######## sync_fifo_lvl ########
$ cat src/rtl/fifo_pkg.sv
// ============================================================================
// fifo_pkg
// Shared widths helper and registered status bundle for sync_fifo_lvl.
// Revision: 1.0
// ============================================================================
`default_nettype none

package fifo_pkg;

  // Widest level field carried in the status bundle; bounds ABITS to 15.
  localparam int unsigned LVL_W = 16;

  typedef struct packed {
    logic             full;
    logic             empty;
    logic             almost_full;
    logic             almost_empty;
    logic [LVL_W-1:0] level;
  } status_t;

  function automatic int unsigned cnt_width(input int unsigned depth);
    return $clog2(depth) + 1;
  endfunction

  function automatic status_t make_status(input logic [LVL_W-1:0] cnt,
                                          input int unsigned      depth,
                                          input int unsigned      af,
                                          input int unsigned      ae);
    status_t s;
    s.level        = cnt;
    s.full         = (32'(cnt) == depth);
    s.empty        = (cnt == '0);
    s.almost_full  = (32'(cnt) >= af);
    s.almost_empty = (32'(cnt) <= ae);
    return s;
  endfunction

endpackage

`default_nettype wire

$ cat src/rtl/fifo_ram.sv
// ============================================================================
// fifo_ram
// Storage array: one write port, one asynchronous read port, no reset.
// Revision: 1.0
// ============================================================================
`default_nettype none

module fifo_ram #(
  parameter int unsigned ABITS = 4,
  parameter int unsigned DBITS = 8
) (
  input  logic             clk_i,
  input  logic             we_i,
  input  logic [ABITS-1:0] waddr_i,
  input  logic [DBITS-1:0] wdata_i,
  input  logic [ABITS-1:0] raddr_i,
  output logic [DBITS-1:0] rdata_o
);

  localparam int unsigned DEPTH = 2 ** ABITS;

  logic [DBITS-1:0] mem_q [DEPTH];

  always_ff @(posedge clk_i) begin
    if (we_i) begin
      mem_q[waddr_i] <= wdata_i;
    end
  end

  assign rdata_o = mem_q[raddr_i];

endmodule

`default_nettype wire

$ cat src/rtl/sync_fifo_lvl.sv
// ============================================================================
// sync_fifo_lvl
// Single-clock show-ahead FIFO with level, watermarks, flush and error flags.
// Optional: FIFO_ERR_FLAGS_EN enables sticky OVERFLOW_O / UNDERFLOW_O.
// Revision: 1.0
// ============================================================================
`default_nettype none

module sync_fifo_lvl
  import fifo_pkg::*;
#(
  parameter int unsigned ABITS     = 4,
  parameter int unsigned DBITS     = 8,
  parameter int unsigned AF_THRESH = 2 ** ABITS - 1,
  parameter int unsigned AE_THRESH = 1
) (
  input  logic             CLK_I,
  input  logic             RST_NI,
  input  logic             CLEAR_I,
  input  logic             WE_I,
  input  logic [DBITS-1:0] W_DATA_I,
  input  logic             RE_I,
  output logic [DBITS-1:0] R_DATA_O,
  output logic             FULL_O,
  output logic             EMPTY_O,
  output logic             ALMOST_FULL_O,
  output logic             ALMOST_EMPTY_O,
  output logic [ABITS:0]   LEVEL_O,
  output logic             OVERFLOW_O,
  output logic             UNDERFLOW_O
);

  localparam int unsigned DEPTH = 2 ** ABITS;
  localparam int unsigned CW    = cnt_width(DEPTH);

  logic [ABITS-1:0] wptr_q, wptr_d;
  logic [ABITS-1:0] rptr_q, rptr_d;
  logic [CW-1:0]    count, count_d;
  status_t          status_q, status_d;
  logic             push, pop;
  logic             unused_lvl_hi;

  // The registered status bundle doubles as the count register.
  assign count         = status_q.level[CW-1:0];
  assign unused_lvl_hi = ^status_q.level;

  assign pop  = RE_I & ~status_q.empty;
  assign push = WE_I & (~status_q.full | RE_I);

  always_comb begin
    wptr_d  = wptr_q;
    rptr_d  = rptr_q;
    count_d = count;
    if (CLEAR_I) begin
      wptr_d  = '0;
      rptr_d  = '0;
      count_d = '0;
    end else begin
      if (push) wptr_d = wptr_q + 1'b1;
      if (pop)  rptr_d = rptr_q + 1'b1;
      if (push && !pop)      count_d = count + 1'b1;
      else if (pop && !push) count_d = count - 1'b1;
    end
  end

  assign status_d = make_status(LVL_W'(count_d), DEPTH, AF_THRESH, AE_THRESH);

  always_ff @(posedge CLK_I or negedge RST_NI) begin
    if (!RST_NI) begin
      wptr_q   <= '0;
      rptr_q   <= '0;
      status_q <= make_status('0, DEPTH, AF_THRESH, AE_THRESH);
    end else begin
      wptr_q   <= wptr_d;
      rptr_q   <= rptr_d;
      status_q <= status_d;
    end
  end

  fifo_ram #(
    .ABITS (ABITS),
    .DBITS (DBITS)
  ) u_ram (
    .clk_i   (CLK_I),
    .we_i    (push & ~CLEAR_I),
    .waddr_i (wptr_q),
    .wdata_i (W_DATA_I),
    .raddr_i (rptr_q),
    .rdata_o (R_DATA_O)
  );

  assign FULL_O         = status_q.full;
  assign EMPTY_O        = status_q.empty;
  assign ALMOST_FULL_O  = status_q.almost_full;
  assign ALMOST_EMPTY_O = status_q.almost_empty;
  assign LEVEL_O        = count;

`ifdef FIFO_ERR_FLAGS_EN
  logic ovf_q, udf_q;

  always_ff @(posedge CLK_I or negedge RST_NI) begin
    if (!RST_NI) begin
      ovf_q <= 1'b0;
      udf_q <= 1'b0;
    end else if (CLEAR_I) begin
      ovf_q <= 1'b0;
      udf_q <= 1'b0;
    end else begin
      if (WE_I && !push) ovf_q <= 1'b1;
      if (RE_I && !pop)  udf_q <= 1'b1;
    end
  end

  assign OVERFLOW_O  = ovf_q;
  assign UNDERFLOW_O = udf_q;
`else
  assign OVERFLOW_O  = 1'b0;
  assign UNDERFLOW_O = 1'b0;
`endif

endmodule

`default_nettype wire

$ cat config.mk
export PLATFORM = sky130hd
export DESIGN_NAME = sync_fifo_lvl
export DESIGN_NICKNAME = d
export VERILOG_FILES = /design/src/rtl/fifo_pkg.sv /design/src/rtl/fifo_ram.sv /design/src/rtl/sync_fifo_lvl.sv
export SDC_FILE = /design/constraint.sdc
export NUM_CORES = 1
export LEC_CHECK = 0
export ABC_AREA = 1
export CAP_MARGIN = 25
export CORE_UTILIZATION = 64
export DETAILED_ROUTE_END_ITERATION = 10
export GPL_ROUTABILITY_DRIVEN = 0
export PLACE_DENSITY_LB_ADDON = 0.12
export SLEW_MARGIN = 30
export SYNTH_ARGS = -nofsm -noshare
export SYNTH_HDL_FRONTEND = slang
export SYNTH_SLANG_ARGS = --single-unit
$ cat constraint.sdc
create_clock -name CLK_I -period 5.5 [get_ports CLK_I]
set_input_delay 1.1 -clock CLK_I [delete_from_list [all_inputs] [get_ports CLK_I]]
set_output_delay 1.1 -clock CLK_I [all_outputs]
set_load 0.03 [all_outputs]
######## xor_puf_ctrl ########
`src/rtl/xor_puf_pkg.sv`:
```
// xor_puf_pkg: shared states, LFSR constants and default timing for the XOR PUF sequencer.
package xor_puf_pkg;
  typedef enum logic [2:0] {S_IDLE, S_LOAD, S_PRST, S_SETUP, S_FIRE, S_SAMPLE, S_DONE} state_t;
  localparam logic [7:0] LFSR_TAPS = 8'hB8;
  localparam logic [7:0] SEED_SUB = 8'h01;
  localparam int DEF_N_BITS = 16;
  localparam int DEF_RST_CYC = 4;
  localparam int DEF_SETUP_CYC = 4;
  localparam int DEF_SETTLE_CYC = 16;
  localparam int CNT_W = 16;
  localparam int BW = 6;
  function automatic logic [7:0] lfsr_next(input logic [7:0] v);
    return {v[6:0], ^(v & LFSR_TAPS)};
  endfunction
endpackage

```
`src/rtl/puf_chal_lfsr.sv`:
```
// puf_chal_lfsr: 8-bit Fibonacci challenge LFSR with load, step and zero-seed substitution.
module puf_chal_lfsr
  import xor_puf_pkg::*;
(
  input  logic       clk,
  input  logic       rst,
  input  logic       load,
  input  logic       step,
  input  logic [7:0] seed,
  output logic [7:0] q
);
  logic [7:0] lfsr_q, lfsr_d;
  always_comb lfsr_d = load ? ((seed == 8'h00) ? SEED_SUB : seed) : step ? lfsr_next(lfsr_q) : lfsr_q;
  always_ff @(posedge clk or negedge rst)
    if (!rst) lfsr_q <= '0;
    else lfsr_q <= lfsr_d;
  assign q = lfsr_q;
endmodule

```
`src/rtl/xor_puf_ctrl.sv`:
```
// xor_puf_ctrl: sequences reset/setup/launch/sample of a 3-arbiter XOR PUF over an LFSR challenge walk.
// Defining MAJ_VOTE_EN evaluates each challenge three times, shifts in the majority and adds unstable_cnt.
module xor_puf_ctrl
  import xor_puf_pkg::*;
#(
  parameter int N_BITS     = DEF_N_BITS,
  parameter int RST_CYC    = DEF_RST_CYC,
  parameter int SETUP_CYC  = DEF_SETUP_CYC,
  parameter int SETTLE_CYC = DEF_SETTLE_CYC
) (
  input  logic              clk,
  input  logic              rst,
  input  logic              start,
  input  logic [7:0]        seed,
  input  logic              abort,
  output logic              busy,
  output logic [7:0]        puf_ch,
  output logic              puf_in,
  output logic              puf_rst,
  input  logic              puf_resp,
  output logic [N_BITS-1:0] resp_word,
  output logic              resp_valid,
  input  logic              resp_ready
`ifdef MAJ_VOTE_EN
  , output logic [7:0]      unstable_cnt
`endif
);
  state_t state_q, state_d;
  logic [CNT_W-1:0] cnt_q, cnt_d;
  logic [BW-1:0] bit_q, bit_d;
  logic [N_BITS-1:0] word_q, word_d;
  logic sync1_q, sync2_q;
  logic lfsr_load, lfsr_step, take, bit_in;
`ifdef MAJ_VOTE_EN
  logic [1:0] rep_q, rep_d, ones_q, ones_d, tot;
  logic [7:0] unst_q, unst_d;
`endif
  puf_chal_lfsr u_lfsr (
    .clk  (clk),
    .rst  (rst),
    .load (lfsr_load),
    .step (lfsr_step),
    .seed (seed),
    .q    (puf_ch)
  );
  always_comb begin
    state_d = state_q;
    cnt_d = cnt_q + CNT_W'(1);
    bit_d = bit_q;
    word_d = word_q;
    lfsr_load = 1'b0;
    lfsr_step = 1'b0;
`ifdef MAJ_VOTE_EN
    rep_d = rep_q;
    ones_d = ones_q;
    unst_d = unst_q;
    tot = ones_q + {1'b0, sync2_q};
    take = rep_q == 2'd2;
    bit_in = tot[1];
`else
    take = 1'b1;
    bit_in = sync2_q;
`endif
    case (state_q)
      S_IDLE: if (start) begin
        state_d = S_LOAD;
        lfsr_load = 1'b1;
      end
      S_LOAD: begin
        state_d = S_PRST;
        cnt_d = '0;
        bit_d = '0;
        word_d = '0;
`ifdef MAJ_VOTE_EN
        rep_d = '0;
        ones_d = '0;
        unst_d = '0;
`endif
      end
      S_PRST: if (cnt_q == CNT_W'(RST_CYC - 1)) begin
        state_d = S_SETUP;
        cnt_d = '0;
      end
      S_SETUP: if (cnt_q == CNT_W'(SETUP_CYC - 1)) begin
        state_d = S_FIRE;
        cnt_d = '0;
      end
      S_FIRE: if (cnt_q == CNT_W'(SETTLE_CYC - 1)) begin
        state_d = S_SAMPLE;
        cnt_d = '0;
      end
      S_SAMPLE: begin
        cnt_d = '0;
        state_d = S_PRST;
`ifdef MAJ_VOTE_EN
        rep_d = take ? 2'd0 : rep_q + 2'd1;
        ones_d = take ? 2'd0 : tot;
        unst_d = (take && (tot[1] ^ tot[0]) && unst_q != 8'hFF) ? unst_q + 8'd1 : unst_q;
`endif
        if (take) begin
          word_d = {word_q[N_BITS-2:0], bit_in};
          lfsr_step = 1'b1;
          bit_d = bit_q + BW'(1);
          state_d = (bit_q == BW'(N_BITS - 1)) ? S_DONE : S_PRST;
        end
      end
      S_DONE: if (resp_ready) state_d = S_IDLE;
      default: state_d = S_IDLE;
    endcase
    // abort freezes the datapath so a partial word survives for inspection
    if (abort && state_q != S_IDLE) begin
      state_d = S_IDLE;
      word_d = word_q;
      bit_d = bit_q;
      lfsr_step = 1'b0;
`ifdef MAJ_VOTE_EN
      rep_d = rep_q;
      ones_d = ones_q;
      unst_d = unst_q;
`endif
    end
  end
  always_ff @(posedge clk or negedge rst)
    if (!rst) begin
      state_q <= S_IDLE;
      cnt_q <= '0;
      bit_q <= '0;
      word_q <= '0;
      sync1_q <= 1'b0;
      sync2_q <= 1'b0;
    end else begin
      state_q <= state_d;
      cnt_q <= cnt_d;
      bit_q <= bit_d;
      word_q <= word_d;
      sync1_q <= puf_resp;
      sync2_q <= sync1_q;
    end
`ifdef MAJ_VOTE_EN
  always_ff @(posedge clk or negedge rst)
    if (!rst) begin
      rep_q <= '0;
      ones_q <= '0;
      unst_q <= '0;
    end else begin
      rep_q <= rep_d;
      ones_q <= ones_d;
      unst_q <= unst_d;
    end
  assign unstable_cnt = unst_q;
`endif
  assign busy = state_q != S_IDLE;
  assign puf_in = state_q == S_FIRE || state_q == S_SAMPLE;
  assign puf_rst = state_q == S_PRST;
  assign resp_valid = state_q == S_DONE;
  assign resp_word = word_q;
endmodule

```
`config.mk`:
```
export PLATFORM = sky130hd
export DESIGN_NAME = xor_puf_ctrl
export DESIGN_NICKNAME = d
export VERILOG_FILES = /design/src/rtl/xor_puf_pkg.sv /design/src/rtl/puf_chal_lfsr.sv /design/src/rtl/xor_puf_ctrl.sv
export SDC_FILE = /design/constraint.sdc
export NUM_CORES = 1
export LEC_CHECK = 0
export CAP_MARGIN = 20
export CORE_UTILIZATION = 45
export DETAILED_ROUTE_END_ITERATION = 8
export GPL_ROUTABILITY_DRIVEN = 1
export GPL_TIMING_DRIVEN = 1
export MAX_ROUTING_LAYER = met4
export PLACE_DENSITY_LB_ADDON = 0.08
export SETUP_SLACK_MARGIN = 0.3
export SLEW_MARGIN = 20
export SYNTH_ARGS = -nofsm -noshare
export SYNTH_HDL_FRONTEND = slang
export SYNTH_SLANG_ARGS = --single-unit
```
`constraint.sdc`:
```
create_clock -name clk -period 3.9 [get_ports clk]
set_clock_uncertainty 0.05 [all_clocks]
set_input_delay 0.39 -clock clk [delete_from_list [all_inputs] [get_ports clk]]
set_output_delay 0.39 -clock clk [all_outputs]
set_load 0.01 [all_outputs]
```
######## alu_accum_fsm ########
==> src/rtl/alu_accum_pkg.sv <==
// Shared encodings for the ALU/accumulator slice: datapath width,
// FSM state codes and one-hot op select bit positions.
package alu_accum_pkg;

  localparam int unsigned WIDTH   = 8;
  localparam int unsigned OP_W    = 6;
  localparam int unsigned MODE_W  = 3;

  typedef enum logic [1:0] {
    IDLE  = 2'b00,
    LOAD  = 2'b01,
    HOLD  = 2'b10,
    CLEAR = 2'b11
  } state_t;

  localparam int unsigned OP_ADD = 0;
  localparam int unsigned OP_SUB = 1;
  localparam int unsigned OP_AND = 2;
  localparam int unsigned OP_OR  = 3;
  localparam int unsigned OP_XOR = 4;
  localparam int unsigned OP_NOT = 5;

  localparam int unsigned MODE_CLEAR   = 0;
  localparam int unsigned MODE_LOAD    = 1;
  localparam int unsigned MODE_PERSIST = 2;

  // Mode select decode, clear beats load beats persist.
  function automatic state_t decode_mode(input logic [MODE_W-1:0] sel);
    state_t st;
    st = IDLE;
    if (sel[MODE_CLEAR])        st = CLEAR;
    else if (sel[MODE_LOAD])    st = LOAD;
    else if (sel[MODE_PERSIST]) st = HOLD;
    return st;
  endfunction

endpackage

==> src/rtl/alu_op_unit.sv <==
// Combinational ALU: lowest set op_sel bit selects the function,
// all-zero op_sel passes A through. Optional carry/borrow output
// exists only when ALU_FLAGS_EN is defined.
module alu_op_unit
  import alu_accum_pkg::*;
#(
  parameter int unsigned W = alu_accum_pkg::WIDTH
) (
  input  logic [W-1:0]    a,
  input  logic [W-1:0]    b,
  input  logic [OP_W-1:0] op_sel,
`ifdef ALU_FLAGS_EN
  output logic            carry,
`endif
  output logic [W-1:0]    result
);

  // Priority-ordered function select; carry is the ADD carry-out or SUB borrow.
  always_comb begin
    result = a;
`ifdef ALU_FLAGS_EN
    carry  = 1'b0;
`endif
    if (op_sel[OP_ADD]) begin
`ifdef ALU_FLAGS_EN
      {carry, result} = (W+1)'(a) + (W+1)'(b);
`else
      result = a + b;
`endif
    end else if (op_sel[OP_SUB]) begin
      result = a - b;
`ifdef ALU_FLAGS_EN
      carry  = (a < b);
`endif
    end else if (op_sel[OP_AND]) begin
      result = a & b;
    end else if (op_sel[OP_OR]) begin
      result = a | b;
    end else if (op_sel[OP_XOR]) begin
      result = a ^ b;
    end else if (op_sel[OP_NOT]) begin
      result = ~a;
    end
  end

endmodule

==> src/rtl/alu_accum_fsm.sv <==
// ALU with registered accumulator sequenced by a 4-state mode FSM.
// Optional {carry, zero} flags output enabled by macro ALU_FLAGS_EN.
module alu_accum_fsm
  import alu_accum_pkg::*;
#(
  parameter int unsigned WIDTH = alu_accum_pkg::WIDTH
) (
  input  logic              clk,
  input  logic              reset,
  input  logic [2:0]        in_sel,
  input  logic [WIDTH-1:0]  num1,
  input  logic [WIDTH-1:0]  num2,
  input  logic [5:0]        out_sel,
`ifdef ALU_FLAGS_EN
  output logic [1:0]        flags,
`endif
  output logic [WIDTH-1:0]  out,
  output logic [1:0]        currState,
  output logic [1:0]        nextState
);

  state_t            curr_st;
  state_t            next_st;
  logic [WIDTH-1:0]  acc;
  logic [WIDTH-1:0]  op_a;
  logic [WIDTH-1:0]  alu_res;
`ifdef ALU_FLAGS_EN
  logic              alu_carry;
  logic [1:0]        flags_q;
`endif

  // Next state follows the mode select continuously, independent of reset.
  always_comb begin
    next_st = decode_mode(in_sel);
  end

  // LOAD takes operand A from num1; otherwise chain on the stored value.
  always_comb begin
    op_a = acc;
    if (next_st == LOAD) op_a = num1;
  end

  alu_op_unit #(.W(WIDTH)) u_alu (
    .a      (op_a),
    .b      (num2),
    .op_sel (out_sel),
`ifdef ALU_FLAGS_EN
    .carry  (alu_carry),
`endif
    .result (alu_res)
  );

  // State register and accumulator update keyed on the upcoming state.
  always_ff @(posedge clk) begin
    if (reset) begin
      curr_st <= IDLE;
      acc     <= '0;
`ifdef ALU_FLAGS_EN
      flags_q <= 2'b00;
`endif
    end else begin
      curr_st <= next_st;
      case (next_st)
        CLEAR: begin
          acc     <= '0;
`ifdef ALU_FLAGS_EN
          flags_q <= 2'b00;
`endif
        end
        LOAD, HOLD: begin
          acc     <= alu_res;
`ifdef ALU_FLAGS_EN
          flags_q <= {alu_carry, (alu_res == '0)};
`endif
        end
        default: begin
          acc     <= acc;
        end
      endcase
    end
  end

  assign out       = acc;
  assign currState = curr_st;
  assign nextState = next_st;
`ifdef ALU_FLAGS_EN
  assign flags     = flags_q;
`endif

endmodule

==> config.mk <==
export PLATFORM = sky130hd
export DESIGN_NAME = alu_accum_fsm
export DESIGN_NICKNAME = d
export VERILOG_FILES = /design/src/rtl/alu_accum_pkg.sv /design/src/rtl/alu_op_unit.sv /design/src/rtl/alu_accum_fsm.sv
export SDC_FILE = /design/constraint.sdc
export NUM_CORES = 1
export LEC_CHECK = 0
export CORE_ASPECT_RATIO = 1.75
export CORE_MARGIN = 8
export CORE_UTILIZATION = 27
export CTS_BUF_LIST = sky130_fd_sc_hd__clkbuf_16
export CTS_CLUSTER_SIZE = 28
export DETAILED_ROUTE_END_ITERATION = 16
export DONT_BUFFER_PORTS = 1
export PLACE_DENSITY_LB_ADDON = 0.3
export SYNTH_ARGS = -nofsm -noshare
export SYNTH_HDL_FRONTEND = slang
export SYNTH_SLANG_ARGS = --single-unit
==> constraint.sdc <==
create_clock -name clk -period 4.5 [get_ports clk]
set_clock_uncertainty 0.2 [all_clocks]
set_input_delay 0.9 -clock clk [delete_from_list [all_inputs] [get_ports clk]]
set_output_delay 0.9 -clock clk [all_outputs]
set_load 0.01 [all_outputs]
######## barrel_pipe ########
`config.mk`:
```
export PLATFORM = sky130hd
export DESIGN_NAME = barrel_pipe
export DESIGN_NICKNAME = d
export VERILOG_FILES = /design/src/rtl/barrel_pipe.sv
export SDC_FILE = /design/constraint.sdc
export NUM_CORES = 1
export LEC_CHECK = 0
export ABC_AREA = 1
export CORE_MARGIN = 2
export CORE_UTILIZATION = 39
export CTS_BUF_LIST = sky130_fd_sc_hd__clkbuf_16
export CTS_CLUSTER_SIZE = 10
export DETAILED_ROUTE_END_ITERATION = 8
export HOLD_SLACK_MARGIN = 0.08
export SYNTH_ARGS = -nofsm -noshare
export SYNTH_HDL_FRONTEND = slang
export SYNTH_SLANG_ARGS = --single-unit
```
`constraint.sdc`:
```
create_clock -name i_clk -period 1.6 [get_ports i_clk]
set_input_delay 0.32 -clock i_clk [delete_from_list [all_inputs] [get_ports i_clk]]
set_output_delay 0.32 -clock i_clk [all_outputs]
set_load 0.01 [all_outputs]
```
`src/rtl/barrel_pipe.sv`:
```
// rtl/barrel_pipe.sv - pipelined barrel shifter/rotator with valid/ready handshake and global stall
// Define BARREL_PIPE_FLAGS_EN to add the o_zero/o_carry result flags.
module barrel_pipe #(
  parameter int WIDTH = 32,
  parameter int SHW   = $clog2(WIDTH)
) (
  input  logic             i_clk,
  input  logic             i_rst_n,
  input  logic             i_flush,
  input  logic             i_valid,
  output logic             o_ready,
  input  logic [WIDTH-1:0] i_data,
  input  logic [SHW-1:0]   i_amt,
  input  logic [2:0]       i_mode,
  output logic             o_valid,
  input  logic             i_ready,
  output logic [WIDTH-1:0] o_data
`ifdef BARREL_PIPE_FLAGS_EN
  ,
  output logic             o_zero,
  output logic             o_carry
`endif
);

  localparam logic [2:0] M_SLL = 3'b001;
  localparam logic [2:0] M_SRL = 3'b010;
  localparam logic [2:0] M_SRA = 3'b011;
  localparam logic [2:0] M_ROL = 3'b100;
  localparam logic [2:0] M_ROR = 3'b101;

  logic             stall;
  logic             vld     [SHW];
  logic [WIDTH-1:0] dat     [SHW];
  logic [SHW-1:0]   amt     [SHW];
  logic [2:0]       mode    [SHW];
  logic             sgn     [SHW];
  logic [WIDTH-1:0] nxt_dat [SHW];
  logic             out_vld;
  logic [WIDTH-1:0] out_dat;

  function automatic logic [WIDTH-1:0] step_data(
    input logic [WIDTH-1:0] d,
    input logic [2:0]       m,
    input logic             s,
    input int               sh
  );
    logic [WIDTH-1:0] r;
    case (m)
      M_SLL:   r = d << sh;
      M_SRL:   r = d >> sh;
      M_SRA:   r = (d >> sh) | (~({WIDTH{1'b1}} >> sh) & {WIDTH{s}});
      M_ROL:   r = (d << sh) | (d >> (WIDTH - sh));
      M_ROR:   r = (d >> sh) | (d << (WIDTH - sh));
      default: r = d;
    endcase
    return r;
  endfunction

  assign stall   = out_vld & ~i_ready;
  assign o_ready = ~stall;
  assign o_valid = out_vld;
  assign o_data  = out_dat;

  // Stage k applies the 2^k step when amount bit k is set.
  always_comb begin
    for (int k = 0; k < SHW; k++) begin
      nxt_dat[k] = dat[k];
      if (amt[k][k]) nxt_dat[k] = step_data(dat[k], mode[k], sgn[k], 1 << k);
    end
  end

  always_ff @(posedge i_clk or negedge i_rst_n) begin
    if (!i_rst_n) begin
      for (int k = 0; k < SHW; k++) begin
        vld[k]  <= 1'b0;
        dat[k]  <= '0;
        amt[k]  <= '0;
        mode[k] <= '0;
        sgn[k]  <= 1'b0;
      end
      out_vld <= 1'b0;
      out_dat <= '0;
    end else begin
      if (i_flush) begin
        for (int k = 0; k < SHW; k++) vld[k] <= 1'b0;
        out_vld <= 1'b0;
      end else if (!stall) begin
        vld[0] <= i_valid;
        for (int k = 1; k < SHW; k++) vld[k] <= vld[k-1];
        out_vld <= vld[SHW-1];
      end
      // Data only moves behind a valid op so unknown bubble data never reaches o_data.
      if (!stall) begin
        if (i_valid) begin
          dat[0]  <= i_data;
          amt[0]  <= i_amt;
          mode[0] <= i_mode;
          sgn[0]  <= i_data[WIDTH-1];
        end
        for (int k = 1; k < SHW; k++) begin
          if (vld[k-1]) begin
            dat[k]  <= nxt_dat[k-1];
            amt[k]  <= amt[k-1];
            mode[k] <= mode[k-1];
            sgn[k]  <= sgn[k-1];
          end
        end
        if (vld[SHW-1]) out_dat <= nxt_dat[SHW-1];
      end
    end
  end

`ifdef BARREL_PIPE_FLAGS_EN
  logic cry     [SHW];
  logic nxt_cry [SHW];
  logic out_zero;
  logic out_cry;

  function automatic logic step_carry(
    input logic [WIDTH-1:0] d,
    input logic [2:0]       m,
    input logic             c,
    input int               sh
  );
    logic [WIDTH-1:0] t;
    logic             r;
    r = c;
    case (m)
      M_SLL, M_ROL: begin
        t = d >> (WIDTH - sh);
        r = t[0];
      end
      M_SRL, M_SRA, M_ROR: begin
        t = d >> (sh - 1);
        r = t[0];
      end
      default: r = c;
    endcase
    return r;
  endfunction

  // The last shifting stage leaves the final shifted-out bit; for rotates that bit lands at the result edge.
  always_comb begin
    for (int k = 0; k < SHW; k++) begin
      nxt_cry[k] = cry[k];
      if (amt[k][k]) nxt_cry[k] = step_carry(dat[k], mode[k], cry[k], 1 << k);
    end
  end

  always_ff @(posedge i_clk or negedge i_rst_n) begin
    if (!i_rst_n) begin
      for (int k = 0; k < SHW; k++) cry[k] <= 1'b0;
      out_zero <= 1'b0;
      out_cry  <= 1'b0;
    end else if (!stall) begin
      if (i_valid) cry[0] <= 1'b0;
      for (int k = 1; k < SHW; k++) begin
        if (vld[k-1]) cry[k] <= nxt_cry[k-1];
      end
      if (vld[SHW-1]) begin
        out_zero <= (nxt_dat[SHW-1] == '0);
        out_cry  <= nxt_cry[SHW-1];
      end
    end
  end

  assign o_zero  = out_zero;
  assign o_carry = out_cry;
`endif

endmodule

```
### Placement view, xor_puf_ctrl

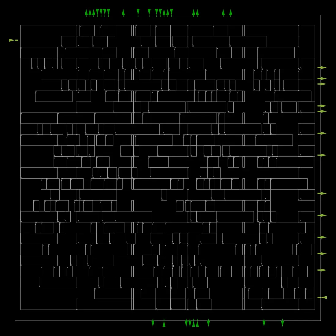
sequential share of cell area: 0.4204
Core Rows: 26
total core area: 5172 µm²
Seq cells: 51

==> impl_metrics.env, xor_puf_ctrl <==
# implementation run metrics
export IMPL_timing_hold_violations_final=0
export IMPL_clk_share=0.04493
export IMPL_gp_congestion=0.8241
export IMPL_synth_top_flop_cell="dfrtp_1"
export IMPL_fmax_mhz=374.8
export IMPL_ant_nets=0
export IMPL_critical_path_class="reg -> out"
export IMPL_top_usage_layer="met2"
export IMPL_p_clk_frac=0.277
export IMPL_use_met2=0.2918
export IMPL_ctsHoldBuffers=0
export IMPL_ys_ff=51
export IMPL_dp_hpwl_um=3094
export IMPL_chipArea_um2=5771
export IMPL_required_ns=3.46
export IMPL_cts_root_buf="clkbuf_8"
export IMPL_p_seq_frac=0.443
export IMPL_drc=0
export IMPL_outcome="finished clean"
export IMPL_setup_viol=0
export IMPL_grt_pass1_wl_um=7962
export IMPL_power_uw=1553
export IMPL_nonClockBufferCount=43
export IMPL_tritoncts="done"
export IMPL_fp_dieW_um=75.97
export IMPL_common_cells="dfrtp_1 (51), nand2_1 (47), nor2_1 (20)"
export IMPL_synth_cell_types=45
export IMPL_wl_per_cell_um=12.31
export IMPL_cts_buffers_inserted=5
export IMPL_finalWirelength_um=4494
export IMPL_antenna_cells=0
export IMPL_maxUsedRoutingLayer="met4"
export IMPL_syn_inst=256
export IMPL_synthesis_area_um2=2462
export IMPL_min_period_ns=2.668
export IMPL_layout_cells_non_filler=365
export IMPL_path_max_fanout=27
export IMPL_worst_pin_slew_ns=0.8379
export IMPL_final_util=0.5868
export IMPL_met1_usage=0.2131
export IMPL_cp_endpoint="resp_valid"
export IMPL_ys_warnings_count=0
export IMPL_inv_count=12
export IMPL_power_density_nw_per_um2=511.8
export IMPL_top_area_cell="dfrtp_1"
==> xor_puf_ctrl: power by group through the flow <==
stage	Combinational (µW)	Sequential (µW)	Clock, µW
after global placement	435	697	0
after global routing	491	703	459
final	435	688	430
after floorplan	296	683	0
after detailed placement	442	698	0
after CTS	443	687	443
==> xor_puf_ctrl: cell families (layout without fill, tap and decap cells) <==
| logic type | count (synthesis) | after routing | share of synthesized area |
|---|---|---|---|
| simple gates | 107 | 107 | 0.2221 |
| buf+inv | 24 | 63 | 0.04725 |
| flops | 51 | 51 | 0.5183 |
| mux | 4 | 4 | 0.01677 |
| compound gates | 52 | 52 | 0.1286 |
| fa+ha+maj | 2 | 2 | 0.01016 |
| xor+xnor | 16 | 16 | 0.05691 |
==> xor_puf_ctrl: state kept, by name, indices dropped and copies added, names as in the netlist <==
name / count
resp_word: 16
state_q: 3
bit_in: 1
bit_q: 6
cnt_q: 16
sync1_q: 1
u_lfsr.q: 8
==> xor_puf_ctrl: worst register-to-register path: cells and delay by family (launching register included) <==
kind / cells / cell delay, ns
DFF: 1 / 0.90
AOI/OAI and AO/OA: 2 / 0.61
and+or+nand+nor: 2 / 0.40
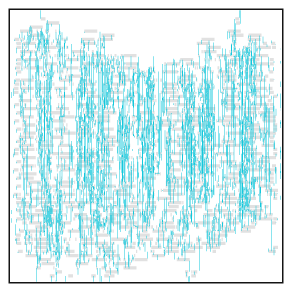
*The metal 2 layer, barrel_pipe*
Drawn at 1.5 px/µm.
wire length on this layer	15400 µm
nets with wire on the layer	1281
longest straight run	78.2 µm
main direction	vertical

==> impl_metrics.env, barrel_pipe <==
# implementation run metrics
export IMPL_openroad_warnings=28
export IMPL_dp_cells=2201
export IMPL_drt_met1_wl_um=14750
export IMPL_ys_warnings_count=0
export IMPL_gp_congestion=0.8901
export IMPL_critical_path_class="reg -> out"
export IMPL_power_density_nw_per_um2=1309
export IMPL_dp_hpwl_um=22860
export IMPL_cts_root_buf="clkbuf_16"
export IMPL_top_area_cell="dfrtp_1"
export IMPL_synth_cell_types=23
export IMPL_p_clk_frac=0.279
export IMPL_setup_ws_ns=-0.02010
export IMPL_sequentialPower_uw=8540
export IMPL_drc=0
export IMPL_cellLeakagePower_uw=0.007469
export IMPL_slew_viol_final=0
export IMPL_place_ws_ns=-0.5644
export IMPL_cts_sinks=232
export IMPL_xor_share=0
export IMPL_synth_area_per_cell_um2=7.008
export IMPL_final_cell_area_um2=15020
export IMPL_drt_iter0_drc=742
export IMPL_violations="setup timing"
export IMPL_outcome="complete, but fails checks"
export IMPL_synth_nets=1796
export IMPL_p_seq_frac=0.434
export IMPL_wl_met3_um=1102
export IMPL_setup_viol=2
export IMPL_top_area_frac=0.4731
export IMPL_r2r_start="o_valid$_DFFE_PN0P_"
export IMPL_coreArea_um2=30750
export IMPL_required_ns=1.28
-- barrel_pipe: cell families after synthesis --
| logic type | count (synthesis) |
|---|---|
| compound gates | 330 |
| buf+inv | 278 |
| flops | 232 |
| simple gates | 911 |
-- barrel_pipe: placed cells by master, fill, tap and decap left out, types with 4 or more instances in the layout --
cell,instances
buf_4,46
clkdlybuf4s50_1,43
clkbuf_16,34
nand2_1,676
nand2_2,8
dlygate4sd2_1,32
inv_2,7
o21ai_0,82
nand3_2,7
inv_1,179
dfrtp_1,229
nand2_4,4
o21ai_1,27
a21oi_1,219
buf_6,6
nor2_1,98
nand4_1,4
nand3_1,105
buf_12,28
-- barrel_pipe: flip-flops by register name (all words and copies together), names as in the netlist --
signal	cells
o_data	32
amt	15
dat	160
o_valid	1
vld	5
sgn	4
mode	15
-- barrel_pipe: area by class of cell --
type                            count  area (µm²)
Fill cell                        3139       15730
Sequential cell                   232        5809
Multi-Input combinational cell   1241        5375
Timing Repair Buffer              165        1869
Clock buffer                       29       725.7
Inverter                          182       699.4
Tap cell                          396       495.5
Clock inverter                     12       47.55
### Pin map, alu_accum_fsm

Drawn at 3 px/µm. Pins as bars across the die edge, other pins in gray.
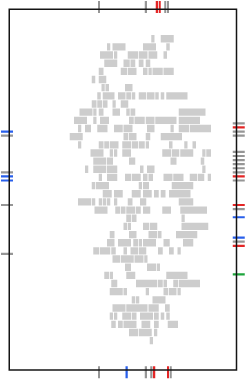
color	port	pins	direction	edge
blue	out_sel	6	input	3 west, 2 east, 1 south
red	num1	8	input	4 east, 2 south, 2 north
green	clk	1	input	east

==> impl_metrics.env, alu_accum_fsm <==
# implementation run metrics
export IMPL_drc=0
export IMPL_slew_viol_final=0
export IMPL_compound_area_frac=0.2502
export IMPL_lay_top_cells="inv_1 (31), ha_1 (24), a21oi_1 (21), nor2_1 (16), nand2_1 (14)"
export IMPL_outcome="finished clean"
export IMPL_path_max_fanout=10
export IMPL_edf_count=0
export IMPL_place_ws_ns=0.6976
export IMPL_maxUsedRoutingLayer="met4"
export IMPL_synth_nets=279
export IMPL_fin_setup_tns_ns=0
export IMPL_cts_resized=0
export IMPL_p_comb_frac=0.424
export IMPL_drt_iter0_drc=92
export IMPL_async_flop_share=0
export IMPL_hp_class="reg -> reg"
export IMPL_p_clk_frac=0.341
export IMPL_dp_hpwl_um=4312
export IMPL_ff2ff_path_depth=9
export IMPL_fp_dieW_um=75.28
export IMPL_cpMaxStageDelayCell="ha_1"
export IMPL_layout_nets=275
export IMPL_xor_share=0.08440
export IMPL_grt_max_degree=17
export IMPL_p_sw_frac=0.3567
export IMPL_worst_pin_slew_ns=0.9673
export IMPL_ys_warnings_count=0
export IMPL_critical_path_class="in -> reg"
export IMPL_vdd_ir_drop_max_uv=62.83
export IMPL_antenna_found_initial=0
[alu_accum_fsm: flip-flops by register name, summed over array words and instances, names as in the netlist]
register   cells
currState      2
out            8
[alu_accum_fsm: area by class of cell]
type	count	area (µm²)
Timing Repair Buffer	1	7.507
Sequential cell	10	200.2
Clock inverter	1	3.754
Inverter	31	116.4
Fill cell	705	4288
Tap cell	80	100.1
Multi-Input combinational cell	175	1295
Clock buffer	3	75.07
[alu_accum_fsm: power groups by stage]
stage	registers [µW]	clock network [µW]	logic, µW
6_report	109	158	197
5_1_grt	110	168	221
4_1_cts	109	163	198
3_5_place_dp	111	0	197
3_3_place_gp	111	0	196
2_1_floorplan	107	0	164
[alu_accum_fsm: path summary, 6_finish.rpt]
path | end
hold / removal | out[0]$_SDFFE_PP0P_
setup / recovery | out[7]$_SDFFE_PP0P_
hold reg to reg | out[0]$_SDFFE_PP0P_
setup reg to reg | out[7]$_SDFFE_PP0P_
[alu_accum_fsm: stage by stage]
stage,total power (µW),instance area [µm²]
detailed placement,307.3,1719
global placement,306.2,1719
global route,498.8,1798
floorplan,271.0,1660
finish,463.9,1798
CTS,470.3,1798
### The metal 1 layer, sync_fifo_lvl

Drawn at 4 px/µm. Supply wires on this layer in gray.
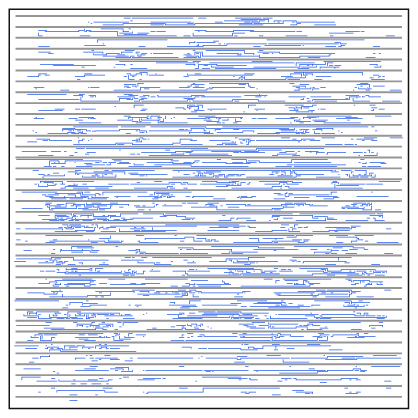
longest straight run	36.3 µm
share of all routed wire	41%
nets with wire on the layer	506
main direction	horizontal
wire length on this layer	5550 µm

### Placement view, sync_fifo_lvl

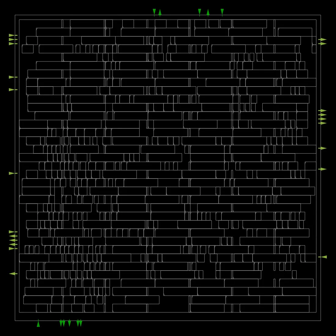
fin util: 0.7688
total core area: 9196 µm²
# fillers: 551
Seq cells: 145

==> impl_metrics.env, sync_fifo_lvl <==
# implementation run metrics
export IMPL_met1_usage=0.3986
export IMPL_dr_pass1_iters=5
export IMPL_fp_utilization=0.6607
export IMPL_first_global_vias=4064
export IMPL_finalWirelength_um=13670
export IMPL_logic_area_um2=1546
export IMPL_cts_setup_buffers=0
export IMPL_wl_per_cell_um=20.94
export IMPL_vdd_ir_drop_max_uv=326.4
export IMPL_outcome="finished clean"
export IMPL_worst_path_buf_inv=2
export IMPL_worst_pin_slew_ns=1.004
export IMPL_startpoint_type="register"
export IMPL_cts_max_level=4
export IMPL_antenna_cells=0
export IMPL_layout_drive_gt1_share=0.09594
export IMPL_fmax_mhz=234.2
export IMPL_grt_overflow_total=0
export IMPL_cpMaxStageDelayCell="dfrtp_1"
export IMPL_fp_row_count=35
export IMPL_fp_dieW_um=99.44
export IMPL_max_slew_margin=0.3302
export IMPL_dominant_cells="registers"
export IMPL_path_max_fanout=24
export IMPL_viasPerCell=6.340
export IMPL_rsz0062_at_grt="no"
export IMPL_setup_viol=0
export IMPL_power_uw=3003
export IMPL_power_density_nw_per_um2=424.7
export IMPL_lay_top_cells="edfxtp_1 (128), nor2_1 (83), o21ai_0 (62), nand2_1 (41), clkdlybuf4s50_1 (29)"
export IMPL_largest_register_ffs=128
export IMPL_crit_chain="inv_1 -> o221ai_1 -> nand3_1 -> nand2_1 -> clkdlybuf4s50_1"
export IMPL_met2_length_um=6667
export IMPL_hold_worst_slack_ns=0.5707
export IMPL_vias=4140
export IMPL_hp_class="reg -> reg"
export IMPL_dpl_cell_area_um2=6441
export IMPL_rr_endpoint="rptr_q[3]$_DFFE_PN0P_"
export IMPL_grt_pass1_wl_um=21180
export IMPL_drc=0
export IMPL_fin_skew_ns=0.005428
export IMPL_seq_area_frac=0.6043
export IMPL_place_ws_ns=1.862
export IMPL_ioPinCount=32
[sync_fifo_lvl: kinds of logic after synthesis]
family / synth area share
adders and majority gates: 0.01441
xor gates and xnor gates: 0.004325
other: 0.0006172
DFF: 0.7030
buffers and inverters: 0.04510
and+or+nand+nor: 0.1147
AOI/OAI and AO/OA: 0.1178
[sync_fifo_lvl: worst max path at each step]
stage                                     start                           end  slack, ns  cells past startpoint
after CTS                 rptr_q[0]$_DFFE_PN0P_                   R_DATA_O[5]       1.24                      6
after global placement    rptr_q[2]$_DFFE_PN0P_                   R_DATA_O[0]       1.91                      5
after global routing      rptr_q[0]$_DFFE_PN0P_                   R_DATA_O[0]       1.12                      6
after detailed placement  rptr_q[0]$_DFFE_PN0P_                   R_DATA_O[0]       1.86                      6
final                     rptr_q[2]$_DFFE_PN0P_                   R_DATA_O[0]       1.23                      5
after floorplan                            RE_I  u_ram.mem_q[13][0]$_DFFE_PP_       2.94                      6
[sync_fifo_lvl: power breakdown]
group	switching, µW	leakage [µW]	total (µW)	internal [µW]
combinational	356	0.000833	529	173
sequential	24.2	0.00137	1260	1230
clock	437	0.000304	1220	780
total	817	0.00251	3000	2190

######## key_conditioner ########
### Placement view, key_conditioner

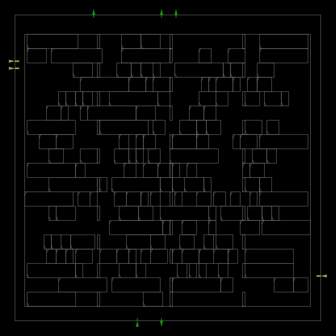

## src/rtl/key_conditioner.sv

```systemverilog
// key_conditioner: synchronises, debounces and edge-detects an active-low push-button.
// The debounced level a_out drives the A input of the downstream K1/K2 control FSM.
// Optional build macro KEY_COND_TOGGLE_EN turns a_out into a press-toggled flop.
`timescale 1ns / 1ps

module key_conditioner #(
    parameter int unsigned TICK_DIV  = 500,   // clk cycles per debounce sample tick
    parameter int unsigned DEB_TICKS = 2000   // stable ticks needed to accept a new level
) (
    input  logic clk,
    input  logic rst_n,
    input  logic key_in,
    input  logic en,
    output logic a_out,
    output logic rise_pulse,
    output logic fall_pulse,
    output logic busy
);

    localparam int unsigned CNT_W = $clog2(DEB_TICKS + 1);
    // A one-cycle prescaler still needs a 1-bit register; it simply never leaves 0.
    localparam int unsigned PRE_W = (TICK_DIV > 1) ? $clog2(TICK_DIV) : 1;

    localparam logic [CNT_W-1:0] CNT_LAST = CNT_W'(DEB_TICKS - 1);
    localparam logic [PRE_W-1:0] PRE_LAST = PRE_W'(TICK_DIV - 1);

    localparam logic [1:0] ST_UP     = 2'd0;
    localparam logic [1:0] ST_DN_CHK = 2'd1;
    localparam logic [1:0] ST_DOWN   = 2'd2;
    localparam logic [1:0] ST_UP_CHK = 2'd3;

    logic             sync1_q, sync2_q;
    logic [PRE_W-1:0] pre_q, pre_d;
    logic [CNT_W-1:0] cnt_q, cnt_d;
    logic [1:0]       state_q, state_d;
    logic             a_q, a_d;
    logic             rise_q, rise_d;
    logic             fall_q, fall_d;
    logic             pressed;
    logic             tick;

    assign pressed = ~sync2_q;
    assign tick    = (pre_q == PRE_LAST);

    // Two-flop synchroniser; keeps sampling even while en is low.
    always_ff @(posedge clk or negedge rst_n) begin
        if (!rst_n) begin
            sync1_q <= 1'b1;
            sync2_q <= 1'b1;
        end else begin
            sync1_q <= key_in;
            sync2_q <= sync1_q;
        end
    end

    // Next-state logic: prescaler, debounce FSM and registered pulse/level outputs.
    always_comb begin
        pre_d   = pre_q;
        cnt_d   = cnt_q;
        state_d = state_q;
        a_d     = a_q;
        rise_d  = 1'b0;
        fall_d  = 1'b0;

        if (en) begin
            pre_d = tick ? '0 : pre_q + 1'b1;

            case (state_q)
                ST_UP: begin
                    if (pressed) begin
                        state_d = ST_DN_CHK;
                        cnt_d   = '0;
                    end
                end
                ST_DN_CHK: begin
                    if (!pressed) begin
                        state_d = ST_UP;
                        cnt_d   = '0;
                    end else if (tick) begin
                        if (cnt_q == CNT_LAST) begin
                            state_d = ST_DOWN;
                            rise_d  = 1'b1;
                        end else begin
                            cnt_d = cnt_q + 1'b1;
                        end
                    end
                end
                ST_DOWN: begin
                    if (!pressed) begin
                        state_d = ST_UP_CHK;
                        cnt_d   = '0;
                    end
                end
                ST_UP_CHK: begin
                    if (pressed) begin
                        state_d = ST_DOWN;
                        cnt_d   = '0;
                    end else if (tick) begin
                        if (cnt_q == CNT_LAST) begin
                            state_d = ST_UP;
                            fall_d  = 1'b1;
                        end else begin
                            cnt_d = cnt_q + 1'b1;
                        end
                    end
                end
                default: begin
                    state_d = ST_UP;
                    cnt_d   = '0;
                end
            endcase

`ifdef KEY_COND_TOGGLE_EN
            if (rise_d) a_d = ~a_q;
`else
            if (rise_d) a_d = 1'b1;
            if (fall_d) a_d = 1'b0;
`endif
        end
    end

    // State registers; a_out and the pulses update on the same edge.
    always_ff @(posedge clk or negedge rst_n) begin
        if (!rst_n) begin
            pre_q   <= '0;
            cnt_q   <= '0;
            state_q <= ST_UP;
            a_q     <= 1'b0;
            rise_q  <= 1'b0;
            fall_q  <= 1'b0;
        end else begin
            pre_q   <= pre_d;
            cnt_q   <= cnt_d;
            state_q <= state_d;
            a_q     <= a_d;
            rise_q  <= rise_d;
            fall_q  <= fall_d;
        end
    end

    assign a_out      = a_q;
    assign rise_pulse = rise_q;
    assign fall_pulse = fall_q;
    assign busy       = (state_q == ST_DN_CHK) || (state_q == ST_UP_CHK);

endmodule
```

## config.mk

```make
export PLATFORM = sky130hd
export DESIGN_NAME = key_conditioner
export DESIGN_NICKNAME = d
export VERILOG_FILES = /design/src/rtl/key_conditioner.sv
export SDC_FILE = /design/constraint.sdc
export NUM_CORES = 1
export LEC_CHECK = 0
export CAP_MARGIN = 20
export CELL_PAD_IN_SITES_DETAIL_PLACEMENT = 0
export CELL_PAD_IN_SITES_GLOBAL_PLACEMENT = 1
export CORE_MARGIN = 1.5
export CORE_UTILIZATION = 49
export DETAILED_ROUTE_END_ITERATION = 8
export PLACE_DENSITY_LB_ADDON = 0.1
export SLEW_MARGIN = 40
export SYNTH_ARGS = -nofsm -noshare
export SYNTH_HDL_FRONTEND = slang
export SYNTH_SLANG_ARGS = --single-unit
```

## constraint.sdc

```tcl
create_clock -name clk -period 5.6 [get_ports clk]
set_clock_uncertainty 0.05 [all_clocks]
set_input_delay 0.84 -clock clk [delete_from_list [all_inputs] [get_ports clk]]
set_output_delay 0.84 -clock clk [all_outputs]
set_load 0.02 [all_outputs]
```

######## noc_mesh_tg_top ########
[src/rtl/noc_tg_pkg.sv]
// rtl/noc_tg_pkg.sv - shared flit type, controller states and edge id helpers for the self-testing mesh
package noc_tg_pkg;

    localparam int FLIT_W = 32;

    typedef struct packed {
        logic [7:0]  dest;
        logic [7:0]  src;
        logic [15:0] seq;
    } flit_t;

    typedef enum logic [1:0] {
        TG_IDLE,
        TG_RUN,
        TG_PASS,
        TG_FAIL
    } tg_state_t;

    function automatic int west_id(input int r);
        return r;
    endfunction

    function automatic int east_id(input int h, input int r);
        return h + r;
    endfunction

    function automatic int north_id(input int h, input int c);
        return 2 * h + c;
    endfunction

    function automatic int south_id(input int h, input int w, input int c);
        return 2 * h + w + c;
    endfunction

    function automatic int n_edge(input int h, input int w);
        return 2 * (h + w);
    endfunction

endpackage

[src/rtl/noc_edge_tg.sv]
// rtl/noc_edge_tg.sv - per-edge traffic generator toward the opposite edge plus in-order checker of arriving flits
module noc_edge_tg
    import noc_tg_pkg::*;
#(
    parameter int MY_ID     = 0,
    parameter int PEER_ID   = 0,
    parameter int PKT_COUNT = 16
) (
    input  logic              clk,
    input  logic              rst_n,
    input  logic              go,
    input  logic              run,
    output logic              up_valid,
    input  logic              up_ready,
    output logic [FLIT_W-1:0] up_data,
    input  logic              down_valid,
    output logic              down_ready,
    input  logic [FLIT_W-1:0] down_data,
    output logic              tx_done,
    output logic              rx_done,
    output logic              chk_err,
    output logic              accept
);

    localparam int            CW   = 17;
    localparam logic [CW-1:0] LAST = CW'(PKT_COUNT);

    logic [CW-1:0] tx_cnt;
    logic [CW-1:0] rx_cnt;
    flit_t         tx_flit;
    flit_t         rx_flit;
    logic          rx_bad;

    assign tx_done = (tx_cnt == LAST);
    assign rx_done = (rx_cnt == LAST);

    // Valid is gated by run so leaving RUN abandons any pending handshake at once.
    assign up_valid = run && !tx_done;

    always_comb begin
        tx_flit      = '0;
        tx_flit.dest = 8'(PEER_ID);
        tx_flit.src  = 8'(MY_ID);
        tx_flit.seq  = tx_cnt[15:0];
    end

    assign up_data    = tx_flit;
    assign down_ready = run;
    assign accept     = down_valid && run;
    assign rx_flit    = flit_t'(down_data);

    // A flit after the full count is as wrong as a misaddressed or out-of-order one.
    assign rx_bad = rx_done
                 || (rx_flit.dest != 8'(MY_ID))
                 || (rx_flit.src  != 8'(PEER_ID))
                 || (rx_flit.seq  != rx_cnt[15:0]);

    always_ff @(posedge clk or negedge rst_n) begin
        if (!rst_n) begin
            tx_cnt  <= '0;
            rx_cnt  <= '0;
            chk_err <= 1'b0;
        end else if (go) begin
            tx_cnt  <= '0;
            rx_cnt  <= '0;
            chk_err <= 1'b0;
        end else begin
            if (up_valid && up_ready) tx_cnt <= tx_cnt + CW'(1);
            if (accept) begin
                if (rx_bad)   chk_err <= 1'b1;
                if (!rx_done) rx_cnt  <= rx_cnt + CW'(1);
            end
        end
    end

endmodule

[src/rtl/noc_mesh.sv]
// rtl/noc_mesh.sv - XY-routed mesh fabric; edge-to-opposite-edge traffic never turns, so each row and column is a pair of lanes
module noc_mesh
    import noc_tg_pkg::*;
#(
    parameter int MESH_WIDTH  = 2,
    parameter int MESH_HEIGHT = 2
) (
    input  logic                                  clk,
    input  logic                                  rst_n,
    input  logic                                  flush,
    input  logic [MESH_HEIGHT-1:0]                west_up_valid,
    output logic [MESH_HEIGHT-1:0]                west_up_ready,
    input  logic [MESH_HEIGHT-1:0][FLIT_W-1:0]    west_up_data,
    output logic [MESH_HEIGHT-1:0]                west_down_valid,
    input  logic [MESH_HEIGHT-1:0]                west_down_ready,
    output logic [MESH_HEIGHT-1:0][FLIT_W-1:0]    west_down_data,
    input  logic [MESH_HEIGHT-1:0]                east_up_valid,
    output logic [MESH_HEIGHT-1:0]                east_up_ready,
    input  logic [MESH_HEIGHT-1:0][FLIT_W-1:0]    east_up_data,
    output logic [MESH_HEIGHT-1:0]                east_down_valid,
    input  logic [MESH_HEIGHT-1:0]                east_down_ready,
    output logic [MESH_HEIGHT-1:0][FLIT_W-1:0]    east_down_data,
    input  logic [MESH_WIDTH-1:0]                 north_up_valid,
    output logic [MESH_WIDTH-1:0]                 north_up_ready,
    input  logic [MESH_WIDTH-1:0][FLIT_W-1:0]     north_up_data,
    output logic [MESH_WIDTH-1:0]                 north_down_valid,
    input  logic [MESH_WIDTH-1:0]                 north_down_ready,
    output logic [MESH_WIDTH-1:0][FLIT_W-1:0]     north_down_data,
    input  logic [MESH_WIDTH-1:0]                 south_up_valid,
    output logic [MESH_WIDTH-1:0]                 south_up_ready,
    input  logic [MESH_WIDTH-1:0][FLIT_W-1:0]     south_up_data,
    output logic [MESH_WIDTH-1:0]                 south_down_valid,
    input  logic [MESH_WIDTH-1:0]                 south_down_ready,
    output logic [MESH_WIDTH-1:0][FLIT_W-1:0]     south_down_data
);

    for (genvar r = 0; r < MESH_HEIGHT; r++) begin : g_row
        noc_mesh_lane #(.DEPTH(MESH_WIDTH)) u_eastbound (
            .clk(clk), .rst_n(rst_n), .flush(flush),
            .in_valid(west_up_valid[r]), .in_ready(west_up_ready[r]), .in_data(west_up_data[r]),
            .out_valid(east_down_valid[r]), .out_ready(east_down_ready[r]), .out_data(east_down_data[r])
        );
        noc_mesh_lane #(.DEPTH(MESH_WIDTH)) u_westbound (
            .clk(clk), .rst_n(rst_n), .flush(flush),
            .in_valid(east_up_valid[r]), .in_ready(east_up_ready[r]), .in_data(east_up_data[r]),
            .out_valid(west_down_valid[r]), .out_ready(west_down_ready[r]), .out_data(west_down_data[r])
        );
    end

    for (genvar c = 0; c < MESH_WIDTH; c++) begin : g_col
        noc_mesh_lane #(.DEPTH(MESH_HEIGHT)) u_southbound (
            .clk(clk), .rst_n(rst_n), .flush(flush),
            .in_valid(north_up_valid[c]), .in_ready(north_up_ready[c]), .in_data(north_up_data[c]),
            .out_valid(south_down_valid[c]), .out_ready(south_down_ready[c]), .out_data(south_down_data[c])
        );
        noc_mesh_lane #(.DEPTH(MESH_HEIGHT)) u_northbound (
            .clk(clk), .rst_n(rst_n), .flush(flush),
            .in_valid(south_up_valid[c]), .in_ready(south_up_ready[c]), .in_data(south_up_data[c]),
            .out_valid(north_down_valid[c]), .out_ready(north_down_ready[c]), .out_data(north_down_data[c])
        );
    end

endmodule

[src/rtl/noc_mesh_lane.sv]
// rtl/noc_mesh_lane.sv - straight chain of DEPTH one-flit hop registers, one register per mesh node
module noc_mesh_lane
    import noc_tg_pkg::*;
#(
    parameter int DEPTH = 2
) (
    input  logic              clk,
    input  logic              rst_n,
    input  logic              flush,
    input  logic              in_valid,
    output logic              in_ready,
    input  logic [FLIT_W-1:0] in_data,
    output logic              out_valid,
    input  logic              out_ready,
    output logic [FLIT_W-1:0] out_data
);

    logic [DEPTH-1:0]             vq;
    logic [DEPTH-1:0]             vin;
    logic [DEPTH-1:0]             rdy;
    logic [DEPTH-1:0][FLIT_W-1:0] dq;
    logic [DEPTH-1:0][FLIT_W-1:0] din;

    // A stage may load when it is empty or its contents move on this cycle.
    always_comb begin
        vin    = '0;
        din    = '0;
        rdy    = '0;
        vin[0] = in_valid;
        din[0] = in_data;
        for (int i = 1; i < DEPTH; i++) begin
            vin[i] = vq[i-1];
            din[i] = dq[i-1];
        end
        rdy[DEPTH-1] = !vq[DEPTH-1] || out_ready;
        for (int i = DEPTH - 2; i >= 0; i--) begin
            rdy[i] = !vq[i] || rdy[i+1];
        end
    end

    always_ff @(posedge clk or negedge rst_n) begin
        if (!rst_n) begin
            vq <= '0;
        end else if (flush) begin
            vq <= '0;
        end else begin
            for (int i = 0; i < DEPTH; i++) begin
                if (rdy[i]) vq[i] <= vin[i];
            end
        end
    end

    always_ff @(posedge clk) begin
        for (int i = 0; i < DEPTH; i++) begin
            if (rdy[i] && vin[i]) dq[i] <= din[i];
        end
    end

    assign in_ready  = rdy[0];
    assign out_valid = vq[DEPTH-1];
    assign out_data  = dq[DEPTH-1];

endmodule

[src/rtl/noc_mesh_tg_top.sv]
// rtl/noc_mesh_tg_top.sv - self-testing mesh: edge generators/checkers on every boundary port and a run controller
module noc_mesh_tg_top
    import noc_tg_pkg::*;
#(
    parameter int MESH_WIDTH  = 2,
    parameter int MESH_HEIGHT = 2,
    parameter int PKT_COUNT   = 16,
    parameter int TIMEOUT     = 4096
) (
    input  logic        clk,
    input  logic        rst,
    input  logic        start,
    output logic        busy,
    output logic        done,
    output logic        error,
    output logic        err_timeout,
    output logic [31:0] rx_total
);

    localparam int W      = MESH_WIDTH;
    localparam int H      = MESH_HEIGHT;
    localparam int N_EDGE = n_edge(H, W);

    tg_state_t         state_q, state_d;
    logic              go, run, set_tmo, tmo_q, tmo_hit, all_done, any_err;
    logic [31:0]       tmo_cnt, acc_sum;
    logic [N_EDGE-1:0] tx_done, rx_done, chk_err, accept;

    logic [H-1:0]             west_up_valid, west_up_ready, west_down_valid, west_down_ready;
    logic [H-1:0]             east_up_valid, east_up_ready, east_down_valid, east_down_ready;
    logic [W-1:0]             north_up_valid, north_up_ready, north_down_valid, north_down_ready;
    logic [W-1:0]             south_up_valid, south_up_ready, south_down_valid, south_down_ready;
    logic [H-1:0][FLIT_W-1:0] west_up_data, west_down_data, east_up_data, east_down_data;
    logic [W-1:0][FLIT_W-1:0] north_up_data, north_down_data, south_up_data, south_down_data;

    assign run         = (state_q == TG_RUN);
    assign busy        = run;
    assign done        = (state_q == TG_PASS);
    assign error       = (state_q == TG_FAIL);
    assign err_timeout = tmo_q;
    assign all_done    = &{tx_done, rx_done};
    assign any_err     = |chk_err;
    assign tmo_hit     = (tmo_cnt == 32'(TIMEOUT - 1));

    // Check errors outrank completion; completion outranks timeout.
    always_comb begin
        state_d = state_q;
        go      = 1'b0;
        set_tmo = 1'b0;
        case (state_q)
            TG_RUN: begin
                if (any_err) begin
                    state_d = TG_FAIL;
                end else if (all_done) begin
                    state_d = TG_PASS;
                end else if (tmo_hit) begin
                    state_d = TG_FAIL;
                    set_tmo = 1'b1;
                end
            end
            default: begin
                if (start) begin
                    state_d = TG_RUN;
                    go      = 1'b1;
                end
            end
        endcase
    end

    always_comb begin
        acc_sum = '0;
        for (int i = 0; i < N_EDGE; i++) begin
            acc_sum = acc_sum + 32'(accept[i]);
        end
    end

    always_ff @(posedge clk or negedge rst) begin
        if (!rst) begin
            state_q  <= TG_IDLE;
            tmo_cnt  <= '0;
            tmo_q    <= 1'b0;
            rx_total <= '0;
        end else begin
            state_q <= state_d;
            if (go) begin
                tmo_cnt  <= '0;
                tmo_q    <= 1'b0;
                rx_total <= '0;
            end else begin
                if (run && (tmo_cnt != '1)) tmo_cnt <= tmo_cnt + 32'd1;
                if (set_tmo) tmo_q <= 1'b1;
                rx_total <= rx_total + acc_sum;
            end
        end
    end

    for (genvar r = 0; r < H; r++) begin : g_row
        localparam int WID = west_id(r);
        localparam int EID = east_id(H, r);
        noc_edge_tg #(.MY_ID(WID), .PEER_ID(EID), .PKT_COUNT(PKT_COUNT)) u_west (
            .clk(clk), .rst_n(rst), .go(go), .run(run),
            .up_valid(west_up_valid[r]), .up_ready(west_up_ready[r]), .up_data(west_up_data[r]),
            .down_valid(west_down_valid[r]), .down_ready(west_down_ready[r]), .down_data(west_down_data[r]),
            .tx_done(tx_done[WID]), .rx_done(rx_done[WID]), .chk_err(chk_err[WID]), .accept(accept[WID])
        );
        noc_edge_tg #(.MY_ID(EID), .PEER_ID(WID), .PKT_COUNT(PKT_COUNT)) u_east (
            .clk(clk), .rst_n(rst), .go(go), .run(run),
            .up_valid(east_up_valid[r]), .up_ready(east_up_ready[r]), .up_data(east_up_data[r]),
            .down_valid(east_down_valid[r]), .down_ready(east_down_ready[r]), .down_data(east_down_data[r]),
            .tx_done(tx_done[EID]), .rx_done(rx_done[EID]), .chk_err(chk_err[EID]), .accept(accept[EID])
        );
    end

    for (genvar c = 0; c < W; c++) begin : g_col
        localparam int NID = north_id(H, c);
        localparam int SID = south_id(H, W, c);
        noc_edge_tg #(.MY_ID(NID), .PEER_ID(SID), .PKT_COUNT(PKT_COUNT)) u_north (
            .clk(clk), .rst_n(rst), .go(go), .run(run),
            .up_valid(north_up_valid[c]), .up_ready(north_up_ready[c]), .up_data(north_up_data[c]),
            .down_valid(north_down_valid[c]), .down_ready(north_down_ready[c]), .down_data(north_down_data[c]),
            .tx_done(tx_done[NID]), .rx_done(rx_done[NID]), .chk_err(chk_err[NID]), .accept(accept[NID])
        );
        noc_edge_tg #(.MY_ID(SID), .PEER_ID(NID), .PKT_COUNT(PKT_COUNT)) u_south (
            .clk(clk), .rst_n(rst), .go(go), .run(run),
            .up_valid(south_up_valid[c]), .up_ready(south_up_ready[c]), .up_data(south_up_data[c]),
            .down_valid(south_down_valid[c]), .down_ready(south_down_ready[c]), .down_data(south_down_data[c]),
            .tx_done(tx_done[SID]), .rx_done(rx_done[SID]), .chk_err(chk_err[SID]), .accept(accept[SID])
        );
    end

    // Flits stranded by a failed run are dropped when the next run starts.
    noc_mesh #(.MESH_WIDTH(W), .MESH_HEIGHT(H)) u_mesh (
        .clk(clk), .rst_n(rst), .flush(go),
        .west_up_valid(west_up_valid), .west_up_ready(west_up_ready), .west_up_data(west_up_data),
        .west_down_valid(west_down_valid), .west_down_ready(west_down_ready), .west_down_data(west_down_data),
        .east_up_valid(east_up_valid), .east_up_ready(east_up_ready), .east_up_data(east_up_data),
        .east_down_valid(east_down_valid), .east_down_ready(east_down_ready), .east_down_data(east_down_data),
        .north_up_valid(north_up_valid), .north_up_ready(north_up_ready), .north_up_data(north_up_data),
        .north_down_valid(north_down_valid), .north_down_ready(north_down_ready), .north_down_data(north_down_data),
        .south_up_valid(south_up_valid), .south_up_ready(south_up_ready), .south_up_data(south_up_data),
        .south_down_valid(south_down_valid), .south_down_ready(south_down_ready), .south_down_data(south_down_data)
    );

endmodule

[config.mk]
export PLATFORM = sky130hd
export DESIGN_NAME = noc_mesh_tg_top
export DESIGN_NICKNAME = d
export VERILOG_FILES = /design/src/rtl/noc_tg_pkg.sv /design/src/rtl/noc_edge_tg.sv /design/src/rtl/noc_mesh.sv /design/src/rtl/noc_mesh_lane.sv /design/src/rtl/noc_mesh_tg_top.sv
export SDC_FILE = /design/constraint.sdc
export NUM_CORES = 1
export LEC_CHECK = 0
export ABC_AREA = 1
export CAP_MARGIN = 10
export CORE_MARGIN = 1.5
export CORE_UTILIZATION = 50
export CTS_BUF_LIST = sky130_fd_sc_hd__clkbuf_2
export CTS_CLUSTER_SIZE = 14
export DETAILED_ROUTE_END_ITERATION = 10
export PLACE_DENSITY_LB_ADDON = 0.1
export SYNTH_ARGS = -nofsm -noshare
export SYNTH_HDL_FRONTEND = slang
export SYNTH_SLANG_ARGS = --single-unit
[constraint.sdc]
create_clock -name clk -period 4.2 [get_ports clk]
set_clock_uncertainty 0.1 [all_clocks]
set_input_delay 1.26 -clock clk [delete_from_list [all_inputs] [get_ports clk]]
set_output_delay 1.26 -clock clk [all_outputs]
set_load 0.005 [all_outputs]
######## cacheline_arbiter ########
$ cat config.mk
export PLATFORM = sky130hd
export DESIGN_NAME = cacheline_arbiter
export DESIGN_NICKNAME = d
export VERILOG_FILES = /design/src/rtl/cacheline_arbiter.sv
export SDC_FILE = /design/constraint.sdc
export NUM_CORES = 1
export LEC_CHECK = 0
export CAP_MARGIN = 25
export CORE_AREA = 2 2 538 540
export DETAILED_ROUTE_END_ITERATION = 7
export DIE_AREA = 0 0 540 542
export PLACE_DENSITY_LB_ADDON = 0.12
export REMOVE_ABC_BUFFERS = 1
export SYNTH_ARGS = -nofsm -noshare
export SYNTH_HDL_FRONTEND = slang
export SYNTH_SLANG_ARGS = --single-unit
$ cat constraint.sdc
create_clock -name clk -period 1.8 [get_ports clk]
set_clock_uncertainty 0.15 [all_clocks]
set_input_delay 0.36 -clock clk [delete_from_list [all_inputs] [get_ports clk]]
set_output_delay 0.36 -clock clk [all_outputs]
set_load 0.02 [all_outputs]
$ cat src/rtl/cacheline_arbiter.sv
// rtl/cacheline_arbiter.sv - I-side/D-side cacheline arbiter for the shared physical memory port
//
// Ports:
//   clk, rst                      clock, synchronous active-high reset
//   imem_read/imem_address        I-side line read request (level) and line address
//   imem_rdata/imem_resp          I-side read data and one-cycle completion pulse
//   dmem_read/dmem_write          D-side line read / writeback request (level)
//   dmem_address/dmem_wdata       D-side line address and writeback data
//   dmem_rdata/dmem_resp          D-side read data and one-cycle completion pulse
//   pmem_read/pmem_write          physical memory request, registered
//   pmem_address/pmem_wdata       physical address and write data, registered
//   pmem_rdata/pmem_resp          physical read data and one-cycle completion
module cacheline_arbiter #(
    parameter int LINE_W       = 256,
    parameter int ADDR_W       = 32,
    parameter int MAX_D_STREAK = 4
) (
    input  logic              clk,
    input  logic              rst,
    input  logic              imem_read,
    input  logic [ADDR_W-1:0] imem_address,
    output logic [LINE_W-1:0] imem_rdata,
    output logic              imem_resp,
    input  logic              dmem_read,
    input  logic              dmem_write,
    input  logic [ADDR_W-1:0] dmem_address,
    input  logic [LINE_W-1:0] dmem_wdata,
    output logic [LINE_W-1:0] dmem_rdata,
    output logic              dmem_resp,
    output logic              pmem_read,
    output logic              pmem_write,
    output logic [ADDR_W-1:0] pmem_address,
    output logic [LINE_W-1:0] pmem_wdata,
    input  logic [LINE_W-1:0] pmem_rdata,
    input  logic              pmem_resp
);

    typedef enum logic [1:0] {
        IDLE    = 2'd0,
        SERVE_I = 2'd1,
        SERVE_D = 2'd2
    } state_t;

    localparam logic [3:0] STREAK_LIMIT = 4'(MAX_D_STREAK);

    state_t     state;
    logic [3:0] streak;
    logic       d_req;
    logic       grant_i;
    logic       grant_d;

    // D wins contention unless it has already been granted STREAK_LIMIT times
    // in a row while I was waiting.
    always_comb begin
        d_req   = dmem_read | dmem_write;
        grant_i = imem_read & (~d_req | (streak >= STREAK_LIMIT));
        grant_d = d_req & ~grant_i;
    end

    // The pmem_* registers double as the request latches: address, op and
    // write data are captured on grant and held for the whole transaction.
    always_ff @(posedge clk) begin
        if (rst) begin
            state        <= IDLE;
            streak       <= '0;
            pmem_read    <= 1'b0;
            pmem_write   <= 1'b0;
            pmem_address <= '0;
            pmem_wdata   <= '0;
        end else begin
            case (state)
                IDLE: begin
                    if (grant_i) begin
                        state        <= SERVE_I;
                        pmem_read    <= 1'b1;
                        pmem_write   <= 1'b0;
                        pmem_address <= imem_address;
                        streak       <= '0;
                    end else if (grant_d) begin
                        state        <= SERVE_D;
                        // read+write together is treated as a writeback
                        pmem_read    <= ~dmem_write;
                        pmem_write   <= dmem_write;
                        pmem_address <= dmem_address;
                        pmem_wdata   <= dmem_wdata;
                        if (!imem_read) begin
                            streak <= '0;
                        end else if (streak != 4'hf) begin
                            streak <= streak + 4'd1;
                        end
                    end
                end
                SERVE_I, SERVE_D: begin
                    if (pmem_resp) begin
                        state      <= IDLE;
                        pmem_read  <= 1'b0;
                        pmem_write <= 1'b0;
                    end
                end
                default: begin
                    state      <= IDLE;
                    pmem_read  <= 1'b0;
                    pmem_write <= 1'b0;
                end
            endcase
        end
    end

    // A pmem_resp seen in IDLE (stray or left over from an aborted
    // transaction) produces no response on either side.
    always_comb begin
        imem_resp  = pmem_resp & (state == SERVE_I);
        dmem_resp  = pmem_resp & (state == SERVE_D);
        imem_rdata = imem_resp ? pmem_rdata : '0;
        dmem_rdata = dmem_resp ? pmem_rdata : '0;
    end

endmodule

######## nes_controller_reader ########
`src/rtl/nes_pkg.sv`:
```
// nes_pkg
// Shared definitions for the NES controller reader: FSM state encoding,
// button bit positions within btn_p1/btn_p2, and the serial frame length.
// No ports (package).
package nes_pkg;

  localparam int NES_BITS = 8;

  // Bit positions in the decoded button byte (shift order from the pad)
  localparam int BTN_A      = 0;
  localparam int BTN_B      = 1;
  localparam int BTN_SELECT = 2;
  localparam int BTN_START  = 3;
  localparam int BTN_UP     = 4;
  localparam int BTN_DOWN   = 5;
  localparam int BTN_LEFT   = 6;
  localparam int BTN_RIGHT  = 7;

  typedef enum logic [2:0] {
    ST_IDLE  = 3'd0,
    ST_LATCH = 3'd1,
    ST_LOW   = 3'd2,
    ST_HIGH  = 3'd3,
    ST_DONE  = 3'd4
  } nes_state_t;

endpackage

```
`src/rtl/nes_input_sync.sv`:
```
// nes_input_sync
// Two-flop synchronizer for one controller data line. Flops reset to 1,
// the idle/unplugged level of the active-low data line.
// Ports:
//   clk     - system clock
//   reset_n - asynchronous active-low reset
//   d       - asynchronous input
//   q       - synchronized output
module nes_input_sync (
  input  logic clk,
  input  logic reset_n,
  input  logic d,
  output logic q
);

  logic meta;

  always_ff @(posedge clk or negedge reset_n) begin
    if (!reset_n) begin
      meta <= 1'b1;
      q    <= 1'b1;
    end else begin
      meta <= d;
      q    <= meta;
    end
  end

endmodule

```
`src/rtl/nes_controller_reader.sv`:
```
// nes_controller_reader
// Reads two NES controllers in parallel on each poll strobe. Drives one
// latch pulse, then eight shift-clock periods, sampling both serial data
// lines at the end of each clock-low phase. Decoded buttons (active-high)
// are published together with a one-cycle btn_valid pulse.
//
// Build option: define NES_INPUT_SYNC_EN to pass both data inputs through
// 2-flop synchronizers (nes_input_sync). Default build samples directly.
//
// State table:
//   state | meaning
//   IDLE  | waiting for poll; latch low, shift clock high
//   LATCH | latch high for 2*HALF_PERIOD cycles
//   LOW   | shift clock low for HALF_PERIOD cycles; sample on last cycle
//   HIGH  | shift clock high for HALF_PERIOD cycles; pad shifts next bit
//   DONE  | one cycle; buttons updated, btn_valid high
//
// Ports:
//   clk          - system clock
//   reset_n      - asynchronous active-low reset
//   poll         - single-cycle read request (ignored while busy)
//   nes_data_p1  - controller 1 serial data, active-low
//   nes_data_p2  - controller 2 serial data, active-low
//   nes_latch    - latch to both controllers, active-high
//   nes_clk      - shift clock to both controllers, idle high
//   btn_p1       - controller 1 buttons, active-high
//   btn_p2       - controller 2 buttons, active-high
//   btn_valid    - one-cycle pulse when btn_p1/btn_p2 update
//   busy         - high while a read is in progress
module nes_controller_reader
  import nes_pkg::*;
#(
  parameter int HALF_PERIOD = 151
) (
  input  logic                clk,
  input  logic                reset_n,
  input  logic                poll,
  input  logic                nes_data_p1,
  input  logic                nes_data_p2,
  output logic                nes_latch,
  output logic                nes_clk,
  output logic [NES_BITS-1:0] btn_p1,
  output logic [NES_BITS-1:0] btn_p2,
  output logic                btn_valid,
  output logic                busy
);

  // Counter spans the longest phase (LATCH, 2*HALF_PERIOD cycles)
  localparam int CW = $clog2(HALF_PERIOD * 2);
  localparam logic [CW-1:0] LATCH_LAST = CW'(2 * HALF_PERIOD - 1);
  localparam logic [CW-1:0] HALF_LAST  = CW'(HALF_PERIOD - 1);
  localparam logic [2:0]    BIT_LAST   = 3'(NES_BITS - 1);

  nes_state_t          state;
  logic [CW-1:0]       cnt;
  logic [2:0]          bit_idx;
  logic [NES_BITS-1:0] sr_p1;
  logic [NES_BITS-1:0] sr_p2;
  logic                data_p1;
  logic                data_p2;

`ifdef NES_INPUT_SYNC_EN
  nes_input_sync u_sync_p1 (
    .clk     (clk),
    .reset_n (reset_n),
    .d       (nes_data_p1),
    .q       (data_p1)
  );

  nes_input_sync u_sync_p2 (
    .clk     (clk),
    .reset_n (reset_n),
    .d       (nes_data_p2),
    .q       (data_p2)
  );
`else
  assign data_p1 = nes_data_p1;
  assign data_p2 = nes_data_p2;
`endif

  always_ff @(posedge clk or negedge reset_n) begin
    if (!reset_n) begin
      state     <= ST_IDLE;
      cnt       <= '0;
      bit_idx   <= '0;
      sr_p1     <= '0;
      sr_p2     <= '0;
      btn_p1    <= '0;
      btn_p2    <= '0;
      btn_valid <= 1'b0;
      busy      <= 1'b0;
      nes_latch <= 1'b0;
      nes_clk   <= 1'b1;
    end else begin
      btn_valid <= 1'b0;
      case (state)
        ST_IDLE: begin
          nes_latch <= 1'b0;
          nes_clk   <= 1'b1;
          busy      <= 1'b0;
          if (poll) begin
            state     <= ST_LATCH;
            cnt       <= '0;
            bit_idx   <= '0;
            sr_p1     <= '0;
            sr_p2     <= '0;
            nes_latch <= 1'b1;
            busy      <= 1'b1;
          end
        end

        ST_LATCH: begin
          if (cnt == LATCH_LAST) begin
            state     <= ST_LOW;
            cnt       <= '0;
            nes_latch <= 1'b0;
            nes_clk   <= 1'b0;
          end else begin
            cnt <= cnt + 1'b1;
          end
        end

        ST_LOW: begin
          if (cnt == HALF_LAST) begin
            // Data lines are active-low; store pressed as 1
            sr_p1[bit_idx] <= ~data_p1;
            sr_p2[bit_idx] <= ~data_p2;
            state          <= ST_HIGH;
            cnt            <= '0;
            nes_clk        <= 1'b1;
          end else begin
            cnt <= cnt + 1'b1;
          end
        end

        ST_HIGH: begin
          if (cnt == HALF_LAST) begin
            cnt <= '0;
            if (bit_idx == BIT_LAST) begin
              // Publish on entry so outputs and btn_valid align with DONE
              state     <= ST_DONE;
              btn_p1    <= sr_p1;
              btn_p2    <= sr_p2;
              btn_valid <= 1'b1;
            end else begin
              state   <= ST_LOW;
              bit_idx <= bit_idx + 1'b1;
              nes_clk <= 1'b0;
            end
          end else begin
            cnt <= cnt + 1'b1;
          end
        end

        ST_DONE: begin
          state   <= ST_IDLE;
          cnt     <= '0;
          bit_idx <= '0;
          busy    <= 1'b0;
        end

        default: begin
          state     <= ST_IDLE;
          cnt       <= '0;
          bit_idx   <= '0;
          busy      <= 1'b0;
          nes_latch <= 1'b0;
          nes_clk   <= 1'b1;
        end
      endcase
    end
  end

endmodule

```
`config.mk`:
```
export PLATFORM = sky130hd
export DESIGN_NAME = nes_controller_reader
export DESIGN_NICKNAME = d
export VERILOG_FILES = /design/src/rtl/nes_pkg.sv /design/src/rtl/nes_input_sync.sv /design/src/rtl/nes_controller_reader.sv
export SDC_FILE = /design/constraint.sdc
export NUM_CORES = 1
export LEC_CHECK = 0
export CAP_MARGIN = 10
export CELL_PAD_IN_SITES_DETAIL_PLACEMENT = 2
export CELL_PAD_IN_SITES_GLOBAL_PLACEMENT = 2
export CORE_MARGIN = 5
export CORE_UTILIZATION = 37
export CTS_CLUSTER_DIAMETER = 40
export DETAILED_ROUTE_END_ITERATION = 8
export HOLD_SLACK_MARGIN = 0.06
export PLACE_DENSITY_LB_ADDON = 0.15
export REMOVE_ABC_BUFFERS = 1
export SLEW_MARGIN = 25
export SYNTH_ARGS = -nofsm -noshare
export SYNTH_HDL_FRONTEND = slang
export SYNTH_SLANG_ARGS = --single-unit
```
`constraint.sdc`:
```
create_clock -name clk -period 2.73 [get_ports clk]
set_input_delay 0.546 -clock clk [delete_from_list [all_inputs] [get_ports clk]]
set_output_delay 0.546 -clock clk [all_outputs]
set_load 0.01 [all_outputs]
```
### The metal 2 layer, key_conditioner

Drawn at 4 px/µm.
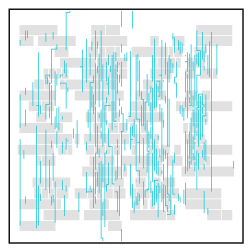
longest straight run	39.8 µm
share of all routed wire	47%

About 'Placement view' of key_conditioner:
total core area: 2805 µm²
Seq cells: 27

==> impl_metrics.env, key_conditioner <==
# implementation run metrics
export IMPL_outcome="finished clean"
export IMPL_top_usage_layer="met2"
export IMPL_top_cell="dfrtp_1"
export IMPL_common_cells="dfrtp_1 (25), nand2_1 (21), nand3_1 (9)"
export IMPL_mux_area_frac=0.01347
export IMPL_first_global_vias=1186
export IMPL_ys_warnings_count=0
export IMPL_fin_setup_tns_ns=0
export IMPL_ys_ff=27
export IMPL_end_kind="register"
export IMPL_clkbuf_count=4
export IMPL_antenna_found_initial=0
export IMPL_crit_chain="clkdlybuf4s50_1 -> and2_1 -> and2_1 -> o311ai_0 -> o311ai_0"
export IMPL_cpMaxStageDelayCell="clkdlybuf4s50_1"
export IMPL_drc=0
export IMPL_viasPerCell=6.415
export IMPL_chipArea_um2=3373
export IMPL_xor_share=0.02946
export IMPL_maxUsedRoutingLayer="met4"
export IMPL_grt_pass1_wl_um=5651
export IMPL_vias=1238
export IMPL_cts_root_to_sink_buffers=2
export IMPL_seq_area_frac=0.4215
==> key_conditioner: power by group <==
part           total [µW]  switching, µW  internal [µW]
sequential            238           25.1            213
combinational        52.7           25.9           26.7
clock                85.8           57.9           28.0
==> key_conditioner: logic make-up (layout without fill, tap and decap cells) <==
kind of cell,Yosys count,in the layout
AND/OR/NAND/NOR,69,69
adder cells (fa/ha/maj),2,2
buffers and inverters,12,19
flip-flops,27,27
XOR/XNOR,5,5
multiplexers,2,2
AND-OR/OR-AND,38,38
==> key_conditioner: final timing paths <==
kind / startpoint / end / slack [ns] / cells after the start
min in group asynchronous: rst_n / cnt_q[8]$_DFFE_PN0P_ / 0.81 / 2
max: en / cnt_q[4]$_DFFE_PN0P_ / 3.14 / 5
min reg2reg: sync1_q$_DFF_PN1_ / sync2_q$_DFF_PN1_ / 0.32 / 0
max reg2reg: pre_q[0]$_DFFE_PN0P_ / cnt_q[4]$_DFFE_PN0P_ / 3.31 / 5
min: sync1_q$_DFF_PN1_ / sync2_q$_DFF_PN1_ / 0.32 / 0
max in group asynchronous: rst_n / sync1_q$_DFF_PN1_ / 4.39 / 2
### Placement view, cacheline_arbiter

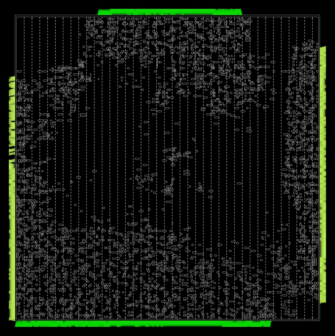
total core area: 286900 µm²
sequential share of cell area: 0.1418

==> impl_metrics.env, cacheline_arbiter <==
# implementation run metrics
export IMPL_common_cells="nand2_1 (538), and3_1 (513), dfxtp_1 (296)"
export IMPL_async_flop_share=0
export IMPL_setup_ws_ns=-0.9563
export IMPL_xor_share=0
export IMPL_setup_viol=1004
export IMPL_cts_setup_buffers=32
export IMPL_synth_area_per_cell_um2=7.334
export IMPL_outcome="complete, but fails checks"
export IMPL_cp_arrival_ns=2.25
export IMPL_wl_per_cell_um=30.75
export IMPL_dr_pass1_iters=5
export IMPL_violations="setup timing"
export IMPL_tap_cells=3781
export IMPL_slowest_delay_ns=0.36
export IMPL_cts_resized=1064
export IMPL_rr_endpoint="pmem_address[23]$_SDFFE_PP0P_"
==> cacheline_arbiter: worst register-to-register path, stage by stage (launching register included) <==
cell and delay (ns):
dfxtp_4 0.36, inv_4 0.06, buf_4 0.09, buf_4 0.09, ha_1 0.38, buf_4 0.21
a21boi_4 0.32, buf_12 0.21, nor2_1 0.08, a211oi_1 0.26
==> cacheline_arbiter: worst max-delay path by stage <==
stage                                     start                             to  slack (ns)  depth (start not counted)
after floorplan           state[0]$_SDFFE_PP0P_    pmem_wdata[44]$_SDFFE_PP0P_       -4.35                          5
after global placement           pmem_rdata[71]                 dmem_rdata[71]       -0.77                          3
after detailed placement             dmem_write  pmem_address[23]$_SDFFE_PP0P_       -0.81                          7
after CTS                 state[1]$_SDFFE_PP0P_                 imem_rdata[56]       -1.06                          7
after global routing      state[1]$_SDFFE_PP0P_                 imem_rdata[56]       -1.04                          7
final                     state[1]$_SDFFE_PP0P_                  imem_rdata[5]       -0.96                          8
==> cacheline_arbiter: layer usage <==
layer,track usage,vias to the layer above
met1,0.1993,10570
met5,0,-
met2,0.2158,1070
met4,0.01858,38
met3,0.07151,230
li1,-,9921
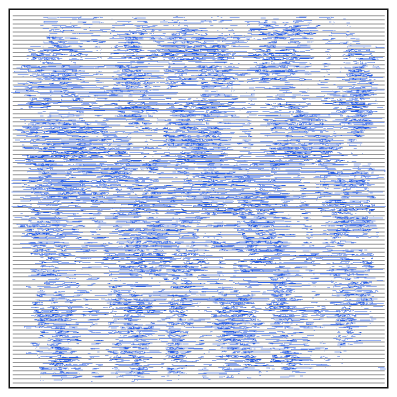
*The metal 1 layer, noc_mesh_tg_top*
Drawn at 1.5 px/µm. Supply wires on this layer in gray.
longest straight run	86.0 µm
wire length on this layer	33.6 mm

### The metal 2 layer, noc_mesh_tg_top

Drawn at 1 px/µm.
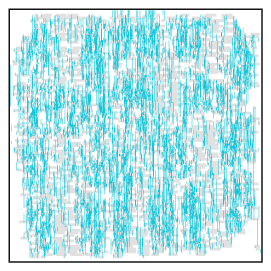
longest straight run	91.7 µm
main direction	vertical

==> impl_metrics.env, noc_mesh_tg_top <==
# implementation run metrics
export IMPL_die_h_um=251.3
export IMPL_area_leaders="dfrtp_1 (29%), edfxtp_1 (25%), nand2_1 (7.0%), nor2_1 (6.4%), inv_1 (4.7%)"
export IMPL_clkbuf_count=249
export IMPL_min_period_ns=4.068
export IMPL_critical_path_top_delay_family="buffers and inverters"
export IMPL_p_int_uw=11620
export IMPL_setup_ws_ns=0.1321
export IMPL_coreArea_um2=60700
export IMPL_met2_length_um=34120
export IMPL_register_area_um2=16770
export IMPL_edf_count=256
export IMPL_seq_area_frac=0.4954
export IMPL_clk_pin_slew_ns=0.11
export IMPL_flop_count=619
export IMPL_p_clk_frac=0.239
export IMPL_fmax_mhz=245.8
export IMPL_finalWirelength_um=73320
export IMPL_drc=0
export IMPL_hold_worst_slack_ns=0.2883
export IMPL_fp_dieW_um=251.3
export IMPL_outcome="finished clean"
export IMPL_cellLeakagePower_uw=0.01403
export IMPL_r2r_start="state_q[1]$_DFFE_PN0P_"
export IMPL_top_cell="nand2_1"
-- noc_mesh_tg_top: logic make-up after synthesis --
| kind of cell | after synthesis | share of synthesized area |
|---|---|---|
| flops | 619 | 0.5439 |
| fa+ha+maj | 44 | 0.01907 |
| xor+xnor | 177 | 0.05027 |
| simple gates | 1719 | 0.2462 |
| compound gates | 442 | 0.07799 |
| buf+inv | 481 | 0.06228 |
| mux | 1 | 0.0003246 |
-- noc_mesh_tg_top: sequential cells by signal, indices dropped and copies added, names as in the netlist, 32 cells and up --
signal,flops
g_col.u_south.tx_cnt,34
u_mesh.g_row.u_eastbound.out_data,32
u_mesh.g_row.u_eastbound.din,32
g_row.u_west.tx_cnt,34
g_col.u_north.rx_cnt,34
u_mesh.g_col.u_southbound.out_data,32
u_mesh.g_col.u_southbound.din,32
g_row.u_east.tx_cnt,34
tmo_cnt,32
u_mesh.g_col.u_northbound.din,32
rx_total,32
u_mesh.g_row.u_westbound.out_data,32
g_row.u_east.rx_cnt,34
u_mesh.g_col.u_northbound.out_data,32
g_col.u_south.rx_cnt,34
g_row.u_west.rx_cnt,34
u_mesh.g_row.u_westbound.din,32
g_col.u_north.tx_cnt,34
### Placement view, nes_controller_reader

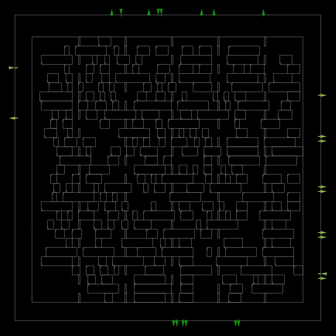
fin util: 0.4516
sequential share of cell area: 0.4455

==> impl_metrics.env, nes_controller_reader <==
# implementation run metrics
export IMPL_outcome="finished clean"
export IMPL_path_max_fanout=9
export IMPL_finalWirelength_um=6216
export IMPL_rrSetupSlack_ns=0.51
export IMPL_fillers=635
export IMPL_gr_usage_all_layers=0.1571
export IMPL_ys_ff=51
export IMPL_synth_top_flop_cell="dfrtp_1"
export IMPL_syn_inst=210
export IMPL_r2r_start="cnt[6]$_DFFE_PN0P_"
export IMPL_lay_top_cells="dfrtp_1 (50), clkdlybuf4s50_1 (23), nand2_1 (22), o2bb2ai_1 (16), nor2_1 (12)"
export IMPL_dpl_cell_area_um2=2733
export IMPL_maxUsedRoutingLayer="met4"
export IMPL_ys_warnings_count=0
export IMPL_max_slew_margin=0.4008
export IMPL_required_ns=2.91
export IMPL_cts_buffers_inserted=5
export IMPL_antenna_found_initial=0
export IMPL_cp_endpoint="sr_p1[1]$_DFFE_PN0P_"
export IMPL_cp_arrival_ns=2.39
export IMPL_slew_viol_final=0
export IMPL_slowest_delay_ns=0.69
export IMPL_hold_worst_slack_ns=0.2186
export IMPL_tap_cells=77
export IMPL_power_uw=1426
export IMPL_fin_skew_ns=0.009331
export IMPL_final_common_cell="dfrtp_1"
export IMPL_ant_nets=0
export IMPL_met1_usage=0.1793
export IMPL_openroad_warnings=27
export IMPL_setup_viol=0
nes_controller_reader: cells in the mapped netlist (2+ instances only):
| cell | number |
|---|---|
| a21o_1 | 2 |
| a21oi_1 | 5 |
| a31oi_1 | 4 |
| and3_1 | 2 |
| clkbuf_1 | 5 |
| dfrtp_1 | 50 |
| ha_1 | 5 |
| inv_1 | 8 |
| mux2_2 | 7 |
| mux2_4 | 9 |
| mux2i_1 | 2 |
| nand2_1 | 22 |
| nand3_1 | 9 |
| nand4_1 | 2 |
| nor2_1 | 12 |
| nor3_1 | 2 |
| nor3b_1 | 2 |
| nor4b_1 | 2 |
| o21ai_0 | 9 |
| o22ai_1 | 2 |
| o2bb2ai_1 | 16 |
| or2_2 | 2 |
| or3_1 | 6 |
| or4_1 | 2 |
| xor2_1 | 2 |
nes_controller_reader: power by group:
group	switching (µW)	total, µW	internal, µW	leakage, µW
combinational	20.2	35.8	15.5	0.000532
clock	248	614	366	0.0000654
sequential	8.39	775	767	0.000641
total	277	1430	1150	0.00124

==> layout pictures side by side <==
Signal wires on met3.
shot_01.png
Drawn at 1.5 px/µm.
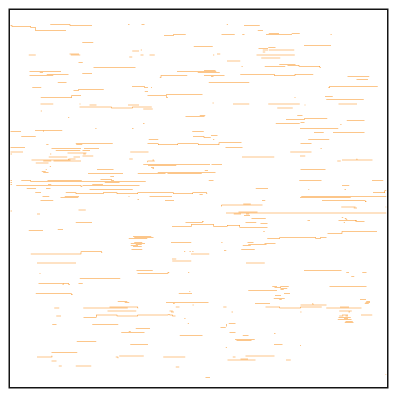
shot_02.png
Drawn at 6 px/µm.
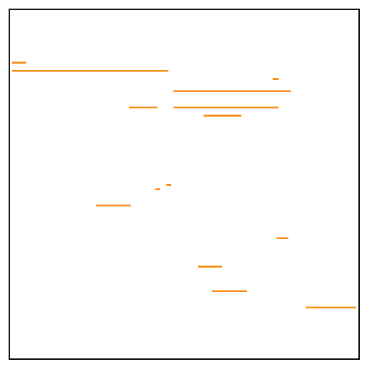
shot_03.png
Drawn at 4 px/µm.
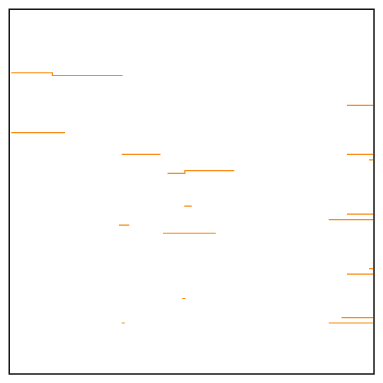
shot_04.png
Drawn at 1 px/µm.
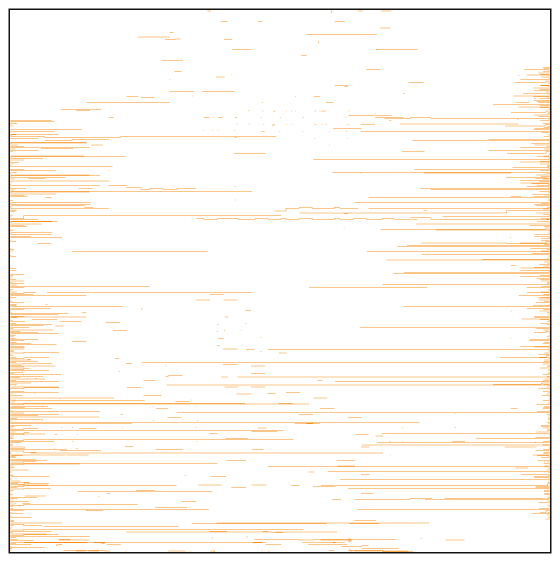
cacheline_arbiter -> shot_04.png
noc_mesh_tg_top -> shot_01.png
key_conditioner -> shot_02.png
nes_controller_reader -> shot_03.png
- smallest die: shot_02.png

Key to shot_03.png:
share of all routed wire	2.3%
nets with wire on the layer	14
longest straight run	17.5 µm
main direction	horizontal


######## booth_multiplier ########
### Signal wires on met3, booth_multiplier

Drawn at 4 px/µm.
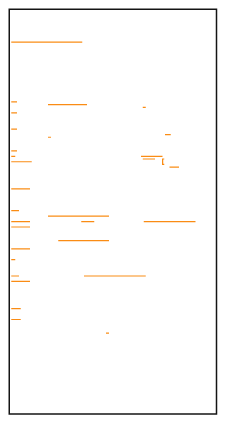

===== config.mk =====
export PLATFORM = sky130hd
export DESIGN_NAME = booth_multiplier
export DESIGN_NICKNAME = d
export VERILOG_FILES = /design/src/rtl/boothmult_pkg.sv /design/src/rtl/booth_recoder.sv /design/src/rtl/booth_multiplier.sv
export SDC_FILE = /design/constraint.sdc
export NUM_CORES = 1
export LEC_CHECK = 0
export CORE_ASPECT_RATIO = 2
export CORE_UTILIZATION = 53
export DETAILED_ROUTE_END_ITERATION = 12
export MAX_ROUTING_LAYER = met4
export PLACE_DENSITY = 0.78
export SLEW_MARGIN = 30
export SYNTH_ARGS = -nofsm -noshare
export SYNTH_HDL_FRONTEND = slang
export SYNTH_HIERARCHICAL = 1
export SYNTH_SLANG_ARGS = --single-unit

===== constraint.sdc =====
create_clock -name Clock -period 7.85 [get_ports Clock]
set_input_delay 1.9625 -clock Clock [delete_from_list [all_inputs] [get_ports Clock]]
set_output_delay 1.9625 -clock Clock [all_outputs]
set_load 0.03 [all_outputs]

===== src/rtl/boothmult_pkg.sv =====
// Shared types for the sequential Booth multiplier.
// Define BOOTHMULT_RADIX4_EN to select radix-4 (modified Booth) recoding.
package boothmult_pkg;

    typedef enum logic [1:0] {
        S_IDLE,
        S_BUSY,
        S_DONE
    } state_e;

    typedef enum logic [2:0] {
        OP_NONE,
        OP_ADD,
        OP_SUB,
        OP_ADD2,
        OP_SUB2
    } op_e;

`ifdef BOOTHMULT_RADIX4_EN
    localparam int RECODE_W = 3;
`else
    localparam int RECODE_W = 2;
`endif

    function automatic int cnt_w(input int n);
        return $clog2(n + 1);
    endfunction

endpackage


===== src/rtl/booth_recoder.sv =====
// Booth recoder: low multiplier bits plus Q_1 -> add/sub op code.
// Radix chosen by BOOTHMULT_RADIX4_EN.
module booth_recoder
    import boothmult_pkg::*;
(
    input  logic [RECODE_W-1:0] bits,
    output op_e                 op
);

`ifdef BOOTHMULT_RADIX4_EN
    always_comb begin
        op = OP_NONE;
        unique case (bits)
            3'b001, 3'b010: op = OP_ADD;
            3'b011:         op = OP_ADD2;
            3'b100:         op = OP_SUB2;
            3'b101, 3'b110: op = OP_SUB;
            default:        op = OP_NONE;
        endcase
    end
`else
    always_comb begin
        op = OP_NONE;
        unique case (bits)
            2'b01:   op = OP_ADD;
            2'b10:   op = OP_SUB;
            default: op = OP_NONE;
        endcase
    end
`endif

endmodule


===== src/rtl/booth_multiplier.sv =====
// Sequential signed Booth multiplier, one add/sub-and-shift step per clock.
// BOOTHMULT_RADIX4_EN selects radix-4 steps (ceil(N_LEN/2) cycles).
module booth_multiplier
    import boothmult_pkg::*;
#(
    parameter int N_LEN = 8
) (
    input  logic                 Clock,
    input  logic                 nReset,
    input  logic [N_LEN-1:0]     op1,
    input  logic [N_LEN-1:0]     op2,
    input  logic                 Request,
    output logic [2*N_LEN-1:0]   Result,
    output logic                 Done
);

`ifdef BOOTHMULT_RADIX4_EN
    localparam int QW = N_LEN + (N_LEN % 2);
    localparam int AW = N_LEN + 2;
    localparam int SH = 2;
`else
    localparam int QW = N_LEN;
    localparam int AW = N_LEN + 1;
    localparam int SH = 1;
`endif
    localparam int STEPS = QW / SH;
    localparam int CW    = cnt_w(N_LEN);
    localparam int WW    = AW + QW + 1;

    state_e             state_q, state_d;
    logic [AW-1:0]      a_q, a_d;
    logic [AW-1:0]      m_q, m_d;
    logic [QW-1:0]      q_q, q_d;
    logic               q1_q, q1_d;
    logic [CW-1:0]      cnt_q, cnt_d;
    logic [2*N_LEN-1:0] result_q, result_d;
    logic               done_q, done_d;

    op_e                op;
    logic [RECODE_W-1:0] rec_bits;
    logic [AW-1:0]      addend;
    logic [AW-1:0]      sum;
    logic [WW-1:0]      shifted;
    logic [AW-1:0]      a_sh;
    logic [QW-1:0]      q_sh;
    logic               q1_sh;

`ifdef BOOTHMULT_RADIX4_EN
    assign rec_bits = {q_q[1], q_q[0], q1_q};
`else
    assign rec_bits = {q_q[0], q1_q};
`endif

    booth_recoder u_recoder (
        .bits (rec_bits),
        .op   (op)
    );

    always_comb begin
        addend = '0;
        unique case (op)
            OP_ADD:  addend = m_q;
            OP_SUB:  addend = -m_q;
            OP_ADD2: addend = m_q << 1;
            OP_SUB2: addend = -(m_q << 1);
            default: addend = '0;
        endcase
    end

    // A carries enough guard bits that the shift keeps the true sign.
    assign sum     = a_q + addend;
    assign shifted = $signed({sum, q_q, q1_q}) >>> SH;
    assign a_sh    = shifted[WW-1:QW+1];
    assign q_sh    = shifted[QW:1];
    assign q1_sh   = shifted[0];

    always_comb begin
        state_d  = state_q;
        a_d      = a_q;
        m_d      = m_q;
        q_d      = q_q;
        q1_d     = q1_q;
        cnt_d    = cnt_q;
        result_d = result_q;
        done_d   = done_q;
        unique case (state_q)
            S_IDLE, S_DONE: begin
                if (Request) begin
                    m_d     = AW'($signed(op1));
                    a_d     = '0;
                    q_d     = QW'($signed(op2));
                    q1_d    = 1'b0;
                    cnt_d   = CW'(STEPS);
                    done_d  = 1'b0;
                    state_d = S_BUSY;
                end
            end
            S_BUSY: begin
                a_d   = a_sh;
                q_d   = q_sh;
                q1_d  = q1_sh;
                cnt_d = cnt_q - CW'(1);
                if (cnt_q == CW'(1)) begin
                    result_d = {a_sh[2*N_LEN-QW-1:0], q_sh};
                    done_d   = 1'b1;
                    state_d  = S_DONE;
                end
            end
            default: state_d = S_IDLE;
        endcase
    end

    always_ff @(posedge Clock) begin
        if (!nReset) begin
            state_q  <= S_IDLE;
            a_q      <= '0;
            m_q      <= '0;
            q_q      <= '0;
            q1_q     <= 1'b0;
            cnt_q    <= '0;
            result_q <= '0;
            done_q   <= 1'b0;
        end else begin
            state_q  <= state_d;
            a_q      <= a_d;
            m_q      <= m_d;
            q_q      <= q_d;
            q1_q     <= q1_d;
            cnt_q    <= cnt_d;
            result_q <= result_d;
            done_q   <= done_d;
        end
    end

    assign Result = result_q;
    assign Done   = done_q;

endmodule


######## perceptron_result_display ########
File: src/rtl/perceptron_result_display.sv
// perceptron_result_display
// Captures the signed 8-bit perceptron result and plays it on one active-high
// 7-segment digit as a repeating sequence: sign, hundreds, tens, ones, gap.
// A single-entry pending buffer holds a newer result until the end of the
// gap. If a newer result overwrites an unshown pending one, dropped pulses.
module perceptron_result_display #(
  parameter logic [23:0] MAX_COUNT = 24'd10_000_000
) (
  input  logic       clk,
  input  logic       reset,
  input  logic [7:0] result,
  input  logic       result_valid,
  output logic [7:0] seg,
  output logic       busy,
  output logic       dropped
);

  typedef enum logic [2:0] {
    IDLE = 3'd0,
    SIGN = 3'd1,
    HUND = 3'd2,
    TENS = 3'd3,
    ONES = 3'd4,
    GAP  = 3'd5
  } state_t;

  // Dwell counter value loaded on every state entry; it counts down to zero.
  localparam logic [23:0] RELOAD = MAX_COUNT - 24'd1;

  state_t      state_r, state_s;
  logic [23:0] cnt_r, cnt_s;
  logic        sign_r, sign_s;
  logic [3:0]  hund_r, hund_s;
  logic [3:0]  tens_r, tens_s;
  logic [3:0]  ones_r, ones_s;
  logic [7:0]  pend_val_r, pend_val_s;
  logic        pend_full_r, pend_full_s;
  logic        load_en_s;
  logic [7:0]  load_val_s;
  logic [7:0]  mag_s;
  logic        dropped_s;
  logic [7:0]  seg_r, seg_s;
  logic        busy_r;
  logic        dropped_r;

  // Segment pattern for one decimal digit (a = bit 0 ... g = bit 6).
  function automatic logic [7:0] digit_code(input logic [3:0] d);
    logic [7:0] c;
    case (d)
      4'd0:    c = 8'h3F;
      4'd1:    c = 8'h06;
      4'd2:    c = 8'h5B;
      4'd3:    c = 8'h4F;
      4'd4:    c = 8'h66;
      4'd5:    c = 8'h6D;
      4'd6:    c = 8'h7D;
      4'd7:    c = 8'h07;
      4'd8:    c = 8'h7F;
      4'd9:    c = 8'h6F;
      default: c = 8'h00;
    endcase
    return c;
  endfunction

  // Symbol shown while in a given state for a given current value.
  function automatic logic [7:0] symbol(input state_t st, input logic sg,
                                        input logic [3:0] h, input logic [3:0] t,
                                        input logic [3:0] o);
    logic [7:0] c;
    case (st)
      IDLE:    c = 8'h00;
      SIGN:    c = sg ? 8'h40 : 8'h00;
      HUND:    c = digit_code(h);
      TENS:    c = digit_code(t);
      ONES:    c = digit_code(o) | 8'h80;
      GAP:     c = 8'h00;
      default: c = 8'h00;
    endcase
    return c;
  endfunction

  // Next-state, dwell timing, pending buffer and load selection.
  always_comb begin
    state_s     = state_r;
    cnt_s       = cnt_r;
    pend_val_s  = pend_val_r;
    pend_full_s = pend_full_r;
    load_en_s   = 1'b0;
    load_val_s  = result;
    dropped_s   = 1'b0;
    case (state_r)
      IDLE: begin
        if (result_valid) begin
          load_en_s = 1'b1;
          state_s   = SIGN;
          cnt_s     = RELOAD;
        end else begin
          cnt_s = 24'd0;
        end
      end
      SIGN, HUND, TENS, ONES: begin
        if (cnt_r == 24'd0) begin
          case (state_r)
            SIGN:    state_s = HUND;
            HUND:    state_s = TENS;
            TENS:    state_s = ONES;
            ONES:    state_s = GAP;
            default: state_s = IDLE;
          endcase
          cnt_s = RELOAD;
        end else begin
          cnt_s = cnt_r - 24'd1;
        end
        if (result_valid) begin
          pend_val_s  = result;
          pend_full_s = 1'b1;
          dropped_s   = pend_full_r;
        end else begin
          pend_full_s = pend_full_r;
        end
      end
      GAP: begin
        if (cnt_r == 24'd0) begin
          // End of sequence: a same-cycle strobe beats the older pending value.
          state_s     = SIGN;
          cnt_s       = RELOAD;
          pend_full_s = 1'b0;
          if (result_valid) begin
            load_en_s  = 1'b1;
            load_val_s = result;
            dropped_s  = pend_full_r;
          end else if (pend_full_r) begin
            load_en_s  = 1'b1;
            load_val_s = pend_val_r;
          end else begin
            load_en_s = 1'b0;
          end
        end else begin
          cnt_s = cnt_r - 24'd1;
          if (result_valid) begin
            pend_val_s  = result;
            pend_full_s = 1'b1;
            dropped_s   = pend_full_r;
          end else begin
            pend_full_s = pend_full_r;
          end
        end
      end
      default: begin
        state_s = IDLE;
        cnt_s   = 24'd0;
      end
    endcase
  end

  // Binary-to-decimal conversion of a loaded value and the next symbol.
  always_comb begin
    mag_s = load_val_s[7] ? (8'd0 - load_val_s) : load_val_s;
    if (load_en_s) begin
      sign_s = load_val_s[7];
      hund_s = 4'(mag_s / 8'd100);
      tens_s = 4'((mag_s / 8'd10) % 8'd10);
      ones_s = 4'(mag_s % 8'd10);
    end else begin
      sign_s = sign_r;
      hund_s = hund_r;
      tens_s = tens_r;
      ones_s = ones_r;
    end
    seg_s = symbol(state_s, sign_s, hund_s, tens_s, ones_s);
  end

  // State, value registers and registered outputs.
  always_ff @(posedge clk) begin
    if (reset) begin
      state_r     <= IDLE;
      cnt_r       <= 24'd0;
      sign_r      <= 1'b0;
      hund_r      <= 4'd0;
      tens_r      <= 4'd0;
      ones_r      <= 4'd0;
      pend_val_r  <= 8'd0;
      pend_full_r <= 1'b0;
      seg_r       <= 8'h00;
      busy_r      <= 1'b0;
      dropped_r   <= 1'b0;
    end else begin
      state_r     <= state_s;
      cnt_r       <= cnt_s;
      sign_r      <= sign_s;
      hund_r      <= hund_s;
      tens_r      <= tens_s;
      ones_r      <= ones_s;
      pend_val_r  <= pend_val_s;
      pend_full_r <= pend_full_s;
      seg_r       <= seg_s;
      busy_r      <= (state_s != IDLE);
      dropped_r   <= dropped_s;
    end
  end

  assign seg     = seg_r;
  assign busy    = busy_r;
  assign dropped = dropped_r;

endmodule

File: config.mk
export PLATFORM = sky130hd
export DESIGN_NAME = perceptron_result_display
export DESIGN_NICKNAME = d
export VERILOG_FILES = /design/src/rtl/perceptron_result_display.sv
export SDC_FILE = /design/constraint.sdc
export NUM_CORES = 1
export LEC_CHECK = 0
export ABC_AREA = 0
export CORE_ASPECT_RATIO = 2
export CORE_UTILIZATION = 65
export CTS_CLUSTER_DIAMETER = 50
export DETAILED_ROUTE_END_ITERATION = 10
export GPL_TIMING_DRIVEN = 0
export PLACE_DENSITY = 0.95
export SLEW_MARGIN = 25
export SYNTH_ARGS = -nofsm -noshare
export SYNTH_HDL_FRONTEND = slang
export SYNTH_SLANG_ARGS = --single-unit
File: constraint.sdc
create_clock -name clk -period 15.24 [get_ports clk]
set_input_delay 1.524 -clock clk [delete_from_list [all_inputs] [get_ports clk]]
set_output_delay 1.524 -clock clk [all_outputs]
set_load 0.05 [all_outputs]
### Pin map, booth_multiplier

Drawn at 4 px/µm. Pins as bars across the die edge, other pins in gray.
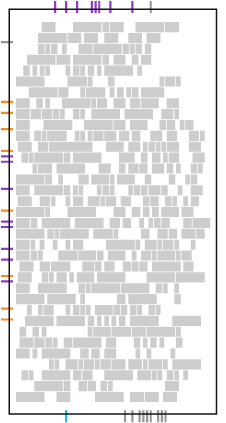
color	port	pins	direction	edge
cyan	Request	1	input	south
purple	Result	16	output	8 north, 8 west
orange	op2	8	input	west
all pins by edge	17 west, 10 south, 9 north

About 'Signal wires on met3' of booth_multiplier:
longest straight run	17.5 µm
nets with wire on the layer	24
main direction	horizontal
share of all routed wire	2.4%
wire length on this layer	139 µm

==> impl_metrics.env, booth_multiplier <==
# implementation run metrics
export IMPL_gp_congestion=0.8956
export IMPL_required_ns=8.05
export IMPL_synth_top_flop_cell="dfxtp_1"
export IMPL_die_h_um=100.8
export IMPL_timing_hold_violations_final=0
export IMPL_rr_endpoint="a_q[7]$_SDFFE_PN0P_"
export IMPL_cp_depth=12
export IMPL_power_density_nw_per_um2=189.2
export IMPL_final_cell_area_um2=3062
export IMPL_cts_resized=0
export IMPL_top_area_cell="dfxtp_1"
export IMPL_ys_warnings_count=6
export IMPL_setup_ws_ns=4.274
export IMPL_gr_usage_all_layers=0.2644
export IMPL_grt_pass1_wl_um=10250
export IMPL_min_period_ns=3.576
export IMPL_drt_met1_wl_um=2393
export IMPL_outcome="finished clean"
[booth_multiplier: final cells by class]
class | instances | area, µm² | area share
Clock buffer | 7 | 96.34 | 0.03147
Clock inverter | 1 | 30.03 | 0.009808
Inverter | 12 | 45.04 | 0.01471
Multi-Input combinational cell | 254 | 1488 | 0.4859
Sequential cell | 48 | 960.9 | 0.3139
Tap cell | 55 | 68.82 | 0.02248
Timing Repair Buffer | 38 | 372.9 | 0.1218
[booth_multiplier: power breakdown]
group | switching (µW) | internal (µW) | total, µW
Clock | 83.3 | 112 | 196
Combinational | 65.7 | 49.6 | 115
Sequential | 13.2 | 255 | 268
[booth_multiplier: layout by cell type, fill, tap and decap left out, drive strengths merged, types with 7 or more instances in the layout]
| master | n |
|---|---|
| dfxtp | 48 |
| a21oi | 45 |
| nand2 | 67 |
| nor2 | 25 |
| o21ai | 11 |
| clkbuf | 7 |
| ha | 11 |
| inv | 11 |
| clkdlybuf4s50 | 35 |
| a22oi | 16 |
[booth_multiplier: sequential cells by signal (all words and copies together), names as in the netlist]
signal and count:
Done 1, Result 16, a_q 8, cnt_q 4
m_q 8, q1_q 1, q_q 8, state_q 2
### The metal 1 layer, perceptron_result_display

Drawn at 4 px/µm. Supply wires on this layer in gray.
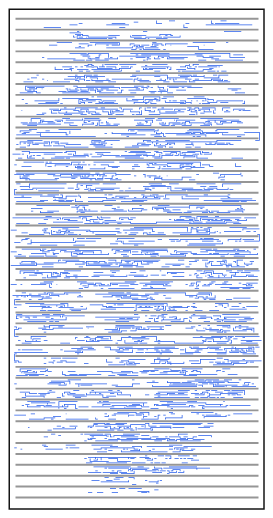
share of all routed wire	35%
wire length on this layer	4970 µm
longest straight run	20.2 µm

==> impl_metrics.env, perceptron_result_display <==
# implementation run metrics
export IMPL_synth_nets=676
export IMPL_fillers=542
export IMPL_synth_area_per_cell_um2=7.571
export IMPL_numPortBuffers=15
export IMPL_startpoint_type="input port"
export IMPL_slew_viol_final=0
export IMPL_r2r_start="cnt_r[4]$_SDFF_PP0_"
export IMPL_cp_endpoint="seg[3]$_SDFF_PP0_"
export IMPL_yosys_stat_area_um2=4883
export IMPL_p_int_uw=409.9
export IMPL_antenna_cells=0
export IMPL_p_comb_frac=0.315
export IMPL_layout_cells_non_filler=769
export IMPL_lay_top_cells="nor2_1 (86), dfxtp_1 (59), nand2_1 (52), a21oi_1 (34), o21ai_0 (33)"
export IMPL_p_clk_frac=0.398
export IMPL_power_switching_uw=202.0
export IMPL_clock_power_uw=243
export IMPL_synthesis_area_um2=4883
export IMPL_cellLeakagePower_uw=0.002209
export IMPL_critical_path_top_delay_family="simple AND/OR/NAND/NOR gates"
export IMPL_cts_sinks=59
export IMPL_synth_top_flop_cell="dfxtp_1"
export IMPL_outcome="finished clean"
export IMPL_chipArea_um2=7885
-- perceptron_result_display: cell type report --
cell class	instances	area (µm²)	area share
timing repair buffer	16	157.7	0.02857
buffer	40	172.7	0.03129
inverter	21	78.83	0.01429
clock inverter	4	95.09	0.01723
sequential	59	1181	0.2141
multi-input combinational	525	3451	0.6254
tap	92	115.1	0.02086
clock buffer	12	266.5	0.04830
-- perceptron_result_display: metal layers --
layer  vias to the layer above  routed length (µm)
met5                         -                   0
met4                         0                1005
met3                       108                 697
met2                       260                7672
met1                      2401                4973
li1                       2406                   -
-- perceptron_result_display: metrics by stage --
stage               total power, µW  hold WS [ns]  setup WS [ns]  utilization
finish                        611.8        0.5497          6.176       0.7593
global route                  634.2        0.5477          5.765       0.7593
CTS                           605.0        0.5335          6.375       0.7583
detailed placement            360.4        0.5082          6.176       0.7085
global placement              351.2        0.4751          6.357       0.7085
floorplan                     317.6        0.4473          7.309            -
-- perceptron_result_display: kinds of logic after synthesis --
family	after synthesis	share of synthesized area
XOR/XNOR	32	0.05739
AND/OR/NAND/NOR	279	0.2923
adder cells (fa/ha/maj)	20	0.05124
AND-OR/OR-AND	161	0.2350
buffers and inverters	61	0.05150
flip-flops	59	0.2419
multiplexers	33	0.07071

######## bus_cs_gen_flat ########
### The metal 2 layer, bus_cs_gen_flat

Drawn at 2 px/µm.
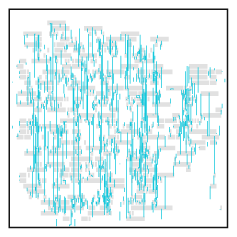

File: src/rtl/bus_cs_pkg.sv
// Shared types and reset-time region table for the chip-select generator.
package bus_cs_pkg;

   typedef enum logic [1:0] {StIdle, StWait, StLast} cs_state_e;

   localparam int unsigned DefNumCs = 6;
   localparam int unsigned DefPageW = 4;

   typedef logic [$clog2(DefNumCs)-1:0] cs_ch_t;

   // ch0 RAM, ch1..ch3 single pages, ch4 PIA, ch5 EEPROM
   localparam logic [DefPageW-1:0] DefBase  [DefNumCs] = '{4'h0, 4'hA, 4'hB, 4'hC, 4'hD, 4'hE};
   localparam logic [DefPageW-1:0] DefLimit [DefNumCs] = '{4'h7, 4'hA, 4'hB, 4'hC, 4'hD, 4'hF};
   localparam bit                  DefEn    [DefNumCs] = '{1'b1, 1'b1, 1'b1, 1'b1, 1'b1, 1'b1};
   localparam logic [7:0]          DefWs    [DefNumCs] = '{8'd0, 8'd0, 8'd0, 8'd0, 8'd0, 8'd0};

   function automatic logic [DefPageW-1:0] def_base(int unsigned ch);
      if (ch < DefNumCs) return DefBase[cs_ch_t'(ch)];
      return '0;
   endfunction

   function automatic logic [DefPageW-1:0] def_limit(int unsigned ch);
      if (ch < DefNumCs) return DefLimit[cs_ch_t'(ch)];
      return '0;
   endfunction

   function automatic bit def_en(int unsigned ch);
      if (ch < DefNumCs) return DefEn[cs_ch_t'(ch)];
      return 1'b0;
   endfunction

   function automatic logic [7:0] def_ws(int unsigned ch);
      if (ch < DefNumCs) return DefWs[cs_ch_t'(ch)];
      return '0;
   endfunction

endpackage

File: src/rtl/bus_cs_gen_if.sv
// CPU bus and region-table config signals for bus_cs_gen.
interface bus_cs_gen_if #(
   parameter int unsigned ADDR_W = 16,
   parameter int unsigned PAGE_W = 4,
   parameter int unsigned NUM_CS = 6,
   parameter int unsigned WS_W   = 3
) ();
   localparam int unsigned IDX_W = (NUM_CS > 1) ? $clog2(NUM_CS) : 1;

   logic [ADDR_W-1:0] addr;
   logic              vld;
   logic              cfg_we;
   logic [IDX_W-1:0]  cfg_idx;
   logic              cfg_en;
   logic [PAGE_W-1:0] cfg_base;
   logic [PAGE_W-1:0] cfg_limit;
   logic [WS_W-1:0]   cfg_ws;
   logic [NUM_CS-1:0] cs_n;
   logic              rdy;
   logic              miss;

   modport master (
      output addr, vld, cfg_we, cfg_idx, cfg_en, cfg_base, cfg_limit, cfg_ws,
      input  cs_n, rdy, miss
   );

   modport slave (
      input  addr, vld, cfg_we, cfg_idx, cfg_en, cfg_base, cfg_limit, cfg_ws,
      output cs_n, rdy, miss
   );
endinterface

File: src/rtl/bus_cs_region.sv
// One region-table entry plus its inclusive page-range comparator.
// Wait-state storage exists only with BUS_CS_GEN_WAITSTATE_EN.
module bus_cs_region #(
   parameter int unsigned       PAGE_W    = 4,
   parameter int unsigned       WS_W      = 3,
   parameter bit                RST_EN    = 1'b0,
   parameter logic [PAGE_W-1:0] RST_BASE  = '0,
   parameter logic [PAGE_W-1:0] RST_LIMIT = '0,
   parameter logic [WS_W-1:0]   RST_WS    = '0
) (
   input  logic              clk,
   input  logic              rst,
   input  logic              we,
   input  logic              cfg_en,
   input  logic [PAGE_W-1:0] cfg_base,
   input  logic [PAGE_W-1:0] cfg_limit,
`ifdef BUS_CS_GEN_WAITSTATE_EN
   input  logic [WS_W-1:0]   cfg_ws,
   output logic [WS_W-1:0]   ws,
`endif
   input  logic [PAGE_W-1:0] page,
   output logic              hit
);

   logic              en_q;
   logic [PAGE_W-1:0] base_q;
   logic [PAGE_W-1:0] limit_q;

   always_ff @(posedge clk or posedge rst) begin
      if (rst) begin
         en_q    <= RST_EN;
         base_q  <= RST_BASE;
         limit_q <= RST_LIMIT;
      end else if (we) begin
         en_q    <= cfg_en;
         base_q  <= cfg_base;
         limit_q <= cfg_limit;
      end
   end

`ifdef BUS_CS_GEN_WAITSTATE_EN
   logic [WS_W-1:0] ws_q;

   always_ff @(posedge clk or posedge rst) begin
      if (rst) begin
         ws_q <= RST_WS;
      end else if (we) begin
         ws_q <= cfg_ws;
      end
   end

   assign ws = ws_q;
`endif

   // base > limit can never satisfy both bounds, so such a region is inert
   assign hit = en_q && (base_q <= page) && (page <= limit_q);

endmodule

File: src/rtl/bus_cs_gen.sv
// Page-decoded chip-select generator with priority resolve and optional wait states.
// Wait states are built only when BUS_CS_GEN_WAITSTATE_EN is defined.
module bus_cs_gen
   import bus_cs_pkg::*;
#(
   parameter int unsigned ADDR_W = 16,
   parameter int unsigned PAGE_W = 4,
   parameter int unsigned NUM_CS = 6,
   parameter int unsigned WS_W   = 3
) (
   input  logic         clk,
   input  logic         rst,
   bus_cs_gen_if.slave  bus
);

   localparam int unsigned IDX_W  = (NUM_CS > 1) ? $clog2(NUM_CS) : 1;
   localparam bit          USE_DEF = (PAGE_W == DefPageW);

   logic [PAGE_W-1:0] page;
   logic              unused_addr;

   assign page        = bus.addr[ADDR_W-1 -: PAGE_W];
   assign unused_addr = ^bus.addr[ADDR_W-PAGE_W-1:0];

   logic [NUM_CS-1:0] hit;
`ifdef BUS_CS_GEN_WAITSTATE_EN
   logic [WS_W-1:0]   ws [NUM_CS];
   logic [WS_W-1:0]   ws_sel;
`else
   logic              unused_ws;
   assign unused_ws = ^bus.cfg_ws;
`endif

   for (genvar i = 0; i < NUM_CS; i++) begin : g_region
      bus_cs_region #(
         .PAGE_W   (PAGE_W),
         .WS_W     (WS_W),
         .RST_EN   (USE_DEF && def_en(i)),
         .RST_BASE (USE_DEF ? PAGE_W'(def_base(i)) : '0),
         .RST_LIMIT(USE_DEF ? PAGE_W'(def_limit(i)) : '0),
         .RST_WS   (USE_DEF ? WS_W'(def_ws(i)) : '0)
      ) u_region (
         .clk      (clk),
         .rst      (rst),
         .we       (bus.cfg_we && (bus.cfg_idx == IDX_W'(i))),
         .cfg_en   (bus.cfg_en),
         .cfg_base (bus.cfg_base),
         .cfg_limit(bus.cfg_limit),
`ifdef BUS_CS_GEN_WAITSTATE_EN
         .cfg_ws   (bus.cfg_ws),
         .ws       (ws[i]),
`endif
         .page     (page),
         .hit      (hit[i])
      );
   end

   logic             hit_any;
   logic [IDX_W-1:0] hit_idx;

   // Scan high to low so the lowest matching index wins
   always_comb begin
      hit_any = 1'b0;
      hit_idx = '0;
`ifdef BUS_CS_GEN_WAITSTATE_EN
      ws_sel  = '0;
`endif
      for (int i = NUM_CS - 1; i >= 0; i--) begin
         if (hit[i]) begin
            hit_any = 1'b1;
            hit_idx = IDX_W'(i);
`ifdef BUS_CS_GEN_WAITSTATE_EN
            ws_sel  = ws[i];
`endif
         end
      end
   end

   cs_state_e         state_q, state_d;
   logic [IDX_W-1:0]  idx_q, idx_d;
   logic              miss_q, miss_d;
   logic [NUM_CS-1:0] cs_n_q, cs_n_d;
`ifdef BUS_CS_GEN_WAITSTATE_EN
   logic [WS_W-1:0]   cnt_q, cnt_d;
`endif

   always_ff @(posedge clk or posedge rst) begin
      if (rst) begin
         state_q <= StIdle;
         idx_q   <= '0;
         miss_q  <= 1'b0;
         cs_n_q  <= '1;
`ifdef BUS_CS_GEN_WAITSTATE_EN
         cnt_q   <= '0;
`endif
      end else begin
         state_q <= state_d;
         idx_q   <= idx_d;
         miss_q  <= miss_d;
         cs_n_q  <= cs_n_d;
`ifdef BUS_CS_GEN_WAITSTATE_EN
         cnt_q   <= cnt_d;
`endif
      end
   end

   // Table writes only touch the region entries, never idx/cnt of a running access
   always_comb begin
      state_d = state_q;
      idx_d   = idx_q;
      miss_d  = 1'b0;
`ifdef BUS_CS_GEN_WAITSTATE_EN
      cnt_d   = cnt_q;
`endif
      case (state_q)
         StIdle: begin
            if (bus.vld) begin
               if (hit_any) begin
                  idx_d = hit_idx;
`ifdef BUS_CS_GEN_WAITSTATE_EN
                  if (ws_sel == '0) begin
                     state_d = StLast;
                  end else begin
                     state_d = StWait;
                     cnt_d   = ws_sel;
                  end
`else
                  state_d = StLast;
`endif
               end else begin
                  miss_d = 1'b1;
               end
            end
         end
         StWait: begin
`ifdef BUS_CS_GEN_WAITSTATE_EN
            cnt_d = cnt_q - WS_W'(1);
            if (cnt_q == WS_W'(1)) begin
               state_d = StLast;
            end
`else
            state_d = StIdle;
`endif
         end
         StLast:  state_d = StIdle;
         default: state_d = StIdle;
      endcase
   end

   always_comb begin
      cs_n_d = '1;
      for (int i = 0; i < NUM_CS; i++) begin
         if ((state_d != StIdle) && (idx_d == IDX_W'(i))) begin
            cs_n_d[i] = 1'b0;
         end
      end
   end

   assign bus.cs_n = cs_n_q;
   assign bus.miss = miss_q;
`ifdef BUS_CS_GEN_WAITSTATE_EN
   assign bus.rdy  = (state_q != StWait);
`else
   assign bus.rdy  = 1'b1;
`endif

endmodule

File: src/flat_wrapper.sv
// flat-port wrapper written by rule: the top's interface ports become plain ports
module bus_cs_gen_flat import bus_cs_pkg::*;
#(
   parameter int unsigned ADDR_W = 16,
   parameter int unsigned PAGE_W = 4,
   parameter int unsigned NUM_CS = 6,
   parameter int unsigned WS_W   = 3
)
  (clk, rst, bus_addr, bus_vld, bus_cfg_we, bus_cfg_idx, bus_cfg_en, bus_cfg_base, bus_cfg_limit, bus_cfg_ws, bus_cs_n, bus_rdy, bus_miss);
  bus_cs_gen_if #(.ADDR_W(ADDR_W), .PAGE_W(PAGE_W), .NUM_CS(NUM_CS), .WS_W(WS_W)) bus_i ();
  input  logic clk;
  input  logic rst;
  input wire logic [$bits(bus_i.addr)-1:0] bus_addr;
  input wire logic [$bits(bus_i.vld)-1:0] bus_vld;
  input wire logic [$bits(bus_i.cfg_we)-1:0] bus_cfg_we;
  input wire logic [$bits(bus_i.cfg_idx)-1:0] bus_cfg_idx;
  input wire logic [$bits(bus_i.cfg_en)-1:0] bus_cfg_en;
  input wire logic [$bits(bus_i.cfg_base)-1:0] bus_cfg_base;
  input wire logic [$bits(bus_i.cfg_limit)-1:0] bus_cfg_limit;
  input wire logic [$bits(bus_i.cfg_ws)-1:0] bus_cfg_ws;
  output wire logic [$bits(bus_i.cs_n)-1:0] bus_cs_n;
  output wire logic [$bits(bus_i.rdy)-1:0] bus_rdy;
  output wire logic [$bits(bus_i.miss)-1:0] bus_miss;
  assign bus_i.addr = bus_addr;
  assign bus_i.vld = bus_vld;
  assign bus_i.cfg_we = bus_cfg_we;
  assign bus_i.cfg_idx = bus_cfg_idx;
  assign bus_i.cfg_en = bus_cfg_en;
  assign bus_i.cfg_base = bus_cfg_base;
  assign bus_i.cfg_limit = bus_cfg_limit;
  assign bus_i.cfg_ws = bus_cfg_ws;
  assign bus_cs_n = bus_i.cs_n;
  assign bus_rdy = bus_i.rdy;
  assign bus_miss = bus_i.miss;
  bus_cs_gen #(.ADDR_W(ADDR_W), .PAGE_W(PAGE_W), .NUM_CS(NUM_CS), .WS_W(WS_W)) u_core (.clk(clk), .rst(rst), .bus(bus_i));
endmodule
File: config.mk
export PLATFORM = sky130hd
export DESIGN_NAME = bus_cs_gen_flat
export DESIGN_NICKNAME = d
export VERILOG_FILES = /design/src/rtl/bus_cs_pkg.sv /design/src/rtl/bus_cs_gen_if.sv /design/src/rtl/bus_cs_region.sv /design/src/rtl/bus_cs_gen.sv /design/src/flat_wrapper.sv
export SDC_FILE = /design/constraint.sdc
export NUM_CORES = 1
export LEC_CHECK = 0
export ABC_AREA = 1
export CORE_MARGIN = 2
export CORE_UTILIZATION = 35
export DETAILED_ROUTE_END_ITERATION = 16
export PLACE_DENSITY_LB_ADDON = 0.2
export SETUP_SLACK_MARGIN = 0.1
export SKIP_CTS_REPAIR_TIMING = 1
export SYNTH_ARGS = -nofsm -noshare
export SYNTH_HDL_FRONTEND = slang
export SYNTH_SLANG_ARGS = --single-unit
File: constraint.sdc
create_clock -name clk -period 4.7 [get_ports clk]
set_input_delay 0.705 -clock clk [delete_from_list [all_inputs] [get_ports clk]]
set_output_delay 0.705 -clock clk [all_outputs]
set_load 0.05 [all_outputs]
######## apb_req_master ########
`config.mk`:
```
export PLATFORM = sky130hd
export DESIGN_NAME = apb_req_master
export DESIGN_NICKNAME = d
export VERILOG_FILES = /design/src/rtl/apb_req_master.sv
export SDC_FILE = /design/constraint.sdc
export NUM_CORES = 1
export LEC_CHECK = 0
export ABC_CLOCK_PERIOD_IN_PS = 1760
export CORE_ASPECT_RATIO = 1.25
export CORE_MARGIN = 3
export CORE_UTILIZATION = 36
export DETAILED_ROUTE_END_ITERATION = 16
export PLACE_DENSITY = 0.77
export SLEW_MARGIN = 25
export SYNTH_ARGS = -nofsm -noshare
export SYNTH_HDL_FRONTEND = slang
export SYNTH_SLANG_ARGS = --single-unit
```
`constraint.sdc`:
```
create_clock -name PCLK -period 1.76 [get_ports PCLK]
set_clock_uncertainty 0.15 [all_clocks]
set_input_delay 0.352 -clock PCLK [delete_from_list [all_inputs] [get_ports PCLK]]
set_output_delay 0.352 -clock PCLK [all_outputs]
set_load 0.1 [all_outputs]
```
`src/rtl/apb_req_master.sv`:
```
// APB requester: turns one cmd/rsp handshake into one APB transfer,
// aborting an ACCESS phase that waits more than TIMEOUT_CYCLES.
//
// state  | meaning
// IDLE   | cmd_ready high, waiting for cmd_valid
// SETUP  | APB setup phase, PSEL=1 PENABLE=0
// ACCESS | APB access phase, waiting for PREADY or timeout
// RESP   | response held on rsp_* until rsp_ready
module apb_req_master #(
    parameter int ADDR_WIDTH     = 32,
    parameter int DATA_WIDTH     = 32,
    parameter int TIMEOUT_CYCLES = 16
) (
    input  logic                    PCLK,
    input  logic                    PRESET,

    input  logic                    cmd_valid,
    output logic                    cmd_ready,
    input  logic                    cmd_write,
    input  logic [ADDR_WIDTH-1:0]   cmd_addr,
    input  logic [DATA_WIDTH-1:0]   cmd_wdata,
    input  logic [DATA_WIDTH/8-1:0] cmd_strb,
    input  logic [2:0]              cmd_prot,
    input  logic                    cmd_nse,

    output logic                    rsp_valid,
    input  logic                    rsp_ready,
    output logic [DATA_WIDTH-1:0]   rsp_rdata,
    output logic                    rsp_err,
    output logic                    rsp_timeout,

    output logic [ADDR_WIDTH-1:0]   PADDR,
    output logic [2:0]              PPROT,
    output logic                    PNSE,
    output logic                    PSEL,
    output logic                    PENABLE,
    output logic                    PWRITE,
    output logic [DATA_WIDTH-1:0]   PWDATA,
    output logic [DATA_WIDTH/8-1:0] PSTRB,
    output logic                    PWAKEUP,
    input  logic                    PREADY,
    input  logic [DATA_WIDTH-1:0]   PRDATA,
    input  logic                    PSLVERR
);

    localparam logic [7:0] WAIT_LIMIT = 8'(TIMEOUT_CYCLES);

    typedef enum logic [1:0] {
        IDLE,
        SETUP,
        ACCESS,
        RESP
    } state_t;

    state_t     state;
    logic [7:0] wait_cnt;

    always_ff @(posedge PCLK) begin
        if (PRESET) begin
            state       <= IDLE;
            wait_cnt    <= '0;
            cmd_ready   <= 1'b0;
            rsp_valid   <= 1'b0;
            rsp_rdata   <= '0;
            rsp_err     <= 1'b0;
            rsp_timeout <= 1'b0;
            PADDR       <= '0;
            PPROT       <= '0;
            PNSE        <= 1'b0;
            PSEL        <= 1'b0;
            PENABLE     <= 1'b0;
            PWRITE      <= 1'b0;
            PWDATA      <= '0;
            PSTRB       <= '0;
            PWAKEUP     <= 1'b0;
        end else begin
            PWAKEUP <= (state != IDLE) || cmd_valid;
            case (state)
                IDLE: begin
                    // cmd_ready is held low for the first cycle out of reset
                    cmd_ready <= 1'b1;
                    if (cmd_valid && cmd_ready) begin
                        cmd_ready <= 1'b0;
                        state     <= SETUP;
                        PSEL      <= 1'b1;
                        PENABLE   <= 1'b0;
                        PADDR     <= cmd_addr;
                        PPROT     <= cmd_prot;
                        PNSE      <= cmd_nse;
                        PWRITE    <= cmd_write;
                        PWDATA    <= cmd_wdata;
                        PSTRB     <= cmd_write ? cmd_strb : '0;
                    end
                end
                SETUP: begin
                    PENABLE  <= 1'b1;
                    wait_cnt <= '0;
                    state    <= ACCESS;
                end
                ACCESS: begin
                    // PREADY wins over the timeout on the limit cycle
                    if (PREADY) begin
                        PSEL        <= 1'b0;
                        PENABLE     <= 1'b0;
                        rsp_valid   <= 1'b1;
                        rsp_rdata   <= PWRITE ? '0 : PRDATA;
                        rsp_err     <= PSLVERR;
                        rsp_timeout <= 1'b0;
                        state       <= RESP;
                    end else if (wait_cnt == WAIT_LIMIT) begin
                        PSEL        <= 1'b0;
                        PENABLE     <= 1'b0;
                        rsp_valid   <= 1'b1;
                        rsp_rdata   <= '0;
                        rsp_err     <= 1'b1;
                        rsp_timeout <= 1'b1;
                        state       <= RESP;
                    end else begin
                        wait_cnt <= wait_cnt + 8'd1;
                    end
                end
                RESP: begin
                    if (rsp_ready) begin
                        rsp_valid <= 1'b0;
                        cmd_ready <= 1'b1;
                        state     <= IDLE;
                    end
                end
                default: state <= IDLE;
            endcase
        end
    end

endmodule

```
######## windowed_regfile ########
==> src/rtl/windowed_regfile.sv <==
// Register-window file: 2^AW visible registers per window over a circular physical array,
// with call/return window moves and a spill/fill engine streaming the oldest window to a memory stack.
module windowed_regfile #(
    parameter int DW   = 16,
    parameter int AW   = 2,
    parameter int STEP = 2,
    parameter int NWIN = 4,
    parameter int SPW  = 8
) (
    input  logic                    clk,
    input  logic                    rst,
    input  logic [AW-1:0]           rd_addr1_i,
    input  logic [AW-1:0]           rd_addr2_i,
    output logic [DW-1:0]           rd_data1_o,
    output logic [DW-1:0]           rd_data2_o,
    input  logic                    wr_en_i,
    input  logic [AW-1:0]           wr_addr_i,
    input  logic [DW-1:0]           wr_data_i,
    input  logic                    call_i,
    input  logic                    ret_i,
    output logic                    cmd_ready_o,
    output logic                    busy_o,
    output logic [$clog2(NWIN)-1:0] cwp_o,
    output logic                    err_o,
    output logic                    spill_valid_o,
    output logic [DW-1:0]           spill_data_o,
    input  logic                    spill_ready_i,
    output logic                    fill_req_o,
    input  logic                    fill_valid_i,
    input  logic [DW-1:0]           fill_data_i
);

    localparam int CW   = $clog2(NWIN);
    localparam int PHYS = NWIN * STEP;
    localparam int PW   = (PHYS > 1) ? $clog2(PHYS) : 1;
    localparam int KW   = (STEP > 1) ? $clog2(STEP) : 1;
    localparam logic [CW-1:0]  RES_MAX = CW'(NWIN - 2);
    localparam logic [CW-1:0]  WIN_ONE = CW'(1);
    localparam logic [SPW-1:0] SPL_MAX = {SPW{1'b1}};
    localparam logic [KW-1:0]  K_LAST  = KW'(STEP - 1);
    localparam logic [AW-1:0]  TOP_IDX = AW'(STEP - 1);

    typedef enum logic [1:0] {
        ST_IDLE  = 2'd0,
        ST_SPILL = 2'd1,
        ST_FILL  = 2'd2
    } state_t;

    function automatic logic [PW-1:0] phys_idx(input logic [CW-1:0] w, input logic [AW-1:0] i);
        int t;
        t = (int'(w) * STEP + int'(i)) % PHYS;
        return PW'(t);
    endfunction

    function automatic logic [CW-1:0] win_inc(input logic [CW-1:0] w);
        return (int'(w) == NWIN - 1) ? {CW{1'b0}} : CW'(int'(w) + 1);
    endfunction

    function automatic logic [CW-1:0] win_sub(input logic [CW-1:0] a, input logic [CW-1:0] b);
        int t;
        t = int'(a) - int'(b);
        return (t < 32'sd0) ? CW'(t + NWIN) : CW'(t);
    endfunction

    function automatic logic [PW-1:0] p_inc(input logic [PW-1:0] p);
        return (int'(p) == PHYS - 1) ? {PW{1'b0}} : PW'(int'(p) + 1);
    endfunction

    function automatic logic [PW-1:0] p_dec(input logic [PW-1:0] p);
        return (p == {PW{1'b0}}) ? PW'(PHYS - 1) : PW'(int'(p) - 1);
    endfunction

    state_t         state_q, state_d;
    logic [CW-1:0]  cwp_q, cwp_d;
    logic [CW-1:0]  res_q, res_d;
    logic [SPW-1:0] spl_q, spl_d;
    logic [KW-1:0]  k_q, k_d;
    logic [PW-1:0]  ptr_q, ptr_d;
    logic [DW-1:0]  sdata_q, sdata_d;
    logic           err_q, err_d;
    logic [DW-1:0]  regs_q [PHYS];
    logic [DW-1:0]  rd1_q, rd2_q;

    logic           we_s;
    logic [PW-1:0]  waddr_s;
    logic [DW-1:0]  wdata_s;
    logic [PW-1:0]  rphys1_s, rphys2_s, spill_start_s, fill_start_s;

    // Next-state logic for window control, spill/fill sequencing and the physical write port
    always_comb begin
        state_d       = state_q;
        cwp_d         = cwp_q;
        res_d         = res_q;
        spl_d         = spl_q;
        k_d           = k_q;
        ptr_d         = ptr_q;
        sdata_d       = sdata_q;
        err_d         = 1'b0;
        we_s          = 1'b0;
        waddr_s       = phys_idx(cwp_q, wr_addr_i);
        wdata_s       = wr_data_i;
        rphys1_s      = phys_idx(cwp_q, rd_addr1_i);
        rphys2_s      = phys_idx(cwp_q, rd_addr2_i);
        spill_start_s = phys_idx(win_sub(cwp_q, res_q), {AW{1'b0}});
        fill_start_s  = phys_idx(win_sub(cwp_q, WIN_ONE), TOP_IDX);
        case (state_q)
            ST_IDLE: begin
                we_s = wr_en_i;
                if (call_i && ret_i) begin
                    err_d = 1'b1;
                end else if (call_i) begin
                    if (res_q < RES_MAX) begin
                        cwp_d = win_inc(cwp_q);
                        res_d = res_q + WIN_ONE;
                    end else if (spl_q != SPL_MAX) begin
                        state_d = ST_SPILL;
                        k_d     = {KW{1'b0}};
                        ptr_d   = spill_start_s;
                        // A same-cycle write into the first spilled register must be seen by beat 0
                        sdata_d = (we_s && (waddr_s == spill_start_s)) ? wdata_s
                                                                       : regs_q[spill_start_s];
                    end else begin
                        err_d = 1'b1;
                    end
                end else if (ret_i) begin
                    if (res_q != {CW{1'b0}}) begin
                        cwp_d = win_sub(cwp_q, WIN_ONE);
                        res_d = res_q - WIN_ONE;
                    end else if (spl_q != {SPW{1'b0}}) begin
                        state_d = ST_FILL;
                        k_d     = {KW{1'b0}};
                        ptr_d   = fill_start_s;
                    end else begin
                        err_d = 1'b1;
                    end
                end else begin
                    state_d = ST_IDLE;
                end
            end
            ST_SPILL: begin
                if (spill_ready_i) begin
                    if (k_q == K_LAST) begin
                        state_d = ST_IDLE;
                        cwp_d   = win_inc(cwp_q);
                        spl_d   = spl_q + {{(SPW-1){1'b0}}, 1'b1};
                    end else begin
                        k_d     = k_q + {{(KW-1){1'b0}}, 1'b1};
                        ptr_d   = p_inc(ptr_q);
                        sdata_d = regs_q[p_inc(ptr_q)];
                    end
                end else begin
                    state_d = ST_SPILL;
                end
            end
            ST_FILL: begin
                if (fill_valid_i) begin
                    we_s    = 1'b1;
                    waddr_s = ptr_q;
                    wdata_s = fill_data_i;
                    if (k_q == K_LAST) begin
                        state_d = ST_IDLE;
                        cwp_d   = win_sub(cwp_q, WIN_ONE);
                        spl_d   = spl_q - {{(SPW-1){1'b0}}, 1'b1};
                    end else begin
                        k_d   = k_q + {{(KW-1){1'b0}}, 1'b1};
                        ptr_d = p_dec(ptr_q);
                    end
                end else begin
                    state_d = ST_FILL;
                end
            end
            default: begin
                state_d = ST_IDLE;
            end
        endcase
    end

    // Control state registers
    always_ff @(posedge clk or posedge rst) begin
        if (rst) begin
            state_q <= ST_IDLE;
            cwp_q   <= {CW{1'b0}};
            res_q   <= {CW{1'b0}};
            spl_q   <= {SPW{1'b0}};
            k_q     <= {KW{1'b0}};
            ptr_q   <= {PW{1'b0}};
            sdata_q <= {DW{1'b0}};
            err_q   <= 1'b0;
        end else begin
            state_q <= state_d;
            cwp_q   <= cwp_d;
            res_q   <= res_d;
            spl_q   <= spl_d;
            k_q     <= k_d;
            ptr_q   <= ptr_d;
            sdata_q <= sdata_d;
            err_q   <= err_d;
        end
    end

    // Physical register array, single write port shared by user writes and fill beats
    always_ff @(posedge clk or posedge rst) begin
        if (rst) begin
            for (int i = 0; i < PHYS; i++) begin
                regs_q[i] <= {DW{1'b0}};
            end
        end else if (we_s) begin
            regs_q[waddr_s] <= wdata_s;
        end
    end

    // Registered read ports with write bypass; held while the engine is busy
    always_ff @(posedge clk or posedge rst) begin
        if (rst) begin
            rd1_q <= {DW{1'b0}};
            rd2_q <= {DW{1'b0}};
        end else if (state_q == ST_IDLE) begin
            rd1_q <= (we_s && (waddr_s == rphys1_s)) ? wdata_s : regs_q[rphys1_s];
            rd2_q <= (we_s && (waddr_s == rphys2_s)) ? wdata_s : regs_q[rphys2_s];
        end
    end

    assign rd_data1_o    = rd1_q;
    assign rd_data2_o    = rd2_q;
    assign busy_o        = (state_q != ST_IDLE);
    assign cmd_ready_o   = (state_q == ST_IDLE);
    assign cwp_o         = cwp_q;
    assign err_o         = err_q;
    assign spill_valid_o = (state_q == ST_SPILL);
    assign spill_data_o  = sdata_q;
    assign fill_req_o    = (state_q == ST_FILL);

endmodule

==> config.mk <==
export PLATFORM = sky130hd
export DESIGN_NAME = windowed_regfile
export DESIGN_NICKNAME = d
export VERILOG_FILES = /design/src/rtl/windowed_regfile.sv
export SDC_FILE = /design/constraint.sdc
export NUM_CORES = 1
export LEC_CHECK = 0
export CAP_MARGIN = 40
export CORE_MARGIN = 4
export CORE_UTILIZATION = 58
export CTS_BUF_LIST = sky130_fd_sc_hd__clkbuf_4 sky130_fd_sc_hd__clkbuf_8
export CTS_CLUSTER_DIAMETER = 30
export DETAILED_ROUTE_END_ITERATION = 6
export PLACE_DENSITY = 0.79
export SYNTH_ARGS = -nofsm -noshare
export SYNTH_HDL_FRONTEND = slang
export SYNTH_SLANG_ARGS = --single-unit
==> constraint.sdc <==
create_clock -name clk -period 22.6 [get_ports clk]
set_input_delay 5.65 -clock clk [delete_from_list [all_inputs] [get_ports clk]]
set_output_delay 5.65 -clock clk [all_outputs]
set_load 0.02 [all_outputs]
######## cavlc_block_sequencer ########
<file path="config.mk">
export PLATFORM = sky130hd
export DESIGN_NAME = cavlc_block_sequencer
export DESIGN_NICKNAME = d
export VERILOG_FILES = /design/src/rtl/cavlc_block_sequencer.sv
export SDC_FILE = /design/constraint.sdc
export NUM_CORES = 1
export LEC_CHECK = 0
export ABC_AREA = 1
export ABC_CLOCK_PERIOD_IN_PS = 5200
export CORE_ASPECT_RATIO = 1.4
export CORE_MARGIN = 4
export CORE_UTILIZATION = 35
export CTS_CLUSTER_DIAMETER = 60
export DETAILED_ROUTE_END_ITERATION = 6
export GPL_ROUTABILITY_DRIVEN = 1
export PLACE_DENSITY_LB_ADDON = 0.2
export SYNTH_ARGS = -nofsm -noshare
export SYNTH_HDL_FRONTEND = slang
export SYNTH_SLANG_ARGS = --single-unit
</file>
<file path="constraint.sdc">
create_clock -name Clk -period 5.2 [get_ports Clk]
set_input_delay 1.04 -clock Clk [delete_from_list [all_inputs] [get_ports Clk]]
set_output_delay 1.04 -clock Clk [all_outputs]
set_load 0.05 [all_outputs]
</file>
<file path="src/rtl/cavlc_block_sequencer.sv">
// Per-4x4-block CAVLC controller: runs coeff_token, level and zero-decode stages in
// order, muxes the owner's shift request to the barrel shifter and counts bits consumed.
// Optional per-stage watchdog (TimeoutErr port) is compiled in with CAVLC_SEQ_TIMEOUT_EN.
module cavlc_block_sequencer #(
    parameter int BITCNT_W       = 12,
    parameter int TIMEOUT_CYCLES = 64
) (
    input  logic                Clk,
    input  logic                Reset,
    input  logic                Start,
    input  logic                Abort,
    input  logic [4:0]          MaxNumCoeff,
    output logic                CtEnable,
    input  logic                CtShiftEn,
    input  logic [4:0]          CtNumShift,
    input  logic                CtDone,
    input  logic [4:0]          CtTotalCoeff,
    output logic                LvEnable,
    input  logic                LvShiftEn,
    input  logic [4:0]          LvNumShift,
    input  logic                LvDone,
    output logic                ZdEnable,
    input  logic                ZdShiftEn,
    input  logic [4:0]          ZdNumShift,
    input  logic                ZdDone,
    output logic                ShiftEn,
    output logic [4:0]          NumShift,
    output logic [4:0]          TotalCoeff,
    output logic                Busy,
    output logic                BlockDone,
    output logic [BITCNT_W-1:0] BitsConsumed,
`ifdef CAVLC_SEQ_TIMEOUT_EN
    output logic                TimeoutErr,
`endif
    output logic                ProtoErr
);

    typedef enum logic [2:0] {IDLE, CT, LV, ZD, GAP, FIN} state_t;

    state_t     state, state_nx;
    state_t     next_stage, next_stage_nx;
    logic [4:0] max_coeff;
    logic       fwd_en;
    logic [4:0] fwd_num;
    logic       stray;
    logic       stage_done;
    logic       start_acc;
    logic       in_stage;

    assign in_stage  = (state == CT) || (state == LV) || (state == ZD);
    assign start_acc = Start && !Abort && (state == IDLE);

    assign CtEnable  = (state == CT);
    assign LvEnable  = (state == LV);
    assign ZdEnable  = (state == ZD);
    assign Busy      = (state != IDLE);
    assign BlockDone = (state == FIN) && !Abort;

    // Owner mux: only the active stage reaches the shifter; anyone else is a protocol error.
    always_comb begin
        fwd_en     = 1'b0;
        fwd_num    = 5'd0;
        stage_done = 1'b0;
        stray      = CtShiftEn | LvShiftEn | ZdShiftEn;
        case (state)
            CT: begin
                fwd_en = CtShiftEn; fwd_num = CtNumShift; stage_done = CtDone;
                stray  = LvShiftEn | ZdShiftEn;
            end
            LV: begin
                fwd_en = LvShiftEn; fwd_num = LvNumShift; stage_done = LvDone;
                stray  = CtShiftEn | ZdShiftEn;
            end
            ZD: begin
                fwd_en = ZdShiftEn; fwd_num = ZdNumShift; stage_done = ZdDone;
                stray  = CtShiftEn | LvShiftEn;
            end
            default: ;
        endcase
    end

    assign ShiftEn  = fwd_en && !Abort;
    assign NumShift = fwd_num;

`ifdef CAVLC_SEQ_TIMEOUT_EN
    localparam int TW = $clog2(TIMEOUT_CYCLES + 1);
    logic [TW-1:0] stage_cnt;
    logic          timeout_hit;

    assign timeout_hit = in_stage && !stage_done && (stage_cnt == TW'(TIMEOUT_CYCLES - 1));

    // GAP always separates stages, so leaving a stage state is enough to re-arm the count.
    always_ff @(posedge Clk or posedge Reset) begin
        if (Reset) begin
            stage_cnt  <= '0;
            TimeoutErr <= 1'b0;
        end else begin
            stage_cnt <= in_stage ? stage_cnt + TW'(1) : '0;
            if (start_acc)
                TimeoutErr <= 1'b0;
            else if (timeout_hit && !Abort)
                TimeoutErr <= 1'b1;
        end
    end
`endif

    always_ff @(posedge Clk or posedge Reset) begin
        if (Reset) begin
            state      <= IDLE;
            next_stage <= IDLE;
        end else begin
            state      <= state_nx;
            next_stage <= next_stage_nx;
        end
    end

    always_comb begin
        state_nx      = state;
        next_stage_nx = next_stage;
        if (Abort) begin
            state_nx = IDLE;
        end else begin
            case (state)
                IDLE: if (Start) state_nx = CT;
                CT: if (CtDone) begin
                    next_stage_nx = (CtTotalCoeff == 5'd0) ? FIN : LV;
                    state_nx      = GAP;
                end
                LV: if (LvDone) begin
                    // total_zeros is not coded when the block is full
                    next_stage_nx = (TotalCoeff == max_coeff) ? FIN : ZD;
                    state_nx      = GAP;
                end
                ZD: if (ZdDone) begin
                    next_stage_nx = FIN;
                    state_nx      = GAP;
                end
                GAP:     state_nx = next_stage;
                FIN:     state_nx = IDLE;
                default: state_nx = IDLE;
            endcase
`ifdef CAVLC_SEQ_TIMEOUT_EN
            if (timeout_hit) state_nx = IDLE;
`endif
        end
    end

    always_ff @(posedge Clk or posedge Reset) begin
        if (Reset) begin
            max_coeff    <= 5'd0;
            TotalCoeff   <= 5'd0;
            BitsConsumed <= '0;
            ProtoErr     <= 1'b0;
        end else begin
            if (start_acc) begin
                max_coeff    <= MaxNumCoeff;
                TotalCoeff   <= 5'd0;
                BitsConsumed <= '0;
            end else if (ShiftEn) begin
                BitsConsumed <= BitsConsumed + BITCNT_W'(NumShift);
            end
            if (state == CT && CtDone && !Abort)
                TotalCoeff <= CtTotalCoeff;
            if (stray)
                ProtoErr <= 1'b1;
        end
    end

endmodule

</file>

## Gallery

Signal wires on met3.
picture 1
Drawn at 3 px/µm.
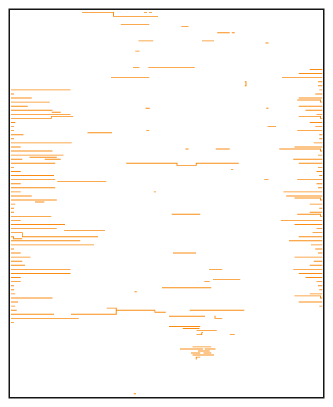
picture 2
Drawn at 4 px/µm.
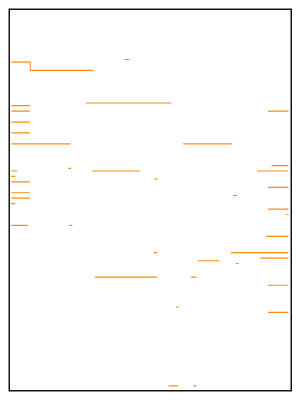
picture 3
Drawn at 3 px/µm.
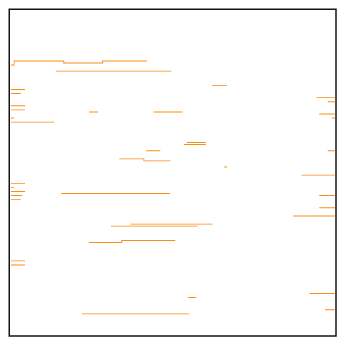
picture 4
Drawn at 2 px/µm.
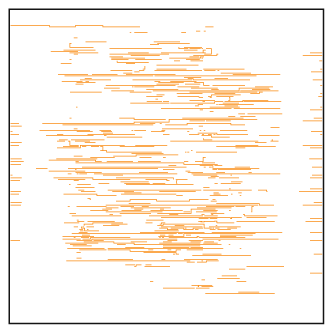
- cavlc_block_sequencer = picture 2
- bus_cs_gen_flat = picture 3
- apb_req_master = picture 1
- windowed_regfile = picture 4
The one with the smallest die is picture 2.
The one with the largest die is picture 4.

Key to picture 2:
nets with wire on the layer	31
share of all routed wire	4.1%
wire length on this layer	207 µm
main direction	horizontal

### Placement view, cavlc_block_sequencer

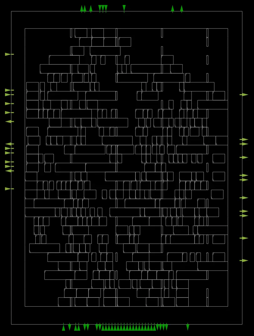
# Taps: 66
Core Rows: 31
# fillers: 528

==> impl_metrics.env, cavlc_block_sequencer <==
# implementation run metrics
export IMPL_outcome="finished clean"
export IMPL_clock_power_uw=189
export IMPL_fin_skew_ns=0.004537
export IMPL_cts_root_to_sink_buffers=2
export IMPL_p_sw_frac=0.4733
export IMPL_die_h_um=94.99
export IMPL_grt_pass1_wl_um=8645
export IMPL_ctsHoldBuffers=0
export IMPL_ioPinCount=64
export IMPL_syn_inst=268
export IMPL_area_growth_pct=41.80
export IMPL_compound_area_frac=0.07011
export IMPL_drc=0
export IMPL_layout_nets=378
export IMPL_cts_resized=0
export IMPL_use_met2=0.3084
export IMPL_cts_max_level=2
export IMPL_antenna_found_initial=0
export IMPL_ys_sh_simple=0.3955
export IMPL_dp_hpwl_um=3999
export IMPL_p_clk_frac=0.165
export IMPL_timing_hold_violations_final=0
export IMPL_power_switching_uw=544.1
export IMPL_top_cell="nand2_1"
export IMPL_nonClockBufferCount=64
export IMPL_synth_nets=309
export IMPL_path_max_fanout=10
export IMPL_layout_cells_non_filler=403
export IMPL_area_leaders="dfrtp_1 (38%), nand2_1 (19%), nand3_1 (7.9%), inv_1 (4.6%), ha_1 (3.3%)"
export IMPL_setup_ws_ns=1.249
export IMPL_fin_crit_sh=0.7599
export IMPL_cellLeakagePower_uw=0.001281
export IMPL_dp_cells=396
export IMPL_cts_buffers_inserted=5
export IMPL_min_period_ns=3.951
## cavlc_block_sequencer: critical path, stage by stage
cell             delay [ns]
clkdlybuf4s50_1        0.50
nand4_1                0.10
nand3_1                0.14
nand2_2                0.09
inv_2                  0.19
clkdlybuf4s50_1        0.84
## cavlc_block_sequencer: flip-flops by register name, indices dropped and copies added (netlist names)
name	flops
BitsConsumed	12
TotalCoeff	5
max_coeff	5
next_stage	3
state	3
ProtoErr	1
## cavlc_block_sequencer: layer usage
metal,vias up,routed length (µm)
li1,1010,-
met1,894,2056
met2,44,2705
met3,13,207
met4,0,141
met5,-,0
## cavlc_block_sequencer: path summary, 6_finish.rpt
check	startpoint	slack, ns	end
setup / recovery	LvShiftEn	1.25	ShiftEn
hold / removal	next_stage[1]$_DFFE_PP0P_	0.48	next_stage[1]$_DFFE_PP0P_
setup reg to reg	state[0]$_DFFE_PP0P_	2.60	BitsConsumed[8]$_DFFE_PP0P_
hold reg to reg	next_stage[1]$_DFFE_PP0P_	0.48	next_stage[1]$_DFFE_PP0P_
max in group asynchronous	Reset	3.79	max_coeff[3]$_DFFE_PP0P_
min in group asynchronous	Reset	1.13	BitsConsumed[4]$_DFFE_PP0P_
### The metal 1 layer, windowed_regfile

Drawn at 2 px/µm. Supply wires on this layer in gray.
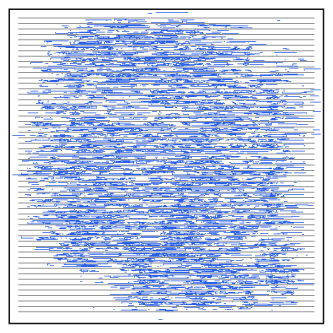
nets with wire on the layer	1327
share of all routed wire	38%
main direction	horizontal
longest straight run	75.4 µm

### The metal 2 layer, windowed_regfile

Drawn at 2 px/µm.
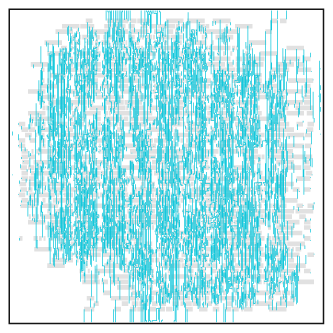
longest straight run	78.5 µm
nets with wire on the layer	1213
share of all routed wire	44%
main direction	vertical
wire length on this layer	18100 µm

==> impl_metrics.env, windowed_regfile <==
# implementation run metrics
export IMPL_largest_register="regs_q"
export IMPL_hold_worst_slack_ns=0.5115
export IMPL_synth_top_flop_cell="dfrtp_1"
export IMPL_timing_hold_violations_final=0
export IMPL_syn_inst=1357
export IMPL_synth_nets=1418
export IMPL_top_area_cell="dfrtp_1"
export IMPL_synthesis_area_um2=12770
export IMPL_vdd_ir_drop_max_uv=114.6
export IMPL_p_int_uw=1343
export IMPL_yosys_stat_area_um2=12770
export IMPL_grt_max_degree=124
export IMPL_first_global_vias=11390
export IMPL_fp_dieW_um=156.4
export IMPL_dp_cells=1668
export IMPL_outcome="complete, but fails checks"
export IMPL_cts_resized=0
export IMPL_gr_usage_all_layers=0.3391
export IMPL_drc=5
export IMPL_min_to="spl_q[7]$_DFFE_PP0P_"
export IMPL_violations="DRC"
## windowed_regfile: final cells by class
| class | count | area (µm²) | share of cell area |
|---|---|---|---|
| clock buffer | 18 | 241.5 | 0.01662 |
| inverter | 44 | 172.7 | 0.01188 |
| sequential | 195 | 4880 | 0.3359 |
| timing repair buffer | 153 | 1534 | 0.1056 |
| tap | 280 | 350.3 | 0.02411 |
| multi-input combinational | 996 | 7178 | 0.4941 |
| clock inverter | 13 | 172.7 | 0.01188 |
## windowed_regfile: kinds of logic (layout without fill, tap and decap cells)
group           Yosys count  in the layout  synth area share
simple gates            407            407            0.1440
mux                     138            138            0.1735
flops                   195            195            0.3822
buf+inv                 166            228           0.05821
compound gates          413            413            0.2069
xor+xnor                 22             22           0.01960
fa+ha+maj                16             16           0.01568
## windowed_regfile: worst max-delay path by stage
stage	from	end	cells past startpoint
global route	state_q[0]$_DFFE_PP0P_	busy_o	5
floorplan	rst	cwp_o[0]$_DFFE_PP0P_	1
CTS	state_q[1]$_DFFE_PP0P_	busy_o	5
global placement	rd_addr1_i[1]	rd_data1_o[7]$_DFFE_PP0N_	7
finish	state_q[1]$_DFFE_PP0P_	busy_o	5
detailed placement	fill_valid_i	regs_q[70]$_DFFE_PP0P_	8
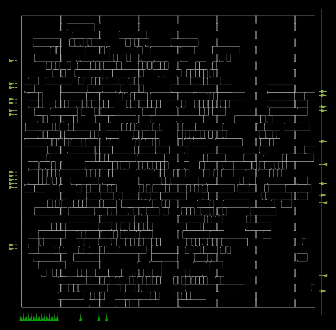
*Placement view, bus_cs_gen_flat*
fin util: 0.4158
Core Rows: 38
total core area: 10750 µm²
# fillers: 1116

### The metal 1 layer, bus_cs_gen_flat

Drawn at 3 px/µm. Supply wires on this layer in gray.
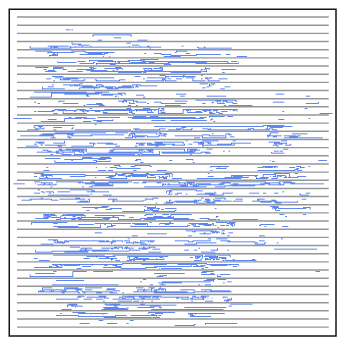
longest straight run	36.8 µm
wire length on this layer	4210 µm
nets with wire on the layer	508
main direction	horizontal

## Picture notes: 'The metal 2 layer' of bus_cs_gen_flat
longest straight run	51.3 µm
main direction	vertical
nets with wire on the layer	403
wire length on this layer	3380 µm
share of all routed wire	42%

==> impl_metrics.env, bus_cs_gen_flat <==
# implementation run metrics
export IMPL_outcome="finished clean"
export IMPL_power_density_nw_per_um2=416.4
export IMPL_async_flop_share=1.000
export IMPL_chipArea_um2=11760
export IMPL_gp_congestion=0.7637
export IMPL_cpMaxStageDelayCell="clkdlybuf4s50_1"
export IMPL_numPortBuffers=26
export IMPL_fin_skew_ns=0.007413
export IMPL_wl_per_cell_um=12.78
export IMPL_tritoncts="done"
export IMPL_synth_area_per_cell_um2=8.372
export IMPL_fp_dieW_um=108.4
export IMPL_grt_max_degree=35
export IMPL_area_leaders="dfstp_2 (29%), dfrtp_1 (16%), ha_1 (16%), nand2_1 (13%), inv_1 (6.6%)"
export IMPL_setup_ws_ns=1.884
export IMPL_common_cells="nand2_1 (135), inv_1 (67), ha_1 (48)"
export IMPL_ant_nets=0
export IMPL_viasPerCell=4.511
export IMPL_worst_path_buf_inv=2
export IMPL_top_area_cell="dfstp_2"
export IMPL_yosys_cells=456
export IMPL_cts_root_buf="clkbuf_8"
export IMPL_dp_cells=616
export IMPL_power_switching_uw=601.2
export IMPL_edf_count=0
export IMPL_die_h_um=108.4
export IMPL_r2r_start="u_core.g_region[1].u_region.limit_q[3]$_DFFE_PP1P_"
export IMPL_timing_hold_violations_final=0
export IMPL_cp_depth=13
export IMPL_final_cell_area_um2=4468
export IMPL_rr_endpoint="u_core.bus.cs_n[4]$_DFF_PP1_"
export IMPL_cellLeakagePower_uw=0.002275
export IMPL_yosys_stat_area_um2=3817
-- bus_cs_gen_flat: power groups by stage --
stage / logic (µW) / clock network [µW] / registers [µW]
floorplan: 381 / 0 / 787
global placement: 502 / 0 / 779
detailed placement: 518 / 0 / 784
CTS: 520 / 587 / 776
global route: 603 / 618 / 790
finish: 516 / 569 / 776
-- bus_cs_gen_flat: kinds of logic (layout without fill, tap and decap cells) --
group	count (synthesis)	in the layout	share of synthesized area
DFF	66	66	0.4464
and+or+nand+nor	181	181	0.2094
buffers and inverters	88	124	0.08817
adders and majority gates	48	48	0.1573
AOI/OAI and AO/OA	71	71	0.09669
other	2	2	0.001967
-- bus_cs_gen_flat: layout make-up --
class	count	area [µm²]
fill	1116	6277
timing repair buffer	27	267.8
clock inverter	4	72.57
tap	140	175.2
inverter	81	306.5
clock buffer	12	165.2
multi-input combinational	302	1777
sequential	66	1704
-- bus_cs_gen_flat: routing by layer --
layer  track usage  wire length, µm  vias up
met5             0                0        -
met4       0.04762               83        0
met3       0.04762              412        6
met2        0.2254             3376       52
met1        0.2232             4208     1296
li1              -                -     1497
### The metal 1 layer, apb_req_master

Drawn at 3 px/µm. Supply wires on this layer in gray.
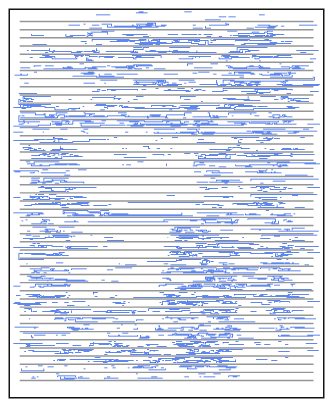
longest straight run	31.7 µm
share of all routed wire	36%
wire length on this layer	5610 µm
nets with wire on the layer	728

### Placement view, apb_req_master

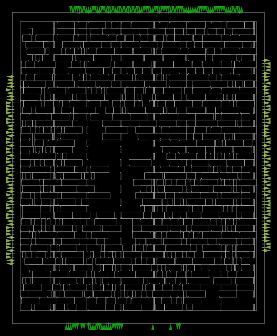
fin util: 0.7432
Core Rows: 44
# Taps: 161
sequential share of cell area: 0.2810
# fillers: 779

==> impl_metrics.env, apb_req_master <==
# implementation run metrics
export IMPL_vdd_ir_drop_max_uv=641.2
export IMPL_edf_count=0
export IMPL_use_met2=0.4163
export IMPL_area_leaders="dfxtp_1 (56%), nand2_1 (13%), a21oi_1 (9.5%), a22o_1 (6.4%), clkbuf_1 (2.3%)"
export IMPL_vias=4460
export IMPL_grt_pass1_wl_um=24030
export IMPL_power_density_nw_per_um2=1031
export IMPL_met2_length_um=8452
export IMPL_ys_top_logic_family="AND-OR/OR-AND gates"
export IMPL_drt_met1_wl_um=5604
export IMPL_ys_seq_frac=0.5609
export IMPL_drt_iter0_drc=179
export IMPL_cts_setup_buffers=0
export IMPL_min_period_ns=1.735
export IMPL_p_comb_frac=0.267
export IMPL_synth_nets=611
export IMPL_cp_arrival_ns=1.92
export IMPL_outcome="finished clean"
export IMPL_mux_area_frac=0.007184
export IMPL_yosys_cells=494
export IMPL_setup_ws_ns=0.02486
export IMPL_top_usage_layer="met2"
export IMPL_p_sw_frac=0.3178
export IMPL_synth_area_per_cell_um2=8.814
-- apb_req_master: power by group through the flow --
stage	Clock (µW)	Sequential, µW	Combinational [µW]
after floorplan	0	4040	375
after global placement	0	3120	2350
after detailed placement	0	3130	2390
after CTS	3580	3070	2400
after global routing	3710	3080	2500
final	3520	3070	2400
-- apb_req_master: state kept, by name, indices dropped and copies added, names as in the netlist --
name         cells
PPROT            3
PSTRB            4
rsp_err          1
PWDATA          32
PSEL             1
rsp_rdata       32
PNSE             1
rsp_valid        1
cmd_ready        1
PENABLE          1
PWRITE           1
rsp_timeout      1
PADDR           32
wait_cnt         8
state            2
PWAKEUP          1
-- apb_req_master: path summary, 6_finish.rpt --
| check | end | slack, ns | cells past startpoint |
|---|---|---|---|
| setup / recovery | state[1]$_SDFFE_PP0P_ | 0.02 | 4 |
| setup reg to reg | state[1]$_SDFFE_PP0P_ | 0.02 | 4 |
| hold reg to reg | PADDR[4]$_SDFFE_PP0P_ | 0.34 | 2 |
| hold / removal | wait_cnt[7]$_SDFFE_PP0P_ | 0.18 | 2 |


==> screenshots <==
The metal 4 layer.
(a)
Drawn at 1.5 px/µm. Supply wires on this layer in gray.
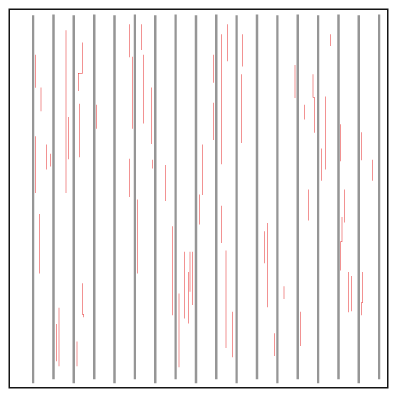
(b)
Drawn at 2 px/µm. Supply wires on this layer in gray.
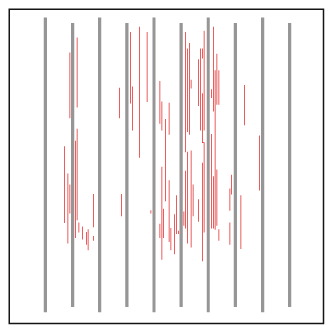
(c)
Drawn at 4 px/µm. Supply wires on this layer in gray.
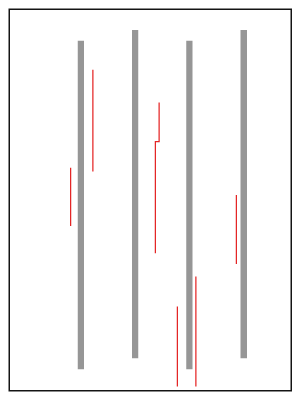
(d)
Drawn at 2 px/µm. Supply wires on this layer in gray.
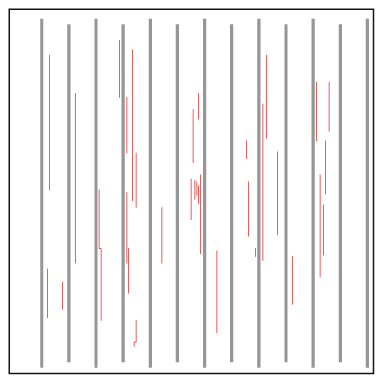
(e)
Drawn at 4 px/µm. Supply wires on this layer in gray.
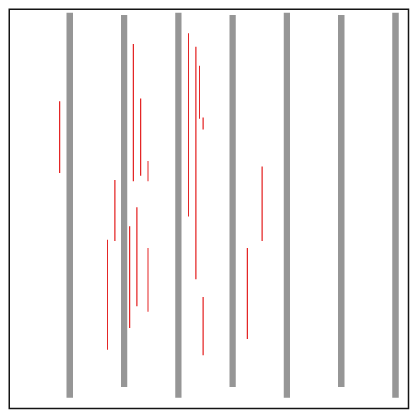
(f)
Drawn at 3 px/µm. Supply wires on this layer in gray.
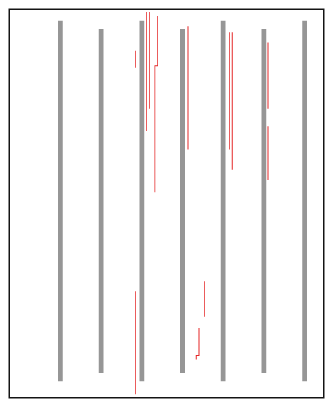
The one with the largest die is (a).
(a) is noc_mesh_tg_top.
(e) is sync_fifo_lvl.
(b) is windowed_regfile.
(f) is apb_req_master.
(d) is barrel_pipe.
(c) is cavlc_block_sequencer.

Key to (a):
longest straight run	108 µm
nets with wire on the layer	40


==> notes/layouts.md <==
Pictures saved along the way, in no particular order.

The metal 2 layer.
image #1
Drawn at 3 px/µm.
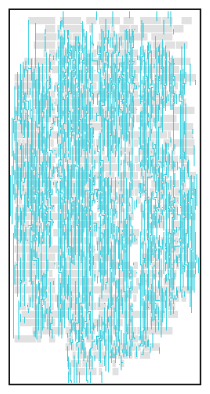
image #2
Drawn at 3 px/µm.
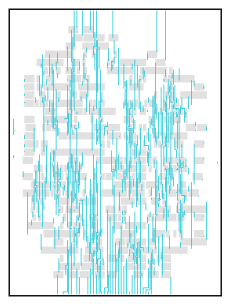
image #3
Drawn at 2 px/µm.
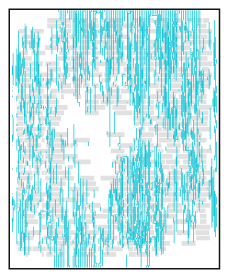
image #4
Drawn at 1 px/µm.
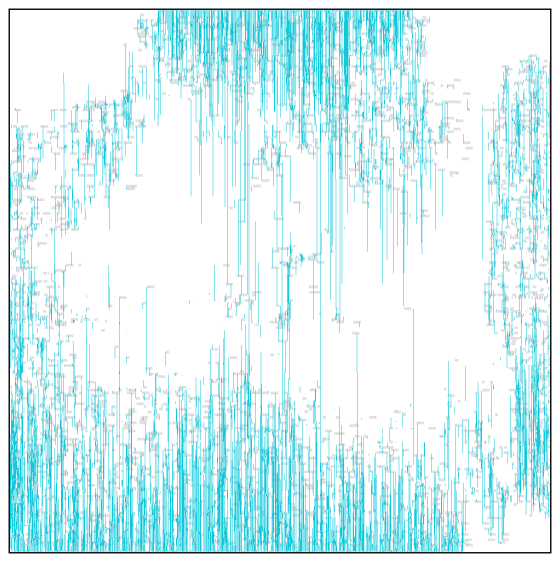
image #5
Drawn at 4 px/µm.
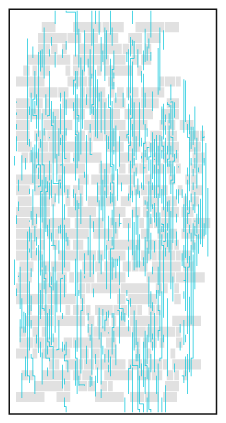
image #6
Drawn at 3 px/µm.
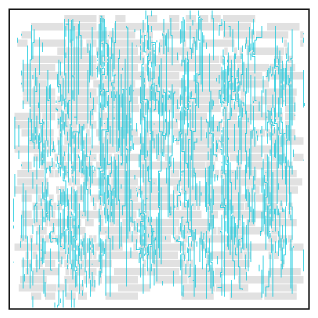
| picture | from |
|---|---|
| image #1 | perceptron_result_display |
| image #5 | booth_multiplier |
| image #6 | sync_fifo_lvl |
| image #3 | apb_req_master |
| image #4 | cacheline_arbiter |
| image #2 | cavlc_block_sequencer |
The one with the smallest die is image #5.
The one with the largest die is image #4.

Power and IR drop assume default switching activity.
